# ---- block 1 ----
block_1/hierarchy.png
Drawn at 1.5 px/micron. Other cells in grey.
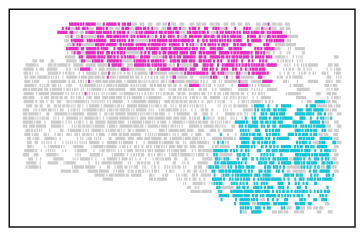

--- src/rtl/zoom_pkg.sv ---
// Shared types and helpers for the 2x2 downscale job sequencer.
// Holds the width limit, FSM encoding and the job legality rule.
package zoom_pkg;

    localparam int LARGURA_MAX = 640;
    localparam int DIM_W       = 10;

    typedef enum logic [2:0] {
        S_IDLE,
        S_LAUNCH,
        S_STREAM,
        S_DRAIN,
        S_ABORT
    } state_t;

    function automatic logic job_legal(
        input logic [DIM_W-1:0] w,
        input logic [DIM_W-1:0] h,
        input int               max_w
    );
        return (w >= 10'd2) && (h >= 10'd2) &&
               !w[0] && !h[0] && (int'(w) <= max_w);
    endfunction

endpackage

--- src/rtl/frame_addr_gen.sv ---
// Base plus running count address generator.
// o_term flags that the count reaches i_limit after this cycle.
module frame_addr_gen #(
    parameter int ADDR_W = 20
) (
    input  logic              clk,
    input  logic              reset,
    input  logic              i_load,
    input  logic              i_inc,
    input  logic [ADDR_W-1:0] i_base,
    input  logic [ADDR_W-1:0] i_limit,
    output logic [ADDR_W-1:0] o_addr,
    output logic              o_term
);

    logic [ADDR_W-1:0] r_base;
    logic [ADDR_W-1:0] r_cnt;
    logic [ADDR_W-1:0] w_cnt_nxt;

    assign w_cnt_nxt = r_cnt + ADDR_W'(i_inc);
    assign o_addr    = r_base + r_cnt;
    assign o_term    = (w_cnt_nxt == i_limit);

    always_ff @(posedge clk) begin
        if (reset) begin
            r_base <= '0;
            r_cnt  <= '0;
        end else if (i_load) begin
            r_base <= i_base;
            r_cnt  <= '0;
        end else begin
            r_cnt  <= w_cnt_nxt;
        end
    end

endmodule

--- src/rtl/zoom_out_scheduler.sv ---
// Job sequencer for the 2x2 block-average downscaler: launches the job,
// streams source pixels one per cycle and writes averaged pixels back.
module zoom_out_scheduler #(
    parameter int ADDR_W      = 20,
    parameter int LARGURA_MAX = zoom_pkg::LARGURA_MAX
) (
    input  logic              clk,
    input  logic              reset,
    input  logic              cmd_valid,
    output logic              cmd_ready,
    input  logic [9:0]        cmd_width,
    input  logic [9:0]        cmd_height,
    input  logic [ADDR_W-1:0] cmd_src_base,
    input  logic [ADDR_W-1:0] cmd_dst_base,
    input  logic              abort,
    output logic              busy,
    output logic              done,
    output logic              err,
    output logic              mem_rd_en,
    output logic [ADDR_W-1:0] mem_rd_addr,
    input  logic [7:0]        mem_rd_data,
    output logic              mem_wr_en,
    output logic [ADDR_W-1:0] mem_wr_addr,
    output logic [7:0]        mem_wr_data,
    output logic              ds_resetn,
    output logic              ds_start,
    output logic [9:0]        ds_largura,
    output logic [9:0]        ds_altura,
    output logic [7:0]        ds_pixel,
    input  logic              ds_pixel_ready,
    input  logic              ds_out_valid,
    input  logic [7:0]        ds_out_pixel,
    input  logic              ds_done
);
    import zoom_pkg::*;

    state_t            r_state;
    logic [9:0]        r_w;
    logic [9:0]        r_h;
    logic [ADDR_W-1:0] r_n;
    logic [ADDR_W-1:0] r_m;
    logic              r_rd_en;
    logic              r_ds_start;
    logic              r_done;
    logic              r_err;
    logic              r_ds_resetn;
    logic              r_abort_cnt;

    logic              w_accept;
    logic              w_legal;
    logic              w_load;
    logic              w_wr_act;
    logic              w_rd_term;
    logic              w_wr_term;
    logic [19:0]       w_n;
    logic [19:0]       w_m;

    assign w_accept = cmd_valid && cmd_ready;
    assign w_legal  = job_legal(cmd_width, cmd_height, LARGURA_MAX);
    assign w_load   = w_accept && w_legal;
    assign w_n      = 20'(cmd_width) * 20'(cmd_height);
    assign w_m      = 20'(cmd_width[9:1]) * 20'(cmd_height[9:1]);
    assign w_wr_act = (r_state == S_STREAM) || (r_state == S_DRAIN);

    assign cmd_ready   = (r_state == S_IDLE);
    assign busy        = (r_state != S_IDLE);
    assign done        = r_done;
    assign err         = r_err;
    assign mem_rd_en   = r_rd_en;
    assign mem_wr_en   = w_wr_act && ds_out_valid;
    assign mem_wr_data = mem_wr_en ? ds_out_pixel : '0;
    assign ds_start    = r_ds_start;
    assign ds_largura  = r_w;
    assign ds_altura   = r_h;
    assign ds_pixel    = mem_rd_data;
    // Reset reaches the downscaler in the same cycle it is raised
    assign ds_resetn   = r_ds_resetn && !reset;

    frame_addr_gen #(.ADDR_W(ADDR_W)) u_rd_gen (
        .clk     (clk),
        .reset   (reset),
        .i_load  (w_load),
        .i_inc   (r_rd_en),
        .i_base  (cmd_src_base),
        .i_limit (r_n),
        .o_addr  (mem_rd_addr),
        .o_term  (w_rd_term)
    );

    frame_addr_gen #(.ADDR_W(ADDR_W)) u_wr_gen (
        .clk     (clk),
        .reset   (reset),
        .i_load  (w_load),
        .i_inc   (mem_wr_en),
        .i_base  (cmd_dst_base),
        .i_limit (r_m),
        .o_addr  (mem_wr_addr),
        .o_term  (w_wr_term)
    );

    always_ff @(posedge clk) begin
        if (reset) begin
            r_state     <= S_IDLE;
            r_w         <= '0;
            r_h         <= '0;
            r_n         <= '0;
            r_m         <= '0;
            r_rd_en     <= 1'b0;
            r_ds_start  <= 1'b0;
            r_done      <= 1'b0;
            r_err       <= 1'b0;
            r_ds_resetn <= 1'b0;
            r_abort_cnt <= 1'b0;
        end else begin
            r_ds_start <= 1'b0;
            r_done     <= 1'b0;
            r_err      <= 1'b0;
            unique case (r_state)
                S_IDLE: begin
                    r_ds_resetn <= 1'b1;
                    if (w_load) begin
                        r_w        <= cmd_width;
                        r_h        <= cmd_height;
                        r_n        <= ADDR_W'(w_n);
                        r_m        <= ADDR_W'(w_m);
                        r_ds_start <= 1'b1;
                        r_rd_en    <= 1'b1;
                        r_state    <= S_LAUNCH;
                    end else if (w_accept) begin
                        r_err <= 1'b1;
                    end
                end
                S_LAUNCH: begin
                    if (abort) begin
                        r_state     <= S_ABORT;
                        r_rd_en     <= 1'b0;
                        r_ds_resetn <= 1'b0;
                        r_abort_cnt <= 1'b0;
                    end else begin
                        r_state <= S_STREAM;
                    end
                end
                S_STREAM, S_DRAIN: begin
                    if (abort || !ds_pixel_ready) begin
                        r_state     <= S_ABORT;
                        r_rd_en     <= 1'b0;
                        r_ds_resetn <= 1'b0;
                        r_abort_cnt <= 1'b0;
                        r_err       <= !abort;
                    end else if (r_state == S_STREAM) begin
                        if (w_rd_term) begin
                            r_rd_en <= 1'b0;
                            r_state <= S_DRAIN;
                        end
                    end else if (ds_done) begin
                        // w_wr_term already counts a write taken this cycle
                        r_done  <= w_wr_term;
                        r_err   <= !w_wr_term;
                        r_state <= S_IDLE;
                    end
                end
                S_ABORT: begin
                    if (r_abort_cnt) begin
                        r_ds_resetn <= 1'b1;
                        r_state     <= S_IDLE;
                    end else begin
                        r_abort_cnt <= 1'b1;
                    end
                end
                default: r_state <= S_IDLE;
            endcase
        end
    end

endmodule
--- config.mk ---
export PLATFORM = sky130hd
export DESIGN_NAME = zoom_out_scheduler
export DESIGN_NICKNAME = d
export VERILOG_FILES = /design/src/rtl/zoom_pkg.sv /design/src/rtl/frame_addr_gen.sv /design/src/rtl/zoom_out_scheduler.sv
export SDC_FILE = /design/constraint.sdc
export NUM_CORES = 1
export LEC_CHECK = 0
export ABC_AREA = 1
export CAP_MARGIN = 25
export CORE_ASPECT_RATIO = 0.6
export CORE_MARGIN = 8
export CORE_UTILIZATION = 50
export DETAILED_ROUTE_END_ITERATION = 7
export HOLD_SLACK_MARGIN = 0.08
export PLACE_DENSITY = 0.88
export SLEW_MARGIN = 25
export SYNTH_ARGS = -nofsm -noshare
export SYNTH_HDL_FRONTEND = slang
export SYNTH_HIERARCHICAL = 1
export SYNTH_SLANG_ARGS = --single-unit
--- constraint.sdc ---
create_clock -name clk -period 5.3 [get_ports clk]
set_clock_uncertainty 0.15 [all_clocks]
set_input_delay 0.795 -clock clk [delete_from_list [all_inputs] [get_ports clk]]
set_output_delay 0.795 -clock clk [all_outputs]
set_load 0.01 [all_outputs]
# ---- block 2 ----
--- config.mk ---
export PLATFORM = sky130hd
export DESIGN_NAME = stream_fifo_flat
export DESIGN_NICKNAME = d
export VERILOG_FILES = /design/src/rtl/stream_fifo_pkg.sv /design/src/rtl/stream_fifo_if.sv /design/src/rtl/stream_fifo_ram.sv /design/src/rtl/stream_fifo.sv /design/src/flat_wrapper.sv
export SDC_FILE = /design/constraint.sdc
export NUM_CORES = 1
export LEC_CHECK = 0
export CAP_MARGIN = 30
export CORE_MARGIN = 2
export CORE_UTILIZATION = 25
export CTS_CLUSTER_SIZE = 30
export DETAILED_ROUTE_END_ITERATION = 6
export HOLD_SLACK_MARGIN = 0.08
export MAX_ROUTING_LAYER = met4
export SYNTH_ARGS = -nofsm -noshare
export SYNTH_HDL_FRONTEND = slang
export SYNTH_HIERARCHICAL = 1
export SYNTH_SLANG_ARGS = --single-unit
--- constraint.sdc ---
create_clock -name clk -period 3.2 [get_ports clk]
set_input_delay 0.48 -clock clk [delete_from_list [all_inputs] [get_ports clk]]
set_output_delay 0.48 -clock clk [all_outputs]
set_load 0.03 [all_outputs]
--- src/rtl/stream_fifo_pkg.sv ---
// rtl/stream_fifo_pkg.sv - shared widths, reset constants and parity helper for stream_fifo
// Optional parity protection is enabled with STREAM_FIFO_PARITY_EN.
package stream_fifo_pkg;

  localparam int PAR_MAX_W = 64;
  localparam int LEVEL_RST = 0;

  function automatic int ptr_w(input int depth);
    return $clog2(depth);
  endfunction

  function automatic int lvl_w(input int depth);
    return $clog2(depth + 1);
  endfunction

  // Even parity: the returned bit makes the total count of ones even.
  function automatic logic par_even(input logic [PAR_MAX_W-1:0] data);
    return ^data;
  endfunction

endpackage

--- src/rtl/stream_fifo_if.sv ---
// rtl/stream_fifo_if.sv - write/read handshake bundle for stream_fifo
// slave is the FIFO side, master is the producer/consumer side.
interface stream_fifo_if #(
  parameter int WIDTH = 18
);
  logic [WIDTH-1:0] in_data;
  logic             in_valid;
  logic             in_ready;
  logic [WIDTH-1:0] out_data;
  logic             out_valid;
  logic             out_ready;

  modport master (
    output in_data, in_valid, out_ready,
    input  in_ready, out_data, out_valid
  );

  modport slave (
    input  in_data, in_valid, out_ready,
    output in_ready, out_data, out_valid
  );
endinterface

--- src/rtl/stream_fifo_ram.sv ---
// rtl/stream_fifo_ram.sv - simple dual-port RAM, one write port and one registered read port
// Contents are not reset; the owner tracks which entries hold live data.
module stream_fifo_ram #(
  parameter int WIDTH = 18,
  parameter int AW    = 5
) (
  input  logic             clk,
  input  logic             we_i,
  input  logic [AW-1:0]    waddr_i,
  input  logic [WIDTH-1:0] wdata_i,
  input  logic             re_i,
  input  logic [AW-1:0]    raddr_i,
  output logic [WIDTH-1:0] rdata_o
);
  logic [WIDTH-1:0] mem_q [2**AW];
  logic [WIDTH-1:0] rdata_q;

  always_ff @(posedge clk) begin
    if (we_i) mem_q[waddr_i] <= wdata_i;
    if (re_i) rdata_q <= mem_q[raddr_i];
  end

  assign rdata_o = rdata_q;
endmodule

--- src/rtl/stream_fifo.sv ---
// rtl/stream_fifo.sv - FWFT stream FIFO with level, almost flags and sticky error status
// Define STREAM_FIFO_PARITY_EN to store and check an even-parity bit per word.
module stream_fifo
  import stream_fifo_pkg::*;
#(
  parameter int  WIDTH         = 18,
  parameter int  DEPTH         = 32,
  parameter int  AFULL_MARGIN  = 4,
  parameter int  AEMPTY_THRESH = 1,
  localparam int LW            = lvl_w(DEPTH)
) (
  input  logic          clk,
  input  logic          reset,
  input  logic          flush,
  input  logic          clr_err,
  stream_fifo_if.slave  bus,
  output logic [LW-1:0] level,
  output logic          almost_full,
  output logic          almost_empty,
  output logic          overflow,
  output logic          parity_err
);
  localparam int AW = ptr_w(DEPTH);
`ifdef STREAM_FIFO_PARITY_EN
  localparam int RW = WIDTH + 1;
`else
  localparam int RW = WIDTH;
`endif
  localparam logic [LW-1:0] DEPTH_L = LW'(DEPTH);
  localparam logic [LW-1:0] AF_L    = LW'(DEPTH - AFULL_MARGIN);
  localparam logic [LW-1:0] AE_L    = LW'(AEMPTY_THRESH);

  logic [AW-1:0]    wr_ptr_q, wr_ptr_d, rd_ptr_q, rd_ptr_d;
  logic [LW-1:0]    level_q, level_d;
  logic             rd_valid_q, rd_valid_d;
  logic             out_valid_q, out_valid_d;
  logic [WIDTH-1:0] out_data_q, out_data_d;
  logic             overflow_q, overflow_d;
  logic [LW-1:0]    pipe_cnt;
  logic             in_ready, push, pop, move, ram_re, ram_we;
  logic [RW-1:0]    ram_wdata, ram_rdata;

  assign in_ready = (level_q < DEPTH_L);
  assign push     = bus.in_valid & in_ready;
  assign pop      = out_valid_q & bus.out_ready;
  // Words in flight between RAM and output; anything above this is still unread in RAM.
  assign pipe_cnt = LW'(rd_valid_q) + LW'(out_valid_q);
  assign move     = rd_valid_q & (~out_valid_q | pop);
  assign ram_re   = (level_q > pipe_cnt) & (~rd_valid_q | move);
  assign ram_we   = push & ~flush;

  always_comb begin
    wr_ptr_d    = wr_ptr_q;
    rd_ptr_d    = rd_ptr_q;
    level_d     = level_q;
    rd_valid_d  = rd_valid_q;
    out_valid_d = out_valid_q;
    out_data_d  = out_data_q;
    if (push) wr_ptr_d = wr_ptr_q + AW'(1);
    if (ram_re) rd_ptr_d = rd_ptr_q + AW'(1);
    if (ram_re) rd_valid_d = 1'b1;
    else if (move) rd_valid_d = 1'b0;
    if (move) begin
      out_valid_d = 1'b1;
      out_data_d  = ram_rdata[WIDTH-1:0];
    end else if (pop) begin
      out_valid_d = 1'b0;
    end
    if (push && !pop) level_d = level_q + LW'(1);
    else if (pop && !push) level_d = level_q - LW'(1);
    if (flush) begin
      wr_ptr_d    = '0;
      rd_ptr_d    = '0;
      level_d     = '0;
      rd_valid_d  = 1'b0;
      out_valid_d = 1'b0;
      out_data_d  = out_data_q;
    end
    // A fresh error event outranks a same-cycle clear.
    overflow_d = (overflow_q & ~clr_err) | (bus.in_valid & ~in_ready);
  end

  always_ff @(posedge clk or negedge reset) begin
    if (!reset) begin
      wr_ptr_q    <= '0;
      rd_ptr_q    <= '0;
      level_q     <= LW'(LEVEL_RST);
      rd_valid_q  <= 1'b0;
      out_valid_q <= 1'b0;
      out_data_q  <= '0;
      overflow_q  <= 1'b0;
    end else begin
      wr_ptr_q    <= wr_ptr_d;
      rd_ptr_q    <= rd_ptr_d;
      level_q     <= level_d;
      rd_valid_q  <= rd_valid_d;
      out_valid_q <= out_valid_d;
      out_data_q  <= out_data_d;
      overflow_q  <= overflow_d;
    end
  end

`ifdef STREAM_FIFO_PARITY_EN
  logic par_err_q, par_err_d, par_bad;

  assign ram_wdata = {par_even(PAR_MAX_W'(bus.in_data)), bus.in_data};
  assign par_bad   = move & ~flush &
                     (par_even(PAR_MAX_W'(ram_rdata[WIDTH-1:0])) != ram_rdata[WIDTH]);
  assign par_err_d = (par_err_q & ~clr_err) | par_bad;

  always_ff @(posedge clk or negedge reset) begin
    if (!reset) par_err_q <= 1'b0;
    else        par_err_q <= par_err_d;
  end

  assign parity_err = par_err_q;
`else
  assign ram_wdata  = bus.in_data;
  assign parity_err = 1'b0;
`endif

  stream_fifo_ram #(
    .WIDTH(RW),
    .AW   (AW)
  ) u_ram (
    .clk    (clk),
    .we_i   (ram_we),
    .waddr_i(wr_ptr_q),
    .wdata_i(ram_wdata),
    .re_i   (ram_re),
    .raddr_i(rd_ptr_q),
    .rdata_o(ram_rdata)
  );

  assign bus.in_ready  = in_ready;
  assign bus.out_valid = out_valid_q;
  assign bus.out_data  = out_data_q;
  assign level         = level_q;
  assign almost_full   = (level_q >= AF_L);
  assign almost_empty  = (level_q <= AE_L);
  assign overflow      = overflow_q;
endmodule
--- src/flat_wrapper.sv ---
// flat-port wrapper written by rule: the top's interface ports become plain ports
module stream_fifo_flat import stream_fifo_pkg::*;
#(
  parameter int  WIDTH         = 18,
  parameter int  DEPTH         = 32,
  parameter int  AFULL_MARGIN  = 4,
  parameter int  AEMPTY_THRESH = 1,
  localparam int LW            = lvl_w(DEPTH)
)
  (clk, reset, flush, clr_err, level, almost_full, almost_empty, overflow, parity_err, bus_in_data, bus_in_valid, bus_out_ready, bus_in_ready, bus_out_data, bus_out_valid);
  stream_fifo_if #(.WIDTH(WIDTH)) bus_i ();
  input  logic clk;
  input  logic reset;
  input  logic flush;
  input  logic clr_err;
  output logic [LW-1:0] level;
  output logic almost_full;
  output logic almost_empty;
  output logic overflow;
  output logic parity_err;
  input wire logic [$bits(bus_i.in_data)-1:0] bus_in_data;
  input wire logic [$bits(bus_i.in_valid)-1:0] bus_in_valid;
  input wire logic [$bits(bus_i.out_ready)-1:0] bus_out_ready;
  output wire logic [$bits(bus_i.in_ready)-1:0] bus_in_ready;
  output wire logic [$bits(bus_i.out_data)-1:0] bus_out_data;
  output wire logic [$bits(bus_i.out_valid)-1:0] bus_out_valid;
  assign bus_i.in_data = bus_in_data;
  assign bus_i.in_valid = bus_in_valid;
  assign bus_i.out_ready = bus_out_ready;
  assign bus_in_ready = bus_i.in_ready;
  assign bus_out_data = bus_i.out_data;
  assign bus_out_valid = bus_i.out_valid;
  stream_fifo #(.WIDTH(WIDTH), .DEPTH(DEPTH), .AFULL_MARGIN(AFULL_MARGIN), .AEMPTY_THRESH(AEMPTY_THRESH)) u_core (.clk(clk), .reset(reset), .flush(flush), .clr_err(clr_err), .bus(bus_i), .level(level), .almost_full(almost_full), .almost_empty(almost_empty), .overflow(overflow), .parity_err(parity_err));
endmodule
# ---- block 3 ----
[src/rtl/iter_logic_shift_unit.sv]
// Iterative logic/shift unit: single-cycle logic ops,
// shifts performed one bit per cycle through the result register.
module iter_logic_shift_unit #(
  parameter int WIDTH = 32,
  parameter int SHW   = $clog2(WIDTH)
) (
  input  logic             clk,
  input  logic             rst_n,
  input  logic             in_valid,
  output logic             in_ready,
  input  logic [2:0]       op,
  input  logic [WIDTH-1:0] A,
  input  logic [WIDTH-1:0] B,
  output logic             out_valid,
  input  logic             out_ready,
  output logic [WIDTH-1:0] res,
  output logic             zero
);

  typedef enum logic [1:0] {
    IDLE  = 2'd0,
    SHIFT = 2'd1,
    DONE  = 2'd2
  } state_t;

  state_t           state_q, state_d;
  logic [2:0]       op_q, op_d;
  logic [SHW-1:0]   cnt_q, cnt_d;
  logic [WIDTH-1:0] res_q, res_d;

  logic [SHW-1:0] amt;
  logic           is_shift;

  assign amt      = B[SHW-1:0];
  assign is_shift = op[2] & ~(op[1] & op[0]);

  always_ff @(posedge clk or negedge rst_n) begin
    if (!rst_n) begin
      state_q <= IDLE;
    end else begin
      state_q <= state_d;
    end
  end

  always_comb begin
    state_d = state_q;
    unique case (state_q)
      IDLE: begin
        if (in_valid) begin
          state_d = (is_shift && amt != '0) ? SHIFT : DONE;
        end
      end
      SHIFT: begin
        if (cnt_q == SHW'(1)) state_d = DONE;
      end
      DONE: begin
        if (out_ready) state_d = IDLE;
      end
      default: state_d = IDLE;
    endcase
  end

  always_comb begin
    in_ready  = (state_q == IDLE);
    out_valid = (state_q == DONE);
  end

  // res_q doubles as the shift accumulator
  always_comb begin
    op_d  = op_q;
    cnt_d = cnt_q;
    res_d = res_q;
    unique case (state_q)
      IDLE: begin
        if (in_valid) begin
          op_d  = op;
          cnt_d = amt;
          unique case (op)
            3'b000:  res_d = A & B;
            3'b001:  res_d = A | B;
            3'b010:  res_d = A ^ B;
            3'b011:  res_d = ~(A | B);
            3'b111:  res_d = B;
            default: res_d = A;
          endcase
        end
      end
      SHIFT: begin
        cnt_d = cnt_q - SHW'(1);
        unique case (op_q)
          3'b100:  res_d = {res_q[WIDTH-2:0], 1'b0};
          3'b101:  res_d = {1'b0, res_q[WIDTH-1:1]};
          default: res_d = {res_q[WIDTH-1], res_q[WIDTH-1:1]};
        endcase
      end
      default: ;
    endcase
  end

  always_ff @(posedge clk or negedge rst_n) begin
    if (!rst_n) begin
      op_q  <= '0;
      cnt_q <= '0;
      res_q <= '0;
    end else begin
      op_q  <= op_d;
      cnt_q <= cnt_d;
      res_q <= res_d;
    end
  end

  assign res  = res_q;
  assign zero = ~|res_q;

endmodule

[config.mk]
export PLATFORM = sky130hd
export DESIGN_NAME = iter_logic_shift_unit
export DESIGN_NICKNAME = d
export VERILOG_FILES = /design/src/rtl/iter_logic_shift_unit.sv
export SDC_FILE = /design/constraint.sdc
export NUM_CORES = 1
export LEC_CHECK = 0
export CAP_MARGIN = 20
export CELL_PAD_IN_SITES_DETAIL_PLACEMENT = 1
export CELL_PAD_IN_SITES_GLOBAL_PLACEMENT = 1
export CORE_UTILIZATION = 38
export DETAILED_ROUTE_END_ITERATION = 10
export GPL_TIMING_DRIVEN = 0
export HOLD_SLACK_MARGIN = 0.06
export MAX_ROUTING_LAYER = met4
export PLACE_DENSITY = 0.84
export SLEW_MARGIN = 20
export SYNTH_ARGS = -nofsm -noshare
export SYNTH_HDL_FRONTEND = slang
export SYNTH_SLANG_ARGS = --single-unit
[constraint.sdc]
create_clock -name clk -period 1.9 [get_ports clk]
set_input_delay 0.475 -clock clk [delete_from_list [all_inputs] [get_ports clk]]
set_output_delay 0.475 -clock clk [all_outputs]
set_load 0.01 [all_outputs]
# ---- block 4 ----
`config.mk`:
```
export PLATFORM = sky130hd
export DESIGN_NAME = int_accumulator_flat
export DESIGN_NICKNAME = d
export VERILOG_FILES = /design/src/rtl/sparq_int_pkg.sv /design/src/rtl/int_accumulator_if.sv /design/src/rtl/sat_add.sv /design/src/rtl/int_accumulator.sv /design/src/flat_wrapper.sv
export SDC_FILE = /design/constraint.sdc
export NUM_CORES = 1
export LEC_CHECK = 0
export ABC_AREA = 1
export CORE_ASPECT_RATIO = 1.5
export CORE_MARGIN = 4
export CORE_UTILIZATION = 55
export DETAILED_ROUTE_END_ITERATION = 6
export PLACE_DENSITY = 0.78
export SYNTH_ARGS = -nofsm -noshare
export SYNTH_HDL_FRONTEND = slang
export SYNTH_HIERARCHICAL = 1
export SYNTH_SLANG_ARGS = --single-unit
```
`constraint.sdc`:
```
create_clock -name clk -period 3.5 [get_ports clk]
set_clock_uncertainty 0.15 [all_clocks]
set_input_delay 0.7 -clock clk [delete_from_list [all_inputs] [get_ports clk]]
set_output_delay 0.7 -clock clk [all_outputs]
set_load 0.05 [all_outputs]
```
`src/rtl/sparq_int_pkg.sv`:
```
// rtl/sparq_int_pkg.sv - shared types and saturation helpers for integer reduction stages
package sparq_int_pkg;

    typedef enum logic [1:0] {IDLE, ACC, HOLD} acc_state_e;

    // Largest positive value representable in a w-bit two's-complement word
    function automatic logic signed [63:0] sat_max(input int w);
        return (64'sd1 <<< (w - 1)) - 64'sd1;
    endfunction

    // Most negative value representable in a w-bit two's-complement word
    function automatic logic signed [63:0] sat_min(input int w);
        return -(64'sd1 <<< (w - 1));
    endfunction

endpackage

```
`src/rtl/int_accumulator_if.sv`:
```
// rtl/int_accumulator_if.sv - input beat stream and result handshake bundle
interface int_accumulator_if #(
    parameter int W_IN  = 17,
    parameter int W_ACC = 32,
    parameter int W_CNT = 8
);
    logic             in_valid;
    logic             in_ready;
    logic [W_IN-1:0]  in_data;
    logic             in_last;
    logic             out_valid;
    logic             out_ready;
    logic [W_ACC-1:0] out_data;
    logic [W_CNT-1:0] out_count;
    logic             out_ovf;

    modport master (
        output in_valid, in_data, in_last, out_ready,
        input  in_ready, out_valid, out_data, out_count, out_ovf
    );

    modport slave (
        input  in_valid, in_data, in_last, out_ready,
        output in_ready, out_valid, out_data, out_count, out_ovf
    );
endinterface

```
`src/rtl/sat_add.sv`:
```
// rtl/sat_add.sv - combinational W-bit signed saturating adder with overflow flag
module sat_add
    import sparq_int_pkg::*;
#(
    parameter int W = 32
) (
    input  logic signed [W-1:0] a,
    input  logic signed [W-1:0] b,
    output logic signed [W-1:0] y,
    output logic                ovf
);
    localparam logic signed [W-1:0] MAX_V = W'(sat_max(W));
    localparam logic signed [W-1:0] MIN_V = W'(sat_min(W));

    logic [W:0] sum;

    // One guard bit: the true sum never overflows W+1 bits
    assign sum = {a[W-1], a} + {b[W-1], b};

    // Guard and sign bits disagree only when the result left the W-bit range
    always_comb begin
        y   = sum[W-1:0];
        ovf = 1'b0;
        if (sum[W] != sum[W-1]) begin
            ovf = 1'b1;
            y   = sum[W] ? MIN_V : MAX_V;
        end
    end
endmodule

```
`src/rtl/int_accumulator.sv`:
```
// rtl/int_accumulator.sv - per-group saturating accumulator of signed sums with registered result
module int_accumulator
    import sparq_int_pkg::*;
#(
    parameter int W_IN  = 17,
    parameter int W_ACC = 32,
    parameter int W_CNT = 8
) (
    input  logic              clk,
    input  logic              rst_n,
    input  logic              clr,
    int_accumulator_if.slave  bus
);
    acc_state_e state, state_n;

    logic signed [W_ACC-1:0] acc;
    logic [W_CNT-1:0]        cnt;
    logic                    ovf;

    logic signed [W_IN-1:0]  din;
    logic signed [W_ACC-1:0] ext;
    logic signed [W_ACC-1:0] add_a;
    logic signed [W_ACC-1:0] sum;
    logic                    add_ovf;
    logic                    accept;
    logic                    first;
    logic [W_CNT-1:0]        cnt_next;
    logic                    ovf_next;

    assign bus.in_ready = (state != HOLD) || bus.out_ready;
    assign accept       = bus.in_valid && bus.in_ready;

    // Any beat accepted outside ACC opens a new group (in HOLD it implies the result was taken)
    assign first = (state != ACC);

    assign din   = bus.in_data;
    assign ext   = W_ACC'(din);
    assign add_a = first ? '0 : acc;

    sat_add #(.W(W_ACC)) u_sat_add (
        .a   (add_a),
        .b   (ext),
        .y   (sum),
        .ovf (add_ovf)
    );

    assign cnt_next = first ? W_CNT'(1) : ((&cnt) ? cnt : cnt + W_CNT'(1));
    assign ovf_next = first ? add_ovf : (ovf | add_ovf);

    // State register
    always_ff @(posedge clk or negedge rst_n) begin
        if (!rst_n) state <= IDLE;
        else        state <= state_n;
    end

    // Next-state logic; clr overrides everything
    always_comb begin
        state_n = state;
        case (state)
            IDLE: if (accept) state_n = bus.in_last ? HOLD : ACC;
            ACC:  if (accept && bus.in_last) state_n = HOLD;
            HOLD: if (bus.out_ready) begin
                if (accept) state_n = bus.in_last ? HOLD : ACC;
                else        state_n = IDLE;
            end
            default: state_n = IDLE;
        endcase
        if (clr) state_n = IDLE;
    end

    // Running total, beat count and result registers
    always_ff @(posedge clk or negedge rst_n) begin
        if (!rst_n) begin
            acc           <= '0;
            cnt           <= '0;
            ovf           <= 1'b0;
            bus.out_valid <= 1'b0;
            bus.out_data  <= '0;
            bus.out_count <= '0;
            bus.out_ovf   <= 1'b0;
        end else if (clr) begin
            acc           <= '0;
            cnt           <= '0;
            ovf           <= 1'b0;
            bus.out_valid <= 1'b0;
        end else begin
            if (bus.out_valid && bus.out_ready) begin
                bus.out_valid <= 1'b0;
            end
            if (accept) begin
                acc <= sum;
                cnt <= cnt_next;
                ovf <= ovf_next;
                if (bus.in_last) begin
                    bus.out_valid <= 1'b1;
                    bus.out_data  <= sum;
                    bus.out_count <= cnt_next;
                    bus.out_ovf   <= ovf_next;
                end
            end else if (state == HOLD && bus.out_ready) begin
                acc <= '0;
                cnt <= '0;
                ovf <= 1'b0;
            end
        end
    end
endmodule

```
`src/flat_wrapper.sv`:
```
// flat-port wrapper written by rule: the top's interface ports become plain ports
module int_accumulator_flat import sparq_int_pkg::*;
#(
    parameter int W_IN  = 17,
    parameter int W_ACC = 32,
    parameter int W_CNT = 8
)
  (clk, rst_n, clr, bus_in_valid, bus_in_data, bus_in_last, bus_out_ready, bus_in_ready, bus_out_valid, bus_out_data, bus_out_count, bus_out_ovf);
  int_accumulator_if #(.W_IN(W_IN), .W_ACC(W_ACC), .W_CNT(W_CNT)) bus_i ();
  input  logic clk;
  input  logic rst_n;
  input  logic clr;
  input wire logic [$bits(bus_i.in_valid)-1:0] bus_in_valid;
  input wire logic [$bits(bus_i.in_data)-1:0] bus_in_data;
  input wire logic [$bits(bus_i.in_last)-1:0] bus_in_last;
  input wire logic [$bits(bus_i.out_ready)-1:0] bus_out_ready;
  output wire logic [$bits(bus_i.in_ready)-1:0] bus_in_ready;
  output wire logic [$bits(bus_i.out_valid)-1:0] bus_out_valid;
  output wire logic [$bits(bus_i.out_data)-1:0] bus_out_data;
  output wire logic [$bits(bus_i.out_count)-1:0] bus_out_count;
  output wire logic [$bits(bus_i.out_ovf)-1:0] bus_out_ovf;
  assign bus_i.in_valid = bus_in_valid;
  assign bus_i.in_data = bus_in_data;
  assign bus_i.in_last = bus_in_last;
  assign bus_i.out_ready = bus_out_ready;
  assign bus_in_ready = bus_i.in_ready;
  assign bus_out_valid = bus_i.out_valid;
  assign bus_out_data = bus_i.out_data;
  assign bus_out_count = bus_i.out_count;
  assign bus_out_ovf = bus_i.out_ovf;
  int_accumulator #(.W_IN(W_IN), .W_ACC(W_ACC), .W_CNT(W_CNT)) u_core (.clk(clk), .rst_n(rst_n), .clr(clr), .bus(bus_i));
endmodule
```

==> gallery <==
Close-up of the layout.
image #1
Window x 148 to 173, y 148 to 173 microns. Cells in grey, sequential cells in the stronger grey; small squares are vias.
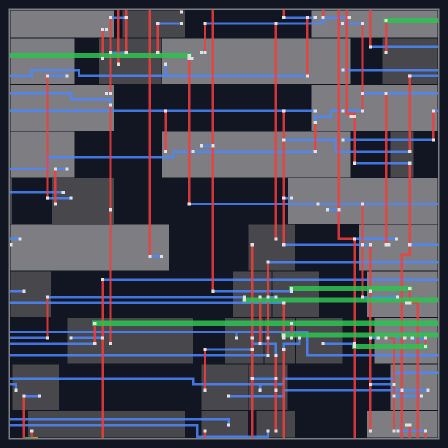
image #2
Window x 35 to 60, y 57 to 82 microns. Cells in grey, sequential cells in the stronger grey; small squares are vias.
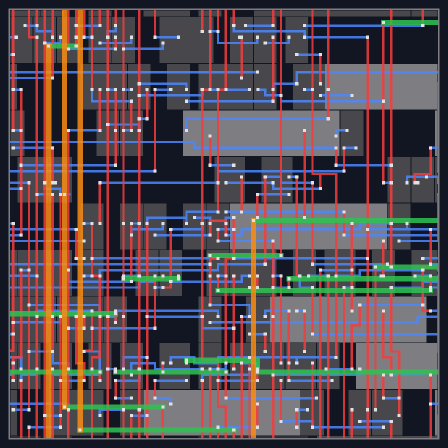
image #3
Window x 45 to 70, y 45 to 70 microns. Cells in grey, sequential cells in the stronger grey; small squares are vias.
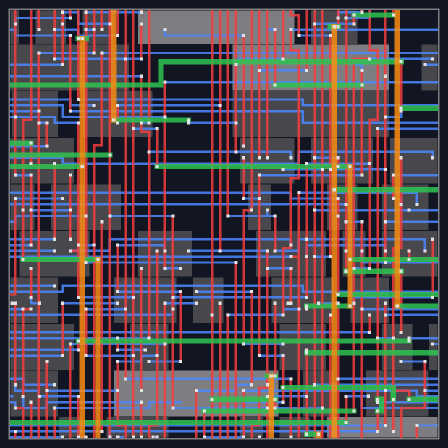
Image #1 comes from block 2.
Image #2 comes from block 4.
Image #3 comes from block 3.

Key to image #2:
Red stands for met2. Green stands for met3. Blue stands for met1. Orange stands for met4.
69 logic cells have their middle in the window. Netlist names of flops here include u_core/acc (4). Sequential cells in the window: 6. Most frequent: nand2_1 (29), nor2_1 (9), inv_1 (9).

block_1/drive_strength.png
Drawn at 2 px/micron.
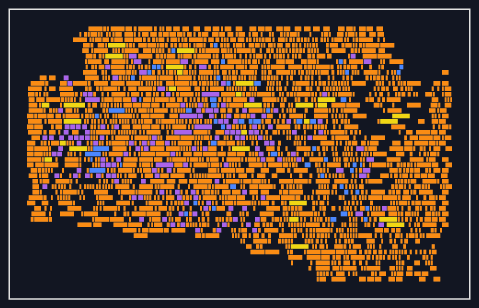
Orange stands for drive 1 or less, cells 2,078, share 90%. Yellow stands for drive 6 and up, cells 28, share 1.2%. Blue stands for drive 2, cells 54, share 2.3%. Purple stands for drive 3 to 4, cells 155, share 6.7%.

## Picture notes: block_1/hierarchy.png
Magenta stands for u_rd_gen, cells 509. Cyan stands for u_wr_gen, cells 512.
Util after Layout: 0.627
Die ar.: 33,100 sq um
final std cells w/o fill: 2,682

==> GITHUB_STEP_SUMMARY, block 1 <==
### Metrics collected by this job

| Metric | Value |
|---|---|
| ANT cells | `0` |
| Critical path startpoint category | `input pin` |
| Seq group | `roughly 1.2 mW` |
| # Post-CTS Setup Buffers | `0` |
| #FFs+latches synth | `roughly 150` |
| Residual DRC | `0` |
| Sequential Power Share | `0.191` |
| RR Endpoint | `err` |
| Clock network power | `roughly 1.2 mW` |
| Area of all placed cells without fillers | `around 17,000 sq um` |
| Multi-input gate area | `9260 sq um` |
| Num rows | `47` |
| DIE HEIGHT | `144 microns` |
| Routed vias/inst | `between 5 and 6` |
| Comb pwr | `~4.0 mW` |
| Core box area | `around 27,000 sq um` |
| Most frequent logic cell in the layout | `nand2_1` |
| Area leader, netlist | `dfxtp_1` |
| Final setup viols | `0` |
| WL final | `between 40,000 and 50,000 microns` |
| Area growth syn-to-layout | `24.9%` |
| Clk buf depth | `2` |
| Top power group | `combinational logic` |
| Largest net degree at the start of global routing | `around 43` |
| Synth top cell by count | `nand2_1` |
| Status | `finished, final reports clean` |
| WHS Endpoint | `r_ds_resetn` |
| M1 GR Usage | `0.345` |
| Adder Area Share | `0.223` |
| Met2 wire length | `approximately 19,000 microns` |
| Maximum vdd drop | `between 0.2 and 0.3 mV` |
| # nets final | `around 2.6k` |
block 1: registers in the layout, indices dropped and copies added, names as in the netlist:
name,count
r_n,20
r_m,18
u_wr_gen/r_cnt,20
ds_start,1
u_rd_gen/r_base,20
r_abort_cnt,1
err,1
r_state,3
ds_altura,10
r_ds_resetn,1
mem_rd_en,1
done,1
ds_largura,10
u_rd_gen/r_cnt,20
u_wr_gen/r_base,20
block 1: worst max path at each step:
stage / startpoint / end / cells past startpoint
finish: cmd_height[9] / r_n[18] / 18
global placement: cmd_width[3] / r_n[19] / 24
floorplan: cmd_width[5] / r_n[18] / 20
global route: cmd_height[7] / r_n[19] / 24
detailed placement: cmd_width[6] / r_n[19] / 22
CTS: cmd_width[5] / r_n[18] / 20
block 1: final cells by class:
class | instances | area share
clock buffers | 21 | 0.0270
flip-flops and latches | 147 | 0.172
inverters | 349 | 0.0768
clock inverters | 11 | 0.00689
multi-input cells | 1505 | 0.542
repair buffers | 282 | 0.148
well taps | 367 | 0.0269
block 1: worst register-to-register path: cells and delay by family, from the launching register on:
kind	cells	cell delay (ns)
AOI/OAI and AO/OA	2	0.35
and+or+nand+nor	13	1.86
DFF	1	0.35
buffers and inverters	2	0.26
adders and majority gates	1	0.26
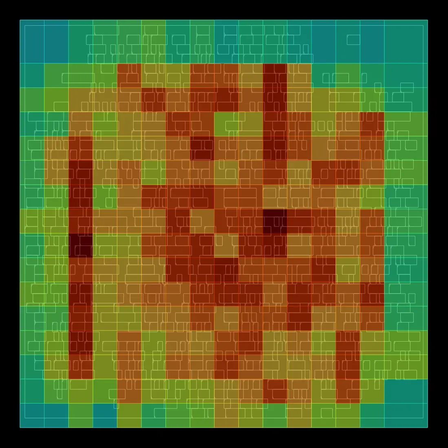
block_3/final_congestion.png
GRT busiest layer: met2
Routed wire per std cell: 22.4 microns
met3 Use GR: 0.0397
M1 GR Usage: 0.367

==> GITHUB_STEP_SUMMARY, block 3 <==
### Metrics collected by this job

| Metric | Value |
|---|---|
| Multi-input gate area | `roughly 3600 sq um` |
| RR Endpoint | `res[13]` |
| Failing checks | `negative setup slack` |
| Top delay family on crit path | `simple AND/OR/NAND/NOR gates` |
| # nets final | `just under 900` |
| Routed vias/inst | `approximately 6.0` |
| Met2 wire length | `roughly 10,000 microns` |
| Util after Layout | `0.530` |
| Clock slew at reported path FFs | `0.07 ns` |
| Slew margin rel. | `0.468` |
| Ys cells | `just over 600` |
| M2 GR Usage | `0.534` |
| DIE HEIGHT | `116 microns` |
| Cts hold-fix bufs | `0` |
| Unrepaired setup endpoints after global routing | `yes` |
| Minimum clock period | `2.06 ns` |
| Status | `complete, but fails checks` |
| Post-Syn Area | `between 4000 and 5000 sq um` |
| #FFs+latches synth | `approximately 42` |
| Critical path type | `register to output port` |
| CP cell instances | `nor4_4, nand4_1, nor2_2, buf_2` |
| Final setup viols | `1` |
| Commonest cells post-synth | `inv_1, nand2_1, ha_1, nor2_1` |
| Antenna viol nets, final | `0` |
| Routability congestion estimate | `approximately 0.9` |
| Yosys Chip Area | `about 5000 sq um` |
| Synth async-reset ratio | `1.00` |
| Setup slack after layout | `-0.161 ns` |
| Adder Area Share | `0.168` |
| CP required | `roughly 1.4 ns` |
| Residual DRC | `0` |
| Synth top area cells | `dfrtp_1, ha_1, mux2i_1, inv_1, nand2_1` |
-- block 3: state kept, by name, summed over array words and instances (netlist names) --
| name | cells |
|---|---|
| cnt_q | 5 |
| op_q | 3 |
| res | 32 |
| state_q | 2 |
-- block 3: how the worst max path moves through the flow --
| stage | endpoint | slack, ns | start |
|---|---|---|---|
| after global placement | op_q[0] | -0.93 | rst_n |
| after CTS | zero | -0.09 | res[29] |
| after detailed placement | res[1] | -0.63 | op[1] |
| after global routing | zero | -0.19 | res[26] |
| final | zero | -0.16 | res[23] |
| after floorplan | res[5] | 0.07 | A[5] |
-- block 3: final cells by class --
type,instances,share of cell area
repair buffers,116,0.166
well taps,172,0.0321
plain buffers,42,0.0413
flip-flops and latches,42,0.161
inverters,69,0.0387
multi-input cells,460,0.536
clock buffers,8,0.0249
-- block 3: report_power, final --
| group | internal, mW | switching, mW |
|---|---|---|
| Combinational | 2.17 | 2.19 |
| Sequential | 1.39 | 0.856 |
| Clock | 0.597 | 0.390 |
-- block 3: timing repair --
item	CTS	global route
pin swaps	4	2
setup buffers	6	5
endpoints found under the hold margin	0	0
gates resized	98	44
endpoints found under the setup margin	40	30
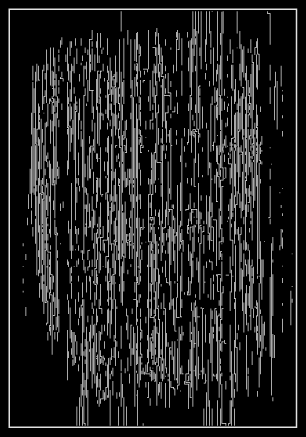
block_4/met2.png
Drawn at 3 px/micron.
849 nets have wire on it. The layer holds 50% of the routed length. The longest straight run is 59.5 microns. The layer carries 8,160 microns of wire.

block_4/drive_strength.png
Drawn at 3 px/micron.
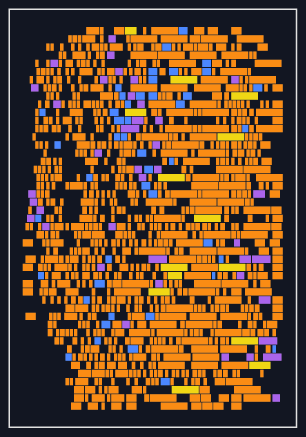
Blue stands for drive 2, cells 45, share 4.5%. Yellow stands for drive 6 and up, cells 14, share 1.4%. Purple stands for drive 3 to 4, cells 40, share 4.0%. Orange stands for drive 1 or less, cells 904, share 90%.
Non-Clock Buffer Count: 95
Area growth syn-to-layout: 19.0%
setup slack after layout: 0.236 ns
area of all placed cells without fillers: 7470 sq um

==> GITHUB_STEP_SUMMARY, block 4 <==
### Metrics collected by this job

| Metric | Value |
|---|---|
| Area leader, netlist | `dfrtp_1` |
| # nets final | `around 1.1k` |
| Seq group | `between 1 and 1.5 mW` |
| Final Power | `about 3.5 mW` |
| Total clock sinks | `85` |
| Placed Cells | `~1.1k` |
| Hpwl dp | `between 10,000 and 15,000 microns` |
| M1 WL | `roughly 7000 microns` |
| Final std cells w/o fill | `1,150` |
| Ys Warns | `6` |
| Routability congestion estimate | `between 0.9 and 1` |
| Combinational power share | `0.399` |
| Slew margin rel. | `0.317` |
| Post-synth EDFFs | `0` |
| Starting DRT DRC Count | `440` |
| Buffers added on ports | `~65` |
| Worst skew pair latency | `0.34 ns` |
| P_int | `approximately 2.1 mW` |
| Worst Setup End Kind | `register` |
| Status | `finished, final reports clean` |
| Max Fanout on Critical Path | `38` |
| R2r startpoint | `u_core/state[0]` |
| Core box area | `between 10,000 and 15,000 sq um` |
-- block 4: cell type report --
cell class | instances | area (sq um)
Inverter | 120 | 453
Tap cell | 147 | 184
Sequential cell | 85 | 2130
Multi-Input combinational cell | 688 | 3540
Fill cell | 991 | 3640
Clock inverter | 4 | 25.0
Clock buffer | 11 | 243
Timing Repair Buffer | 95 | 902
-- block 4: worst max-delay path, cell delays in order, from the launching register on --
cell and delay (ns):
dfrtp_1 0.45, nand2_1 0.15, buf_12 0.23, nor2_1 0.09, ha_1 0.24, fa_1 0.39, nand2_1 0.08, nand2_1 0.07
nand3_1 0.11, nand2_2 0.09, nand2_1 0.08, nand2_2 0.08, nand2_2 0.11, nand3_1 0.09, nand2_2 0.16, nand2_8 0.13
buf_4 0.17, nand2_1 0.07, nand2_1 0.08, o21ai_1 0.17
-- block 4: through the flow --
stage               setup slack, ns   util  hold WS, ns
finish                        0.236  0.672        0.327
floorplan                     0.479      -        0.254
global route                0.00974  0.672        0.346
global placement             0.0147  0.645        0.313
detailed placement          -0.0481  0.645        0.315
CTS                           0.213  0.669        0.332
block_2/final_congestion.png
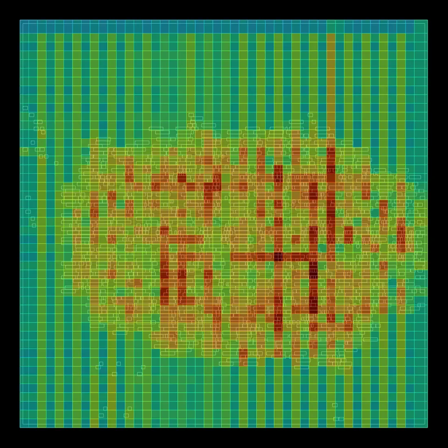
Routed wire per std cell: 19.6 microns
GRT busiest layer: met2
M2 GR Usage: 0.182
GRT Total Usage: 0.112
M1 GR Usage: 0.146

block_2/drive_strength.png
Drawn at 1.5 px/micron.
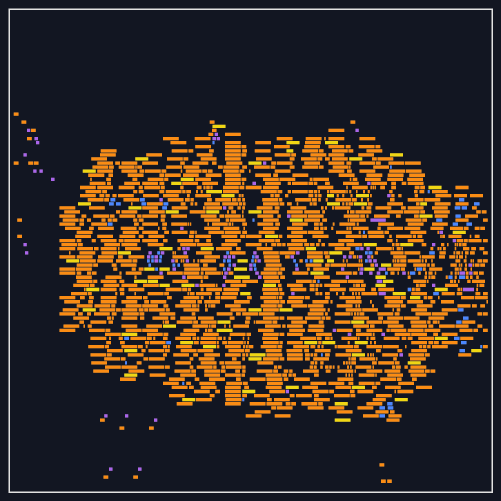
Yellow stands for drive 6 and up, cells 87, share 5.3%. Blue stands for drive 2, cells 74, share 4.5%. Orange stands for drive 1 or less, cells 1,374, share 84%. Purple stands for drive 3 to 4, cells 92, share 5.7%.

==> GITHUB_STEP_SUMMARY, block 2 <==
### Metrics collected by this job

| Metric | Value |
|---|---|
| Yosys aoi share | `0.0507` |
| Buffers added on ports | `52` |
| Post-synth EDFFs | `~600` |
| Vias in the first global route | `roughly 14k` |
| Seq group | `~9.7 mW` |
| Setup slack after layout | `about 0.22 ns` |
| Number of CTS-inserted buffers | `around 59` |
| Clk buf depth | `3` |
| Post-CTS sizing | `0` |
| Max Fanout on Critical Path | `9` |
| Final hold vios | `0` |
| Worst Setup End Kind | `output port` |
| Most frequent logic cell in the layout | `edfxtp_1` |
| Clock Power Share | `0.319` |
| Area growth syn-to-layout | `18.0%` |
| DIE HEIGHT | `between 300 and 400 microns` |
| Status | `finished, final reports clean` |
| Util after Layout | `0.297` |
| Setup tns final | `0 ns` |
| Synth top area share | `0.710` |
| Met3 Use GR | `0.0175` |
| Worst hold margin | `around 0.18 ns` |
| Mux frac, synth | `0.125` |
| # Post-CTS Setup Buffers | `0` |
| Post-Syn Area | `between 20,000 and 30,000 sq um` |
| Ys cells | `~1.4k` |
| P_int | `~16 mW` |
| Clk_buf instances | `~78` |
| Largest net degree at the start of global routing | `81` |
| Clock network power | `approximately 7 mW` |
| # nets final | `1,610` |
| Minimum clock period | `~3.0 ns` |
block 2: cell usage after synthesis (all sizes together) (2+ instances only):
| cell type | instances |
|---|---|
| nand3b | 6 |
| mux2i | 289 |
| xnor2 | 3 |
| a31oi | 20 |
| a22o | 36 |
| and2 | 3 |
| nand3 | 44 |
| edfxtp | 594 |
| nand4 | 22 |
| nor2 | 49 |
| a22oi | 72 |
| buf | 68 |
| nor2b | 9 |
| nor3b | 2 |
| mux2 | 22 |
| nor3 | 19 |
| ha | 8 |
| nand2b | 6 |
| or3b | 3 |
| nand2 | 48 |
| o21ai | 4 |
| inv | 6 |
| clkbuf | 16 |
| nor4 | 3 |
| xor2 | 3 |
| dfrtp | 37 |
| a21oi | 40 |
block 2: metrics by stage:
stage          instance area, sq um  instances
2_1_floorplan                 25100       1448
3_3_place_gp                  27700       2813
4_1_cts                       29600       2924
3_5_place_dp                  27700       2813
5_1_grt                       29600       2925
6_report                      29600       2925
block 2: worst max-delay path, stage by stage, from the launching register on:
cell and delay [ns]:
dfrtp_1 0.50, nor4_4 0.53, o21a_1 0.19, clkdlybuf4s50_1 0.67

# ---- block 5 ----
## src/rtl/kiwi_tma_counter.sv

```systemverilog
// Top-down microarchitecture analysis counters for the kiwi core: per-slot decode
// classification, retire count, flush-recovery window, snapshot shadows and saturation.
module kiwi_tma_counter #(
  parameter int unsigned SLOT_NUM  = 2,
  parameter int unsigned CNT_W     = 64,
  parameter int unsigned FLUSH_WIN = 4
) (
  input  logic                clk,
  input  logic                rst_n,
  input  logic                en_i,
  input  logic                clear_i,
  input  logic                snap_i,
  input  logic [SLOT_NUM-1:0] dec_valid_i,
  input  logic                backend_stall_i,
  input  logic                flush_i,
  input  logic [SLOT_NUM-1:0] retire_valid_i,
  input  logic [2:0]          rd_sel_i,
  output logic [CNT_W-1:0]    rd_data_o,
  output logic                overflow_o,
  output logic                win_active_o
);

  localparam int unsigned IncW      = $clog2(SLOT_NUM + 1);
  localparam int unsigned NumCnt    = 6;
  localparam int unsigned CntSlots  = 0;
  localparam int unsigned CntIssue  = 1;
  localparam int unsigned CntBack   = 2;
  localparam int unsigned CntFront  = 3;
  localparam int unsigned CntFlush  = 4;
  localparam int unsigned CntRetire = 5;
  localparam logic [3:0]  WinLoad   = 4'(FLUSH_WIN);

  logic [NumCnt-1:0][CNT_W-1:0] cnt_q, cnt_d;
  logic [NumCnt-1:0][CNT_W-1:0] shadow_q, shadow_d;
  logic [NumCnt-1:0][CNT_W-1:0] cnt_sat;
  logic [NumCnt-1:0][CNT_W:0]   sum;
  logic [NumCnt-1:0][IncW-1:0]  inc;
  logic [NumCnt-1:0]            sat_hit;
  logic                         ovf_q, ovf_d;
  logic [3:0]                   win_q, win_d;
  logic [SLOT_NUM-1:0]          dec_empty;
  logic [IncW-1:0]              empty_cnt;
  logic [CNT_W-1:0]             badspec;

  function automatic logic [IncW-1:0] popcnt(input logic [SLOT_NUM-1:0] v);
    logic [IncW-1:0] c;
    c = '0;
    for (int i = 0; i < SLOT_NUM; i++) begin
      c = c + IncW'(v[i]);
    end
    return c;
  endfunction

  assign win_active_o = (win_q != 4'd0);
  assign overflow_o   = ovf_q;

  // Empty slots are charged to flush recovery using the window state before this edge.
  always_comb begin
    dec_empty      = ~dec_valid_i;
    empty_cnt      = popcnt(dec_empty);
    inc            = '0;
    inc[CntSlots]  = IncW'(SLOT_NUM);
    inc[CntIssue]  = backend_stall_i ? '0 : popcnt(dec_valid_i);
    inc[CntBack]   = backend_stall_i ? popcnt(dec_valid_i) : '0;
    inc[CntFront]  = win_active_o ? '0 : empty_cnt;
    inc[CntFlush]  = win_active_o ? empty_cnt : '0;
    inc[CntRetire] = popcnt(retire_valid_i);
  end

  always_comb begin
    sum     = '0;
    cnt_sat = '0;
    sat_hit = '0;
    for (int i = 0; i < NumCnt; i++) begin
      sum[i] = {1'b0, cnt_q[i]} + (CNT_W + 1)'(inc[i]);
      if (sum[i][CNT_W]) begin
        cnt_sat[i] = '1;
        sat_hit[i] = 1'b1;
      end else begin
        cnt_sat[i] = sum[i][CNT_W-1:0];
      end
    end
  end

  always_comb begin
    cnt_d    = cnt_q;
    shadow_d = shadow_q;
    ovf_d    = ovf_q;
    win_d    = win_q;
    if (clear_i) begin
      cnt_d    = '0;
      shadow_d = '0;
      ovf_d    = 1'b0;
      win_d    = 4'd0;
    end else begin
      if (en_i) begin
        cnt_d = cnt_sat;
        ovf_d = ovf_q | (|sat_hit);
      end
      if (snap_i) begin
        shadow_d = cnt_q;
      end
      if (flush_i) begin
        win_d = WinLoad;
      end else if (win_q != 4'd0) begin
        win_d = win_q - 4'd1;
      end
    end
  end

  always_ff @(posedge clk or negedge rst_n) begin
    if (!rst_n) begin
      cnt_q    <= '0;
      shadow_q <= '0;
      ovf_q    <= 1'b0;
      win_q    <= 4'd0;
    end else begin
      cnt_q    <= cnt_d;
      shadow_q <= shadow_d;
      ovf_q    <= ovf_d;
      win_q    <= win_d;
    end
  end

  always_comb begin
    badspec = (shadow_q[CntIssue] > shadow_q[CntRetire]) ?
              (shadow_q[CntIssue] - shadow_q[CntRetire]) : '0;
    rd_data_o = '0;
    case (rd_sel_i)
      3'd0:    rd_data_o = shadow_q[CntSlots];
      3'd1:    rd_data_o = shadow_q[CntIssue];
      3'd2:    rd_data_o = shadow_q[CntBack];
      3'd3:    rd_data_o = shadow_q[CntFront];
      3'd4:    rd_data_o = shadow_q[CntFlush];
      3'd5:    rd_data_o = shadow_q[CntRetire];
      3'd6:    rd_data_o = badspec;
      default: rd_data_o = {{(CNT_W-1){1'b0}}, ovf_q};
    endcase
  end

endmodule

```

## config.mk

```make
export PLATFORM = sky130hd
export DESIGN_NAME = kiwi_tma_counter
export DESIGN_NICKNAME = d
export VERILOG_FILES = /design/src/rtl/kiwi_tma_counter.sv
export SDC_FILE = /design/constraint.sdc
export NUM_CORES = 2
export LEC_CHECK = 0
export ABC_AREA = 1
export ABC_CLOCK_PERIOD_IN_PS = 3400
export CAP_MARGIN = 5
export CORE_MARGIN = 5
export CORE_UTILIZATION = 40
export CTS_CLUSTER_DIAMETER = 150
export DETAILED_ROUTE_END_ITERATION = 12
export HOLD_SLACK_MARGIN = 0.02
export PLACE_DENSITY_LB_ADDON = 0.3
export SYNTH_ARGS = -nofsm -noshare
export SYNTH_HDL_FRONTEND = slang
export SYNTH_SLANG_ARGS = --single-unit
```

## constraint.sdc

```tcl
create_clock -name clk -period 3.4 [get_ports clk]
set_clock_uncertainty 0.05 [all_clocks]
set_input_delay 0.68 -clock clk [delete_from_list [all_inputs] [get_ports clk]]
set_output_delay 0.68 -clock clk [all_outputs]
set_load 0.005 [all_outputs]
```

# ---- block 6 ----
==> config.mk <==
export PLATFORM = sky130hd
export DESIGN_NAME = alu_arbiter
export DESIGN_NICKNAME = d
export VERILOG_FILES = /design/src/rtl/alu_arbiter.sv
export SDC_FILE = /design/constraint.sdc
export NUM_CORES = 1
export LEC_CHECK = 0
export CAP_MARGIN = 20
export CORE_MARGIN = 2
export CORE_UTILIZATION = 42
export DETAILED_ROUTE_END_ITERATION = 10
export PLACE_DENSITY_LB_ADDON = 0.15
export SLEW_MARGIN = 20
export SYNTH_ARGS = -nofsm -noshare
export SYNTH_HDL_FRONTEND = slang
export SYNTH_SLANG_ARGS = --single-unit
==> constraint.sdc <==
create_clock -name clk -period 3.8 [get_ports clk]
set_clock_uncertainty 0.05 [all_clocks]
set_input_delay 0.57 -clock clk [delete_from_list [all_inputs] [get_ports clk]]
set_output_delay 0.57 -clock clk [all_outputs]
set_load 0.02 [all_outputs]
==> src/rtl/alu_arbiter.sv <==
// Round-robin front end that shares one multi-cycle ALU between two requesters.
// One operation is in flight at a time; its result is returned on the owner's response channel.
//
// Handshake: a request transfers on a rising edge where req_valid_k and req_ready_k are both high;
// a response transfers on a rising edge where rsp_valid_k and rsp_ready_k are both high.
module alu_arbiter #(
    parameter int MOD_LATENCY = 34
) (
    input  logic        clk,
    input  logic        reset,
    input  logic        req_valid_0,
    input  logic        req_valid_1,
    output logic        req_ready_0,
    output logic        req_ready_1,
    input  logic [31:0] req_a_0,
    input  logic [31:0] req_b_0,
    input  logic [31:0] req_a_1,
    input  logic [31:0] req_b_1,
    input  logic [2:0]  req_op_0,
    input  logic [2:0]  req_op_1,
    output logic        rsp_valid_0,
    output logic        rsp_valid_1,
    input  logic        rsp_ready_0,
    input  logic        rsp_ready_1,
    output logic [31:0] rsp_data,
    output logic [31:0] alu_a,
    output logic [31:0] alu_b,
    output logic [2:0]  alu_op,
    output logic        alu_reset,
    input  logic [31:0] alu_result,
    output logic        busy,
    output logic [1:0]  dbg_state
);

    localparam int CW = (MOD_LATENCY > 1) ? $clog2(MOD_LATENCY) : 1;
    localparam logic [2:0] OP_MOD = 3'b111;

    typedef enum logic [1:0] {IDLE, CLR, EXEC, RESP} state_e;

    state_e        state_q, state_d;
    logic [CW-1:0] cnt_q, cnt_d;
    logic          last_q, last_d;
    logic          gid_q, gid_d;
    logic [31:0]   a_q, a_d, b_q, b_d, res_q, res_d;
    logic [2:0]    op_q, op_d;

    logic          grant;
    logic          accept;
    logic          rsp_fire;
    logic [2:0]    grant_op;

    // On a tie the requester that was not served last wins; a lone requester always wins.
    assign grant    = (req_valid_0 & req_valid_1) ? ~last_q : req_valid_1;
    assign accept   = (state_q == IDLE) & reset & (req_valid_0 | req_valid_1);
    assign grant_op = grant ? req_op_1 : req_op_0;
    assign rsp_fire = (state_q == RESP) & (gid_q ? rsp_ready_1 : rsp_ready_0);

    always_ff @(posedge clk or negedge reset) begin
        if (!reset) begin
            state_q <= IDLE;
        end else begin
            state_q <= state_d;
        end
    end

    always_comb begin
        state_d = state_q;
        case (state_q)
            IDLE: if (accept) state_d = (grant_op == OP_MOD) ? CLR : EXEC;
            CLR:  state_d = EXEC;
            EXEC: if (cnt_q == '0) state_d = RESP;
            RESP: if (rsp_fire) state_d = IDLE;
            default: state_d = IDLE;
        endcase
    end

    always_comb begin
        cnt_d  = cnt_q;
        last_d = last_q;
        gid_d  = gid_q;
        a_d    = a_q;
        b_d    = b_q;
        op_d   = op_q;
        res_d  = res_q;
        case (state_q)
            IDLE: begin
                if (accept) begin
                    last_d = grant;
                    gid_d  = grant;
                    a_d    = grant ? req_a_1 : req_a_0;
                    b_d    = grant ? req_b_1 : req_b_0;
                    op_d   = grant_op;
                    cnt_d  = '0;
                end
            end
            // The down-counter only runs for MOD; single-cycle ops enter EXEC with it at zero.
            CLR:  cnt_d = CW'(MOD_LATENCY - 1);
            EXEC: begin
                if (cnt_q == '0) begin
                    res_d = alu_result;
                end else begin
                    cnt_d = cnt_q - CW'(1);
                end
            end
            default: ;
        endcase
    end

    always_ff @(posedge clk or negedge reset) begin
        if (!reset) begin
            cnt_q  <= '0;
            last_q <= 1'b1;
            gid_q  <= 1'b0;
            a_q    <= '0;
            b_q    <= '0;
            op_q   <= '0;
            res_q  <= '0;
        end else begin
            cnt_q  <= cnt_d;
            last_q <= last_d;
            gid_q  <= gid_d;
            a_q    <= a_d;
            b_q    <= b_d;
            op_q   <= op_d;
            res_q  <= res_d;
        end
    end

    // The ALU is held in reset together with the controller, and pulsed once ahead of a MOD.
    always_comb begin
        req_ready_0 = accept & ~grant;
        req_ready_1 = accept & grant;
        rsp_valid_0 = (state_q == RESP) & ~gid_q;
        rsp_valid_1 = (state_q == RESP) & gid_q;
        rsp_data    = res_q;
        alu_a       = a_q;
        alu_b       = b_q;
        alu_op      = op_q;
        alu_reset   = ~reset | (state_q == CLR);
        busy        = (state_q != IDLE);
        dbg_state   = state_q;
    end

endmodule
block_5/final_congestion.png
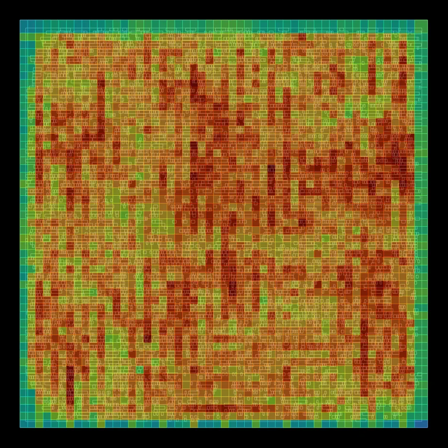
met3 Use GR: 0.113
GRT busiest layer: met1
Util after Layout: 0.526
M1 GR Usage: 0.567
M2 GR Usage: 0.563

==> GITHUB_STEP_SUMMARY, block 5 <==
### Metrics collected by this job

| Metric | Value |
|---|---|
| CTS Root Buffer Type | `clkbuf_16` |
| Die width | `around 360 microns` |
| Crit path largest cell delay | `0.63 ns` |
| Failing checks | `negative setup slack` |
| Final setup viols | `approximately 64` |
| # Post-CTS Setup Buffers | `approximately 56` |
| Status | `complete, but fails checks` |
| Placed cell areas | `just under 60,000 sq um` |
| Setup slack after layout | `-0.685 ns` |
| CP required | `approximately 2.7 ns` |
| Routed wire per std cell | `roughly 27 microns` |
| Synthesized area per cell | `6.92 sq um` |
| Post-synth EDFFs | `0` |
| Setup tns final | `-33.53 ns` |
| Adder Area Share | `0.0219` |
| DIE HEIGHT | `363 microns` |
| Synth top area share | `0.387` |
-- block 5: path summary, 6_finish.rpt --
path                            slack [ns]             to        start  cells past startpoint
worst max-delay path                 -0.69  rd_data_o[32]  rd_sel_i[1]                      9
worst min-delay path                  0.45       cnt_q[0]     cnt_q[0]                      2
worst max register to register        0.22     cnt_q[208]     win_q[0]                     18
worst min register to register        0.45       cnt_q[0]     cnt_q[0]                      2
max in group asynchronous             1.74     cnt_q[148]        rst_n                      3
min in group asynchronous             0.46  shadow_q[281]        rst_n                      2
-- block 5: critical path: cells and delay by family --
family          cells  cell delay, ns
compound gates      2            0.41
buf+inv             4            1.39
simple gates        3            0.85
-- block 5: power by group through the flow --
stage	Clock (mW)	Combinational (mW)	Sequential [mW]
finish	11.4	1.87	9.25
global route	11.8	1.96	9.25
CTS	11.4	1.76	9.25
detailed placement	0	1.61	9.42
global placement	0	1.60	9.42
floorplan	0	0.606	9.41
-- block 5: flip-flops by register name, summed over array words and instances (netlist names) --
register and cells:
overflow_o 1, shadow_q 384, cnt_q 384, win_q 4
block_6/zoom.png
Window x 44 to 69, y 44 to 69 microns. Cells in grey, sequential cells in the stronger grey; small squares are vias.
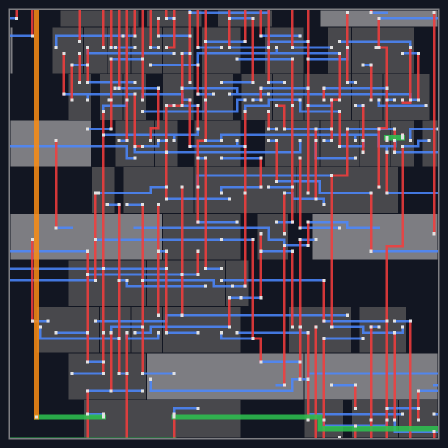
Orange stands for met4. Red stands for met2. Blue stands for met1. Green stands for met3.
Sequential cells in the window: 5. Netlist names of flops here include cnt_q (2), dbg_state (2). Most frequent: o21ai_0 (6). 52 logic cells have their middle in the window.

==> GITHUB_STEP_SUMMARY, block 6 <==
### Metrics collected by this job

| Metric | Value |
|---|---|
| Unrepaired setup endpoints after global routing | `no` |
| CP cell instances | `clkdlybuf4s50_1, a21boi_4, nor2b_1, clkdlybuf4s50_1` |
| Sequential cell area share | `0.337` |
| Status | `finished, final reports clean` |
| Multi-input gate area | `2060 sq um` |
| Slew Viols, Final | `0` |
| Tapcell count | `approximately 140` |
| Residual DRC | `0` |
| Layout fillers | `roughly 870` |
| Cts hold-fix bufs | `0` |
| Multi-input gate count | `about 290` |
| R2R Setup Slk | `1.31 ns` |
| M1 GR Usage | `0.243` |
| Util after Layout | `0.710` |
| Final setup viols | `0` |
| Minimum clock period | `about 2.9 ns` |
| CP endpoint | `req_ready_1` |
| Post-CTS sizing | `0` |
| Gr ovfl total | `0` |
| Ys cells | `between 400 and 500` |
| Pwr dens | `slightly below 800 nW/um^2` |
| Crit path largest cell delay | `around 0.7 ns` |
| Max Cap Viol | `0` |
| Max Used Layer | `met4` |
| Worst hold path class | `input pin to async pin` |
| Clk buf depth | `2` |
| DIE HEIGHT | `around 110 microns` |
| GRT Total Usage | `0.227` |
| H-tree levels | `3` |
| M2 GR Usage | `0.409` |
| Top Layout Cells | `clkdlybuf4s50_1, dfrtp_1, o21ai_0` |
| # nets final | `~880` |
| Logic share of the area | `0.255` |
| Antenna viol nets, final | `0` |
| Post-synthesis cell count | `431` |
| Worst Setup End Kind | `output port` |
[block 6: metrics by stage]
step	power, mW	cell area [sq um]	cells	worst slack, ns	hold slack [ns]
after detailed placement	5.48	7830	832	0.749	0.419
after global placement	5.36	7830	832	0.848	0.411
after global routing	6.70	8110	847	0.775	0.424
after CTS	6.38	8110	847	0.865	0.405
after floorplan	3.82	4930	431	1.58	0.224
final	6.31	8110	847	0.896	0.377
[block 6: cells by family (layout without fill, tap and decap cells)]
| kind of cell | count (synthesis) | count (layout) | share of synthesized area |
|---|---|---|---|
| multiplexers | 103 | 103 | 0.218 |
| flip-flops | 109 | 109 | 0.553 |
| adder cells (fa/ha/maj) | 7 | 7 | 0.0178 |
| buffers and inverters | 33 | 306 | 0.0320 |
| AND/OR/NAND/NOR | 89 | 89 | 0.0771 |
| AND-OR/OR-AND | 90 | 90 | 0.102 |
[block 6: registers in the layout, summed over array words and instances, names as in the netlist]
name,flops
alu_a,32
alu_b,32
rsp_data,32
cnt_q,6
alu_op,3
dbg_state,2
gid_q,1
last_q,1
[block 6: power breakdown]
part           switching [mW]  internal (mW)
Combinational            1.69           1.67
Clock                   0.390          0.495
Sequential              0.325           1.75

# ---- block 7 ----
block_7/zoom.png
Window x 187 to 212, y 187 to 212 microns. Cells in grey, sequential cells in the stronger grey; small squares are vias.
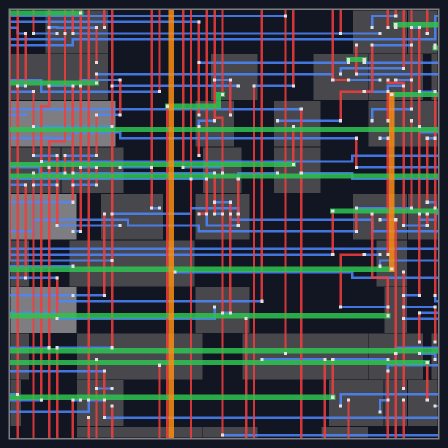

===== src/rtl/branch_predictor.sv =====
// branch_predictor: direct-mapped BTB with per-entry saturating counters.
// IF looks up pc_IF combinationally; EX writes one resolved outcome per cycle.
// Optional feature macro: BP_STATS_EN (adds lookup/update/mispredict counters).
module branch_predictor #(
  parameter int XLEN    = 32,
  parameter int ENTRIES = 16,
  parameter int CNT_W   = 2
) (
  input  logic            clk,
  input  logic            rstn,
  input  logic [XLEN-1:0] pc_IF,
  output logic            pred_taken_IF,
  output logic [XLEN-1:0] pred_target_IF,
  input  logic            upd_valid_EX,
  input  logic [XLEN-1:0] upd_pc_EX,
  input  logic            upd_uncond_EX,
  input  logic            upd_taken_EX,
  input  logic [XLEN-1:0] upd_target_EX,
  input  logic            upd_mispredict_EX
`ifdef BP_STATS_EN
  ,
  output logic [31:0]     stat_lookups,
  output logic [31:0]     stat_updates,
  output logic [31:0]     stat_mispredicts
`endif
);

  localparam int INDEX_W = $clog2(ENTRIES);
  localparam int TAG_W   = XLEN - INDEX_W - 2;

  // Counter encodings: upper half predicts taken.
  localparam logic [CNT_W-1:0] CNT_MAX = {CNT_W{1'b1}};
  localparam logic [CNT_W-1:0] CNT_WNT = CNT_MAX >> 1;
  localparam logic [CNT_W-1:0] CNT_WT  = CNT_W'(int'(CNT_WNT) + 1);

  // Entry storage
  logic             valid_q  [ENTRIES];
  logic [TAG_W-1:0] tag_q    [ENTRIES];
  logic [XLEN-1:0]  target_q [ENTRIES];
  logic [CNT_W-1:0] cnt_q    [ENTRIES];

  // Lookup side (pre-update contents, no bypass)
  logic [INDEX_W-1:0] lk_idx;
  logic [TAG_W-1:0]   lk_tag;
  logic               lk_hit;
  logic [XLEN-1:0]    pc_plus4;

  assign lk_idx         = pc_IF[INDEX_W+1:2];
  assign lk_tag         = pc_IF[XLEN-1:INDEX_W+2];
  assign lk_hit         = valid_q[lk_idx] && (tag_q[lk_idx] == lk_tag);
  assign pc_plus4       = pc_IF + XLEN'(4);
  assign pred_taken_IF  = lk_hit & cnt_q[lk_idx][CNT_W-1];
  assign pred_target_IF = pred_taken_IF ? target_q[lk_idx] : pc_plus4;

  // Update side
  logic [INDEX_W-1:0] upd_idx;
  logic [TAG_W-1:0]   upd_tag;
  logic               upd_hit;
  logic               upd_t;
  logic [CNT_W-1:0]   upd_cnt_cur;

  assign upd_idx     = upd_pc_EX[INDEX_W+1:2];
  assign upd_tag     = upd_pc_EX[XLEN-1:INDEX_W+2];
  assign upd_hit     = valid_q[upd_idx] && (tag_q[upd_idx] == upd_tag);
  assign upd_t       = upd_uncond_EX | upd_taken_EX;
  assign upd_cnt_cur = cnt_q[upd_idx];

  logic             wr_en;
  logic [XLEN-1:0]  target_d;
  logic [CNT_W-1:0] cnt_d;

  // Compute the new contents of the entry addressed by the EX update.
  always_comb begin
    wr_en    = 1'b0;
    target_d = target_q[upd_idx];
    cnt_d    = upd_cnt_cur;
    if (upd_valid_EX) begin
      if (upd_hit) begin
        wr_en = 1'b1;
        if (upd_uncond_EX) begin
          cnt_d    = CNT_MAX;
          target_d = upd_target_EX;
        end else if (upd_taken_EX) begin
          cnt_d    = (upd_cnt_cur == CNT_MAX) ? upd_cnt_cur : upd_cnt_cur + CNT_W'(1);
          target_d = upd_target_EX;
        end else begin
          cnt_d    = (upd_cnt_cur == '0) ? upd_cnt_cur : upd_cnt_cur - CNT_W'(1);
        end
      end else if (upd_t) begin
        // Miss on a taken outcome: allocate, evicting any aliasing entry.
        wr_en    = 1'b1;
        target_d = upd_target_EX;
        cnt_d    = upd_uncond_EX ? CNT_MAX : CNT_WT;
      end
    end
  end

  // Table registers: cleared to invalid/weakly-not-taken on reset, one write per cycle.
  always_ff @(posedge clk or negedge rstn) begin
    if (!rstn) begin
      for (int i = 0; i < ENTRIES; i++) begin
        valid_q[i]  <= 1'b0;
        tag_q[i]    <= '0;
        target_q[i] <= '0;
        cnt_q[i]    <= CNT_WNT;
      end
    end else if (wr_en) begin
      valid_q[upd_idx]  <= 1'b1;
      tag_q[upd_idx]    <= upd_tag;
      target_q[upd_idx] <= target_d;
      cnt_q[upd_idx]    <= cnt_d;
    end
  end

`ifdef BP_STATS_EN
  logic [31:0] stat_lookups_q;
  logic [31:0] stat_updates_q;
  logic [31:0] stat_mispredicts_q;

  // Free-running wrapping statistics counters.
  always_ff @(posedge clk or negedge rstn) begin
    if (!rstn) begin
      stat_lookups_q     <= '0;
      stat_updates_q     <= '0;
      stat_mispredicts_q <= '0;
    end else begin
      stat_lookups_q <= stat_lookups_q + 32'd1;
      if (upd_valid_EX) begin
        stat_updates_q <= stat_updates_q + 32'd1;
      end
      if (upd_valid_EX && upd_mispredict_EX) begin
        stat_mispredicts_q <= stat_mispredicts_q + 32'd1;
      end
    end
  end

  assign stat_lookups     = stat_lookups_q;
  assign stat_updates     = stat_updates_q;
  assign stat_mispredicts = stat_mispredicts_q;

  // Byte-offset bits never participate in index or tag.
  logic unused_bits;
  assign unused_bits = ^{pc_IF[1:0], upd_pc_EX[1:0]};
`else
  // Byte-offset bits and the mispredict flag have no consumer in this build.
  logic unused_bits;
  assign unused_bits = ^{pc_IF[1:0], upd_pc_EX[1:0], upd_mispredict_EX};
`endif

endmodule


===== config.mk =====
export PLATFORM = sky130hd
export DESIGN_NAME = branch_predictor
export DESIGN_NICKNAME = d
export VERILOG_FILES = /design/src/rtl/branch_predictor.sv
export SDC_FILE = /design/constraint.sdc
export NUM_CORES = 2
export LEC_CHECK = 0
export ABC_CLOCK_PERIOD_IN_PS = 6300
export CAP_MARGIN = 20
export CORE_MARGIN = 4
export CORE_UTILIZATION = 35
export DETAILED_ROUTE_END_ITERATION = 10
export MAX_ROUTING_LAYER = met4
export PLACE_DENSITY = 0.54
export SYNTH_ARGS = -nofsm -noshare
export SYNTH_HDL_FRONTEND = slang
export SYNTH_SLANG_ARGS = --single-unit

===== constraint.sdc =====
create_clock -name clk -period 6.3 [get_ports clk]
set_input_delay 0.945 -clock clk [delete_from_list [all_inputs] [get_ports clk]]
set_output_delay 0.945 -clock clk [all_outputs]
set_load 0.01 [all_outputs]

# ---- block 8 ----
$ cat config.mk
export PLATFORM = sky130hd
export DESIGN_NAME = change_dispenser
export DESIGN_NICKNAME = d
export VERILOG_FILES = /design/src/rtl/change_pkg.sv /design/src/rtl/dispense_timer.sv /design/src/rtl/change_dispenser.sv
export SDC_FILE = /design/constraint.sdc
export NUM_CORES = 1
export LEC_CHECK = 0
export ABC_AREA = 1
export CAP_MARGIN = 10
export CORE_ASPECT_RATIO = 0.5
export CORE_UTILIZATION = 47
export DETAILED_ROUTE_END_ITERATION = 10
export PLACE_DENSITY_LB_ADDON = 0.08
export SLEW_MARGIN = 0
export SYNTH_ARGS = -nofsm -noshare
export SYNTH_HDL_FRONTEND = slang
export SYNTH_SLANG_ARGS = --single-unit
$ cat constraint.sdc
create_clock -name clk -period 2.3 [get_ports clk]
set_input_delay 0.46 -clock clk [delete_from_list [all_inputs] [get_ports clk]]
set_output_delay 0.46 -clock clk [all_outputs]
set_load 0.01 [all_outputs]
$ cat src/rtl/change_pkg.sv
// Shared types and constants for the change dispenser: FSM encoding, coin values,
// datapath widths and the timer-width helper.
package change_pkg;

  localparam int AMT_W = 8;
  localparam int INV_W = 8;

  localparam logic [AMT_W-1:0] VAL_Q = 8'd25;
  localparam logic [AMT_W-1:0] VAL_D = 8'd10;
  localparam logic [AMT_W-1:0] VAL_N = 8'd5;

  typedef enum logic [2:0] {
    S_IDLE,
    S_SELECT,
    S_PULSE,
    S_GAP,
    S_DONE,
    S_FAULT
  } state_e;

  typedef enum logic [1:0] {
    COIN_NONE,
    COIN_Q,
    COIN_D,
    COIN_N
  } coin_e;

  function automatic logic [AMT_W-1:0] coin_value(input coin_e c);
    case (c)
      COIN_Q:  return VAL_Q;
      COIN_D:  return VAL_D;
      COIN_N:  return VAL_N;
      default: return '0;
    endcase
  endfunction

  // Smallest counter width able to hold the larger of the two durations.
  function automatic int cnt_width(input int a, input int b);
    int m;
    m = (a > b) ? a : b;
    return (m < 2) ? 1 : $clog2(m + 1);
  endfunction

endpackage

$ cat src/rtl/dispense_timer.sv
// Loadable down-counter shared by the PULSE and GAP phases; `last` flags the
// final cycle of the loaded duration.
module dispense_timer #(
  parameter int W = 3
) (
  input  logic         clk,
  input  logic         nrst,
  input  logic         load,
  input  logic [W-1:0] load_val,
  output logic         last
);

  logic [W-1:0] cnt_q;

  always_ff @(posedge clk or negedge nrst) begin
    if (!nrst) begin
      cnt_q <= '0;
    end else if (load) begin
      cnt_q <= load_val;
    end else if (cnt_q != '0) begin
      cnt_q <= cnt_q - 1'b1;
    end
  end

  assign last = (cnt_q == W'(1));

endmodule

$ cat src/rtl/change_dispenser.sv
// Greedy coin-change dispenser (quarter/dime/nickel) with timed eject pulses.
// Define CHANGE_INV_EN to add per-denomination inventory tracking and load ports.
module change_dispenser
  import change_pkg::*;
#(
  parameter int PULSE_CYCLES = 4,
  parameter int GAP_CYCLES   = 2
) (
  input  logic             clk,
  input  logic             nrst,
  input  logic             start,
  input  logic [AMT_W-1:0] amount,
`ifdef CHANGE_INV_EN
  input  logic             inv_load,
  input  logic [INV_W-1:0] inv_q,
  input  logic [INV_W-1:0] inv_d,
  input  logic [INV_W-1:0] inv_n,
`endif
  output logic             quarter_out,
  output logic             dime_out,
  output logic             nickel_out,
  output logic             busy,
  output logic             done,
  output logic             fault,
  output logic [AMT_W-1:0] remain
);

  localparam int CNT_W = cnt_width(PULSE_CYCLES, GAP_CYCLES);

  state_e           state_q, state_d;
  coin_e            coin_q, coin_d, take;
  logic [AMT_W-1:0] remain_q, remain_d;
  logic             fault_q, fault_d;
  logic             tmr_load, tmr_last;
  logic [CNT_W-1:0] tmr_val;
  logic             avail_qtr, avail_dime, avail_nkl;

`ifdef CHANGE_INV_EN
  logic [INV_W-1:0] qtr_cnt_q, dime_cnt_q, nkl_cnt_q;
  logic [INV_W-1:0] qtr_cnt_d, dime_cnt_d, nkl_cnt_d;

  // A load landing with start is taken on the same edge, so SELECT sees new counts.
  always_comb begin
    qtr_cnt_d  = qtr_cnt_q;
    dime_cnt_d = dime_cnt_q;
    nkl_cnt_d  = nkl_cnt_q;
    if (state_q == S_IDLE && inv_load) begin
      qtr_cnt_d  = inv_q;
      dime_cnt_d = inv_d;
      nkl_cnt_d  = inv_n;
    end else begin
      case (take)
        COIN_Q:  qtr_cnt_d  = qtr_cnt_q - 1'b1;
        COIN_D:  dime_cnt_d = dime_cnt_q - 1'b1;
        COIN_N:  nkl_cnt_d  = nkl_cnt_q - 1'b1;
        default: ;
      endcase
    end
  end

  always_ff @(posedge clk or negedge nrst) begin
    if (!nrst) begin
      qtr_cnt_q  <= '0;
      dime_cnt_q <= '0;
      nkl_cnt_q  <= '0;
    end else begin
      qtr_cnt_q  <= qtr_cnt_d;
      dime_cnt_q <= dime_cnt_d;
      nkl_cnt_q  <= nkl_cnt_d;
    end
  end

  assign avail_qtr  = (qtr_cnt_q  != '0);
  assign avail_dime = (dime_cnt_q != '0);
  assign avail_nkl  = (nkl_cnt_q  != '0);
`else
  assign avail_qtr  = 1'b1;
  assign avail_dime = 1'b1;
  assign avail_nkl  = 1'b1;
`endif

  dispense_timer #(.W(CNT_W)) u_timer (
    .clk      (clk),
    .nrst     (nrst),
    .load     (tmr_load),
    .load_val (tmr_val),
    .last     (tmr_last)
  );

  always_ff @(posedge clk or negedge nrst) begin
    if (!nrst) begin
      state_q  <= S_IDLE;
      coin_q   <= COIN_NONE;
      remain_q <= '0;
      fault_q  <= 1'b0;
    end else begin
      state_q  <= state_d;
      coin_q   <= coin_d;
      remain_q <= remain_d;
      fault_q  <= fault_d;
    end
  end

  always_comb begin
    state_d  = state_q;
    coin_d   = coin_q;
    remain_d = remain_q;
    fault_d  = fault_q;
    take     = COIN_NONE;
    tmr_load = 1'b0;
    tmr_val  = '0;
    case (state_q)
      S_IDLE: begin
        if (start) begin
          remain_d = amount;
          fault_d  = 1'b0;
          state_d  = S_SELECT;
        end
      end
      S_SELECT: begin
        // Greedy: largest payable coin first, never revisiting an earlier choice.
        if (remain_q == '0) begin
          state_d = S_DONE;
        end else if (remain_q >= VAL_Q && avail_qtr) begin
          take = COIN_Q;
        end else if (remain_q >= VAL_D && avail_dime) begin
          take = COIN_D;
        end else if (remain_q >= VAL_N && avail_nkl) begin
          take = COIN_N;
        end else begin
          state_d = S_FAULT;
          fault_d = 1'b1;
        end
        if (take != COIN_NONE) begin
          state_d  = S_PULSE;
          coin_d   = take;
          remain_d = remain_q - coin_value(take);
          tmr_load = 1'b1;
          tmr_val  = CNT_W'(PULSE_CYCLES);
        end
      end
      S_PULSE: begin
        if (tmr_last) begin
          state_d  = S_GAP;
          tmr_load = 1'b1;
          tmr_val  = CNT_W'(GAP_CYCLES);
        end
      end
      S_GAP: begin
        if (tmr_last) state_d = S_SELECT;
      end
      S_DONE:  state_d = S_IDLE;
      S_FAULT: state_d = S_IDLE;
      default: state_d = S_IDLE;
    endcase
  end

  assign quarter_out = (state_q == S_PULSE) && (coin_q == COIN_Q);
  assign dime_out    = (state_q == S_PULSE) && (coin_q == COIN_D);
  assign nickel_out  = (state_q == S_PULSE) && (coin_q == COIN_N);
  assign busy        = (state_q == S_SELECT) || (state_q == S_PULSE) || (state_q == S_GAP);
  assign done        = (state_q == S_DONE);
  assign fault       = fault_q;
  assign remain      = remain_q;

endmodule

# ---- block 9 ----
File: src/rtl/if_id_queue_pkg.sv
// Shared pipeline constants and types used between the fetch and decode stages.
package if_id_queue_pkg;

  localparam int unsigned XLEN    = 32;
  localparam int unsigned ENTRY_W = 96;

  // addi x0,x0,0 -- shown to decode whenever no instruction is available
  localparam logic [XLEN-1:0] NOP_INSTR = 32'h00000013;

  typedef struct packed {
    logic [XLEN-1:0] instr;
    logic [XLEN-1:0] pc;
    logic [XLEN-1:0] pc_plus4;
  } if_id_entry_t;

endpackage

File: src/rtl/if_id_queue.sv
// IF/ID decoupling queue: small circular FIFO between fetch and decode.
// Full/valid are decoded from the registered count only, so there is no
// combinational path from StallD to StallF.
module if_id_queue #(
  parameter int unsigned DEPTH     = 2,
  parameter logic [31:0] NOP_INSTR = if_id_queue_pkg::NOP_INSTR
) (
  input  logic                     clk,
  input  logic                     rst,
  input  logic                     ValidF,
  input  logic [31:0]              InstrF,
  input  logic [31:0]              PCF,
  input  logic [31:0]              PCPlus4F,
  input  logic                     FlushD,
  input  logic                     StallD,
  output logic                     StallF,
  output logic                     ValidD,
  output logic [31:0]              InstrD,
  output logic [31:0]              PCD,
  output logic [31:0]              PCPlus4D,
  output logic [$clog2(DEPTH):0]   CountQ
);

  import if_id_queue_pkg::*;

  localparam int unsigned PW = $clog2(DEPTH);
  localparam int unsigned CW = PW + 1;

  if (DEPTH < 2 || DEPTH > 8 || (DEPTH & (DEPTH - 1)) != 0 ||
      $bits(if_id_entry_t) != ENTRY_W) begin : g_bad_cfg
    $error("if_id_queue: DEPTH must be 2, 4 or 8");
  end

  logic [PW-1:0] rd_ptr;
  logic [PW-1:0] wr_ptr;
  logic [CW-1:0] count;
  logic          full;
  logic          empty;
  logic          push;
  logic          pop;
  if_id_entry_t  mem [DEPTH];
  if_id_entry_t  wr_entry;
  if_id_entry_t  head;

  assign full   = (count == CW'(DEPTH));
  assign empty  = (count == '0);
  assign push   = ValidF & ~full & ~FlushD;
  assign pop    = ~empty & ~StallD & ~FlushD;

  assign StallF = full;
  assign ValidD = ~empty;
  assign CountQ = count;

  assign wr_entry = '{instr: InstrF, pc: PCF, pc_plus4: PCPlus4F};

  // Pointer and occupancy tracking; flush wins over any push/pop that cycle.
  always_ff @(posedge clk or negedge rst) begin
    if (!rst) begin
      rd_ptr <= '0;
      wr_ptr <= '0;
      count  <= '0;
    end else if (FlushD) begin
      rd_ptr <= '0;
      wr_ptr <= '0;
      count  <= '0;
    end else begin
      if (push) wr_ptr <= wr_ptr + 1'b1;
      if (pop)  rd_ptr <= rd_ptr + 1'b1;
      if (push && !pop)      count <= count + 1'b1;
      else if (pop && !push) count <= count - 1'b1;
    end
  end

  // Entry storage; contents are don't-care until written, so no reset.
  always_ff @(posedge clk) begin
    if (push) mem[wr_ptr] <= wr_entry;
  end

  // Head presentation, substituting a NOP with zero PCs while empty.
  always_comb begin
    head     = mem[rd_ptr];
    InstrD   = head.instr;
    PCD      = head.pc;
    PCPlus4D = head.pc_plus4;
    if (empty) begin
      InstrD   = NOP_INSTR;
      PCD      = '0;
      PCPlus4D = '0;
    end
  end

endmodule

File: config.mk
export PLATFORM = sky130hd
export DESIGN_NAME = if_id_queue
export DESIGN_NICKNAME = d
export VERILOG_FILES = /design/src/rtl/if_id_queue_pkg.sv /design/src/rtl/if_id_queue.sv
export SDC_FILE = /design/constraint.sdc
export NUM_CORES = 1
export LEC_CHECK = 0
export CORE_ASPECT_RATIO = 1.25
export CORE_UTILIZATION = 52
export DETAILED_ROUTE_END_ITERATION = 8
export GPL_ROUTABILITY_DRIVEN = 0
export PLACE_DENSITY = 0.85
export SETUP_SLACK_MARGIN = 0.3
export SLEW_MARGIN = 20
export SYNTH_ARGS = -nofsm -noshare
export SYNTH_HDL_FRONTEND = slang
export SYNTH_SLANG_ARGS = --single-unit
File: constraint.sdc
create_clock -name clk -period 18.8 [get_ports clk]
set_input_delay 3.76 -clock clk [delete_from_list [all_inputs] [get_ports clk]]
set_output_delay 3.76 -clock clk [all_outputs]
set_load 0.01 [all_outputs]
# ---- block 10 ----
## config.mk

```make
export PLATFORM = sky130hd
export DESIGN_NAME = alu_wb_stage
export DESIGN_NICKNAME = d
export VERILOG_FILES = /design/src/rtl/alu_wb_stage.sv
export SDC_FILE = /design/constraint.sdc
export NUM_CORES = 1
export LEC_CHECK = 0
export ABC_AREA = 0
export CORE_UTILIZATION = 30
export DETAILED_ROUTE_END_ITERATION = 12
export DONT_BUFFER_PORTS = 1
export GPL_TIMING_DRIVEN = 0
export PLACE_DENSITY = 0.5
export SYNTH_ARGS = -nofsm -noshare
export SYNTH_HDL_FRONTEND = slang
export SYNTH_SLANG_ARGS = --single-unit
```

## constraint.sdc

```tcl
create_clock -name ICLK -period 2.95 [get_ports ICLK]
set_clock_uncertainty 0.05 [all_clocks]
set_input_delay 0.59 -clock ICLK [delete_from_list [all_inputs] [get_ports ICLK]]
set_output_delay 0.59 -clock ICLK [all_outputs]
set_load 0.05 [all_outputs]
```

## src/rtl/alu_wb_stage.sv

```systemverilog
`default_nettype none
// +----------------------------------------------------------------------------+
// | alu_wb_stage: 2-entry in-order write-back buffer between ALU and regfile.   |
// | Optional ALU_WB_FWD_EN builds the pending-write forwarding lookup. Rev 1.0  |
// +----------------------------------------------------------------------------+
module alu_wb_stage #(
  parameter int DW = 8,
  parameter int AW = 3
) (
  input  logic          ICLK,
  input  logic          IRSTn,
  input  logic          IValid,
  output logic          OReady,
  input  logic [DW-1:0] IALUD,
  input  logic          IFgn,
  input  logic          IFgz,
  input  logic [AW-1:0] IRd,
  input  logic          IWrEn,
  input  logic          IFlagEn,
  input  logic          IRfReady,
  output logic          ORfWe,
  output logic [AW-1:0] ORfAddr,
  output logic [DW-1:0] ORfData,
  output logic          OFlagN,
  output logic          OFlagZ,
  input  logic [AW-1:0] IFwdAddr,
  output logic          OFwdHit,
  output logic [DW-1:0] OFwdData
);

  localparam logic [1:0] c_empty = 2'd0;
  localparam logic [1:0] c_full  = 2'd2;

  logic [1:0][DW-1:0] r_data;
  logic [1:0][AW-1:0] r_rd;
  logic [1:0]         r_n;
  logic [1:0]         r_z;
  logic [1:0]         r_wren;
  logic [1:0]         r_flagen;
  logic [1:0]         r_count;
  logic               r_head;
  logic               r_tail;
  logic               r_flagn;
  logic               r_flagz;

  logic w_ready;
  logic w_push;
  logic w_retire;

  assign w_ready  = (r_count != c_full);
  assign w_push   = IValid && w_ready;
  // Non-writing entries never wait on the register file.
  assign w_retire = (r_count != c_empty) && (IRfReady || !r_wren[r_head]);

  always_ff @(posedge ICLK) begin
    if (!IRSTn) begin
      r_count <= c_empty;
      r_head  <= 1'b0;
      r_tail  <= 1'b0;
      r_flagn <= 1'b0;
      r_flagz <= 1'b0;
    end else begin
      if (w_push) begin
        r_data[r_tail]   <= IALUD;
        r_rd[r_tail]     <= IRd;
        r_n[r_tail]      <= IFgn;
        r_z[r_tail]      <= IFgz;
        r_wren[r_tail]   <= IWrEn;
        r_flagen[r_tail] <= IFlagEn;
        r_tail           <= ~r_tail;
      end
      if (w_retire) begin
        r_head <= ~r_head;
        if (r_flagen[r_head]) begin
          r_flagn <= r_n[r_head];
          r_flagz <= r_z[r_head];
        end
      end
      if (w_push && !w_retire) begin
        r_count <= r_count + 2'd1;
      end else if (w_retire && !w_push) begin
        r_count <= r_count - 2'd1;
      end
    end
  end

  assign OReady  = w_ready;
  assign ORfWe   = (r_count != c_empty) && r_wren[r_head];
  assign ORfAddr = (r_count != c_empty) ? r_rd[r_head]   : '0;
  assign ORfData = (r_count != c_empty) ? r_data[r_head] : '0;
  assign OFlagN  = r_flagn;
  assign OFlagZ  = r_flagz;

`ifdef ALU_WB_FWD_EN
  logic w_young;
  logic w_old_hit;
  logic w_young_hit;

  // With two entries buffered, the one opposite the head is the younger.
  assign w_young     = ~r_head;
  assign w_old_hit   = (r_count != c_empty) && r_wren[r_head] && (r_rd[r_head] == IFwdAddr);
  assign w_young_hit = (r_count == c_full) && r_wren[w_young] && (r_rd[w_young] == IFwdAddr);
  assign OFwdHit     = w_old_hit || w_young_hit;
  assign OFwdData    = w_young_hit ? r_data[w_young] :
                       w_old_hit   ? r_data[r_head]  : '0;
`else
  logic w_unused_fwd;

  assign w_unused_fwd = ^IFwdAddr;
  assign OFwdHit      = 1'b0;
  assign OFwdData     = '0;
`endif

endmodule
`default_nettype wire

```


==> screenshots <==
Cell sizes after repair.
picture 1
Drawn at 3 px/micron.
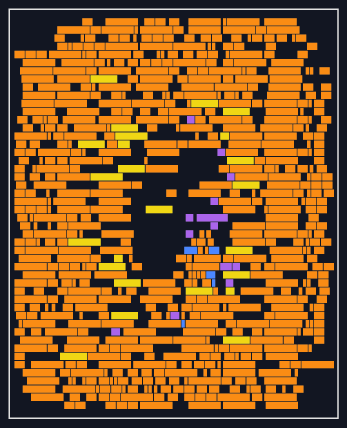
picture 2
Drawn at 8 px/micron.
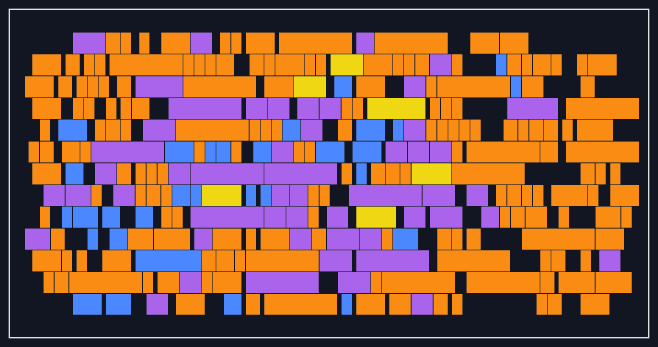
picture 3
Drawn at 6 px/micron.
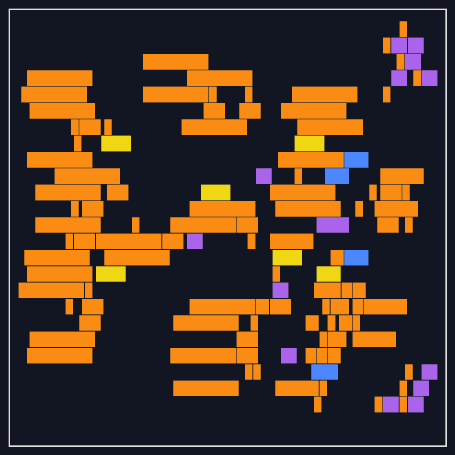
picture 2 -> block 8
picture 3 -> block 10
picture 1 -> block 9
Of these, most cells: picture 1

Key to picture 2:
Yellow stands for drive 6 and up, cells 6, share 2.3%. Blue stands for drive 2, cells 31, share 12%. Orange stands for drive 1 or less, cells 177, share 67%. Purple stands for drive 3 to 4, cells 52, share 20%.

block_9/zoom.png
Window x 42 to 67, y 55 to 80 microns. Cells in grey, sequential cells in the stronger grey; small squares are vias.
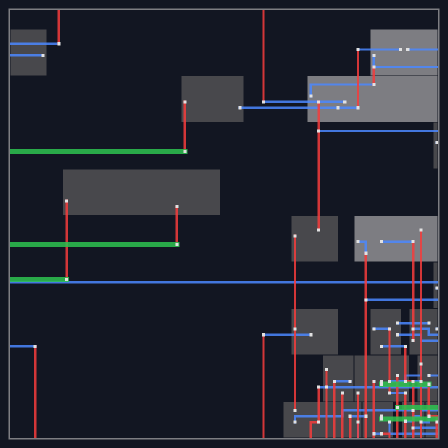
Blue stands for met1. Green stands for met3. Red stands for met2.
Netlist names of flops here include mem (1). 14 logic cells have their middle in the window. Most frequent: a21oi_1 (2), buf_4 (2). Sequential cells in the window: 1.

block_9/final_congestion.png
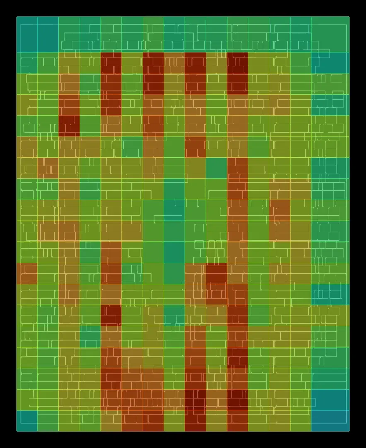
GRT busiest layer: met2
M2 GR Usage: 0.357

==> GITHUB_STEP_SUMMARY, block 9 <==
### Metrics collected by this job

| Metric | Value |
|---|---|
| Placed cell areas | `9600 sq um` |
| Total clock sinks | `196` |
| Synth async-reset ratio | `0.0204` |
| WL final | `around 15,000 microns` |
| CTS Root Buffer Type | `clkbuf_16` |
| Clock slew at reported path FFs | `0.07 ns` |
| Worst-Margin Slew | `0.994 ns` |
| Non-Clock Buffer Count | `206` |
| Setup slack after layout | `between 10 and 15 ns` |
| Final std cells w/o fill | `824` |
| Met3 Use GR | `0.0446` |
| Mux frac, synth | `0.129` |
| Util after Layout | `0.732` |
| Status | `finished, final reports clean` |
| Clk buf depth | `2` |
| Commonest cells post-synth | `edfxtp_1, mux2i_1, nor2_1, buf_2` |
| Area of all placed cells without fillers | `10,200 sq um` |
| Worst hold path class | `register to register` |
| Hold wc startpoint | `wr_ptr` |
| Yosys simple share | `0.0571` |
| Post-synthesis cell count | `approximately 430` |
| Number of CTS-inserted buffers | `17` |
| Slew Viols, Final | `0` |
| Buffering overhead | `0.201` |
| Max Fclk | `between 100 and 150 MHz` |
| Final Cycle Share | `0.369` |
| Slew margin rel. | `0.337` |
| Adder Area Share | `0` |
| H-tree levels | `4` |
| R2r startpoint | `rd_ptr` |
| M1 WL | `5520 microns` |
| DIE HEIGHT | `roughly 140 microns` |
| Tapcell count | `175` |
| Die ar. | `approximately 15,000 sq um` |
| Via count | `~4.3k` |
| Final Power | `around 1 mW` |
| Ys Warns | `0` |
| Largest net degree at the start of global routing | `97` |
| R2R Setup Slk | `around 17 ns` |
| M1 GR Usage | `0.216` |
## block 9: kinds of logic after synthesis
| kind of cell | count (synthesis) |
|---|---|
| buffers and inverters | 24 |
| DFF | 196 |
| and+or+nand+nor | 107 |
| AOI/OAI and AO/OA | 9 |
| muxes | 96 |
## block 9: power by group
part	internal [mW]	switching (mW)
clock network	0.212	0.156
logic	0.0552	0.0451
registers	0.497	0.00669
total	0.764	0.208
## block 9: worst max path at each step
stage / startpoint / to / slack, ns / cells past startpoint
final: rd_ptr / PCPlus4D[3] / 11.86 / 4
after global routing: rd_ptr / PCPlus4D[3] / 11.70 / 4
after CTS: rd_ptr / InstrD[12] / 11.80 / 4
after detailed placement: rd_ptr / InstrD[12] / 12.27 / 4
after global placement: rd_ptr / InstrD[12] / 12.28 / 4
after floorplan: ValidF / mem[1][0] / 7.35 / 2
## block 9: flip-flops by register name, indices dropped and copies added, names as in the netlist
signal,count
wr_ptr,1
mem,192
CountQ,2
rd_ptr,1
## block 9: critical path, cell delays in order (launching register included)
cell and delay, ns:
dfrtp_4 0.89, buf_4 0.84, mux2i_1 0.22, nor2_1 0.15, clkdlybuf4s50_1 0.58
block_10/zoom.png
Window x 24 to 49, y 24 to 49 microns. Cells in grey, sequential cells in the stronger grey; small squares are vias.
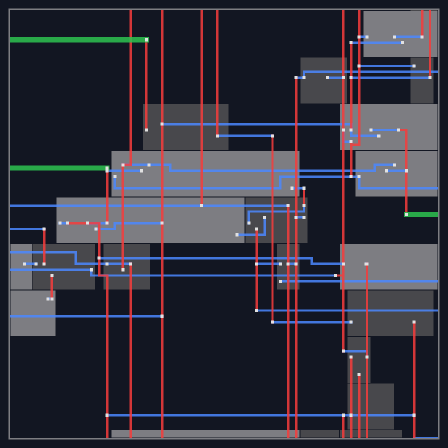
Green stands for met3. Red stands for met2. Blue stands for met1.
Sequential cells in the window: 4. 14 logic cells have their middle in the window. Netlist names of flops here include r_wren (2). Most frequent: edfxtp_1 (3).

==> GITHUB_STEP_SUMMARY, block 10 <==
### Metrics collected by this job

| Metric | Value |
|---|---|
| Clock slew at reported path FFs | `approximately 0.070 ns` |
| Setup tns final | `0 ns` |
| Post-synth EDFFs | `30` |
| GRT Total Usage | `0.0990` |
| Synth Seq Share | `0.683` |
| Comb pwr | `roughly 0.63 mW` |
| Worst Setup End Kind | `output port` |
| Crit path from | `r_count[0]` |
| Initial antenna violation count | `0` |
| Worst skew pair latency | `between 0.2 and 0.3 ns` |
| Die ar. | `~5300 sq um` |
| Synth top area share | `0.603` |
| # nets final | `145` |
| Setup slack after layout | `between 0.4 and 0.5 ns` |
| Final hold vios | `0` |
| ANT cells | `0` |
| Routability congestion estimate | `0.704` |
| Post-CTS sizing | `0` |
| Hpwl dp | `approximately 1700 microns` |
| Area growth syn-to-layout | `14.7%` |
| Via count | `approximately 790` |
| Pwr dens | `~950 nW/um^2` |
| Gr ovfl total | `0` |
| Seq group | `~0.66 mW` |
| Post-Syn Area | `1490 sq um` |
| # Post-CTS Setup Buffers | `0` |
| Max Fanout on Critical Path | `10` |
| Routed vias/inst | `approximately 4.2` |
| CP required | `approximately 2.3 ns` |
| CTS tree | `done` |
| Leak pwr | `~0.62 nW` |
| Sequential Power Share | `0.408` |
| Worst hold path cell count | `0` |
| Status | `finished, final reports clean` |
| Routed wire per std cell | `roughly 13 microns` |
| R2R Setup Slk | `around 1.1 ns` |
| Most frequent logic cell in the layout | `edfxtp_1` |
| Minimum clock period | `approximately 2.5 ns` |
-- block 10: cells by family (layout without fill, tap and decap cells) --
group | Yosys count | in the layout | synth area share
flops | 36 | 36 | 0.683
simple gates | 26 | 26 | 0.0754
mux | 18 | 18 | 0.126
buf+inv | 15 | 25 | 0.0678
compound gates | 6 | 6 | 0.0251
xor+xnor | 2 | 2 | 0.0117
fa+ha+maj | 1 | 1 | 0.00837
other cells | 1 | 9 | 0.00251
-- block 10: layout make-up --
class | count | area, sq um
Clock buffer | 6 | 72.6
Sequential cell | 36 | 1020
Fill cell | 496 | 3040
Timing Repair Buffer | 2 | 15.0
Clock inverter | 2 | 11.3
Buffer | 12 | 90.1
Multi-Input combinational cell | 62 | 408
Tap cell | 67 | 83.8
Inverter | 3 | 11.3
-- block 10: sequential cells by signal, indices dropped and copies added, names as in the netlist --
register,count
r_head,1
r_tail,1
r_flagen,2
r_n,2
r_data,16
OFlagZ,1
r_count,2
r_z,2
r_rd,6
r_wren,2
OFlagN,1
-- block 10: layer usage --
layer,global-route usage,up-vias,wire (microns)
met5,0,-,0
met4,0.0196,0,0
met3,0.0681,0,225
met2,0.159,34,1210
met1,0.109,371,1040
li1,-,387,-
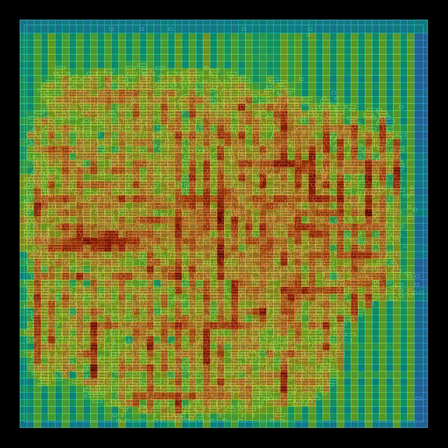
block_7/final_congestion.png
M2 GR Usage: 0.328
M1 GR Usage: 0.306
GRT Total Usage: 0.222
Util after Layout: 0.405
GRT busiest layer: met2

block_7/met2.png
Drawn at 1 px/micron.
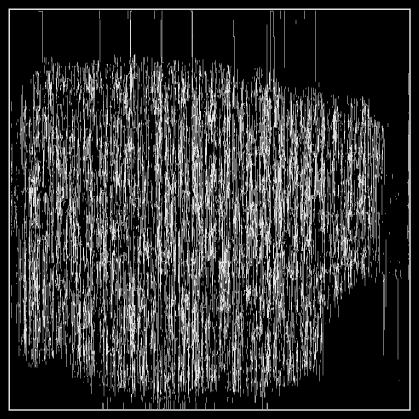
The layer holds 46% of the routed length. 3,395 nets have wire on it.
WL final: 170,000 microns
via count: 33.0k

## Picture notes: block_7/zoom.png
Green stands for met3. Blue stands for met1. Orange stands for met4. Red stands for met2.
Sequential cells in the window: 1. 31 logic cells have their middle in the window. Most frequent: xnor2_1 (5). Netlist names of flops here include tag_q (1).

==> GITHUB_STEP_SUMMARY, block 7 <==
### Metrics collected by this job

| Metric | Value |
|---|---|
| Critical path startpoint category | `input pin` |
| Worst skew pair latency | `approximately 0.74 ns` |
| #FFs+latches synth | `976` |
| Ys cells | `3,515` |
| Clock Power Share | `0.336` |
| Largest net degree at the start of global routing | `153` |
| Count of different cell masters after synthesis | `between 60 and 70` |
| Worst hold path class | `input pin to async pin` |
| Final Power | `around 20 mW` |
| Num rows | `about 140` |
| RR Endpoint | `tag_q[298]` |
| Ys Warns | `0` |
| Top Layout Cells | `dfrtp_1, mux2_1, mux4_2` |
| Dominant comb cell | `multiplexers` |
| Area leader, netlist | `dfrtp_1` |
| Synthesized area per cell | `around 15 sq um` |
| Cts hold-fix bufs | `0` |
| Multi-input gate count | `roughly 2.2k` |
| Status | `finished, final reports clean` |
| Post-CTS sizing | `0` |
| Clk_buf instances | `161` |
| Residual DRC | `0` |
| Crit path top cell by count | `buf_12` |
| CTS Root Buffer Type | `clkbuf_16` |
| Synth top area cells | `dfrtp_1, mux4_2, mux2_1, mux2_2, mux2i_1` |
| Ratio of cells with drive above 1 in the final layout | `0.361` |
| Placed Cells | `approximately 5.5k` |
| Die ar. | `159,000 sq um` |
| Yosys Chip Area | `approximately 54,000 sq um` |
| Main synth FF type | `dfrtp_1` |
| Final hold vios | `0` |
| Mux frac, synth | `0.448` |
| Setup slack after layout | `between 0.1 and 0.15 ns` |
| Hpwl dp | `just over 100,000 microns` |
| Routability congestion estimate | `~0.83` |
| Setup tns final | `0 ns` |
## block 7: flip-flops by register name, indices dropped and copies added (netlist names)
register  count
target_q    512
tag_q       416
cnt_q        32
valid_q      16
## block 7: power by group through the flow
stage | logic (mW) | clock network, mW | registers (mW)
global placement | 4.41 | 0 | 8.77
CTS | 4.50 | 6.85 | 8.72
finish | 4.46 | 6.69 | 8.75
floorplan | 3.35 | 0 | 8.45
detailed placement | 4.49 | 0 | 8.83
global route | 4.83 | 7.10 | 8.93
## block 7: how the worst max path moves through the flow
stage	end	slack (ns)	start
after floorplan	pred_target_IF[0]	0.82	pc_IF[2]
after global placement	pred_target_IF[26]	0.03	pc_IF[2]
after detailed placement	pred_target_IF[11]	0.06	pc_IF[2]
after CTS	pred_target_IF[11]	0.04	pc_IF[2]
after global routing	pred_target_IF[27]	-0.004	pc_IF[2]
final	pred_target_IF[26]	0.15	pc_IF[3]
## block 7: routing by layer
layer / part of all wire / global-route usage / routed length [microns] / up-vias
met4: 0.022 / 0.0524 / 3710 / 0
met3: 0.074 / 0.0593 / 12700 / 219
met1: 0.45 / 0.306 / 76200 / 18151
li1: - / - / - / 13692
met5: 0 / - / 0 / -
met2: 0.46 / 0.328 / 77800 / 920
block_8/zoom.png
Window x 27 to 52, y 8 to 33 microns. Cells in grey, sequential cells in the stronger grey; small squares are vias.
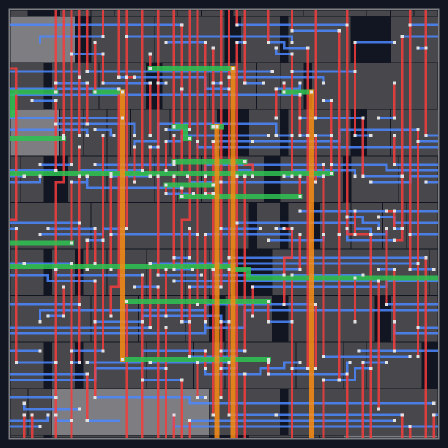
Green stands for met3. Blue stands for met1. Orange stands for met4. Red stands for met2.
Netlist names of flops here include remain (1). 64 logic cells have their middle in the window. Most frequent: buf_4 (16), nand2_1 (8). Sequential cells in the window: 1.

block_8/registers.png
Drawn at 6 px/micron. Other sequential cells in the stronger grey, the rest of the logic in the fainter grey.
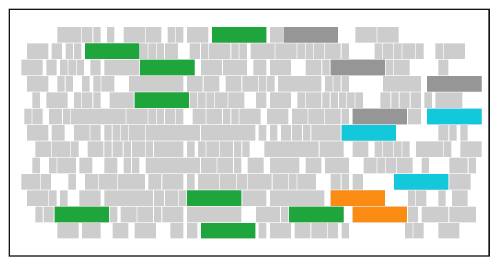
Orange stands for coin_q, sequential cells 2. Cyan stands for u_timer.cnt_q, sequential cells 3. Green stands for remain, sequential cells 8.
Another 4 sequential cells are not coloured.

==> GITHUB_STEP_SUMMARY, block 8 <==
### Metrics collected by this job

| Metric | Value |
|---|---|
| Final setup viols | `5` |
| Register area | `425 sq um` |
| Multi-input gate count | `approximately 150` |
| Setup slack after layout | `-0.136 ns` |
| Sequential cell area share | `0.193` |
| Worst hold margin | `0.496 ns` |
| Dominant comb cell | `simple AND/OR/NAND/NOR gates` |
| Status | `complete, but fails checks` |
| Clock Power Share | `0.062` |
| Worst Setup End Kind | `register` |
| Failing checks | `negative setup slack` |
| Vias in the first global route | `1,311` |
| Met3 Use GR | `0.0644` |
| Comb pwr | `around 3.0 mW` |
| Buffers added on ports | `24` |
| Ys Warns | `0` |
| First-pass GRT wire length | `a little under 6000 microns` |
| Unrepaired setup endpoints after global routing | `yes` |
| Top power group | `combinational logic` |
| Fp util | `0.520` |
-- block 8: state kept, by name, indices dropped and copies added, names as in the netlist --
signal         flops
remain             8
state_q            3
u_timer.cnt_q      3
coin_q             2
fault              1
-- block 8: path summary, 6_finish.rpt --
path	startpoint	endpoint	slack (ns)
setup / recovery	remain[0]	remain[7]	-0.14
max in group asynchronous	nrst	fault	1.55
hold reg to reg	fault	fault	0.50
min in group asynchronous	nrst	u_timer.cnt_q[2]	0.55
setup reg to reg	remain[0]	remain[7]	-0.14
hold / removal	fault	fault	0.50
-- block 8: placed cells by master (no fill, tap or decap), drive strengths merged --
| cell | n |
|---|---|
| o31ai | 2 |
| o21ai | 11 |
| nand2 | 60 |
| clkbuf | 3 |
| fa | 1 |
| clkdlybuf4s50 | 23 |
| and2 | 1 |
| o211ai | 2 |
| nor2 | 22 |
| dfrtp | 17 |
| dlymetal6s2s | 1 |
| buf | 30 |
| inv | 39 |
| xnor2 | 2 |
| nand3 | 21 |
| a31oi | 1 |
| or2 | 2 |
| clkinv | 1 |
| a21oi | 7 |
| nand4 | 4 |
| nor3 | 4 |
| ha | 12 |

# ---- block 11 ----
--- config.mk ---
export PLATFORM = sky130hd
export DESIGN_NAME = instr_mem_loader
export DESIGN_NICKNAME = d
export VERILOG_FILES = /design/src/rtl/instr_mem_loader_pkg.sv /design/src/rtl/instr_mem_loader_word_assembler.sv /design/src/rtl/instr_mem_loader.sv
export SDC_FILE = /design/constraint.sdc
export NUM_CORES = 1
export LEC_CHECK = 0
export CORE_AREA = 2 2 113 170
export CTS_CLUSTER_SIZE = 10
export DETAILED_ROUTE_END_ITERATION = 10
export DIE_AREA = 0 0 115 172
export PLACE_DENSITY = 0.7
export SYNTH_ARGS = -nofsm -noshare
export SYNTH_HDL_FRONTEND = slang
export SYNTH_SLANG_ARGS = --single-unit
--- constraint.sdc ---
create_clock -name iClk -period 6.35 [get_ports iClk]
set_input_delay 0.9525 -clock iClk [delete_from_list [all_inputs] [get_ports iClk]]
set_output_delay 0.9525 -clock iClk [all_outputs]
set_load 0.02 [all_outputs]
--- src/rtl/instr_mem_loader_pkg.sv ---
`default_nettype none
// ============================================================================
//  Module      : LoaderTypes (package)
//  Description : Shared types and constants for the instruction memory
//                loader: FSM state encoding and word geometry.
//  Revision    : 1.0 - initial release
// ============================================================================
package LoaderTypes;

    // Loader FSM states; CHECK is only reachable with LOADER_CHECKSUM_EN
    typedef enum logic [2:0] {
        IDLE    = 3'd0,
        COLLECT = 3'd1,
        WRITE   = 3'd2,
        CHECK   = 3'd3,
        DONE    = 3'd4
    } LoaderState_t;

    // Bytes in one instruction word and the width of the byte index
    localparam int BYTES_PER_WORD = 4;
    localparam int BYTE_IDX_WIDTH = 2;

endpackage : LoaderTypes
`default_nettype wire

--- src/rtl/instr_mem_loader_word_assembler.sv ---
`default_nettype none
// ============================================================================
//  Module      : word_assembler
//  Description : Little-endian byte-to-word shift-in register. Bytes 0..2 are
//                stored; byte 3 is passed straight through so the complete
//                word is presented together with oWordValid in the cycle the
//                fourth byte is accepted.
//  Revision    : 1.0 - initial release
// ============================================================================
module word_assembler
    import LoaderTypes::*;
(
    input  logic        iClk,
    input  logic        iRst,
    input  logic        iClear,
    input  logic [7:0]  iByte,
    input  logic        iByteAccept,
    output logic [31:0] oWord,
    output logic        oWordValid
);

    logic [BYTE_IDX_WIDTH-1:0] r_idx;
    logic [23:0]               r_shift;

    // Store bytes 0..2 at their little-endian lanes; the index wraps after byte 3
    always_ff @(posedge iClk) begin
        if (iRst || iClear) begin
            r_idx   <= '0;
            r_shift <= '0;
        end else if (iByteAccept) begin
            case (r_idx)
                2'd0:    r_shift[7:0]   <= iByte;
                2'd1:    r_shift[15:8]  <= iByte;
                2'd2:    r_shift[23:16] <= iByte;
                default: ;  // byte 3 leaves directly through oWord
            endcase
            r_idx <= r_idx + 2'd1;
        end
    end

    assign oWord      = {iByte, r_shift};
    assign oWordValid = iByteAccept && (r_idx == 2'd3);

endmodule : word_assembler
`default_nettype wire

--- src/rtl/instr_mem_loader.sv ---
`default_nettype none
// ============================================================================
//  Module      : instr_mem_loader
//  Description : Write-side master for the instruction memory. After a start
//                command it assembles a byte stream into little-endian 32-bit
//                words and writes them to consecutive word addresses, holding
//                the CPU off while the load is in progress.
//                Optional feature macro: LOADER_CHECKSUM_EN - appends a 4-byte
//                little-endian checksum (sum of written words, mod 2^32) after
//                the last word and flags a mismatch on oChecksumErr.
//  Revision    : 1.0 - initial release
// ============================================================================
module instr_mem_loader
    import LoaderTypes::*;
#(
    parameter int ADDR_WIDTH  = 32,
    parameter int COUNT_WIDTH = 16
) (
    input  logic                   iClk,
    input  logic                   iRst,
    input  logic                   iStart,
    input  logic [ADDR_WIDTH-1:0]  iBaseAddr,
    input  logic [COUNT_WIDTH-1:0] iWordCount,
    input  logic [7:0]             iByte,
    input  logic                   iByteValid,
    output logic                   oByteReady,
    output logic                   oMemWe,
    output logic [ADDR_WIDTH-1:0]  oMemAddr,
    output logic [31:0]            oMemWData,
    output logic                   oBusy,
    output logic                   oCpuHold,
    output logic                   oDone,
    output logic                   oChecksumErr
);

    localparam logic [ADDR_WIDTH-1:0] c_WORD_STRIDE = ADDR_WIDTH'(BYTES_PER_WORD);
    localparam logic [ADDR_WIDTH-1:0] c_ALIGN_MASK  = ~(c_WORD_STRIDE - ADDR_WIDTH'(1));

    LoaderState_t           r_state;
    logic [COUNT_WIDTH-1:0] r_count;
    logic [COUNT_WIDTH-1:0] r_word_idx;
    logic [ADDR_WIDTH-1:0]  r_next_addr;
    logic [ADDR_WIDTH-1:0]  r_mem_addr;
    logic [31:0]            r_mem_wdata;
`ifdef LOADER_CHECKSUM_EN
    logic [31:0]            r_sum;
    logic                   r_chk_err;
`endif

    logic                   w_start_accept;
    logic                   w_byte_ready;
    logic                   w_byte_accept;
    logic                   w_asm_clear;
    logic                   w_word_valid;
    logic [31:0]            w_word;
    logic [COUNT_WIDTH-1:0] w_idx_next;

    // Start is only honoured in IDLE; it also restarts the byte assembler
    assign w_start_accept = iStart && (r_state == IDLE);
    assign w_byte_ready   = (r_state == COLLECT) || (r_state == CHECK);
    assign w_byte_accept  = iByteValid && w_byte_ready;
    assign w_asm_clear    = iRst || w_start_accept;
    assign w_idx_next     = r_word_idx + COUNT_WIDTH'(1);

    // Shared byte assembler: builds instruction words and, later, the checksum word
    word_assembler u_word_asm (
        .iClk        (iClk),
        .iRst        (iRst),
        .iClear      (w_asm_clear),
        .iByte       (iByte),
        .iByteAccept (w_byte_accept),
        .oWord       (w_word),
        .oWordValid  (w_word_valid)
    );

    // Load sequencer: captures the command, issues one write per assembled word
    always_ff @(posedge iClk) begin
        if (iRst) begin
            r_state     <= IDLE;
            r_count     <= '0;
            r_word_idx  <= '0;
            r_next_addr <= '0;
            r_mem_addr  <= '0;
            r_mem_wdata <= '0;
`ifdef LOADER_CHECKSUM_EN
            r_sum       <= '0;
            r_chk_err   <= 1'b0;
`endif
        end else begin
            case (r_state)
                IDLE: begin
                    if (iStart) begin
                        // Low address bits are forced to zero so every write is word aligned
                        r_next_addr <= iBaseAddr & c_ALIGN_MASK;
                        r_count     <= iWordCount;
                        r_word_idx  <= '0;
`ifdef LOADER_CHECKSUM_EN
                        r_sum       <= '0;
                        r_chk_err   <= 1'b0;
`endif
                        r_state     <= (iWordCount == '0) ? DONE : COLLECT;
                    end
                end

                COLLECT: begin
                    // Address and data are latched here so they hold outside WRITE
                    if (w_word_valid) begin
                        r_mem_wdata <= w_word;
                        r_mem_addr  <= r_next_addr;
                        r_state     <= WRITE;
                    end
                end

                WRITE: begin
                    r_word_idx  <= w_idx_next;
                    r_next_addr <= r_next_addr + c_WORD_STRIDE;
`ifdef LOADER_CHECKSUM_EN
                    r_sum       <= r_sum + r_mem_wdata;
                    r_state     <= (w_idx_next == r_count) ? CHECK : COLLECT;
`else
                    r_state     <= (w_idx_next == r_count) ? DONE : COLLECT;
`endif
                end

`ifdef LOADER_CHECKSUM_EN
                CHECK: begin
                    // The accumulator already includes the last word once CHECK is entered
                    if (w_word_valid) begin
                        r_chk_err <= (w_word != r_sum);
                        r_state   <= DONE;
                    end
                end
`endif

                DONE: begin
                    r_state <= IDLE;
                end

                default: begin
                    r_state <= IDLE;
                end
            endcase
        end
    end

    assign oByteReady = w_byte_ready;
    assign oMemWe     = (r_state == WRITE);
    assign oMemAddr   = r_mem_addr;
    assign oMemWData  = r_mem_wdata;
    assign oBusy      = (r_state != IDLE);
    assign oCpuHold   = (r_state != IDLE);
    assign oDone      = (r_state == DONE);
`ifdef LOADER_CHECKSUM_EN
    assign oChecksumErr = r_chk_err;
`else
    assign oChecksumErr = 1'b0;
`endif

endmodule : instr_mem_loader
`default_nettype wire

# ---- block 12 ----
`src/rtl/uart_result_tx.sv`:
```
// uart_result_tx: sends an inference class index over a UART line as one
// ASCII digit ('0'..'9', or 'E' for indices 10..15), optionally followed by
// CR LF. Each byte is framed with a start bit, 8 data bits (LSB first) and
// STOP_BITS stop bits. The line, busy, ready and frame_done are registered.
module uart_result_tx #(
    parameter int CLKS_PER_BIT = 27,
    parameter int STOP_BITS    = 1,
    parameter int SEND_CRLF    = 1
) (
    input  logic       clk,
    input  logic       rst_n,
    input  logic       result_valid,
    input  logic [3:0] result,
    output logic       result_ready,
    output logic       tx,
    output logic       busy,
    output logic       frame_done
);

    typedef enum logic [2:0] {
        S_IDLE  = 3'd0,
        S_START = 3'd1,
        S_DATA  = 3'd2,
        S_STOP  = 3'd3,
        S_DONE  = 3'd4
    } state_t;

    localparam int               BAUD_W    = (CLKS_PER_BIT > 1) ? $clog2(CLKS_PER_BIT) : 1;
    localparam logic [BAUD_W-1:0] BAUD_LAST = BAUD_W'(CLKS_PER_BIT - 1);
    localparam logic [BAUD_W-1:0] BAUD_ONE  = BAUD_W'(1);
    // Stop counter runs 0..STOP_BITS-1 (STOP_BITS is 1 or 2).
    localparam logic              STOP_LAST = 1'(STOP_BITS - 1);
    localparam logic [1:0]        BYTE_LAST = (SEND_CRLF != 0) ? 2'd2 : 2'd0;

    // Byte of the message at position idx for class index res.
    function automatic logic [7:0] msg_byte(input logic [1:0] idx, input logic [3:0] res);
        logic [7:0] b;
        case (idx)
            2'd0:    b = (res < 4'd10) ? (8'h30 + {4'h0, res}) : 8'h45;
            2'd1:    b = 8'h0D;
            2'd2:    b = 8'h0A;
            default: b = 8'hFF;
        endcase
        return b;
    endfunction

    state_t            r_state;
    logic [BAUD_W-1:0] r_baud;
    logic [2:0]        r_bit;
    logic              r_stop;
    logic [1:0]        r_byte;
    logic [3:0]        r_result;
    logic              r_tx;
    logic              r_busy;
    logic              r_ready;
    logic              r_frame_done;

    state_t            w_state_nxt;
    logic [BAUD_W-1:0] w_baud_nxt;
    logic [2:0]        w_bit_nxt;
    logic              w_stop_nxt;
    logic [1:0]        w_byte_nxt;
    logic              w_accept;
    logic              w_bit_end;
    logic [7:0]        w_data_byte;
    logic              w_tx_nxt;

    assign tx           = r_tx;
    assign busy         = r_busy;
    assign result_ready = r_ready;
    assign frame_done   = r_frame_done;

    // Next-state and counter logic; output values are derived from the next state
    // so the registered outputs line up with the state they describe.
    always_comb begin
        w_state_nxt = r_state;
        w_baud_nxt  = r_baud;
        w_bit_nxt   = r_bit;
        w_stop_nxt  = r_stop;
        w_byte_nxt  = r_byte;
        w_accept    = result_valid & r_ready;
        w_bit_end   = (r_baud == BAUD_LAST);

        case (r_state)
            S_IDLE, S_DONE: begin
                if (w_accept) begin
                    w_state_nxt = S_START;
                    w_baud_nxt  = '0;
                    w_bit_nxt   = 3'd0;
                    w_stop_nxt  = 1'b0;
                    w_byte_nxt  = 2'd0;
                end else begin
                    w_state_nxt = S_IDLE;
                    w_baud_nxt  = '0;
                end
            end
            S_START: begin
                if (w_bit_end) begin
                    w_state_nxt = S_DATA;
                    w_baud_nxt  = '0;
                    w_bit_nxt   = 3'd0;
                end else begin
                    w_baud_nxt  = r_baud + BAUD_ONE;
                end
            end
            S_DATA: begin
                if (w_bit_end) begin
                    w_baud_nxt = '0;
                    if (r_bit == 3'd7) begin
                        w_state_nxt = S_STOP;
                        w_bit_nxt   = 3'd0;
                        w_stop_nxt  = 1'b0;
                    end else begin
                        w_bit_nxt   = r_bit + 3'd1;
                    end
                end else begin
                    w_baud_nxt = r_baud + BAUD_ONE;
                end
            end
            S_STOP: begin
                if (w_bit_end) begin
                    w_baud_nxt = '0;
                    if (r_stop == STOP_LAST) begin
                        w_stop_nxt = 1'b0;
                        if (r_byte == BYTE_LAST) begin
                            w_state_nxt = S_DONE;
                        end else begin
                            w_state_nxt = S_START;
                            w_byte_nxt  = r_byte + 2'd1;
                        end
                    end else begin
                        w_stop_nxt = 1'b1;
                    end
                end else begin
                    w_baud_nxt = r_baud + BAUD_ONE;
                end
            end
            default: begin
                w_state_nxt = S_IDLE;
                w_baud_nxt  = '0;
                w_bit_nxt   = 3'd0;
                w_stop_nxt  = 1'b0;
                w_byte_nxt  = 2'd0;
            end
        endcase

        w_data_byte = msg_byte(w_byte_nxt, r_result);
        case (w_state_nxt)
            S_START: w_tx_nxt = 1'b0;
            S_DATA:  w_tx_nxt = w_data_byte[w_bit_nxt];
            default: w_tx_nxt = 1'b1;
        endcase
    end

    // State, counters, captured result and registered outputs.
    always_ff @(posedge clk or negedge rst_n) begin
        if (!rst_n) begin
            r_state      <= S_IDLE;
            r_baud       <= '0;
            r_bit        <= 3'd0;
            r_stop       <= 1'b0;
            r_byte       <= 2'd0;
            r_result     <= 4'd0;
            r_tx         <= 1'b1;
            r_busy       <= 1'b0;
            r_ready      <= 1'b1;
            r_frame_done <= 1'b0;
        end else begin
            r_state      <= w_state_nxt;
            r_baud       <= w_baud_nxt;
            r_bit        <= w_bit_nxt;
            r_stop       <= w_stop_nxt;
            r_byte       <= w_byte_nxt;
            r_tx         <= w_tx_nxt;
            r_busy       <= (w_state_nxt == S_START) || (w_state_nxt == S_DATA) ||
                            (w_state_nxt == S_STOP);
            r_ready      <= (w_state_nxt == S_IDLE) || (w_state_nxt == S_DONE);
            r_frame_done <= (w_state_nxt == S_DONE);
            if (w_accept) begin
                r_result <= result;
            end else begin
                r_result <= r_result;
            end
        end
    end

endmodule

```
`config.mk`:
```
export PLATFORM = sky130hd
export DESIGN_NAME = uart_result_tx
export DESIGN_NICKNAME = d
export VERILOG_FILES = /design/src/rtl/uart_result_tx.sv
export SDC_FILE = /design/constraint.sdc
export NUM_CORES = 1
export LEC_CHECK = 0
export ABC_AREA = 0
export CORE_MARGIN = 1
export CORE_UTILIZATION = 50
export DETAILED_ROUTE_END_ITERATION = 8
export PLACE_DENSITY = 0.72
export SLEW_MARGIN = 10
export SYNTH_ARGS = -nofsm -noshare
export SYNTH_HDL_FRONTEND = slang
export SYNTH_SLANG_ARGS = --single-unit
```
`constraint.sdc`:
```
create_clock -name clk -period 3.8 [get_ports clk]
set_clock_uncertainty 0.15 [all_clocks]
set_input_delay 0.76 -clock clk [delete_from_list [all_inputs] [get_ports clk]]
set_output_delay 0.76 -clock clk [all_outputs]
set_load 0.01 [all_outputs]
```
# ---- block 13 ----
### src/rtl/sequence_generator_io.sv
// sequence_generator_io: serial MSB-first pattern transmitter with repeats, idle gaps and done pulse.
// Optional even-parity bit per frame when SEQGEN_PARITY_EN is defined.
module sequence_generator_io #(
  parameter int PAT_W   = 4,
  parameter int GAP_CYC = 0
) (
  input  logic             clock,
  input  logic             reset,
  input  logic             start,
  input  logic             abort,
  input  logic [PAT_W-1:0] pattern,
  input  logic [7:0]       reps,
  output logic             o,
  output logic             o_valid,
  output logic             busy,
  output logic             done
);
  localparam int CW = $clog2(PAT_W);
  localparam logic [3:0] GAP_LD = 4'(GAP_CYC > 0 ? GAP_CYC - 1 : 0);
  typedef enum logic [2:0] {
    IDLE,
    SEND,
`ifdef SEQGEN_PARITY_EN
    PAR,
`endif
    GAP,
    DONE
  } state_t;
  state_t state_q, state_d;
  logic [PAT_W-1:0] pat_q, pat_d, shift_q, shift_d, src;
  logic [CW-1:0] bit_q, bit_d;
  logic [7:0] rep_q, rep_d;
  logic [3:0] gap_q, gap_d;
  logic o_q, o_d, valid_q, valid_d, busy_q, busy_d, done_q, done_d;
  logic frame_end, reload;
  // A fresh start loads straight from the input; later frames replay the captured copy.
  assign src = (state_q == IDLE) ? pattern : pat_q;
  always_comb begin
    state_d   = state_q;
    pat_d     = pat_q;
    shift_d   = shift_q;
    bit_d     = bit_q;
    rep_d     = rep_q;
    gap_d     = gap_q;
    o_d       = o_q;
    valid_d   = valid_q;
    busy_d    = busy_q;
    done_d    = 1'b0;
    frame_end = 1'b0;
    reload    = 1'b0;
    case (state_q)
      IDLE: if (start && !abort) begin
        pat_d  = pattern;
        rep_d  = (reps == 8'd0) ? 8'd1 : reps;
        busy_d = 1'b1;
        reload = 1'b1;
      end
      SEND: if (bit_q != '0) begin
        o_d     = shift_q[PAT_W-1];
        shift_d = {shift_q[PAT_W-2:0], 1'b0};
        bit_d   = bit_q - 1'b1;
      end else begin
`ifdef SEQGEN_PARITY_EN
        state_d = PAR;
        o_d     = ^pat_q;
`else
        frame_end = 1'b1;
`endif
      end
`ifdef SEQGEN_PARITY_EN
      PAR: frame_end = 1'b1;
`endif
      GAP: if (gap_q == 4'd0) reload = 1'b1;
           else gap_d = gap_q - 4'd1;
      DONE: state_d = IDLE;
      default: state_d = IDLE;
    endcase
    if (frame_end) begin
      if (rep_q > 8'd1) begin
        rep_d = rep_q - 8'd1;
        if (GAP_CYC == 0) reload = 1'b1;
        else begin
          state_d = GAP;
          gap_d   = GAP_LD;
          o_d     = 1'b0;
          valid_d = 1'b0;
        end
      end else begin
        state_d = DONE;
        o_d     = 1'b0;
        valid_d = 1'b0;
        busy_d  = 1'b0;
        done_d  = 1'b1;
      end
    end
    if (reload) begin
      state_d = SEND;
      shift_d = {src[PAT_W-2:0], 1'b0};
      bit_d   = CW'(PAT_W - 1);
      o_d     = src[PAT_W-1];
      valid_d = 1'b1;
    end
    if (abort && busy_q) begin
      state_d = IDLE;
      o_d     = 1'b0;
      valid_d = 1'b0;
      busy_d  = 1'b0;
      done_d  = 1'b0;
    end
  end
  always_ff @(posedge clock or negedge reset) begin
    if (!reset) begin
      state_q <= IDLE;
      pat_q   <= '0;
      shift_q <= '0;
      bit_q   <= '0;
      rep_q   <= '0;
      gap_q   <= '0;
      o_q     <= 1'b0;
      valid_q <= 1'b0;
      busy_q  <= 1'b0;
      done_q  <= 1'b0;
    end else begin
      state_q <= state_d;
      pat_q   <= pat_d;
      shift_q <= shift_d;
      bit_q   <= bit_d;
      rep_q   <= rep_d;
      gap_q   <= gap_d;
      o_q     <= o_d;
      valid_q <= valid_d;
      busy_q  <= busy_d;
      done_q  <= done_d;
    end
  end
  assign o       = o_q;
  assign o_valid = valid_q;
  assign busy    = busy_q;
  assign done    = done_q;
endmodule

### config.mk
export PLATFORM = sky130hd
export DESIGN_NAME = sequence_generator_io
export DESIGN_NICKNAME = d
export VERILOG_FILES = /design/src/rtl/sequence_generator_io.sv
export SDC_FILE = /design/constraint.sdc
export NUM_CORES = 1
export LEC_CHECK = 0
export CAP_MARGIN = 20
export CORE_UTILIZATION = 58
export DETAILED_ROUTE_END_ITERATION = 12
export HOLD_SLACK_MARGIN = 0.05
export PLACE_DENSITY = 0.82
export SETUP_SLACK_MARGIN = 0.15
export SKIP_CTS_REPAIR_TIMING = 1
export SYNTH_ARGS = -nofsm -noshare
export SYNTH_HDL_FRONTEND = slang
export SYNTH_SLANG_ARGS = --single-unit
export TNS_END_PERCENT = 1
### constraint.sdc
create_clock -name clock -period 6.1 [get_ports clock]
set_input_delay 1.22 -clock clock [delete_from_list [all_inputs] [get_ports clock]]
set_output_delay 1.22 -clock clock [all_outputs]
set_load 0.01 [all_outputs]
# ---- block 14 ----
==> src/rtl/serial_pattern_tx.sv <==
// serial_pattern_tx: parallel word in, MSB-first serial line out.
// Inserts a fixed idle gap after each frame and counts completed frames.
module serial_pattern_tx #(
    parameter int   WIDTH      = 8,
    parameter int   GAP        = 2,
    parameter logic IDLE_LEVEL = 1'b0
) (
    input  logic             clock,
    input  logic             reset,
    input  logic             in_valid,
    input  logic [WIDTH-1:0] data,
    output logic             in_ready,
    output logic             out,
    output logic             out_valid,
    output logic             busy,
    output logic             done,
    output logic [7:0]       frame_count
);

    localparam int CW = $clog2(WIDTH + 1);

    typedef enum logic [1:0] {
        S_IDLE,
        S_SHIFT,
        S_GAP
    } state_t;

    state_t           state, state_n;
    logic [WIDTH-1:0] sh, sh_n;
    logic [CW-1:0]    bitcnt, bitcnt_n;
    logic [3:0]       gapcnt, gapcnt_n;
    logic             out_n, out_valid_n, busy_n, done_n;
    logic [7:0]       fc_n;
    logic             fin;

    assign in_ready = (state == S_IDLE);

    // next-state and next-output decode
    always_comb begin
        state_n     = state;
        sh_n        = sh;
        bitcnt_n    = bitcnt;
        gapcnt_n    = gapcnt;
        out_n       = out;
        out_valid_n = out_valid;
        busy_n      = busy;
        done_n      = 1'b0;
        fc_n        = frame_count;
        fin         = 1'b0;
        unique case (state)
            S_IDLE: begin
                if (in_valid) begin
                    sh_n        = data;
                    out_n       = data[WIDTH-1];
                    out_valid_n = 1'b1;
                    busy_n      = 1'b1;
                    bitcnt_n    = CW'(1);
                    state_n     = S_SHIFT;
                end
            end
            S_SHIFT: begin
                if (bitcnt == CW'(WIDTH)) begin
                    out_n       = IDLE_LEVEL;
                    out_valid_n = 1'b0;
                    if (GAP > 0) begin
                        gapcnt_n = 4'(GAP);
                        state_n  = S_GAP;
                    end else begin
                        fin = 1'b1;
                    end
                end else begin
                    sh_n     = sh << 1;
                    out_n    = sh[WIDTH-2];
                    bitcnt_n = bitcnt + CW'(1);
                end
            end
            S_GAP: begin
                if (gapcnt == 4'd1) begin
                    fin = 1'b1;
                end else begin
                    gapcnt_n = gapcnt - 4'd1;
                end
            end
            default: begin
                state_n = S_IDLE;
            end
        endcase
        // frame plus gap complete: back to idle, pulse done, count it
        if (fin) begin
            state_n  = S_IDLE;
            busy_n   = 1'b0;
            done_n   = 1'b1;
            bitcnt_n = '0;
            gapcnt_n = '0;
            fc_n     = frame_count + 8'd1;
        end
    end

    // state and registered outputs; reset aborts any frame in flight
    always_ff @(posedge clock or negedge reset) begin
        if (!reset) begin
            state       <= S_IDLE;
            sh          <= '0;
            bitcnt      <= '0;
            gapcnt      <= '0;
            out         <= IDLE_LEVEL;
            out_valid   <= 1'b0;
            busy        <= 1'b0;
            done        <= 1'b0;
            frame_count <= 8'd0;
        end else begin
            state       <= state_n;
            sh          <= sh_n;
            bitcnt      <= bitcnt_n;
            gapcnt      <= gapcnt_n;
            out         <= out_n;
            out_valid   <= out_valid_n;
            busy        <= busy_n;
            done        <= done_n;
            frame_count <= fc_n;
        end
    end

endmodule
==> config.mk <==
export PLATFORM = sky130hd
export DESIGN_NAME = serial_pattern_tx
export DESIGN_NICKNAME = d
export VERILOG_FILES = /design/src/rtl/serial_pattern_tx.sv
export SDC_FILE = /design/constraint.sdc
export NUM_CORES = 1
export LEC_CHECK = 0
export CORE_MARGIN = 3
export CORE_UTILIZATION = 45
export DETAILED_ROUTE_END_ITERATION = 7
export PLACE_DENSITY = 0.69
export SYNTH_ARGS = -nofsm -noshare
export SYNTH_HDL_FRONTEND = slang
export SYNTH_SLANG_ARGS = --single-unit
==> constraint.sdc <==
create_clock -name clock -period 2.63 [get_ports clock]
set_clock_uncertainty 0.15 [all_clocks]
set_input_delay 0.789 -clock clock [delete_from_list [all_inputs] [get_ports clock]]
set_output_delay 0.789 -clock clock [all_outputs]
set_load 0.005 [all_outputs]
block_12/zoom.png
Window x 14 to 39, y 14 to 39 microns. Cells in grey, sequential cells in the stronger grey; small squares are vias.
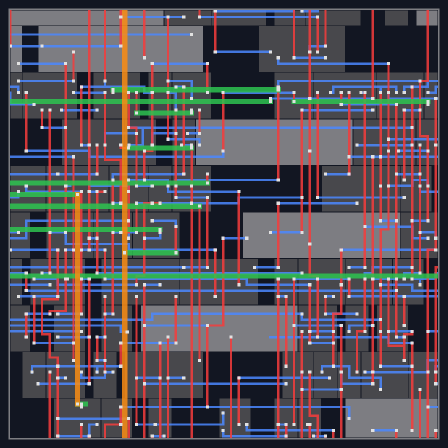
Orange stands for met4. Red stands for met2. Blue stands for met1. Green stands for met3.
56 logic cells have their middle in the window. Netlist names of flops here include r_state (2). Most frequent: nor2_1 (7), a21oi_1 (5), inv_1 (5). Sequential cells in the window: 5.

==> GITHUB_STEP_SUMMARY, block 12 <==
### Metrics collected by this job

| Metric | Value |
|---|---|
| Status | `finished, final reports clean` |
| M1 GR Usage | `0.268` |
| WL final | `approximately 2500 microns` |
| Starting DRT DRC Count | `31` |
| Hold wc startpoint | `r_baud[0]` |
| Crit path depth | `14` |
| Synth top cell by count | `dfrtp_1` |
| Post-Syn Area | `about 1300 sq um` |
| Sw Pwr | `0.0766 mW` |
| Maximum vdd drop | `around 0.24 mV` |
| Top delay family on crit path | `AND-OR/OR-AND gates` |
| Max Cap Viol | `0` |
| Combinational power share | `0.030` |
| Most frequent logic cell in the layout | `dfrtp_1` |
| # nets final | `roughly 160` |
| Synth async-reset ratio | `1.00` |
| Final setup viols | `0` |
| Crit path largest cell delay | `about 0.43 ns` |
| Vias in the first global route | `949` |
| Final hold vios | `0` |
| Mux frac, synth | `0.0435` |
| Antenna viol nets, final | `0` |
| M2 GR Usage | `0.335` |
| Synth top area share | `0.376` |
| Cts hold-fix bufs | `0` |
| Comb pwr | `between 0.01 and 0.015 mW` |
| Critical path type | `register to register` |
| CTS tree | `done` |
| Crit path from | `r_baud[0]` |
| Initial antenna violation count | `0` |
==> block 12: state kept, by name, indices dropped and copies added, names as in the netlist <==
name          flops
busy              1
tx                1
r_state           3
result_ready      1
r_bit             3
r_baud            5
r_result          4
frame_done        1
r_byte            2
==> block 12: stage by stage <==
step,setup WS [ns],power [mW],hold slack [ns],cells,util
global placement,0.589,0.238,0.327,163,0.597
finish,0.587,0.345,0.356,167,0.609
detailed placement,0.513,0.239,0.337,163,0.597
CTS,0.621,0.347,0.353,167,0.609
global route,0.323,0.355,0.397,167,0.609
floorplan,0.958,0.228,0.303,129,-
==> block 12: worst register-to-register path, delay by kind of cell, from the launching register on <==
family	cells	cell delay (ns)
buffers and inverters	1	0.07
AND-OR/OR-AND	7	1.31
adder cells (fa/ha/maj)	2	0.44
AND/OR/NAND/NOR	4	0.74
flip-flops	1	0.43
==> block 12: area by class of cell <==
| class | instances | share of cell area |
|---|---|---|
| multi-input cells | 92 | 0.475 |
| flip-flops and latches | 21 | 0.377 |
| repair buffers | 10 | 0.0715 |
| inverters | 12 | 0.0322 |
| well taps | 28 | 0.0250 |
| clock buffers | 3 | 0.0161 |
| clock inverters | 1 | 0.00357 |
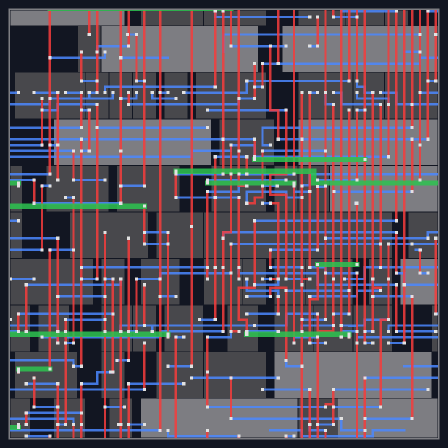
block_13/zoom.png
Window x 14 to 39, y 14 to 39 microns. Cells in grey, sequential cells in the stronger grey; small squares are vias.
Green stands for met3. Red stands for met2. Blue stands for met1.
Sequential cells in the window: 8. Most frequent: dfrtp_1 (8), nand2_1 (6). 53 logic cells have their middle in the window.

==> GITHUB_STEP_SUMMARY, block 13 <==
### Metrics collected by this job

| Metric | Value |
|---|---|
| Maximum vdd drop | `approximately 0.24 mV` |
| Slowest CP cell | `nor4b_2` |
| Residual DRC | `0` |
| Ys Warns | `0` |
| Antenna viol nets, final | `0` |
| Largest net degree at the start of global routing | `29` |
| Max Used Layer | `met4` |
| Post-Syn Area | `between 1500 and 2000 sq um` |
| Via count | `roughly 1.3k` |
| Inverters | `10` |
| Synth top area share | `0.453` |
| Clock slew at reported path FFs | `0.16 ns` |
| Setup tns final | `0 ns` |
| Crit path largest cell delay | `approximately 0.48 ns` |
| Worst r2r path cells | `7` |
| Setup slack after layout | `~3.3 ns` |
| Met3 Use GR | `0.0282` |
| Count of different cell masters after synthesis | `between 40 and 50` |
| Area leader, netlist | `dfrtp_1` |
| Status | `finished, final reports clean` |
| CTS Root Buffer Type | `clkbuf_4` |
| #FFs+latches synth | `28` |
| Worst hold path cell count | `2` |
| Area of all placed cells without fillers | `~1800 sq um` |
| WL final | `approximately 3300 microns` |
| Number of CTS-inserted buffers | `3` |
| Final Cycle Share | `0.467` |
==> block 13: flip-flops by register name, summed over array words and instances (netlist names) <==
register,cells
bit_q,2
pat_q,4
o,1
busy,1
shift_q,3
done,1
state_q,3
gap_q,4
rep_q,8
o_valid,1
==> block 13: kinds of logic (layout without fill, tap and decap cells) <==
logic type                 count (synthesis)  in the layout  synth area share
adders and majority gates                  4              4            0.0323
AOI/OAI and AO/OA                         26             26             0.114
other                                      1              1           0.00242
DFF                                       28             28             0.453
and+or+nand+nor                           67             67             0.247
muxes                                     14             14            0.0970
buffers and inverters                     14             35            0.0428
xor gates and xnor gates                   2              2            0.0113
==> block 13: power groups by stage <==
stage,sequential [mW],clock (mW),combinational [mW]
floorplan,0.261,0,0.0932
detailed placement,0.268,0,0.140
CTS,0.264,0.124,0.143
finish,0.265,0.123,0.143
global route,0.270,0.132,0.162
global placement,0.265,0,0.131
==> block 13: path summary, 6_finish.rpt <==
path	start	endpoint	slack (ns)
max	start	rep_q[4]	3.25
min	pat_q[3]	pat_q[3]	0.50
max reg2reg	rep_q[0]	rep_q[5]	3.59
min reg2reg	pat_q[3]	pat_q[3]	0.50
max in group asynchronous	reset	rep_q[3]	4.60
min in group asynchronous	reset	state_q[1]	1.24
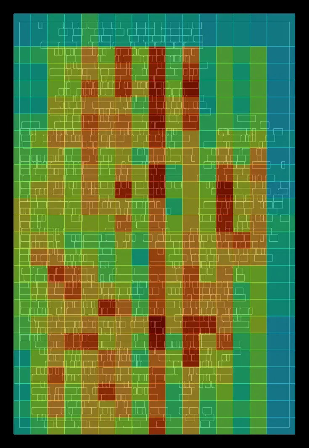
block_11/final_congestion.png
M2 GR Usage: 0.347
Util after Layout: 0.477
M1 GR Usage: 0.229
GRT busiest layer: met2
GRT Total Usage: 0.200

block_11/registers.png
Drawn at 2 px/micron. Other sequential cells in the stronger grey, the rest of the logic in the fainter grey.
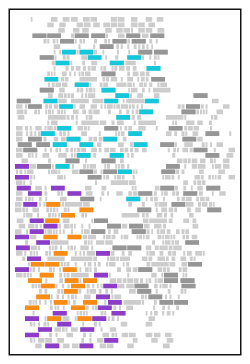
Purple stands for oMemWData, sequential cells 32. Orange stands for u_word_asm.r_shift, sequential cells 24, where lower left. Cyan stands for r_next_addr, sequential cells 30.

==> GITHUB_STEP_SUMMARY, block 11 <==
### Metrics collected by this job

| Metric | Value |
|---|---|
| Status | `finished, final reports clean` |
| Slew Viols, Final | `0` |
| Routability congestion estimate | `0.831` |
| Buffering overhead | `0.148` |
| WL final | `between 15,000 and 20,000 microns` |
| Non-Clock Buffer Count | `131` |
| Synthesized area per cell | `~7.7 sq um` |
| Synth top cell by count | `nand2_1` |
| Worst-Margin Slew | `1.09 ns` |
| Crit path largest cell delay | `0.61 ns` |
| Starting DRT DRC Count | `310` |
| Slew margin rel. | `0.272` |
| Tool warnings | `31` |
| Initial antenna violation count | `0` |
| Most frequent logic cell in the layout | `nand2_1` |
| Setup tns final | `0 ns` |
| Sequential cell area share | `0.351` |
| Final hold vios | `0` |
| Routed vias/inst | `5.41` |
| Minimum clock period | `about 3.3 ns` |
| # nets final | `around 1.0k` |
| Worst hold path class | `register to register` |
| Synth top area cells | `dfxtp_1, nand2_1, a21oi_1, clkbuf_1, nor2_1` |
[block 11: cell families (layout without fill, tap and decap cells)]
kind of cell | count (synthesis) | after routing | synth area share
fa+ha+maj | 6 | 6 | 0.0110
flops | 153 | 153 | 0.448
xor+xnor | 23 | 23 | 0.0295
buf+inv | 75 | 171 | 0.0452
other cells | 1 | 4 | 0.000548
mux | 3 | 3 | 0.00476
compound gates | 221 | 221 | 0.187
simple gates | 408 | 408 | 0.274
[block 11: state kept, by name (all words and copies together), names as in the netlist]
register and flops:
oMemAddr 30, oMemWData 32, r_count 16, r_next_addr 30
r_state 3, r_word_idx 16, u_word_asm.r_idx 2, u_word_asm.r_shift 24
[block 11: layer usage]
| metal | routed length [microns] | share of wire | vias to the layer above |
|---|---|---|---|
| li1 | - | - | 3250 |
| met1 | 7830 | 0.41 | 3085 |
| met2 | 9910 | 0.51 | 160 |
| met3 | 1030 | 0.053 | 40 |
| met4 | 534 | 0.028 | 0 |
| met5 | 0 | 0 | - |
[block 11: critical path, delay by kind of cell (launching register included)]
kind	cells	cell delay [ns]
flip-flops	1	0.53
AND/OR/NAND/NOR	1	0.38
buffers and inverters	3	0.99
block_14/registers.png
Drawn at 6 px/micron. Other sequential cells in the stronger grey, the rest of the logic in the fainter grey.
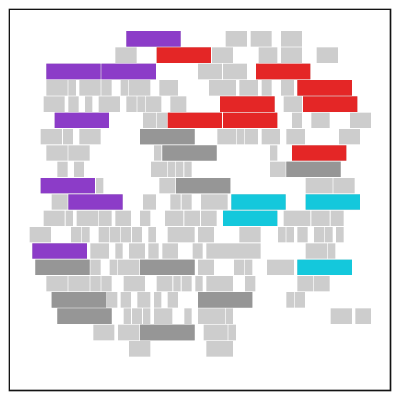
Purple stands for sh, sequential cells 7. Cyan stands for gapcnt, sequential cells 4, where middle right. Red stands for frame_count, sequential cells 8.
Another 10 sequential cells are not coloured.
sequential cell area share: 0.398
register area: 726 sq um

==> GITHUB_STEP_SUMMARY, block 14 <==
### Metrics collected by this job

| Metric | Value |
|---|---|
| Ys Warns | `0` |
| CTS tree | `done` |
| Area leader, netlist | `dfrtp_1` |
| First-pass GRT wire length | `4750 microns` |
| Worst path buffer plus inverter count | `2` |
| Residual DRC | `0` |
| Worst skew pair latency | `roughly 0.32 ns` |
| H-tree levels | `2` |
| Hold wc startpoint | `frame_count[7]` |
| Synth Seq Share | `0.492` |
| Util after Layout | `0.588` |
| Worst r2r path cells | `6` |
| Status | `finished, final reports clean` |
| Max Cap Viol | `0` |
| WHS Endpoint | `frame_count[7]` |
| Slew Viols, Final | `0` |
| Count of different cell masters after synthesis | `36` |
| Seq group | `0.671 mW` |
| Slowest CP cell | `clkdlybuf4s50_1` |
block 14: cell type report:
| type | count | area [sq um] |
|---|---|---|
| well taps | 44 | 55.1 |
| clock buffers | 6 | 41.3 |
| multi-input cells | 101 | 707 |
| inverters | 9 | 33.8 |
| clock inverters | 2 | 10.0 |
| flip-flops and latches | 29 | 726 |
| fillers | 292 | 1280 |
| repair buffers | 26 | 253 |
block 14: sequential cells by signal, summed over array words and instances, names as in the netlist:
name / flops
bitcnt: 4
busy: 1
done: 1
frame_count: 8
gapcnt: 4
out: 1
out_valid: 1
sh: 7
state: 2
block 14: logic make-up after synthesis:
| logic type | Yosys count |
|---|---|
| mux | 10 |
| compound gates | 33 |
| xor+xnor | 7 |
| fa+ha+maj | 9 |
| buf+inv | 13 |
| simple gates | 42 |
| flops | 29 |
block 14: metal layers:
layer,routed length (microns),global-route usage
met5,0,0
met4,16,0.0323
met3,125,0.0499
met2,1290,0.267
met1,1200,0.169
block 14: what timing repair did:
item                                   CTS  global route
setup endpoints to repair                1             1
resized                                  1             1
cloned                                   0             0
endpoints found under the hold margin    0             0

==> layout pictures side by side <==
Cell sizes after repair.
panel A
Drawn at 3 px/micron.
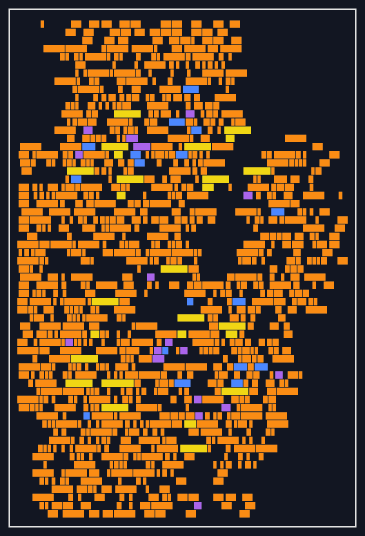
panel B
Drawn at 10 px/micron.
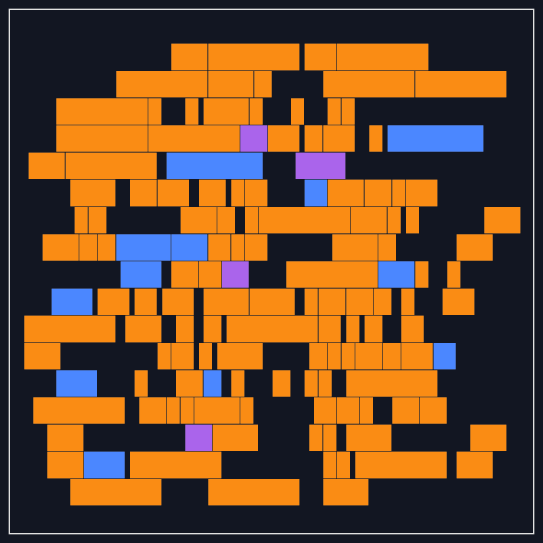
panel C
Drawn at 8 px/micron.
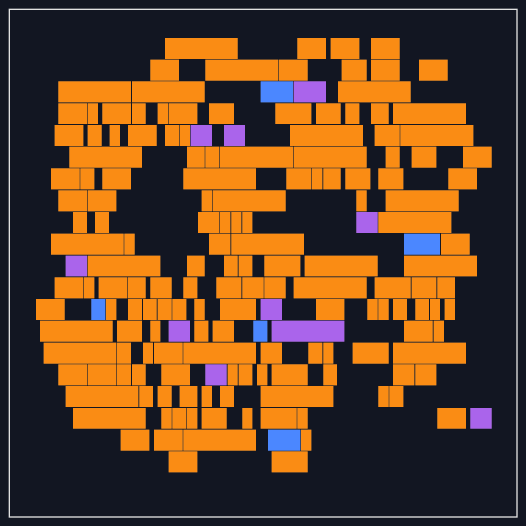
panel D
Drawn at 10 px/micron.
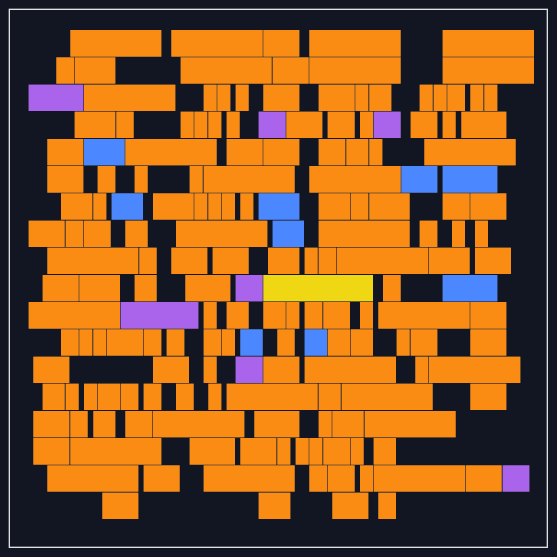
panel C: block 14
panel B: block 12
panel D: block 13
panel A: block 11
Of these, most cells: panel A
Of these, fewest cells: panel B


# ---- block 15 ----
--- src/rtl/instruction_fetch_unit_if.sv ---
// Fetch-unit bus: instruction-memory address/data, decode handshake and control.
interface instruction_fetch_unit_if;
  logic        start;
  logic        redirect_valid;
  logic [15:0] redirect_pc;
  logic [15:0] pc;
  logic [15:0] instruction;
  logic        out_valid;
  logic        out_ready;
  logic [15:0] out_instr;
  logic [15:0] out_pc;
  logic        halted;

  // fetch unit side
  modport master (
    input  start, redirect_valid, redirect_pc, instruction, out_ready,
    output pc, out_valid, out_instr, out_pc, halted
  );

  // environment side: memory, decode and control
  modport slave (
    output start, redirect_valid, redirect_pc, instruction, out_ready,
    input  pc, out_valid, out_instr, out_pc, halted
  );
endinterface

--- src/rtl/instruction_fetch_unit.sv ---
// Instruction fetch unit: owns the PC, captures combinational memory read
// data into a fetch register and hands it to decode via valid/ready.
module instruction_fetch_unit #(
  parameter logic [15:0] RESET_PC    = 16'h0000,
  parameter logic [15:0] PC_STEP     = 16'd1,
  parameter logic [3:0]  HALT_OPCODE = 4'hF
) (
  input logic                       clk,
  input logic                       rst_n,
  instruction_fetch_unit_if.master  bus
);

  typedef enum logic [1:0] {IDLE, FETCH, HALTED} state_t;

  state_t      state;
  logic [15:0] pc;
  logic        out_valid;
  logic [15:0] out_instr;
  logic [15:0] out_pc;
  logic        halted;
  logic        cap;
  logic        is_halt;

  // Capture only when the fetch register is free or being drained this cycle.
  assign cap     = (state == FETCH) && !bus.redirect_valid && (!out_valid || bus.out_ready);
  assign is_halt = (bus.instruction[15:12] == HALT_OPCODE);

  assign bus.pc        = pc;
  assign bus.out_valid = out_valid;
  assign bus.out_instr = out_instr;
  assign bus.out_pc    = out_pc;
  assign bus.halted    = halted;

  // Control FSM, PC and fetch register; redirect outranks start and capture.
  always_ff @(posedge clk or negedge rst_n) begin
    if (!rst_n) begin
      state     <= IDLE;
      pc        <= RESET_PC;
      out_valid <= 1'b0;
      out_instr <= 16'h0000;
      out_pc    <= 16'h0000;
      halted    <= 1'b0;
    end else begin
      // default drain: accepted instruction leaves unless replaced below
      if (out_valid && bus.out_ready) out_valid <= 1'b0;
      case (state)
        IDLE: begin
          if (bus.redirect_valid) pc <= bus.redirect_pc;
          if (bus.start) state <= FETCH;
        end
        FETCH: begin
          if (bus.redirect_valid) begin
            pc        <= bus.redirect_pc;
            out_valid <= 1'b0;
          end else if (cap) begin
            out_instr <= bus.instruction;
            out_pc    <= pc;
            out_valid <= 1'b1;
            if (is_halt) begin
              state  <= HALTED;
              halted <= 1'b1;
            end else begin
              pc <= pc + PC_STEP;
            end
          end
        end
        HALTED: begin
          if (bus.redirect_valid) begin
            pc        <= bus.redirect_pc;
            out_valid <= 1'b0;
            state     <= FETCH;
            halted    <= 1'b0;
          end else if (bus.start) begin
            // resume past the halt word
            pc     <= pc + PC_STEP;
            state  <= FETCH;
            halted <= 1'b0;
          end
        end
        default: begin
          state  <= IDLE;
          halted <= 1'b0;
        end
      endcase
    end
  end

endmodule

--- src/flat_wrapper.sv ---
// flat-port wrapper written by rule: the top's interface ports become plain ports
module instruction_fetch_unit_flat 
#(
  parameter logic [15:0] RESET_PC    = 16'h0000,
  parameter logic [15:0] PC_STEP     = 16'd1,
  parameter logic [3:0]  HALT_OPCODE = 4'hF
)
  (clk, rst_n, bus_start, bus_redirect_valid, bus_redirect_pc, bus_instruction, bus_out_ready, bus_pc, bus_out_valid, bus_out_instr, bus_out_pc, bus_halted);
  instruction_fetch_unit_if bus_i ();
  input logic clk;
  input logic rst_n;
  input wire logic [$bits(bus_i.start)-1:0] bus_start;
  input wire logic [$bits(bus_i.redirect_valid)-1:0] bus_redirect_valid;
  input wire logic [$bits(bus_i.redirect_pc)-1:0] bus_redirect_pc;
  input wire logic [$bits(bus_i.instruction)-1:0] bus_instruction;
  input wire logic [$bits(bus_i.out_ready)-1:0] bus_out_ready;
  output wire logic [$bits(bus_i.pc)-1:0] bus_pc;
  output wire logic [$bits(bus_i.out_valid)-1:0] bus_out_valid;
  output wire logic [$bits(bus_i.out_instr)-1:0] bus_out_instr;
  output wire logic [$bits(bus_i.out_pc)-1:0] bus_out_pc;
  output wire logic [$bits(bus_i.halted)-1:0] bus_halted;
  assign bus_i.start = bus_start;
  assign bus_i.redirect_valid = bus_redirect_valid;
  assign bus_i.redirect_pc = bus_redirect_pc;
  assign bus_i.instruction = bus_instruction;
  assign bus_i.out_ready = bus_out_ready;
  assign bus_pc = bus_i.pc;
  assign bus_out_valid = bus_i.out_valid;
  assign bus_out_instr = bus_i.out_instr;
  assign bus_out_pc = bus_i.out_pc;
  assign bus_halted = bus_i.halted;
  instruction_fetch_unit #(.RESET_PC(RESET_PC), .PC_STEP(PC_STEP), .HALT_OPCODE(HALT_OPCODE)) u_core (.clk(clk), .rst_n(rst_n), .bus(bus_i));
endmodule
--- config.mk ---
export PLATFORM = sky130hd
export DESIGN_NAME = instruction_fetch_unit_flat
export DESIGN_NICKNAME = d
export VERILOG_FILES = /design/src/rtl/instruction_fetch_unit_if.sv /design/src/rtl/instruction_fetch_unit.sv /design/src/flat_wrapper.sv
export SDC_FILE = /design/constraint.sdc
export NUM_CORES = 1
export LEC_CHECK = 0
export CORE_UTILIZATION = 41
export CTS_CLUSTER_SIZE = 10
export DETAILED_ROUTE_END_ITERATION = 7
export PLACE_DENSITY_LB_ADDON = 0.15
export SYNTH_ARGS = -nofsm -noshare
export SYNTH_HDL_FRONTEND = slang
export SYNTH_SLANG_ARGS = --single-unit
--- constraint.sdc ---
create_clock -name clk -period 2.18 [get_ports clk]
set_input_delay 0.327 -clock clk [delete_from_list [all_inputs] [get_ports clk]]
set_output_delay 0.327 -clock clk [all_outputs]
set_load 0.02 [all_outputs]
# ---- block 16 ----
==> config.mk <==
export PLATFORM = sky130hd
export DESIGN_NAME = mem_port_arbiter
export DESIGN_NICKNAME = d
export VERILOG_FILES = /design/src/rtl/mem_port_arbiter_pkg.sv /design/src/rtl/mem_port_arbiter_rr_picker.sv /design/src/rtl/mem_port_arbiter.sv
export SDC_FILE = /design/constraint.sdc
export NUM_CORES = 1
export LEC_CHECK = 0
export CORE_AREA = 2 2 756 758
export DETAILED_ROUTE_END_ITERATION = 7
export DIE_AREA = 0 0 758 760
export RECOVER_POWER = 50
export SETUP_SLACK_MARGIN = 0.05
export SLEW_MARGIN = 20
export SYNTH_ARGS = -nofsm -noshare
export SYNTH_HDL_FRONTEND = slang
export SYNTH_HIERARCHICAL = 1
export SYNTH_SLANG_ARGS = --single-unit
==> constraint.sdc <==
create_clock -name clk -period 4.32 [get_ports clk]
set_input_delay 1.296 -clock clk [delete_from_list [all_inputs] [get_ports clk]]
set_output_delay 1.296 -clock clk [all_outputs]
set_load 0.05 [all_outputs]
==> src/rtl/mem_port_arbiter_pkg.sv <==
// Shared definitions for the memory port arbiter: FSM states and memory geometry defaults.
package mem_port_arbiter_pkg;

  localparam int MEM_BANDWIDTH = 32;
  localparam int MEM_DATA_W    = MEM_BANDWIDTH * 8;
  localparam int MEM_ADDR_SIZE = 16;

  typedef enum logic [1:0] {
    IDLE  = 2'd0,
    ISSUE = 2'd1,
    DRAIN = 2'd2,
    DONE  = 2'd3
  } arb_state_e;

endpackage

==> src/rtl/mem_port_arbiter_rr_picker.sv <==
// Combinational round-robin picker: one-hot select of the first requester after last_grant.
module mem_port_arbiter_rr_picker #(
  parameter int NUM_CLIENTS = 4,
  parameter int IDX_W       = $clog2(NUM_CLIENTS)
) (
  input  logic [NUM_CLIENTS-1:0] req,
  input  logic [IDX_W-1:0]       last_grant,
  output logic [NUM_CLIENTS-1:0] grant,
  output logic                   valid
);

  logic [IDX_W-1:0] idx;

  always_comb begin
    grant = '0;
    valid = 1'b0;
    idx   = '0;
    // Offsets 1..N put last_grant itself at the lowest priority.
    for (int off = 1; off <= NUM_CLIENTS; off++) begin
      idx = IDX_W'((int'(last_grant) + off) % NUM_CLIENTS);
      if (!valid && req[idx]) begin
        valid      = 1'b1;
        grant[idx] = 1'b1;
      end
    end
  end

endmodule

==> src/rtl/mem_port_arbiter.sv <==
// N-client round-robin arbiter for a single memory port with per-client auto-incrementing pointers.
module mem_port_arbiter
  import mem_port_arbiter_pkg::*;
#(
  parameter int NUM_CLIENTS = 4,
  parameter int DATA_W      = MEM_DATA_W,
  parameter int ADDR_W      = MEM_ADDR_SIZE,
  parameter int MAX_BURST   = 16,
  parameter int LEN_W       = $clog2(MAX_BURST + 1)
) (
  input  logic                          clk,
  input  logic                          rst,
  input  logic                          start,
  input  logic [NUM_CLIENTS*ADDR_W-1:0] client_base_addr,
  input  logic [NUM_CLIENTS-1:0]        client_req,
  input  logic [NUM_CLIENTS-1:0]        client_we,
  input  logic [NUM_CLIENTS*LEN_W-1:0]  client_len,
  input  logic [NUM_CLIENTS*DATA_W-1:0] client_wdata,
  output logic [NUM_CLIENTS-1:0]        client_grant,
  output logic [NUM_CLIENTS-1:0]        client_beat_ack,
  output logic [DATA_W-1:0]             client_rdata,
  output logic [NUM_CLIENTS-1:0]        client_rdata_valid,
  output logic [NUM_CLIENTS-1:0]        client_done,
  output logic [ADDR_W-1:0]             mem_addr,
  output logic [DATA_W-1:0]             mem_wdata,
  output logic                          mem_read_valid,
  output logic                          mem_write_valid,
  input  logic                          mem_ready,
  input  logic [DATA_W-1:0]             mem_rdata,
  input  logic                          mem_rvalid,
  output logic                          busy,
  output logic                          protocol_err
);

  localparam int IDX_W = $clog2(NUM_CLIENTS);
  localparam logic [LEN_W-1:0] MAX_LEN = LEN_W'(MAX_BURST);

  arb_state_e       state_q, state_d;
  logic [IDX_W-1:0] owner_q, owner_d;
  logic [IDX_W-1:0] last_grant_q, last_grant_d;
  logic             we_q, we_d;
  logic [LEN_W-1:0] len_q, len_d;
  logic [LEN_W-1:0] issued_q, issued_d;
  logic [LEN_W-1:0] returned_q, returned_d;
  logic             err_q, err_d;
  logic [ADDR_W-1:0] ptr_q [NUM_CLIENTS];
  logic [ADDR_W-1:0] ptr_d [NUM_CLIENTS];

  logic [ADDR_W-1:0] base_arr  [NUM_CLIENTS];
  logic [LEN_W-1:0]  len_arr   [NUM_CLIENTS];
  logic [DATA_W-1:0] wdata_arr [NUM_CLIENTS];

  logic [NUM_CLIENTS-1:0] pick_onehot;
  logic                   pick_valid;
  logic [IDX_W-1:0]       pick_idx;
  logic [LEN_W-1:0]       pick_len;

  genvar gi;
  generate
    for (gi = 0; gi < NUM_CLIENTS; gi++) begin : g_client
      assign base_arr[gi]  = client_base_addr[gi*ADDR_W +: ADDR_W];
      assign len_arr[gi]   = client_len[gi*LEN_W +: LEN_W];
      assign wdata_arr[gi] = client_wdata[gi*DATA_W +: DATA_W];

      always_ff @(posedge clk) begin
        if (rst) begin
          ptr_q[gi] <= '0;
        end else begin
          ptr_q[gi] <= ptr_d[gi];
        end
      end
    end
  endgenerate

  mem_port_arbiter_rr_picker #(
    .NUM_CLIENTS (NUM_CLIENTS),
    .IDX_W       (IDX_W)
  ) u_picker (
    .req        (client_req),
    .last_grant (last_grant_q),
    .grant      (pick_onehot),
    .valid      (pick_valid)
  );

  always_comb begin
    pick_idx = '0;
    for (int i = 0; i < NUM_CLIENTS; i++) begin
      if (pick_onehot[i]) pick_idx = IDX_W'(i);
    end
    pick_len = (len_arr[pick_idx] > MAX_LEN) ? MAX_LEN : len_arr[pick_idx];
  end

  assign client_rdata = mem_rdata;
  assign busy         = (state_q != IDLE);
  assign protocol_err = err_q;

  always_comb begin
    state_d            = state_q;
    owner_d            = owner_q;
    last_grant_d       = last_grant_q;
    we_d               = we_q;
    len_d              = len_q;
    issued_d           = issued_q;
    returned_d         = returned_q;
    err_d              = err_q;
    ptr_d              = ptr_q;
    client_grant       = '0;
    client_beat_ack    = '0;
    client_rdata_valid = '0;
    client_done        = '0;
    mem_read_valid     = 1'b0;
    mem_write_valid    = 1'b0;
    mem_addr           = ptr_q[owner_q] + ADDR_W'(issued_q);
    mem_wdata          = wdata_arr[owner_q];

    if (state_q != IDLE) client_grant[owner_q] = 1'b1;

    // Read data is only legal while a read burst still expects beats.
    if (mem_rvalid) begin
      if ((state_q == ISSUE || state_q == DRAIN) && !we_q && (returned_q < len_q)) begin
        client_rdata_valid[owner_q] = 1'b1;
        returned_d                  = returned_q + LEN_W'(1);
      end else begin
        err_d = 1'b1;
      end
    end

    if (start && state_q != IDLE) err_d = 1'b1;

    case (state_q)
      IDLE: begin
        if (start) begin
          for (int i = 0; i < NUM_CLIENTS; i++) ptr_d[i] = base_arr[i];
        end
        if (pick_valid) begin
          owner_d    = pick_idx;
          we_d       = client_we[pick_idx];
          len_d      = pick_len;
          issued_d   = '0;
          returned_d = '0;
          state_d    = (pick_len == '0) ? DONE : ISSUE;
        end
      end
      ISSUE: begin
        mem_read_valid  = !we_q;
        mem_write_valid = we_q;
        if (mem_ready) begin
          issued_d = issued_q + LEN_W'(1);
          if (we_q) client_beat_ack[owner_q] = 1'b1;
          if (issued_d == len_q) begin
            if (we_q || returned_d == len_q) state_d = DONE;
            else                             state_d = DRAIN;
          end
        end
      end
      DRAIN: begin
        if (returned_d == len_q) state_d = DONE;
      end
      DONE: begin
        client_done[owner_q] = 1'b1;
        ptr_d[owner_q]       = ptr_q[owner_q] + ADDR_W'(len_q);
        last_grant_d         = owner_q;
        state_d              = IDLE;
      end
      default: state_d = IDLE;
    endcase
  end

  always_ff @(posedge clk) begin
    if (rst) begin
      state_q      <= IDLE;
      owner_q      <= '0;
      last_grant_q <= IDX_W'(NUM_CLIENTS - 1);
      we_q         <= 1'b0;
      len_q        <= '0;
      issued_q     <= '0;
      returned_q   <= '0;
      err_q        <= 1'b0;
    end else begin
      state_q      <= state_d;
      owner_q      <= owner_d;
      last_grant_q <= last_grant_d;
      we_q         <= we_d;
      len_q        <= len_d;
      issued_q     <= issued_d;
      returned_q   <= returned_d;
      err_q        <= err_d;
    end
  end

endmodule

# ---- block 17 ----
==> src/rtl/seg7_scan_driver_pkg.sv <==
// Shared definitions for the 7-segment scan driver and the BCD decoder beside it.
// Latency: n/a (constants, types and a pure helper function only).
// Backpressure: n/a.
package seg7_scan_driver_pkg;

    // Active-low segment pattern with every segment dark.
    localparam logic [7:0] SEG_BLANK  = 8'hFF;

    // Widest display the digit index can address.
    localparam int         MAX_DIGITS = 8;
    localparam int         SEL_W      = $clog2(MAX_DIGITS);

    // Scan FSM: dark dead-time at slot start, then the selected digit lit.
    typedef enum logic {
        ST_BLANK = 1'b0,
        ST_SHOW  = 1'b1
    } scan_state_t;

    // Next digit index in scan order, wrapping after the last digit.
    function automatic logic [SEL_W-1:0] next_digit(input logic [SEL_W-1:0] cur,
                                                    input logic [SEL_W-1:0] last);
        return (cur == last) ? '0 : cur + SEL_W'(1);
    endfunction

endpackage

==> src/rtl/seg7_slot_timer.sv <==
// Digit-slot prescaler: counts 0..REFRESH_DIV-1 and strobes the dead-time end and slot end.
// Latency: strobes are combinational decodes of the registered count (same cycle).
// Backpressure: none; free-running from reset release.
module seg7_slot_timer #(
    parameter int REFRESH_DIV  = 100000,
    parameter int BLANK_CYCLES = 1000,
    parameter int CNT_W        = $clog2(REFRESH_DIV)
) (
    input  logic             i_clk,
    input  logic             i_rst_n,
    output logic [CNT_W-1:0] o_slot_cnt,
    output logic             o_blank_end,
    output logic             o_slot_end
);

    localparam logic [CNT_W-1:0] BLANK_LAST = CNT_W'(BLANK_CYCLES - 1);
    localparam logic [CNT_W-1:0] SLOT_LAST  = CNT_W'(REFRESH_DIV - 1);

    logic [CNT_W-1:0] r_cnt;
    logic             w_slot_end;

    assign w_slot_end  = (r_cnt == SLOT_LAST);
    assign o_slot_end  = w_slot_end;
    assign o_blank_end = (r_cnt == BLANK_LAST);
    assign o_slot_cnt  = r_cnt;

    // Slot counter: wraps to zero after the last cycle of each slot.
    always_ff @(posedge i_clk or negedge i_rst_n) begin
        if (!i_rst_n) begin
            r_cnt <= '0;
        end else if (w_slot_end) begin
            r_cnt <= '0;
        end else begin
            r_cnt <= r_cnt + CNT_W'(1);
        end
    end

endmodule

==> src/rtl/seg7_scan_driver.sv <==
// Time-multiplexed 7-segment scan with per-slot dead-time and frame-synchronous score update.
// Latency: seg follows seg_in by 1 cycle while lit; score reaches score_held at the next frame end.
// Backpressure: none; score_load is a fire-and-forget pulse, last load in a frame wins.
module seg7_scan_driver
    import seg7_scan_driver_pkg::*;
#(
    parameter int REFRESH_DIV  = 100000,
    parameter int BLANK_CYCLES = 1000,
    parameter int NUM_DIGITS   = 4
) (
    input  logic                  i_clk,
    input  logic                  i_rst_n,
    input  logic [7:0]            i_score,
    input  logic                  i_score_load,
    output logic [7:0]            o_score_held,
    output logic [2:0]            o_digit_sel,
    input  logic [7:0]            i_seg_in,
    output logic [7:0]            o_seg,
    output logic [NUM_DIGITS-1:0] o_an,
    output logic                  o_frame_done
);

    localparam int               CNT_W      = $clog2(REFRESH_DIV);
    localparam logic [CNT_W-1:0] BLANK_LAST = CNT_W'(BLANK_CYCLES - 1);
    localparam logic [SEL_W-1:0] LAST_DIGIT = SEL_W'(NUM_DIGITS - 1);

    logic [CNT_W-1:0]      w_slot_cnt;
    logic                  w_blank_end;
    logic                  w_slot_end;
    logic                  w_frame_end;

    scan_state_t           r_state;
    scan_state_t           w_state_nxt;
    logic [7:0]            r_seg;
    logic [7:0]            w_seg_nxt;
    logic [SEL_W-1:0]      r_digit_sel;
    logic [7:0]            r_pending;
    logic [7:0]            r_score_held;
    logic [NUM_DIGITS-1:0] w_an;

    seg7_slot_timer #(
        .REFRESH_DIV  (REFRESH_DIV),
        .BLANK_CYCLES (BLANK_CYCLES),
        .CNT_W        (CNT_W)
    ) u_slot_timer (
        .i_clk        (i_clk),
        .i_rst_n      (i_rst_n),
        .o_slot_cnt   (w_slot_cnt),
        .o_blank_end  (w_blank_end),
        .o_slot_end   (w_slot_end)
    );

    // The last cycle of the last digit's slot closes the frame.
    assign w_frame_end  = w_slot_end && (r_digit_sel == LAST_DIGIT);

    assign o_frame_done = w_frame_end;
    assign o_seg        = r_seg;
    assign o_an         = w_an;
    assign o_digit_sel  = r_digit_sel;
    assign o_score_held = r_score_held;

    // Scan state register.
    always_ff @(posedge i_clk or negedge i_rst_n) begin
        if (!i_rst_n) begin
            r_state <= ST_BLANK;
        end else begin
            r_state <= w_state_nxt;
        end
    end

    // Next state and next segment bus value; the bus is forced dark on the slot-end edge.
    always_comb begin
        w_state_nxt = r_state;
        w_seg_nxt   = SEG_BLANK;
        case (r_state)
            ST_BLANK: begin
                if (w_blank_end) begin
                    w_state_nxt = ST_SHOW;
                end
            end
            ST_SHOW: begin
                if (w_slot_end) begin
                    w_state_nxt = ST_BLANK;
                end else begin
                    w_seg_nxt   = i_seg_in;
                end
            end
            default: begin
                w_state_nxt = ST_BLANK;
            end
        endcase
    end

    // Segment bus register: one cycle behind the decoder while lit.
    always_ff @(posedge i_clk or negedge i_rst_n) begin
        if (!i_rst_n) begin
            r_seg <= SEG_BLANK;
        end else begin
            r_seg <= w_seg_nxt;
        end
    end

    // Digit index steps only as the dead-time begins, giving the decoder time to settle.
    always_ff @(posedge i_clk or negedge i_rst_n) begin
        if (!i_rst_n) begin
            r_digit_sel <= '0;
        end else if (w_slot_end) begin
            r_digit_sel <= next_digit(r_digit_sel, LAST_DIGIT);
        end
    end

    // Score shadow: loads collect in pending; a load on the frame-end cycle goes straight through.
    always_ff @(posedge i_clk or negedge i_rst_n) begin
        if (!i_rst_n) begin
            r_pending    <= '0;
            r_score_held <= '0;
        end else begin
            if (i_score_load) begin
                r_pending <= i_score;
            end
            if (w_frame_end) begin
                r_score_held <= i_score_load ? i_score : r_pending;
            end
        end
    end

    // Anode decode: only the selected digit is pulled low, and only while lit.
    always_comb begin
        w_an = '1;
        for (int i = 0; i < NUM_DIGITS; i++) begin
            if ((r_state == ST_SHOW) && (r_digit_sel == SEL_W'(i))) begin
                w_an[i] = 1'b0;
            end
        end
    end

    // The FSM must stay aligned with the prescaler's dead-time window.
    a_blank_window: assert property (@(posedge i_clk) disable iff (!i_rst_n)
        (r_state == ST_BLANK) == (w_slot_cnt <= BLANK_LAST));

    // Never two digits lit at once.
    a_one_anode: assert property (@(posedge i_clk) disable iff (!i_rst_n)
        $countones(~o_an) <= 1);

endmodule

==> config.mk <==
export PLATFORM = sky130hd
export DESIGN_NAME = seg7_scan_driver
export DESIGN_NICKNAME = d
export VERILOG_FILES = /design/src/rtl/seg7_scan_driver_pkg.sv /design/src/rtl/seg7_slot_timer.sv /design/src/rtl/seg7_scan_driver.sv
export SDC_FILE = /design/constraint.sdc
export NUM_CORES = 1
export LEC_CHECK = 0
export CAP_MARGIN = 5
export CORE_MARGIN = 1.5
export CORE_UTILIZATION = 57
export CTS_BUF_LIST = sky130_fd_sc_hd__clkbuf_8
export CTS_CLUSTER_DIAMETER = 60
export DETAILED_ROUTE_END_ITERATION = 8
export PLACE_DENSITY = 0.93
export SYNTH_ARGS = -nofsm -noshare
export SYNTH_HDL_FRONTEND = slang
export SYNTH_HIERARCHICAL = 1
export SYNTH_SLANG_ARGS = --single-unit
==> constraint.sdc <==
create_clock -name i_clk -period 3.7 [get_ports i_clk]
set_input_delay 0.37 -clock i_clk [delete_from_list [all_inputs] [get_ports i_clk]]
set_output_delay 0.37 -clock i_clk [all_outputs]
set_load 0.005 [all_outputs]
# ---- block 18 ----
--- config.mk ---
export PLATFORM = sky130hd
export DESIGN_NAME = xyt_frame_tx
export DESIGN_NICKNAME = d
export VERILOG_FILES = /design/src/rtl/xyt_frame_tx.sv
export SDC_FILE = /design/constraint.sdc
export NUM_CORES = 1
export LEC_CHECK = 0
export CORE_AREA = 2 2 70 72
export CTS_CLUSTER_SIZE = 14
export DETAILED_ROUTE_END_ITERATION = 6
export DIE_AREA = 0 0 72 74
export PLACE_DENSITY_LB_ADDON = 0.12
export SYNTH_ARGS = -nofsm -noshare
export SYNTH_HDL_FRONTEND = slang
export SYNTH_SLANG_ARGS = --single-unit
--- constraint.sdc ---
create_clock -name clk -period 2.16 [get_ports clk]
set_input_delay 0.432 -clock clk [delete_from_list [all_inputs] [get_ports clk]]
set_output_delay 0.432 -clock clk [all_outputs]
set_load 0.03 [all_outputs]
--- src/rtl/xyt_frame_tx.sv ---
// -----------------------------------------------------------------------------
// xyt_frame_tx
//   Serial transmitter for packed smoothed samples {t[1:0], y[1:0], x[1:0]}.
//   Words arrive over a valid/ready handshake and are buffered in a small FIFO.
//   Each word is framed as start bit (0), 6 data bits LSB first, stop bit (1)
//   and shifted onto tx_out at CLKS_PER_BIT clocks per bit. Frames queued in
//   the FIFO go out back-to-back with no idle gap.
//
//   Optional feature: define XYT_FRAME_TX_PARITY_EN to insert an even-parity
//   bit (XOR of the 6 data bits) between the last data bit and the stop bit.
//
// Parameters:
//   CLKS_PER_BIT  clock cycles per serial bit (2..255)
//   FIFO_DEPTH    input buffer entries (power of 2, >= 2)
//
// Ports:
//   clk          system clock, rising edge
//   rst_n        synchronous reset, ACTIVE HIGH (1 = reset) despite the name
//   in_valid     in_data valid this cycle
//   in_ready     FIFO can accept a word (= !full)
//   in_data      packed sample {t, y, x}
//   tx_out       registered serial line, idles high
//   tx_busy      high whenever the FSM is not idle
//   frame_count  completed frames, wraps modulo 256
// -----------------------------------------------------------------------------
module xyt_frame_tx #(
  parameter int CLKS_PER_BIT = 4,
  parameter int FIFO_DEPTH   = 2
) (
  input  logic       clk,
  input  logic       rst_n,
  input  logic       in_valid,
  output logic       in_ready,
  input  logic [5:0] in_data,
  output logic       tx_out,
  output logic       tx_busy,
  output logic [7:0] frame_count
);

  localparam int              AW           = $clog2(FIFO_DEPTH);
  localparam logic [AW:0]     PTR_ONE      = {{AW{1'b0}}, 1'b1};
  localparam logic [7:0]      TIMER_RELOAD = 8'(CLKS_PER_BIT - 1);
  localparam logic [2:0]      LAST_BIT     = 3'd5;

  typedef enum logic [2:0] {
    S_IDLE,
    S_START,
    S_DATA,
`ifdef XYT_FRAME_TX_PARITY_EN
    S_PARITY,
`endif
    S_STOP
  } state_e;

  // ---------------------------------------------------------------------------
  // Input FIFO. Pointers carry one extra bit so full and empty differ only in
  // the MSB; wrap-around is plain binary overflow.
  // ---------------------------------------------------------------------------
  logic [5:0]  mem_q [FIFO_DEPTH];
  logic [AW:0] wr_ptr_q;
  logic [AW:0] rd_ptr_q;
  logic        fifo_empty;
  logic        fifo_full;
  logic        push;
  logic        pop;
  logic [5:0]  pop_data;

  assign fifo_empty = (wr_ptr_q == rd_ptr_q);
  assign fifo_full  = (wr_ptr_q[AW] != rd_ptr_q[AW]) &&
                      (wr_ptr_q[AW-1:0] == rd_ptr_q[AW-1:0]);
  assign in_ready   = !fifo_full;
  assign push       = in_valid && !fifo_full;
  assign pop_data   = mem_q[rd_ptr_q[AW-1:0]];

  // NOTE: sequential state is always written with non-blocking '<=' so every
  // register samples the pre-edge values of the others.
  always_ff @(posedge clk) begin
    if (rst_n) begin
      wr_ptr_q <= '0;
      rd_ptr_q <= '0;
    end else begin
      if (push) wr_ptr_q <= wr_ptr_q + PTR_ONE;
      if (pop)  rd_ptr_q <= rd_ptr_q + PTR_ONE;
    end
  end

  // NOTE: the storage array is deliberately not reset; resetting the pointers
  // already makes every entry unreachable until it is rewritten.
  always_ff @(posedge clk) begin
    if (push) mem_q[wr_ptr_q[AW-1:0]] <= in_data;
  end

  // ---------------------------------------------------------------------------
  // Framing FSM
  // ---------------------------------------------------------------------------
  state_e     state_q, state_d;
  logic [7:0] timer_q, timer_d;
  logic [2:0] bit_idx_q, bit_idx_d;
  logic [5:0] shift_q, shift_d;
  logic [7:0] count_q, count_d;
  logic       tx_q, tx_d;
  logic       timer_done;
`ifdef XYT_FRAME_TX_PARITY_EN
  logic       parity_q, parity_d;
`endif

  assign timer_done = (timer_q == 8'd0);

  // State register (tx_out is registered here too, from the next state).
  always_ff @(posedge clk) begin
    if (rst_n) begin
      state_q   <= S_IDLE;
      timer_q   <= '0;
      bit_idx_q <= '0;
      shift_q   <= '0;
      count_q   <= '0;
      tx_q      <= 1'b1;
`ifdef XYT_FRAME_TX_PARITY_EN
      parity_q  <= 1'b0;
`endif
    end else begin
      state_q   <= state_d;
      timer_q   <= timer_d;
      bit_idx_q <= bit_idx_d;
      shift_q   <= shift_d;
      count_q   <= count_d;
      tx_q      <= tx_d;
`ifdef XYT_FRAME_TX_PARITY_EN
      parity_q  <= parity_d;
`endif
    end
  end

  // Next-state logic.
  always_comb begin
    // NOTE: every signal gets a default before the case so no path leaves it
    // unassigned, which would otherwise infer a latch.
    state_d   = state_q;
    timer_d   = timer_q;
    bit_idx_d = bit_idx_q;
    shift_d   = shift_q;
    count_d   = count_q;
    pop       = 1'b0;
`ifdef XYT_FRAME_TX_PARITY_EN
    parity_d  = parity_q;
`endif

    // The timer free-runs down to zero; states that advance reload it.
    if (!timer_done) timer_d = timer_q - 8'd1;

    case (state_q)
      S_IDLE: begin
        if (!fifo_empty) begin
          pop      = 1'b1;
          shift_d  = pop_data;
          timer_d  = TIMER_RELOAD;
          state_d  = S_START;
`ifdef XYT_FRAME_TX_PARITY_EN
          parity_d = ^pop_data;
`endif
        end
      end

      S_START: begin
        if (timer_done) begin
          state_d   = S_DATA;
          timer_d   = TIMER_RELOAD;
          bit_idx_d = 3'd0;
        end
      end

      S_DATA: begin
        if (timer_done) begin
          timer_d = TIMER_RELOAD;
          shift_d = shift_q >> 1;
          if (bit_idx_q == LAST_BIT) begin
`ifdef XYT_FRAME_TX_PARITY_EN
            state_d = S_PARITY;
`else
            state_d = S_STOP;
`endif
          end else begin
            bit_idx_d = bit_idx_q + 3'd1;
          end
        end
      end

`ifdef XYT_FRAME_TX_PARITY_EN
      S_PARITY: begin
        if (timer_done) begin
          state_d = S_STOP;
          timer_d = TIMER_RELOAD;
        end
      end
`endif

      S_STOP: begin
        if (timer_done) begin
          count_d = count_q + 8'd1;
          // Chain straight into the next frame when one is waiting.
          if (!fifo_empty) begin
            pop      = 1'b1;
            shift_d  = pop_data;
            timer_d  = TIMER_RELOAD;
            state_d  = S_START;
`ifdef XYT_FRAME_TX_PARITY_EN
            parity_d = ^pop_data;
`endif
          end else begin
            state_d = S_IDLE;
          end
        end
      end

      default: state_d = S_IDLE;
    endcase
  end

  // Output logic: line level for the state being entered, so the registered
  // tx_out changes on the same edge as the state.
  always_comb begin
    tx_d = 1'b1;
    case (state_d)
      S_START:  tx_d = 1'b0;
      S_DATA:   tx_d = shift_d[0];
`ifdef XYT_FRAME_TX_PARITY_EN
      S_PARITY: tx_d = parity_d;
`endif
      default:  tx_d = 1'b1;
    endcase
  end

  assign tx_out      = tx_q;
  assign tx_busy     = (state_q != S_IDLE);
  assign frame_count = count_q;

endmodule
block_18/final_congestion.png
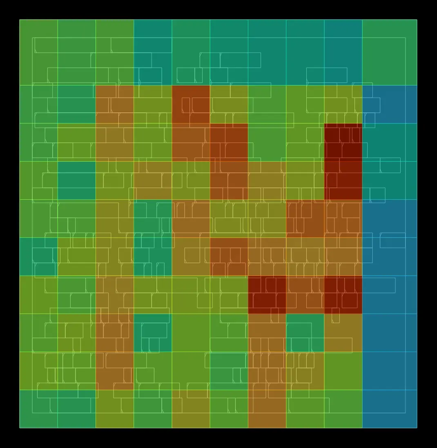
met3 Use GR: 0.0461
GRT Total Usage: 0.191
Routed wire per std cell: 15.0 microns
M1 GR Usage: 0.238
GRT busiest layer: met2

==> GITHUB_STEP_SUMMARY, block 18 <==
### Metrics collected by this job

| Metric | Value |
|---|---|
| Status | `finished, final reports clean` |
| Yosys Chip Area | `about 2200 sq um` |
| Routed vias/inst | `roughly 5.7` |
| Commonest cells post-synth | `dfxtp_1, nor2_1, nand2_1, edfxtp_1, xor2_1` |
| CP cell instances | `inv_2, ha_2, or3b_4, nor2_4, inv_4, o22a_4, a2111oi_4, mux2i_1` |
| Final Power | `around 3.5 mW` |
| Io pins | `20` |
| Tool warnings | `28` |
| Count of different cell masters after synthesis | `approximately 55` |
| Crit path largest cell delay | `approximately 0.42 ns` |
| Yosys simple share | `0.201` |
| Worst skew pair latency | `about 0.3 ns` |
| Synth top area cells | `dfxtp_1, edfxtp_1, nor2_1, xor2_1, xnor2_1` |
| Ys cells | `219` |
| Slew margin rel. | `0.642` |
| Multi-input gate area | `approximately 1100 sq um` |
| Hpwl dp | `approximately 3400 microns` |
| Top Layout Cells | `dfxtp_1, nor2_1, buf_4` |
| Sw Pwr | `approximately 1.3 mW` |
| Synth top area share | `0.306` |
| # nets final | `roughly 270` |
| CTS Root Buffer Type | `clkbuf_8` |
| Ys Warns | `0` |
| Adder Area Share | `0.0337` |
| Maximum vdd drop | `about 0.63 mV` |
| Placed Cells | `297` |
| WHS Endpoint | `timer_q[3]` |
| Register area | `about 1000 sq um` |
| Vias in the first global route | `1,759` |
| Layout fillers | `a little over 400` |
| Synthesized area per cell | `around 10 sq um` |
| Met2 wire length | `approximately 2300 microns` |
| First-pass GRT wire length | `between 7000 and 8000 microns` |
| Worst Setup End Kind | `register` |
| Setup slack after layout | `0.110 ns` |
| Antenna viol nets, final | `0` |
| Clock slew at reported path FFs | `0.09 ns` |
-- block 18: worst max-delay path, delay by kind of cell (launching register included) --
kind	cells	cell delay (ns)
AOI/OAI and AO/OA	2	0.58
adders and majority gates	1	0.18
buffers and inverters	2	0.16
DFF	1	0.34
muxes	1	0.12
and+or+nand+nor	2	0.56
-- block 18: state kept, by name, indices dropped and copies added, names as in the netlist, named ones only --
signal and cells:
rd_ptr_q 2, frame_count 8, tx_out 1, shift_q 6, state_q 3, mem_q 12
timer_q 8, bit_idx_q 3, wr_ptr_q 2
-- block 18: power groups by stage --
| stage | logic [mW] | clock network [mW] | registers, mW |
|---|---|---|---|
| 2_1_floorplan | 1.20 | 0 | 1.19 |
| 3_3_place_gp | 1.50 | 0 | 1.22 |
| 3_5_place_dp | 1.55 | 0 | 1.23 |
| 4_1_cts | 1.57 | 0.660 | 1.21 |
| 5_1_grt | 1.78 | 0.695 | 1.24 |
| 6_report | 1.62 | 0.645 | 1.22 |
-- block 18: final cells by class --
type,count,area share
inverter,6,0.00925
clock inverter,3,0.0162
timing repair buffer,38,0.125
multi-input combinational,155,0.415
tap,54,0.0250
sequential,46,0.385
clock buffer,5,0.0254
block_15/drive_strength.png
Drawn at 6 px/micron.
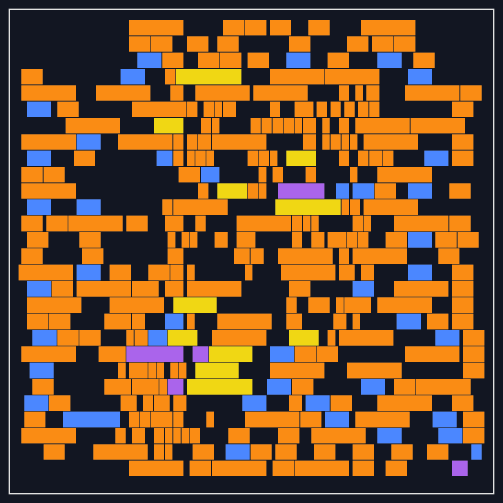
Yellow stands for drive 6 and up, cells 11, share 3.5%. Orange stands for drive 1 or less, cells 260, share 82%. Blue stands for drive 2, cells 40, share 13%. Purple stands for drive 3 to 4, cells 5, share 1.6%.
setup slack after layout: 0.219 ns
Non-Clock Buffer Count: 92
area of all placed cells without fillers: 3630 sq um

==> GITHUB_STEP_SUMMARY, block 15 <==
### Metrics collected by this job

| Metric | Value |
|---|---|
| Maximum vdd drop | `around 0.65 mV` |
| WL final | `approximately 5600 microns` |
| Status | `finished, final reports clean` |
| Ratio of cells with drive above 1 in the final layout | `0.177` |
| Slew margin rel. | `0.556` |
| Adder Area Share | `0.0297` |
| Sequential cell area share | `0.359` |
| # Post-CTS Setup Buffers | `0` |
| Unrepaired setup endpoints after global routing | `no` |
| Dominant comb cell | `AND-OR/OR-AND gates` |
| Seq group | `roughly 1.8 mW` |
| Commonest cells post-synth | `dfrtp_1, mux2_2, nand2_1, a21oi_1, o21ai_0` |
| Crit path from | `u_core.state[1]` |
| H-tree levels | `2` |
| Worst Setup End Kind | `register` |
| DR WL met3 | `roughly 440 microns` |
-- block 15: metrics by stage --
stage	instance area (sq um)	hold WS, ns	utilization	power, mW	cells
after floorplan	2520	0.0314	-	3.51	228
after global placement	3470	0.484	0.586	4.72	383
after detailed placement	3470	0.492	0.586	4.79	383
after CTS	3630	0.158	0.613	5.70	391
after global routing	3630	0.178	0.613	6.02	391
final	3630	0.124	0.613	5.64	391
-- block 15: timing repair --
action / 4_1_cts / 5_1_grt
setup endpoints to repair: 0 / 1
resized: 0 / 1
hold endpoints to repair: 0 / 0
-- block 15: cells in the final DEF (no fill, tap or decap), types with 2 or more instances in the layout --
master / instances
clkdlybuf4s50_1: 85
dfrtp_1: 51
mux2_2: 31
nand2_1: 28
a21oi_1: 27
o21ai_0: 13
o22ai_1: 9
inv_1: 6
nand4_1: 6
nand3_1: 6
ha_1: 6
nor2_1: 5
clkbuf_8: 5
a2bb2oi_1: 3
bufinv_16: 3
buf_4: 3
buf_12: 3
a21boi_1: 2
nor3_1: 2
-- block 15: state kept, by name, indices dropped and copies added (netlist names) --
register,count
u_core.bus.out_instr,16
u_core.bus.out_pc,16
u_core.bus.pc,16
u_core.state,2
u_core.bus.halted,1
u_core.bus.out_valid,1
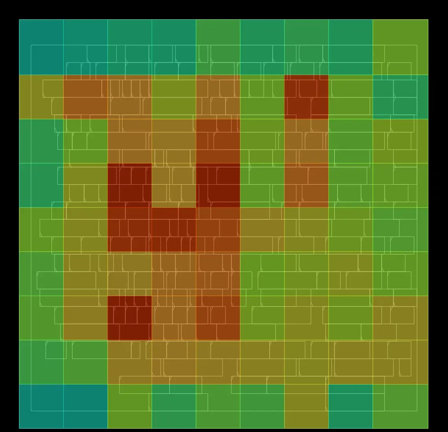
block_17/final_congestion.png
GRT Total Usage: 0.219
met3 Use GR: 0.0511
Routed wire per std cell: 16.5 microns

block_17/registers.png
Drawn at 6 px/micron. Other sequential cells in the stronger grey, the rest of the logic in the fainter grey.
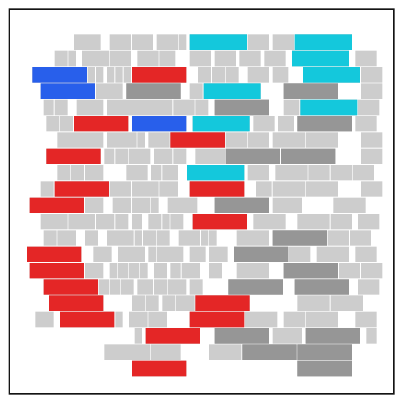
Cyan stands for o_seg, sequential cells 8. Red stands for u_slot_timer/o_slot_cnt, sequential cells 17. Blue stands for o_digit_sel, sequential cells 3.
Another 17 sequential cells are not coloured.
sequential cell area share: 0.427
Seq group: 0.503 mW
register area: 1140 sq um

==> GITHUB_STEP_SUMMARY, block 17 <==
### Metrics collected by this job

| Metric | Value |
|---|---|
| Crit path from | `u_slot_timer/o_slot_cnt[0]` |
| Starting DRT DRC Count | `roughly 73` |
| CP required | `between 3 and 4 ns` |
| Worst skew pair latency | `0.30 ns` |
| Main synth FF type | `dfrtp_1` |
| Count of different cell masters after synthesis | `32` |
| Synth top area share | `0.439` |
| Unrepaired setup endpoints after global routing | `no` |
| Initial antenna violation count | `0` |
| WL final | `4170 microns` |
| Die ar. | `4070 sq um` |
| Slew Viols, Final | `0` |
| Fp util | `0.613` |
| Pwr dens | `approximately 350 nW/um^2` |
| 1st-pass router iterations | `4` |
| Routed vias/inst | `5.50` |
| Post-CTS sizing | `0` |
| Status | `finished, final reports clean` |
| Top Layout Cells | `clkdlybuf4s50_1, dfrtp_1, mux2_4` |
| Final setup viols | `0` |
| Synthesized area per cell | `approximately 13 sq um` |
| Util after Layout | `0.774` |
| Yosys Chip Area | `2110 sq um` |
| Number of flip-flops in the largest register | `17` |
| Synth top area cells | `dfrtp_1, mux2_4, dfstp_2, xnor2_1, ha_1` |
| Total clock sinks | `45` |
| R2R Setup Slk | `1.49 ns` |
| # nets final | `approximately 230` |
| CTS Root Buffer Type | `clkbuf_8` |
| Antenna viol nets, final | `0` |
| Number of CTS-inserted buffers | `5` |
| Area leader, netlist | `dfrtp_1` |
| Max Cap Viol | `0` |
| #FFs+latches synth | `approximately 45` |
| Placed Cells | `between 200 and 250` |
| Synth async-reset ratio | `1.00` |
| Io pins | `43` |
| Layout fillers | `roughly 210` |
| H-tree levels | `2` |
[block 17: critical path, cell delays in order (launching register included)]
cell and delay, ns:
dfrtp_1 0.48, ha_1 0.22, nand3_2 0.16, nor4_2 0.32, and3b_1 0.57, clkdlybuf4s50_1 0.61
[block 17: metal layers]
layer  vias to the layer above  global-route usage  share of wire
met5                         -                   0              0
met4                         0              0.0788          0.020
met3                        10              0.0511          0.055
met2                        60               0.391           0.53
met1                       686               0.257           0.40
li1                        630                   -              -
[block 17: where the power goes]
part | leakage (nW) | switching (mW) | internal [mW]
clock network | 0.0574 | 0.162 | 0.219
logic | 0.532 | 0.0189 | 0.0301
registers | 0.569 | 0.00284 | 0.500
total | 1.16 | 0.184 | 0.750
[block 17: layout make-up]
class	count	share of cell area
multi-input combinational	106	0.342
tap	46	0.0216
inverter	4	0.00564
clock inverter	2	0.0141
sequential	45	0.427
clock buffer	6	0.0310
timing repair buffer	43	0.159
[block 17: logic make-up after synthesis]
kind of cell	after synthesis	synth area share
AND-OR/OR-AND	4	0.0125
XOR/XNOR	15	0.0623
adder cells (fa/ha/maj)	6	0.0356
buffers and inverters	11	0.0297
flip-flops	45	0.539
multiplexers	16	0.114
AND/OR/NAND/NOR	65	0.208
block_16/met2.png
Drawn at 1 px/micron.
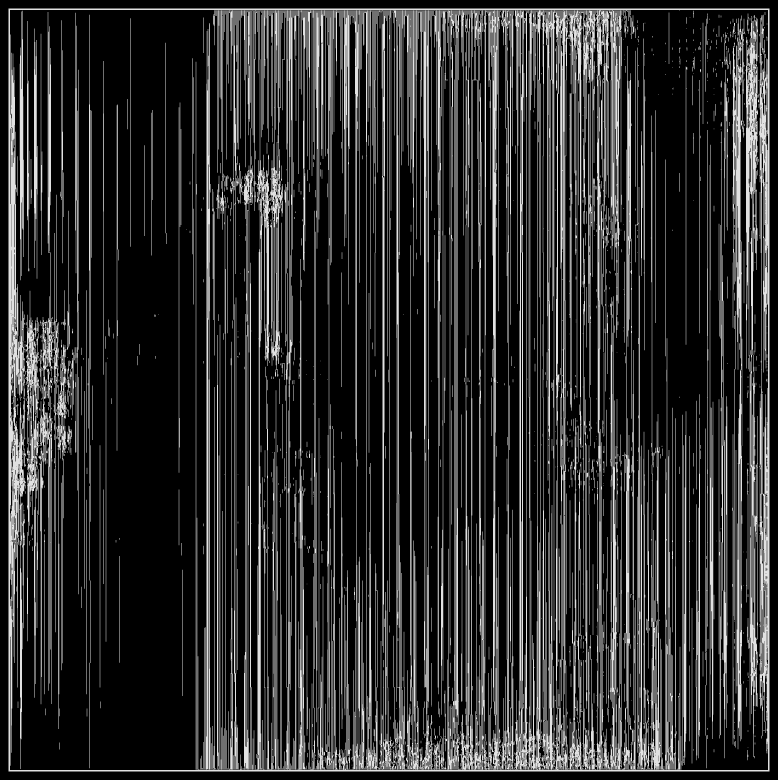
The wires run mostly vertical. The longest straight run is 711 microns.

block_16/density.png
Drawn at 0.5 px/micron. The die is cut into 38 by 38 equal tiles; black is low, pale yellow is high, 0 to 100% covered.
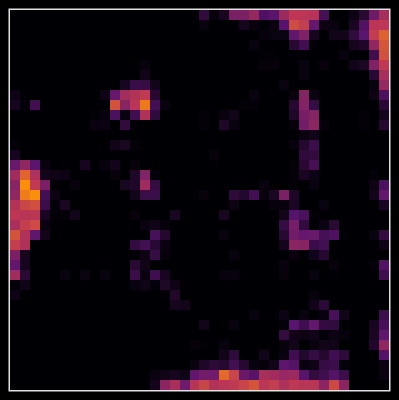
The mean over all tiles is 5.0%. 0.10% of the tiles are over 75% full. 75% of the tiles are nearly empty.

==> GITHUB_STEP_SUMMARY, block 16 <==
### Metrics collected by this job

| Metric | Value |
|---|---|
| Residual DRC | `0` |
| Post-Syn Nets | `approximately 2.7k` |
| Failing checks | `max-capacitance violations, max-slew violations, negative setup slack` |
| Status | `complete, but fails checks` |
| Placed Cells | `~9.9k` |
| Slew Viols, Final | `32` |
| Final setup viols | `2` |
| Initial antenna violation count | `just over 700` |
| Total clock sinks | `slightly below 90` |
| Worst-Margin Slew | `1.54 ns` |
| Setup slack after layout | `-0.0142 ns` |
| # nets final | `3,799` |
| WP data arrival | `just over 3 ns` |
| Post-synthesis cell count | `about 1.3k` |
| Critical path startpoint category | `register` |
| Max Cap Viol | `1` |
-- block 16: cell type report --
class,count,area [sq um],share of cell area
antenna,189,473,0.0122
clock buffer,10,229,0.00592
clock inverter,6,72.6,0.00188
inverter,28,105,0.00272
multi-input combinational,791,9920,0.256
sequential,87,1750,0.0452
tap,7533,9430,0.244
timing repair buffer,1476,16700,0.432
-- block 16: final timing paths --
kind | from | to | cells past startpoint
min | protocol_err | protocol_err | 2
max reg2reg | owner_q[0] | ptr_q[11] | 14
min reg2reg | protocol_err | protocol_err | 2
max | owner_q[0] | mem_addr[7] | 12
-- block 16: power by group --
| part | total (mW) | internal [mW] | leakage (nW) | switching [mW] |
|---|---|---|---|---|
| Combinational | 19.6 | 7.53 | 10.1 | 12.1 |
| Sequential | 1.22 | 1.03 | 0.718 | 0.194 |
| Clock | 0.911 | 0.461 | 0.151 | 0.451 |
-- block 16: sequential cells by signal (all words and copies together), names as in the netlist --
register	flops
owner_q	2
issued_q	5
returned_q	5
last_grant_q	2
ptr_q	64
state_q	2
we_q	1
protocol_err	1
len_q	5


==> notes/layouts.md <==
Pictures saved along the way, in no particular order.

The metal 2 layer.
shot_01.png
Drawn at 2 px/micron.
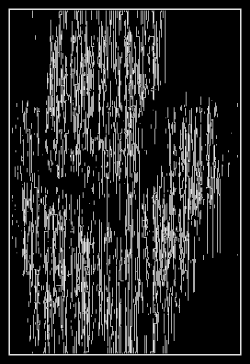
shot_02.png
Drawn at 3 px/micron.
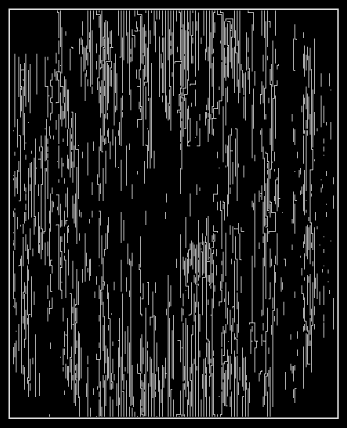
shot_03.png
Drawn at 3 px/micron.
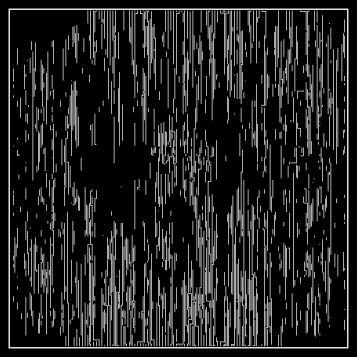
shot_04.png
Drawn at 6 px/micron.
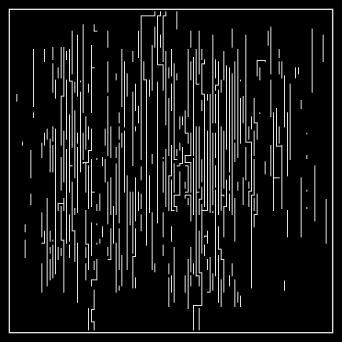
shot_05.png
Drawn at 4 px/micron.
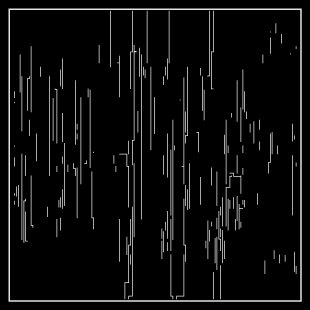
shot_06.png
Drawn at 3 px/micron.
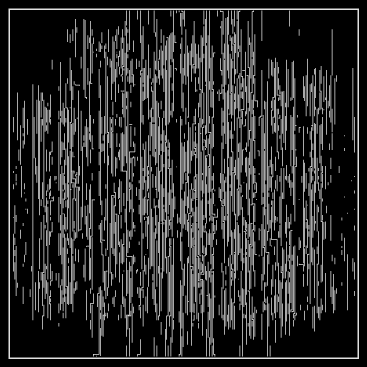
The one with the largest die is shot_01.png.
shot_05.png comes from block 10.
shot_06.png comes from block 3.
shot_01.png comes from block 11.
shot_02.png comes from block 9.
shot_03.png comes from block 6.
shot_04.png comes from block 13.


==> layout pictures side by side <==
Close-up of the layout.
Plate I
Window x 169 to 194, y 169 to 194 microns. Cells in grey, sequential cells in the stronger grey; small squares are vias.
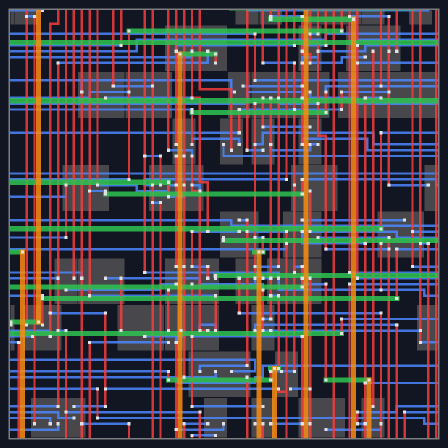
Plate II
Window x 28 to 53, y 28 to 53 microns. Cells in grey, sequential cells in the stronger grey; small squares are vias.
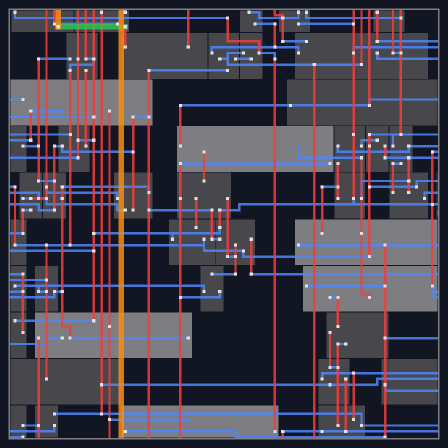
Plate III
Window x 19 to 44, y 19 to 44 microns. Cells in grey, sequential cells in the stronger grey; small squares are vias.
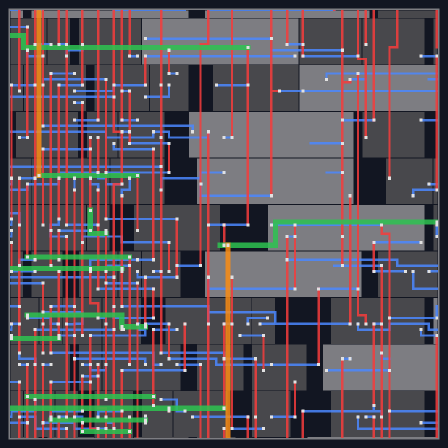
Plate IV
Window x 19 to 44, y 19 to 44 microns. Cells in grey, sequential cells in the stronger grey; small squares are vias.
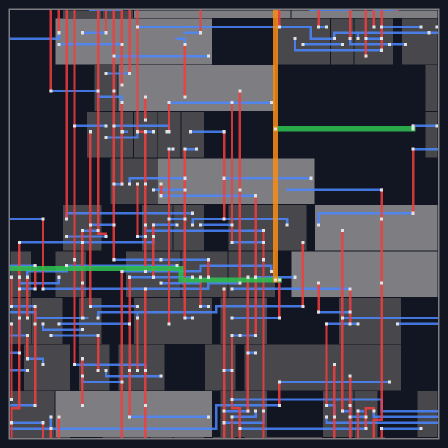
Plate V
Window x 24 to 49, y 24 to 49 microns. Cells in grey, sequential cells in the stronger grey; small squares are vias.
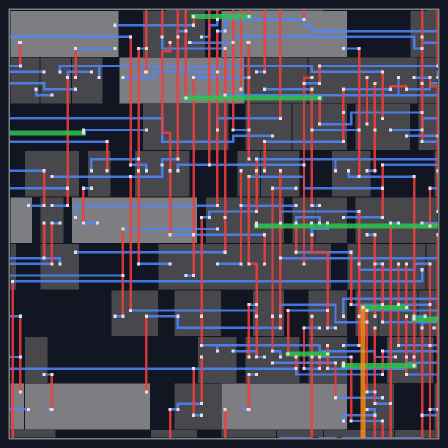
Plate VI
Window x 45 to 70, y 74 to 99 microns. Cells in grey, sequential cells in the stronger grey; small squares are vias.
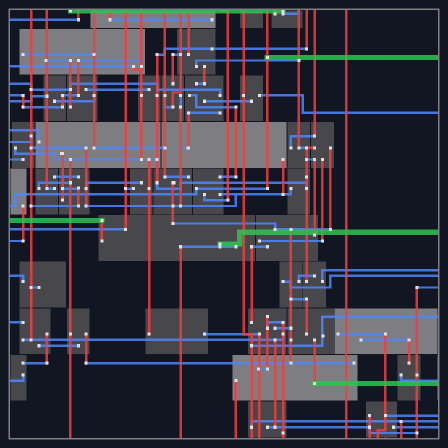
- block 14 = Plate IV
- block 11 = Plate VI
- block 5 = Plate I
- block 18 = Plate V
- block 17 = Plate III
- block 15 = Plate II

No activity file was given, so power comes from the tool's default toggle rates.
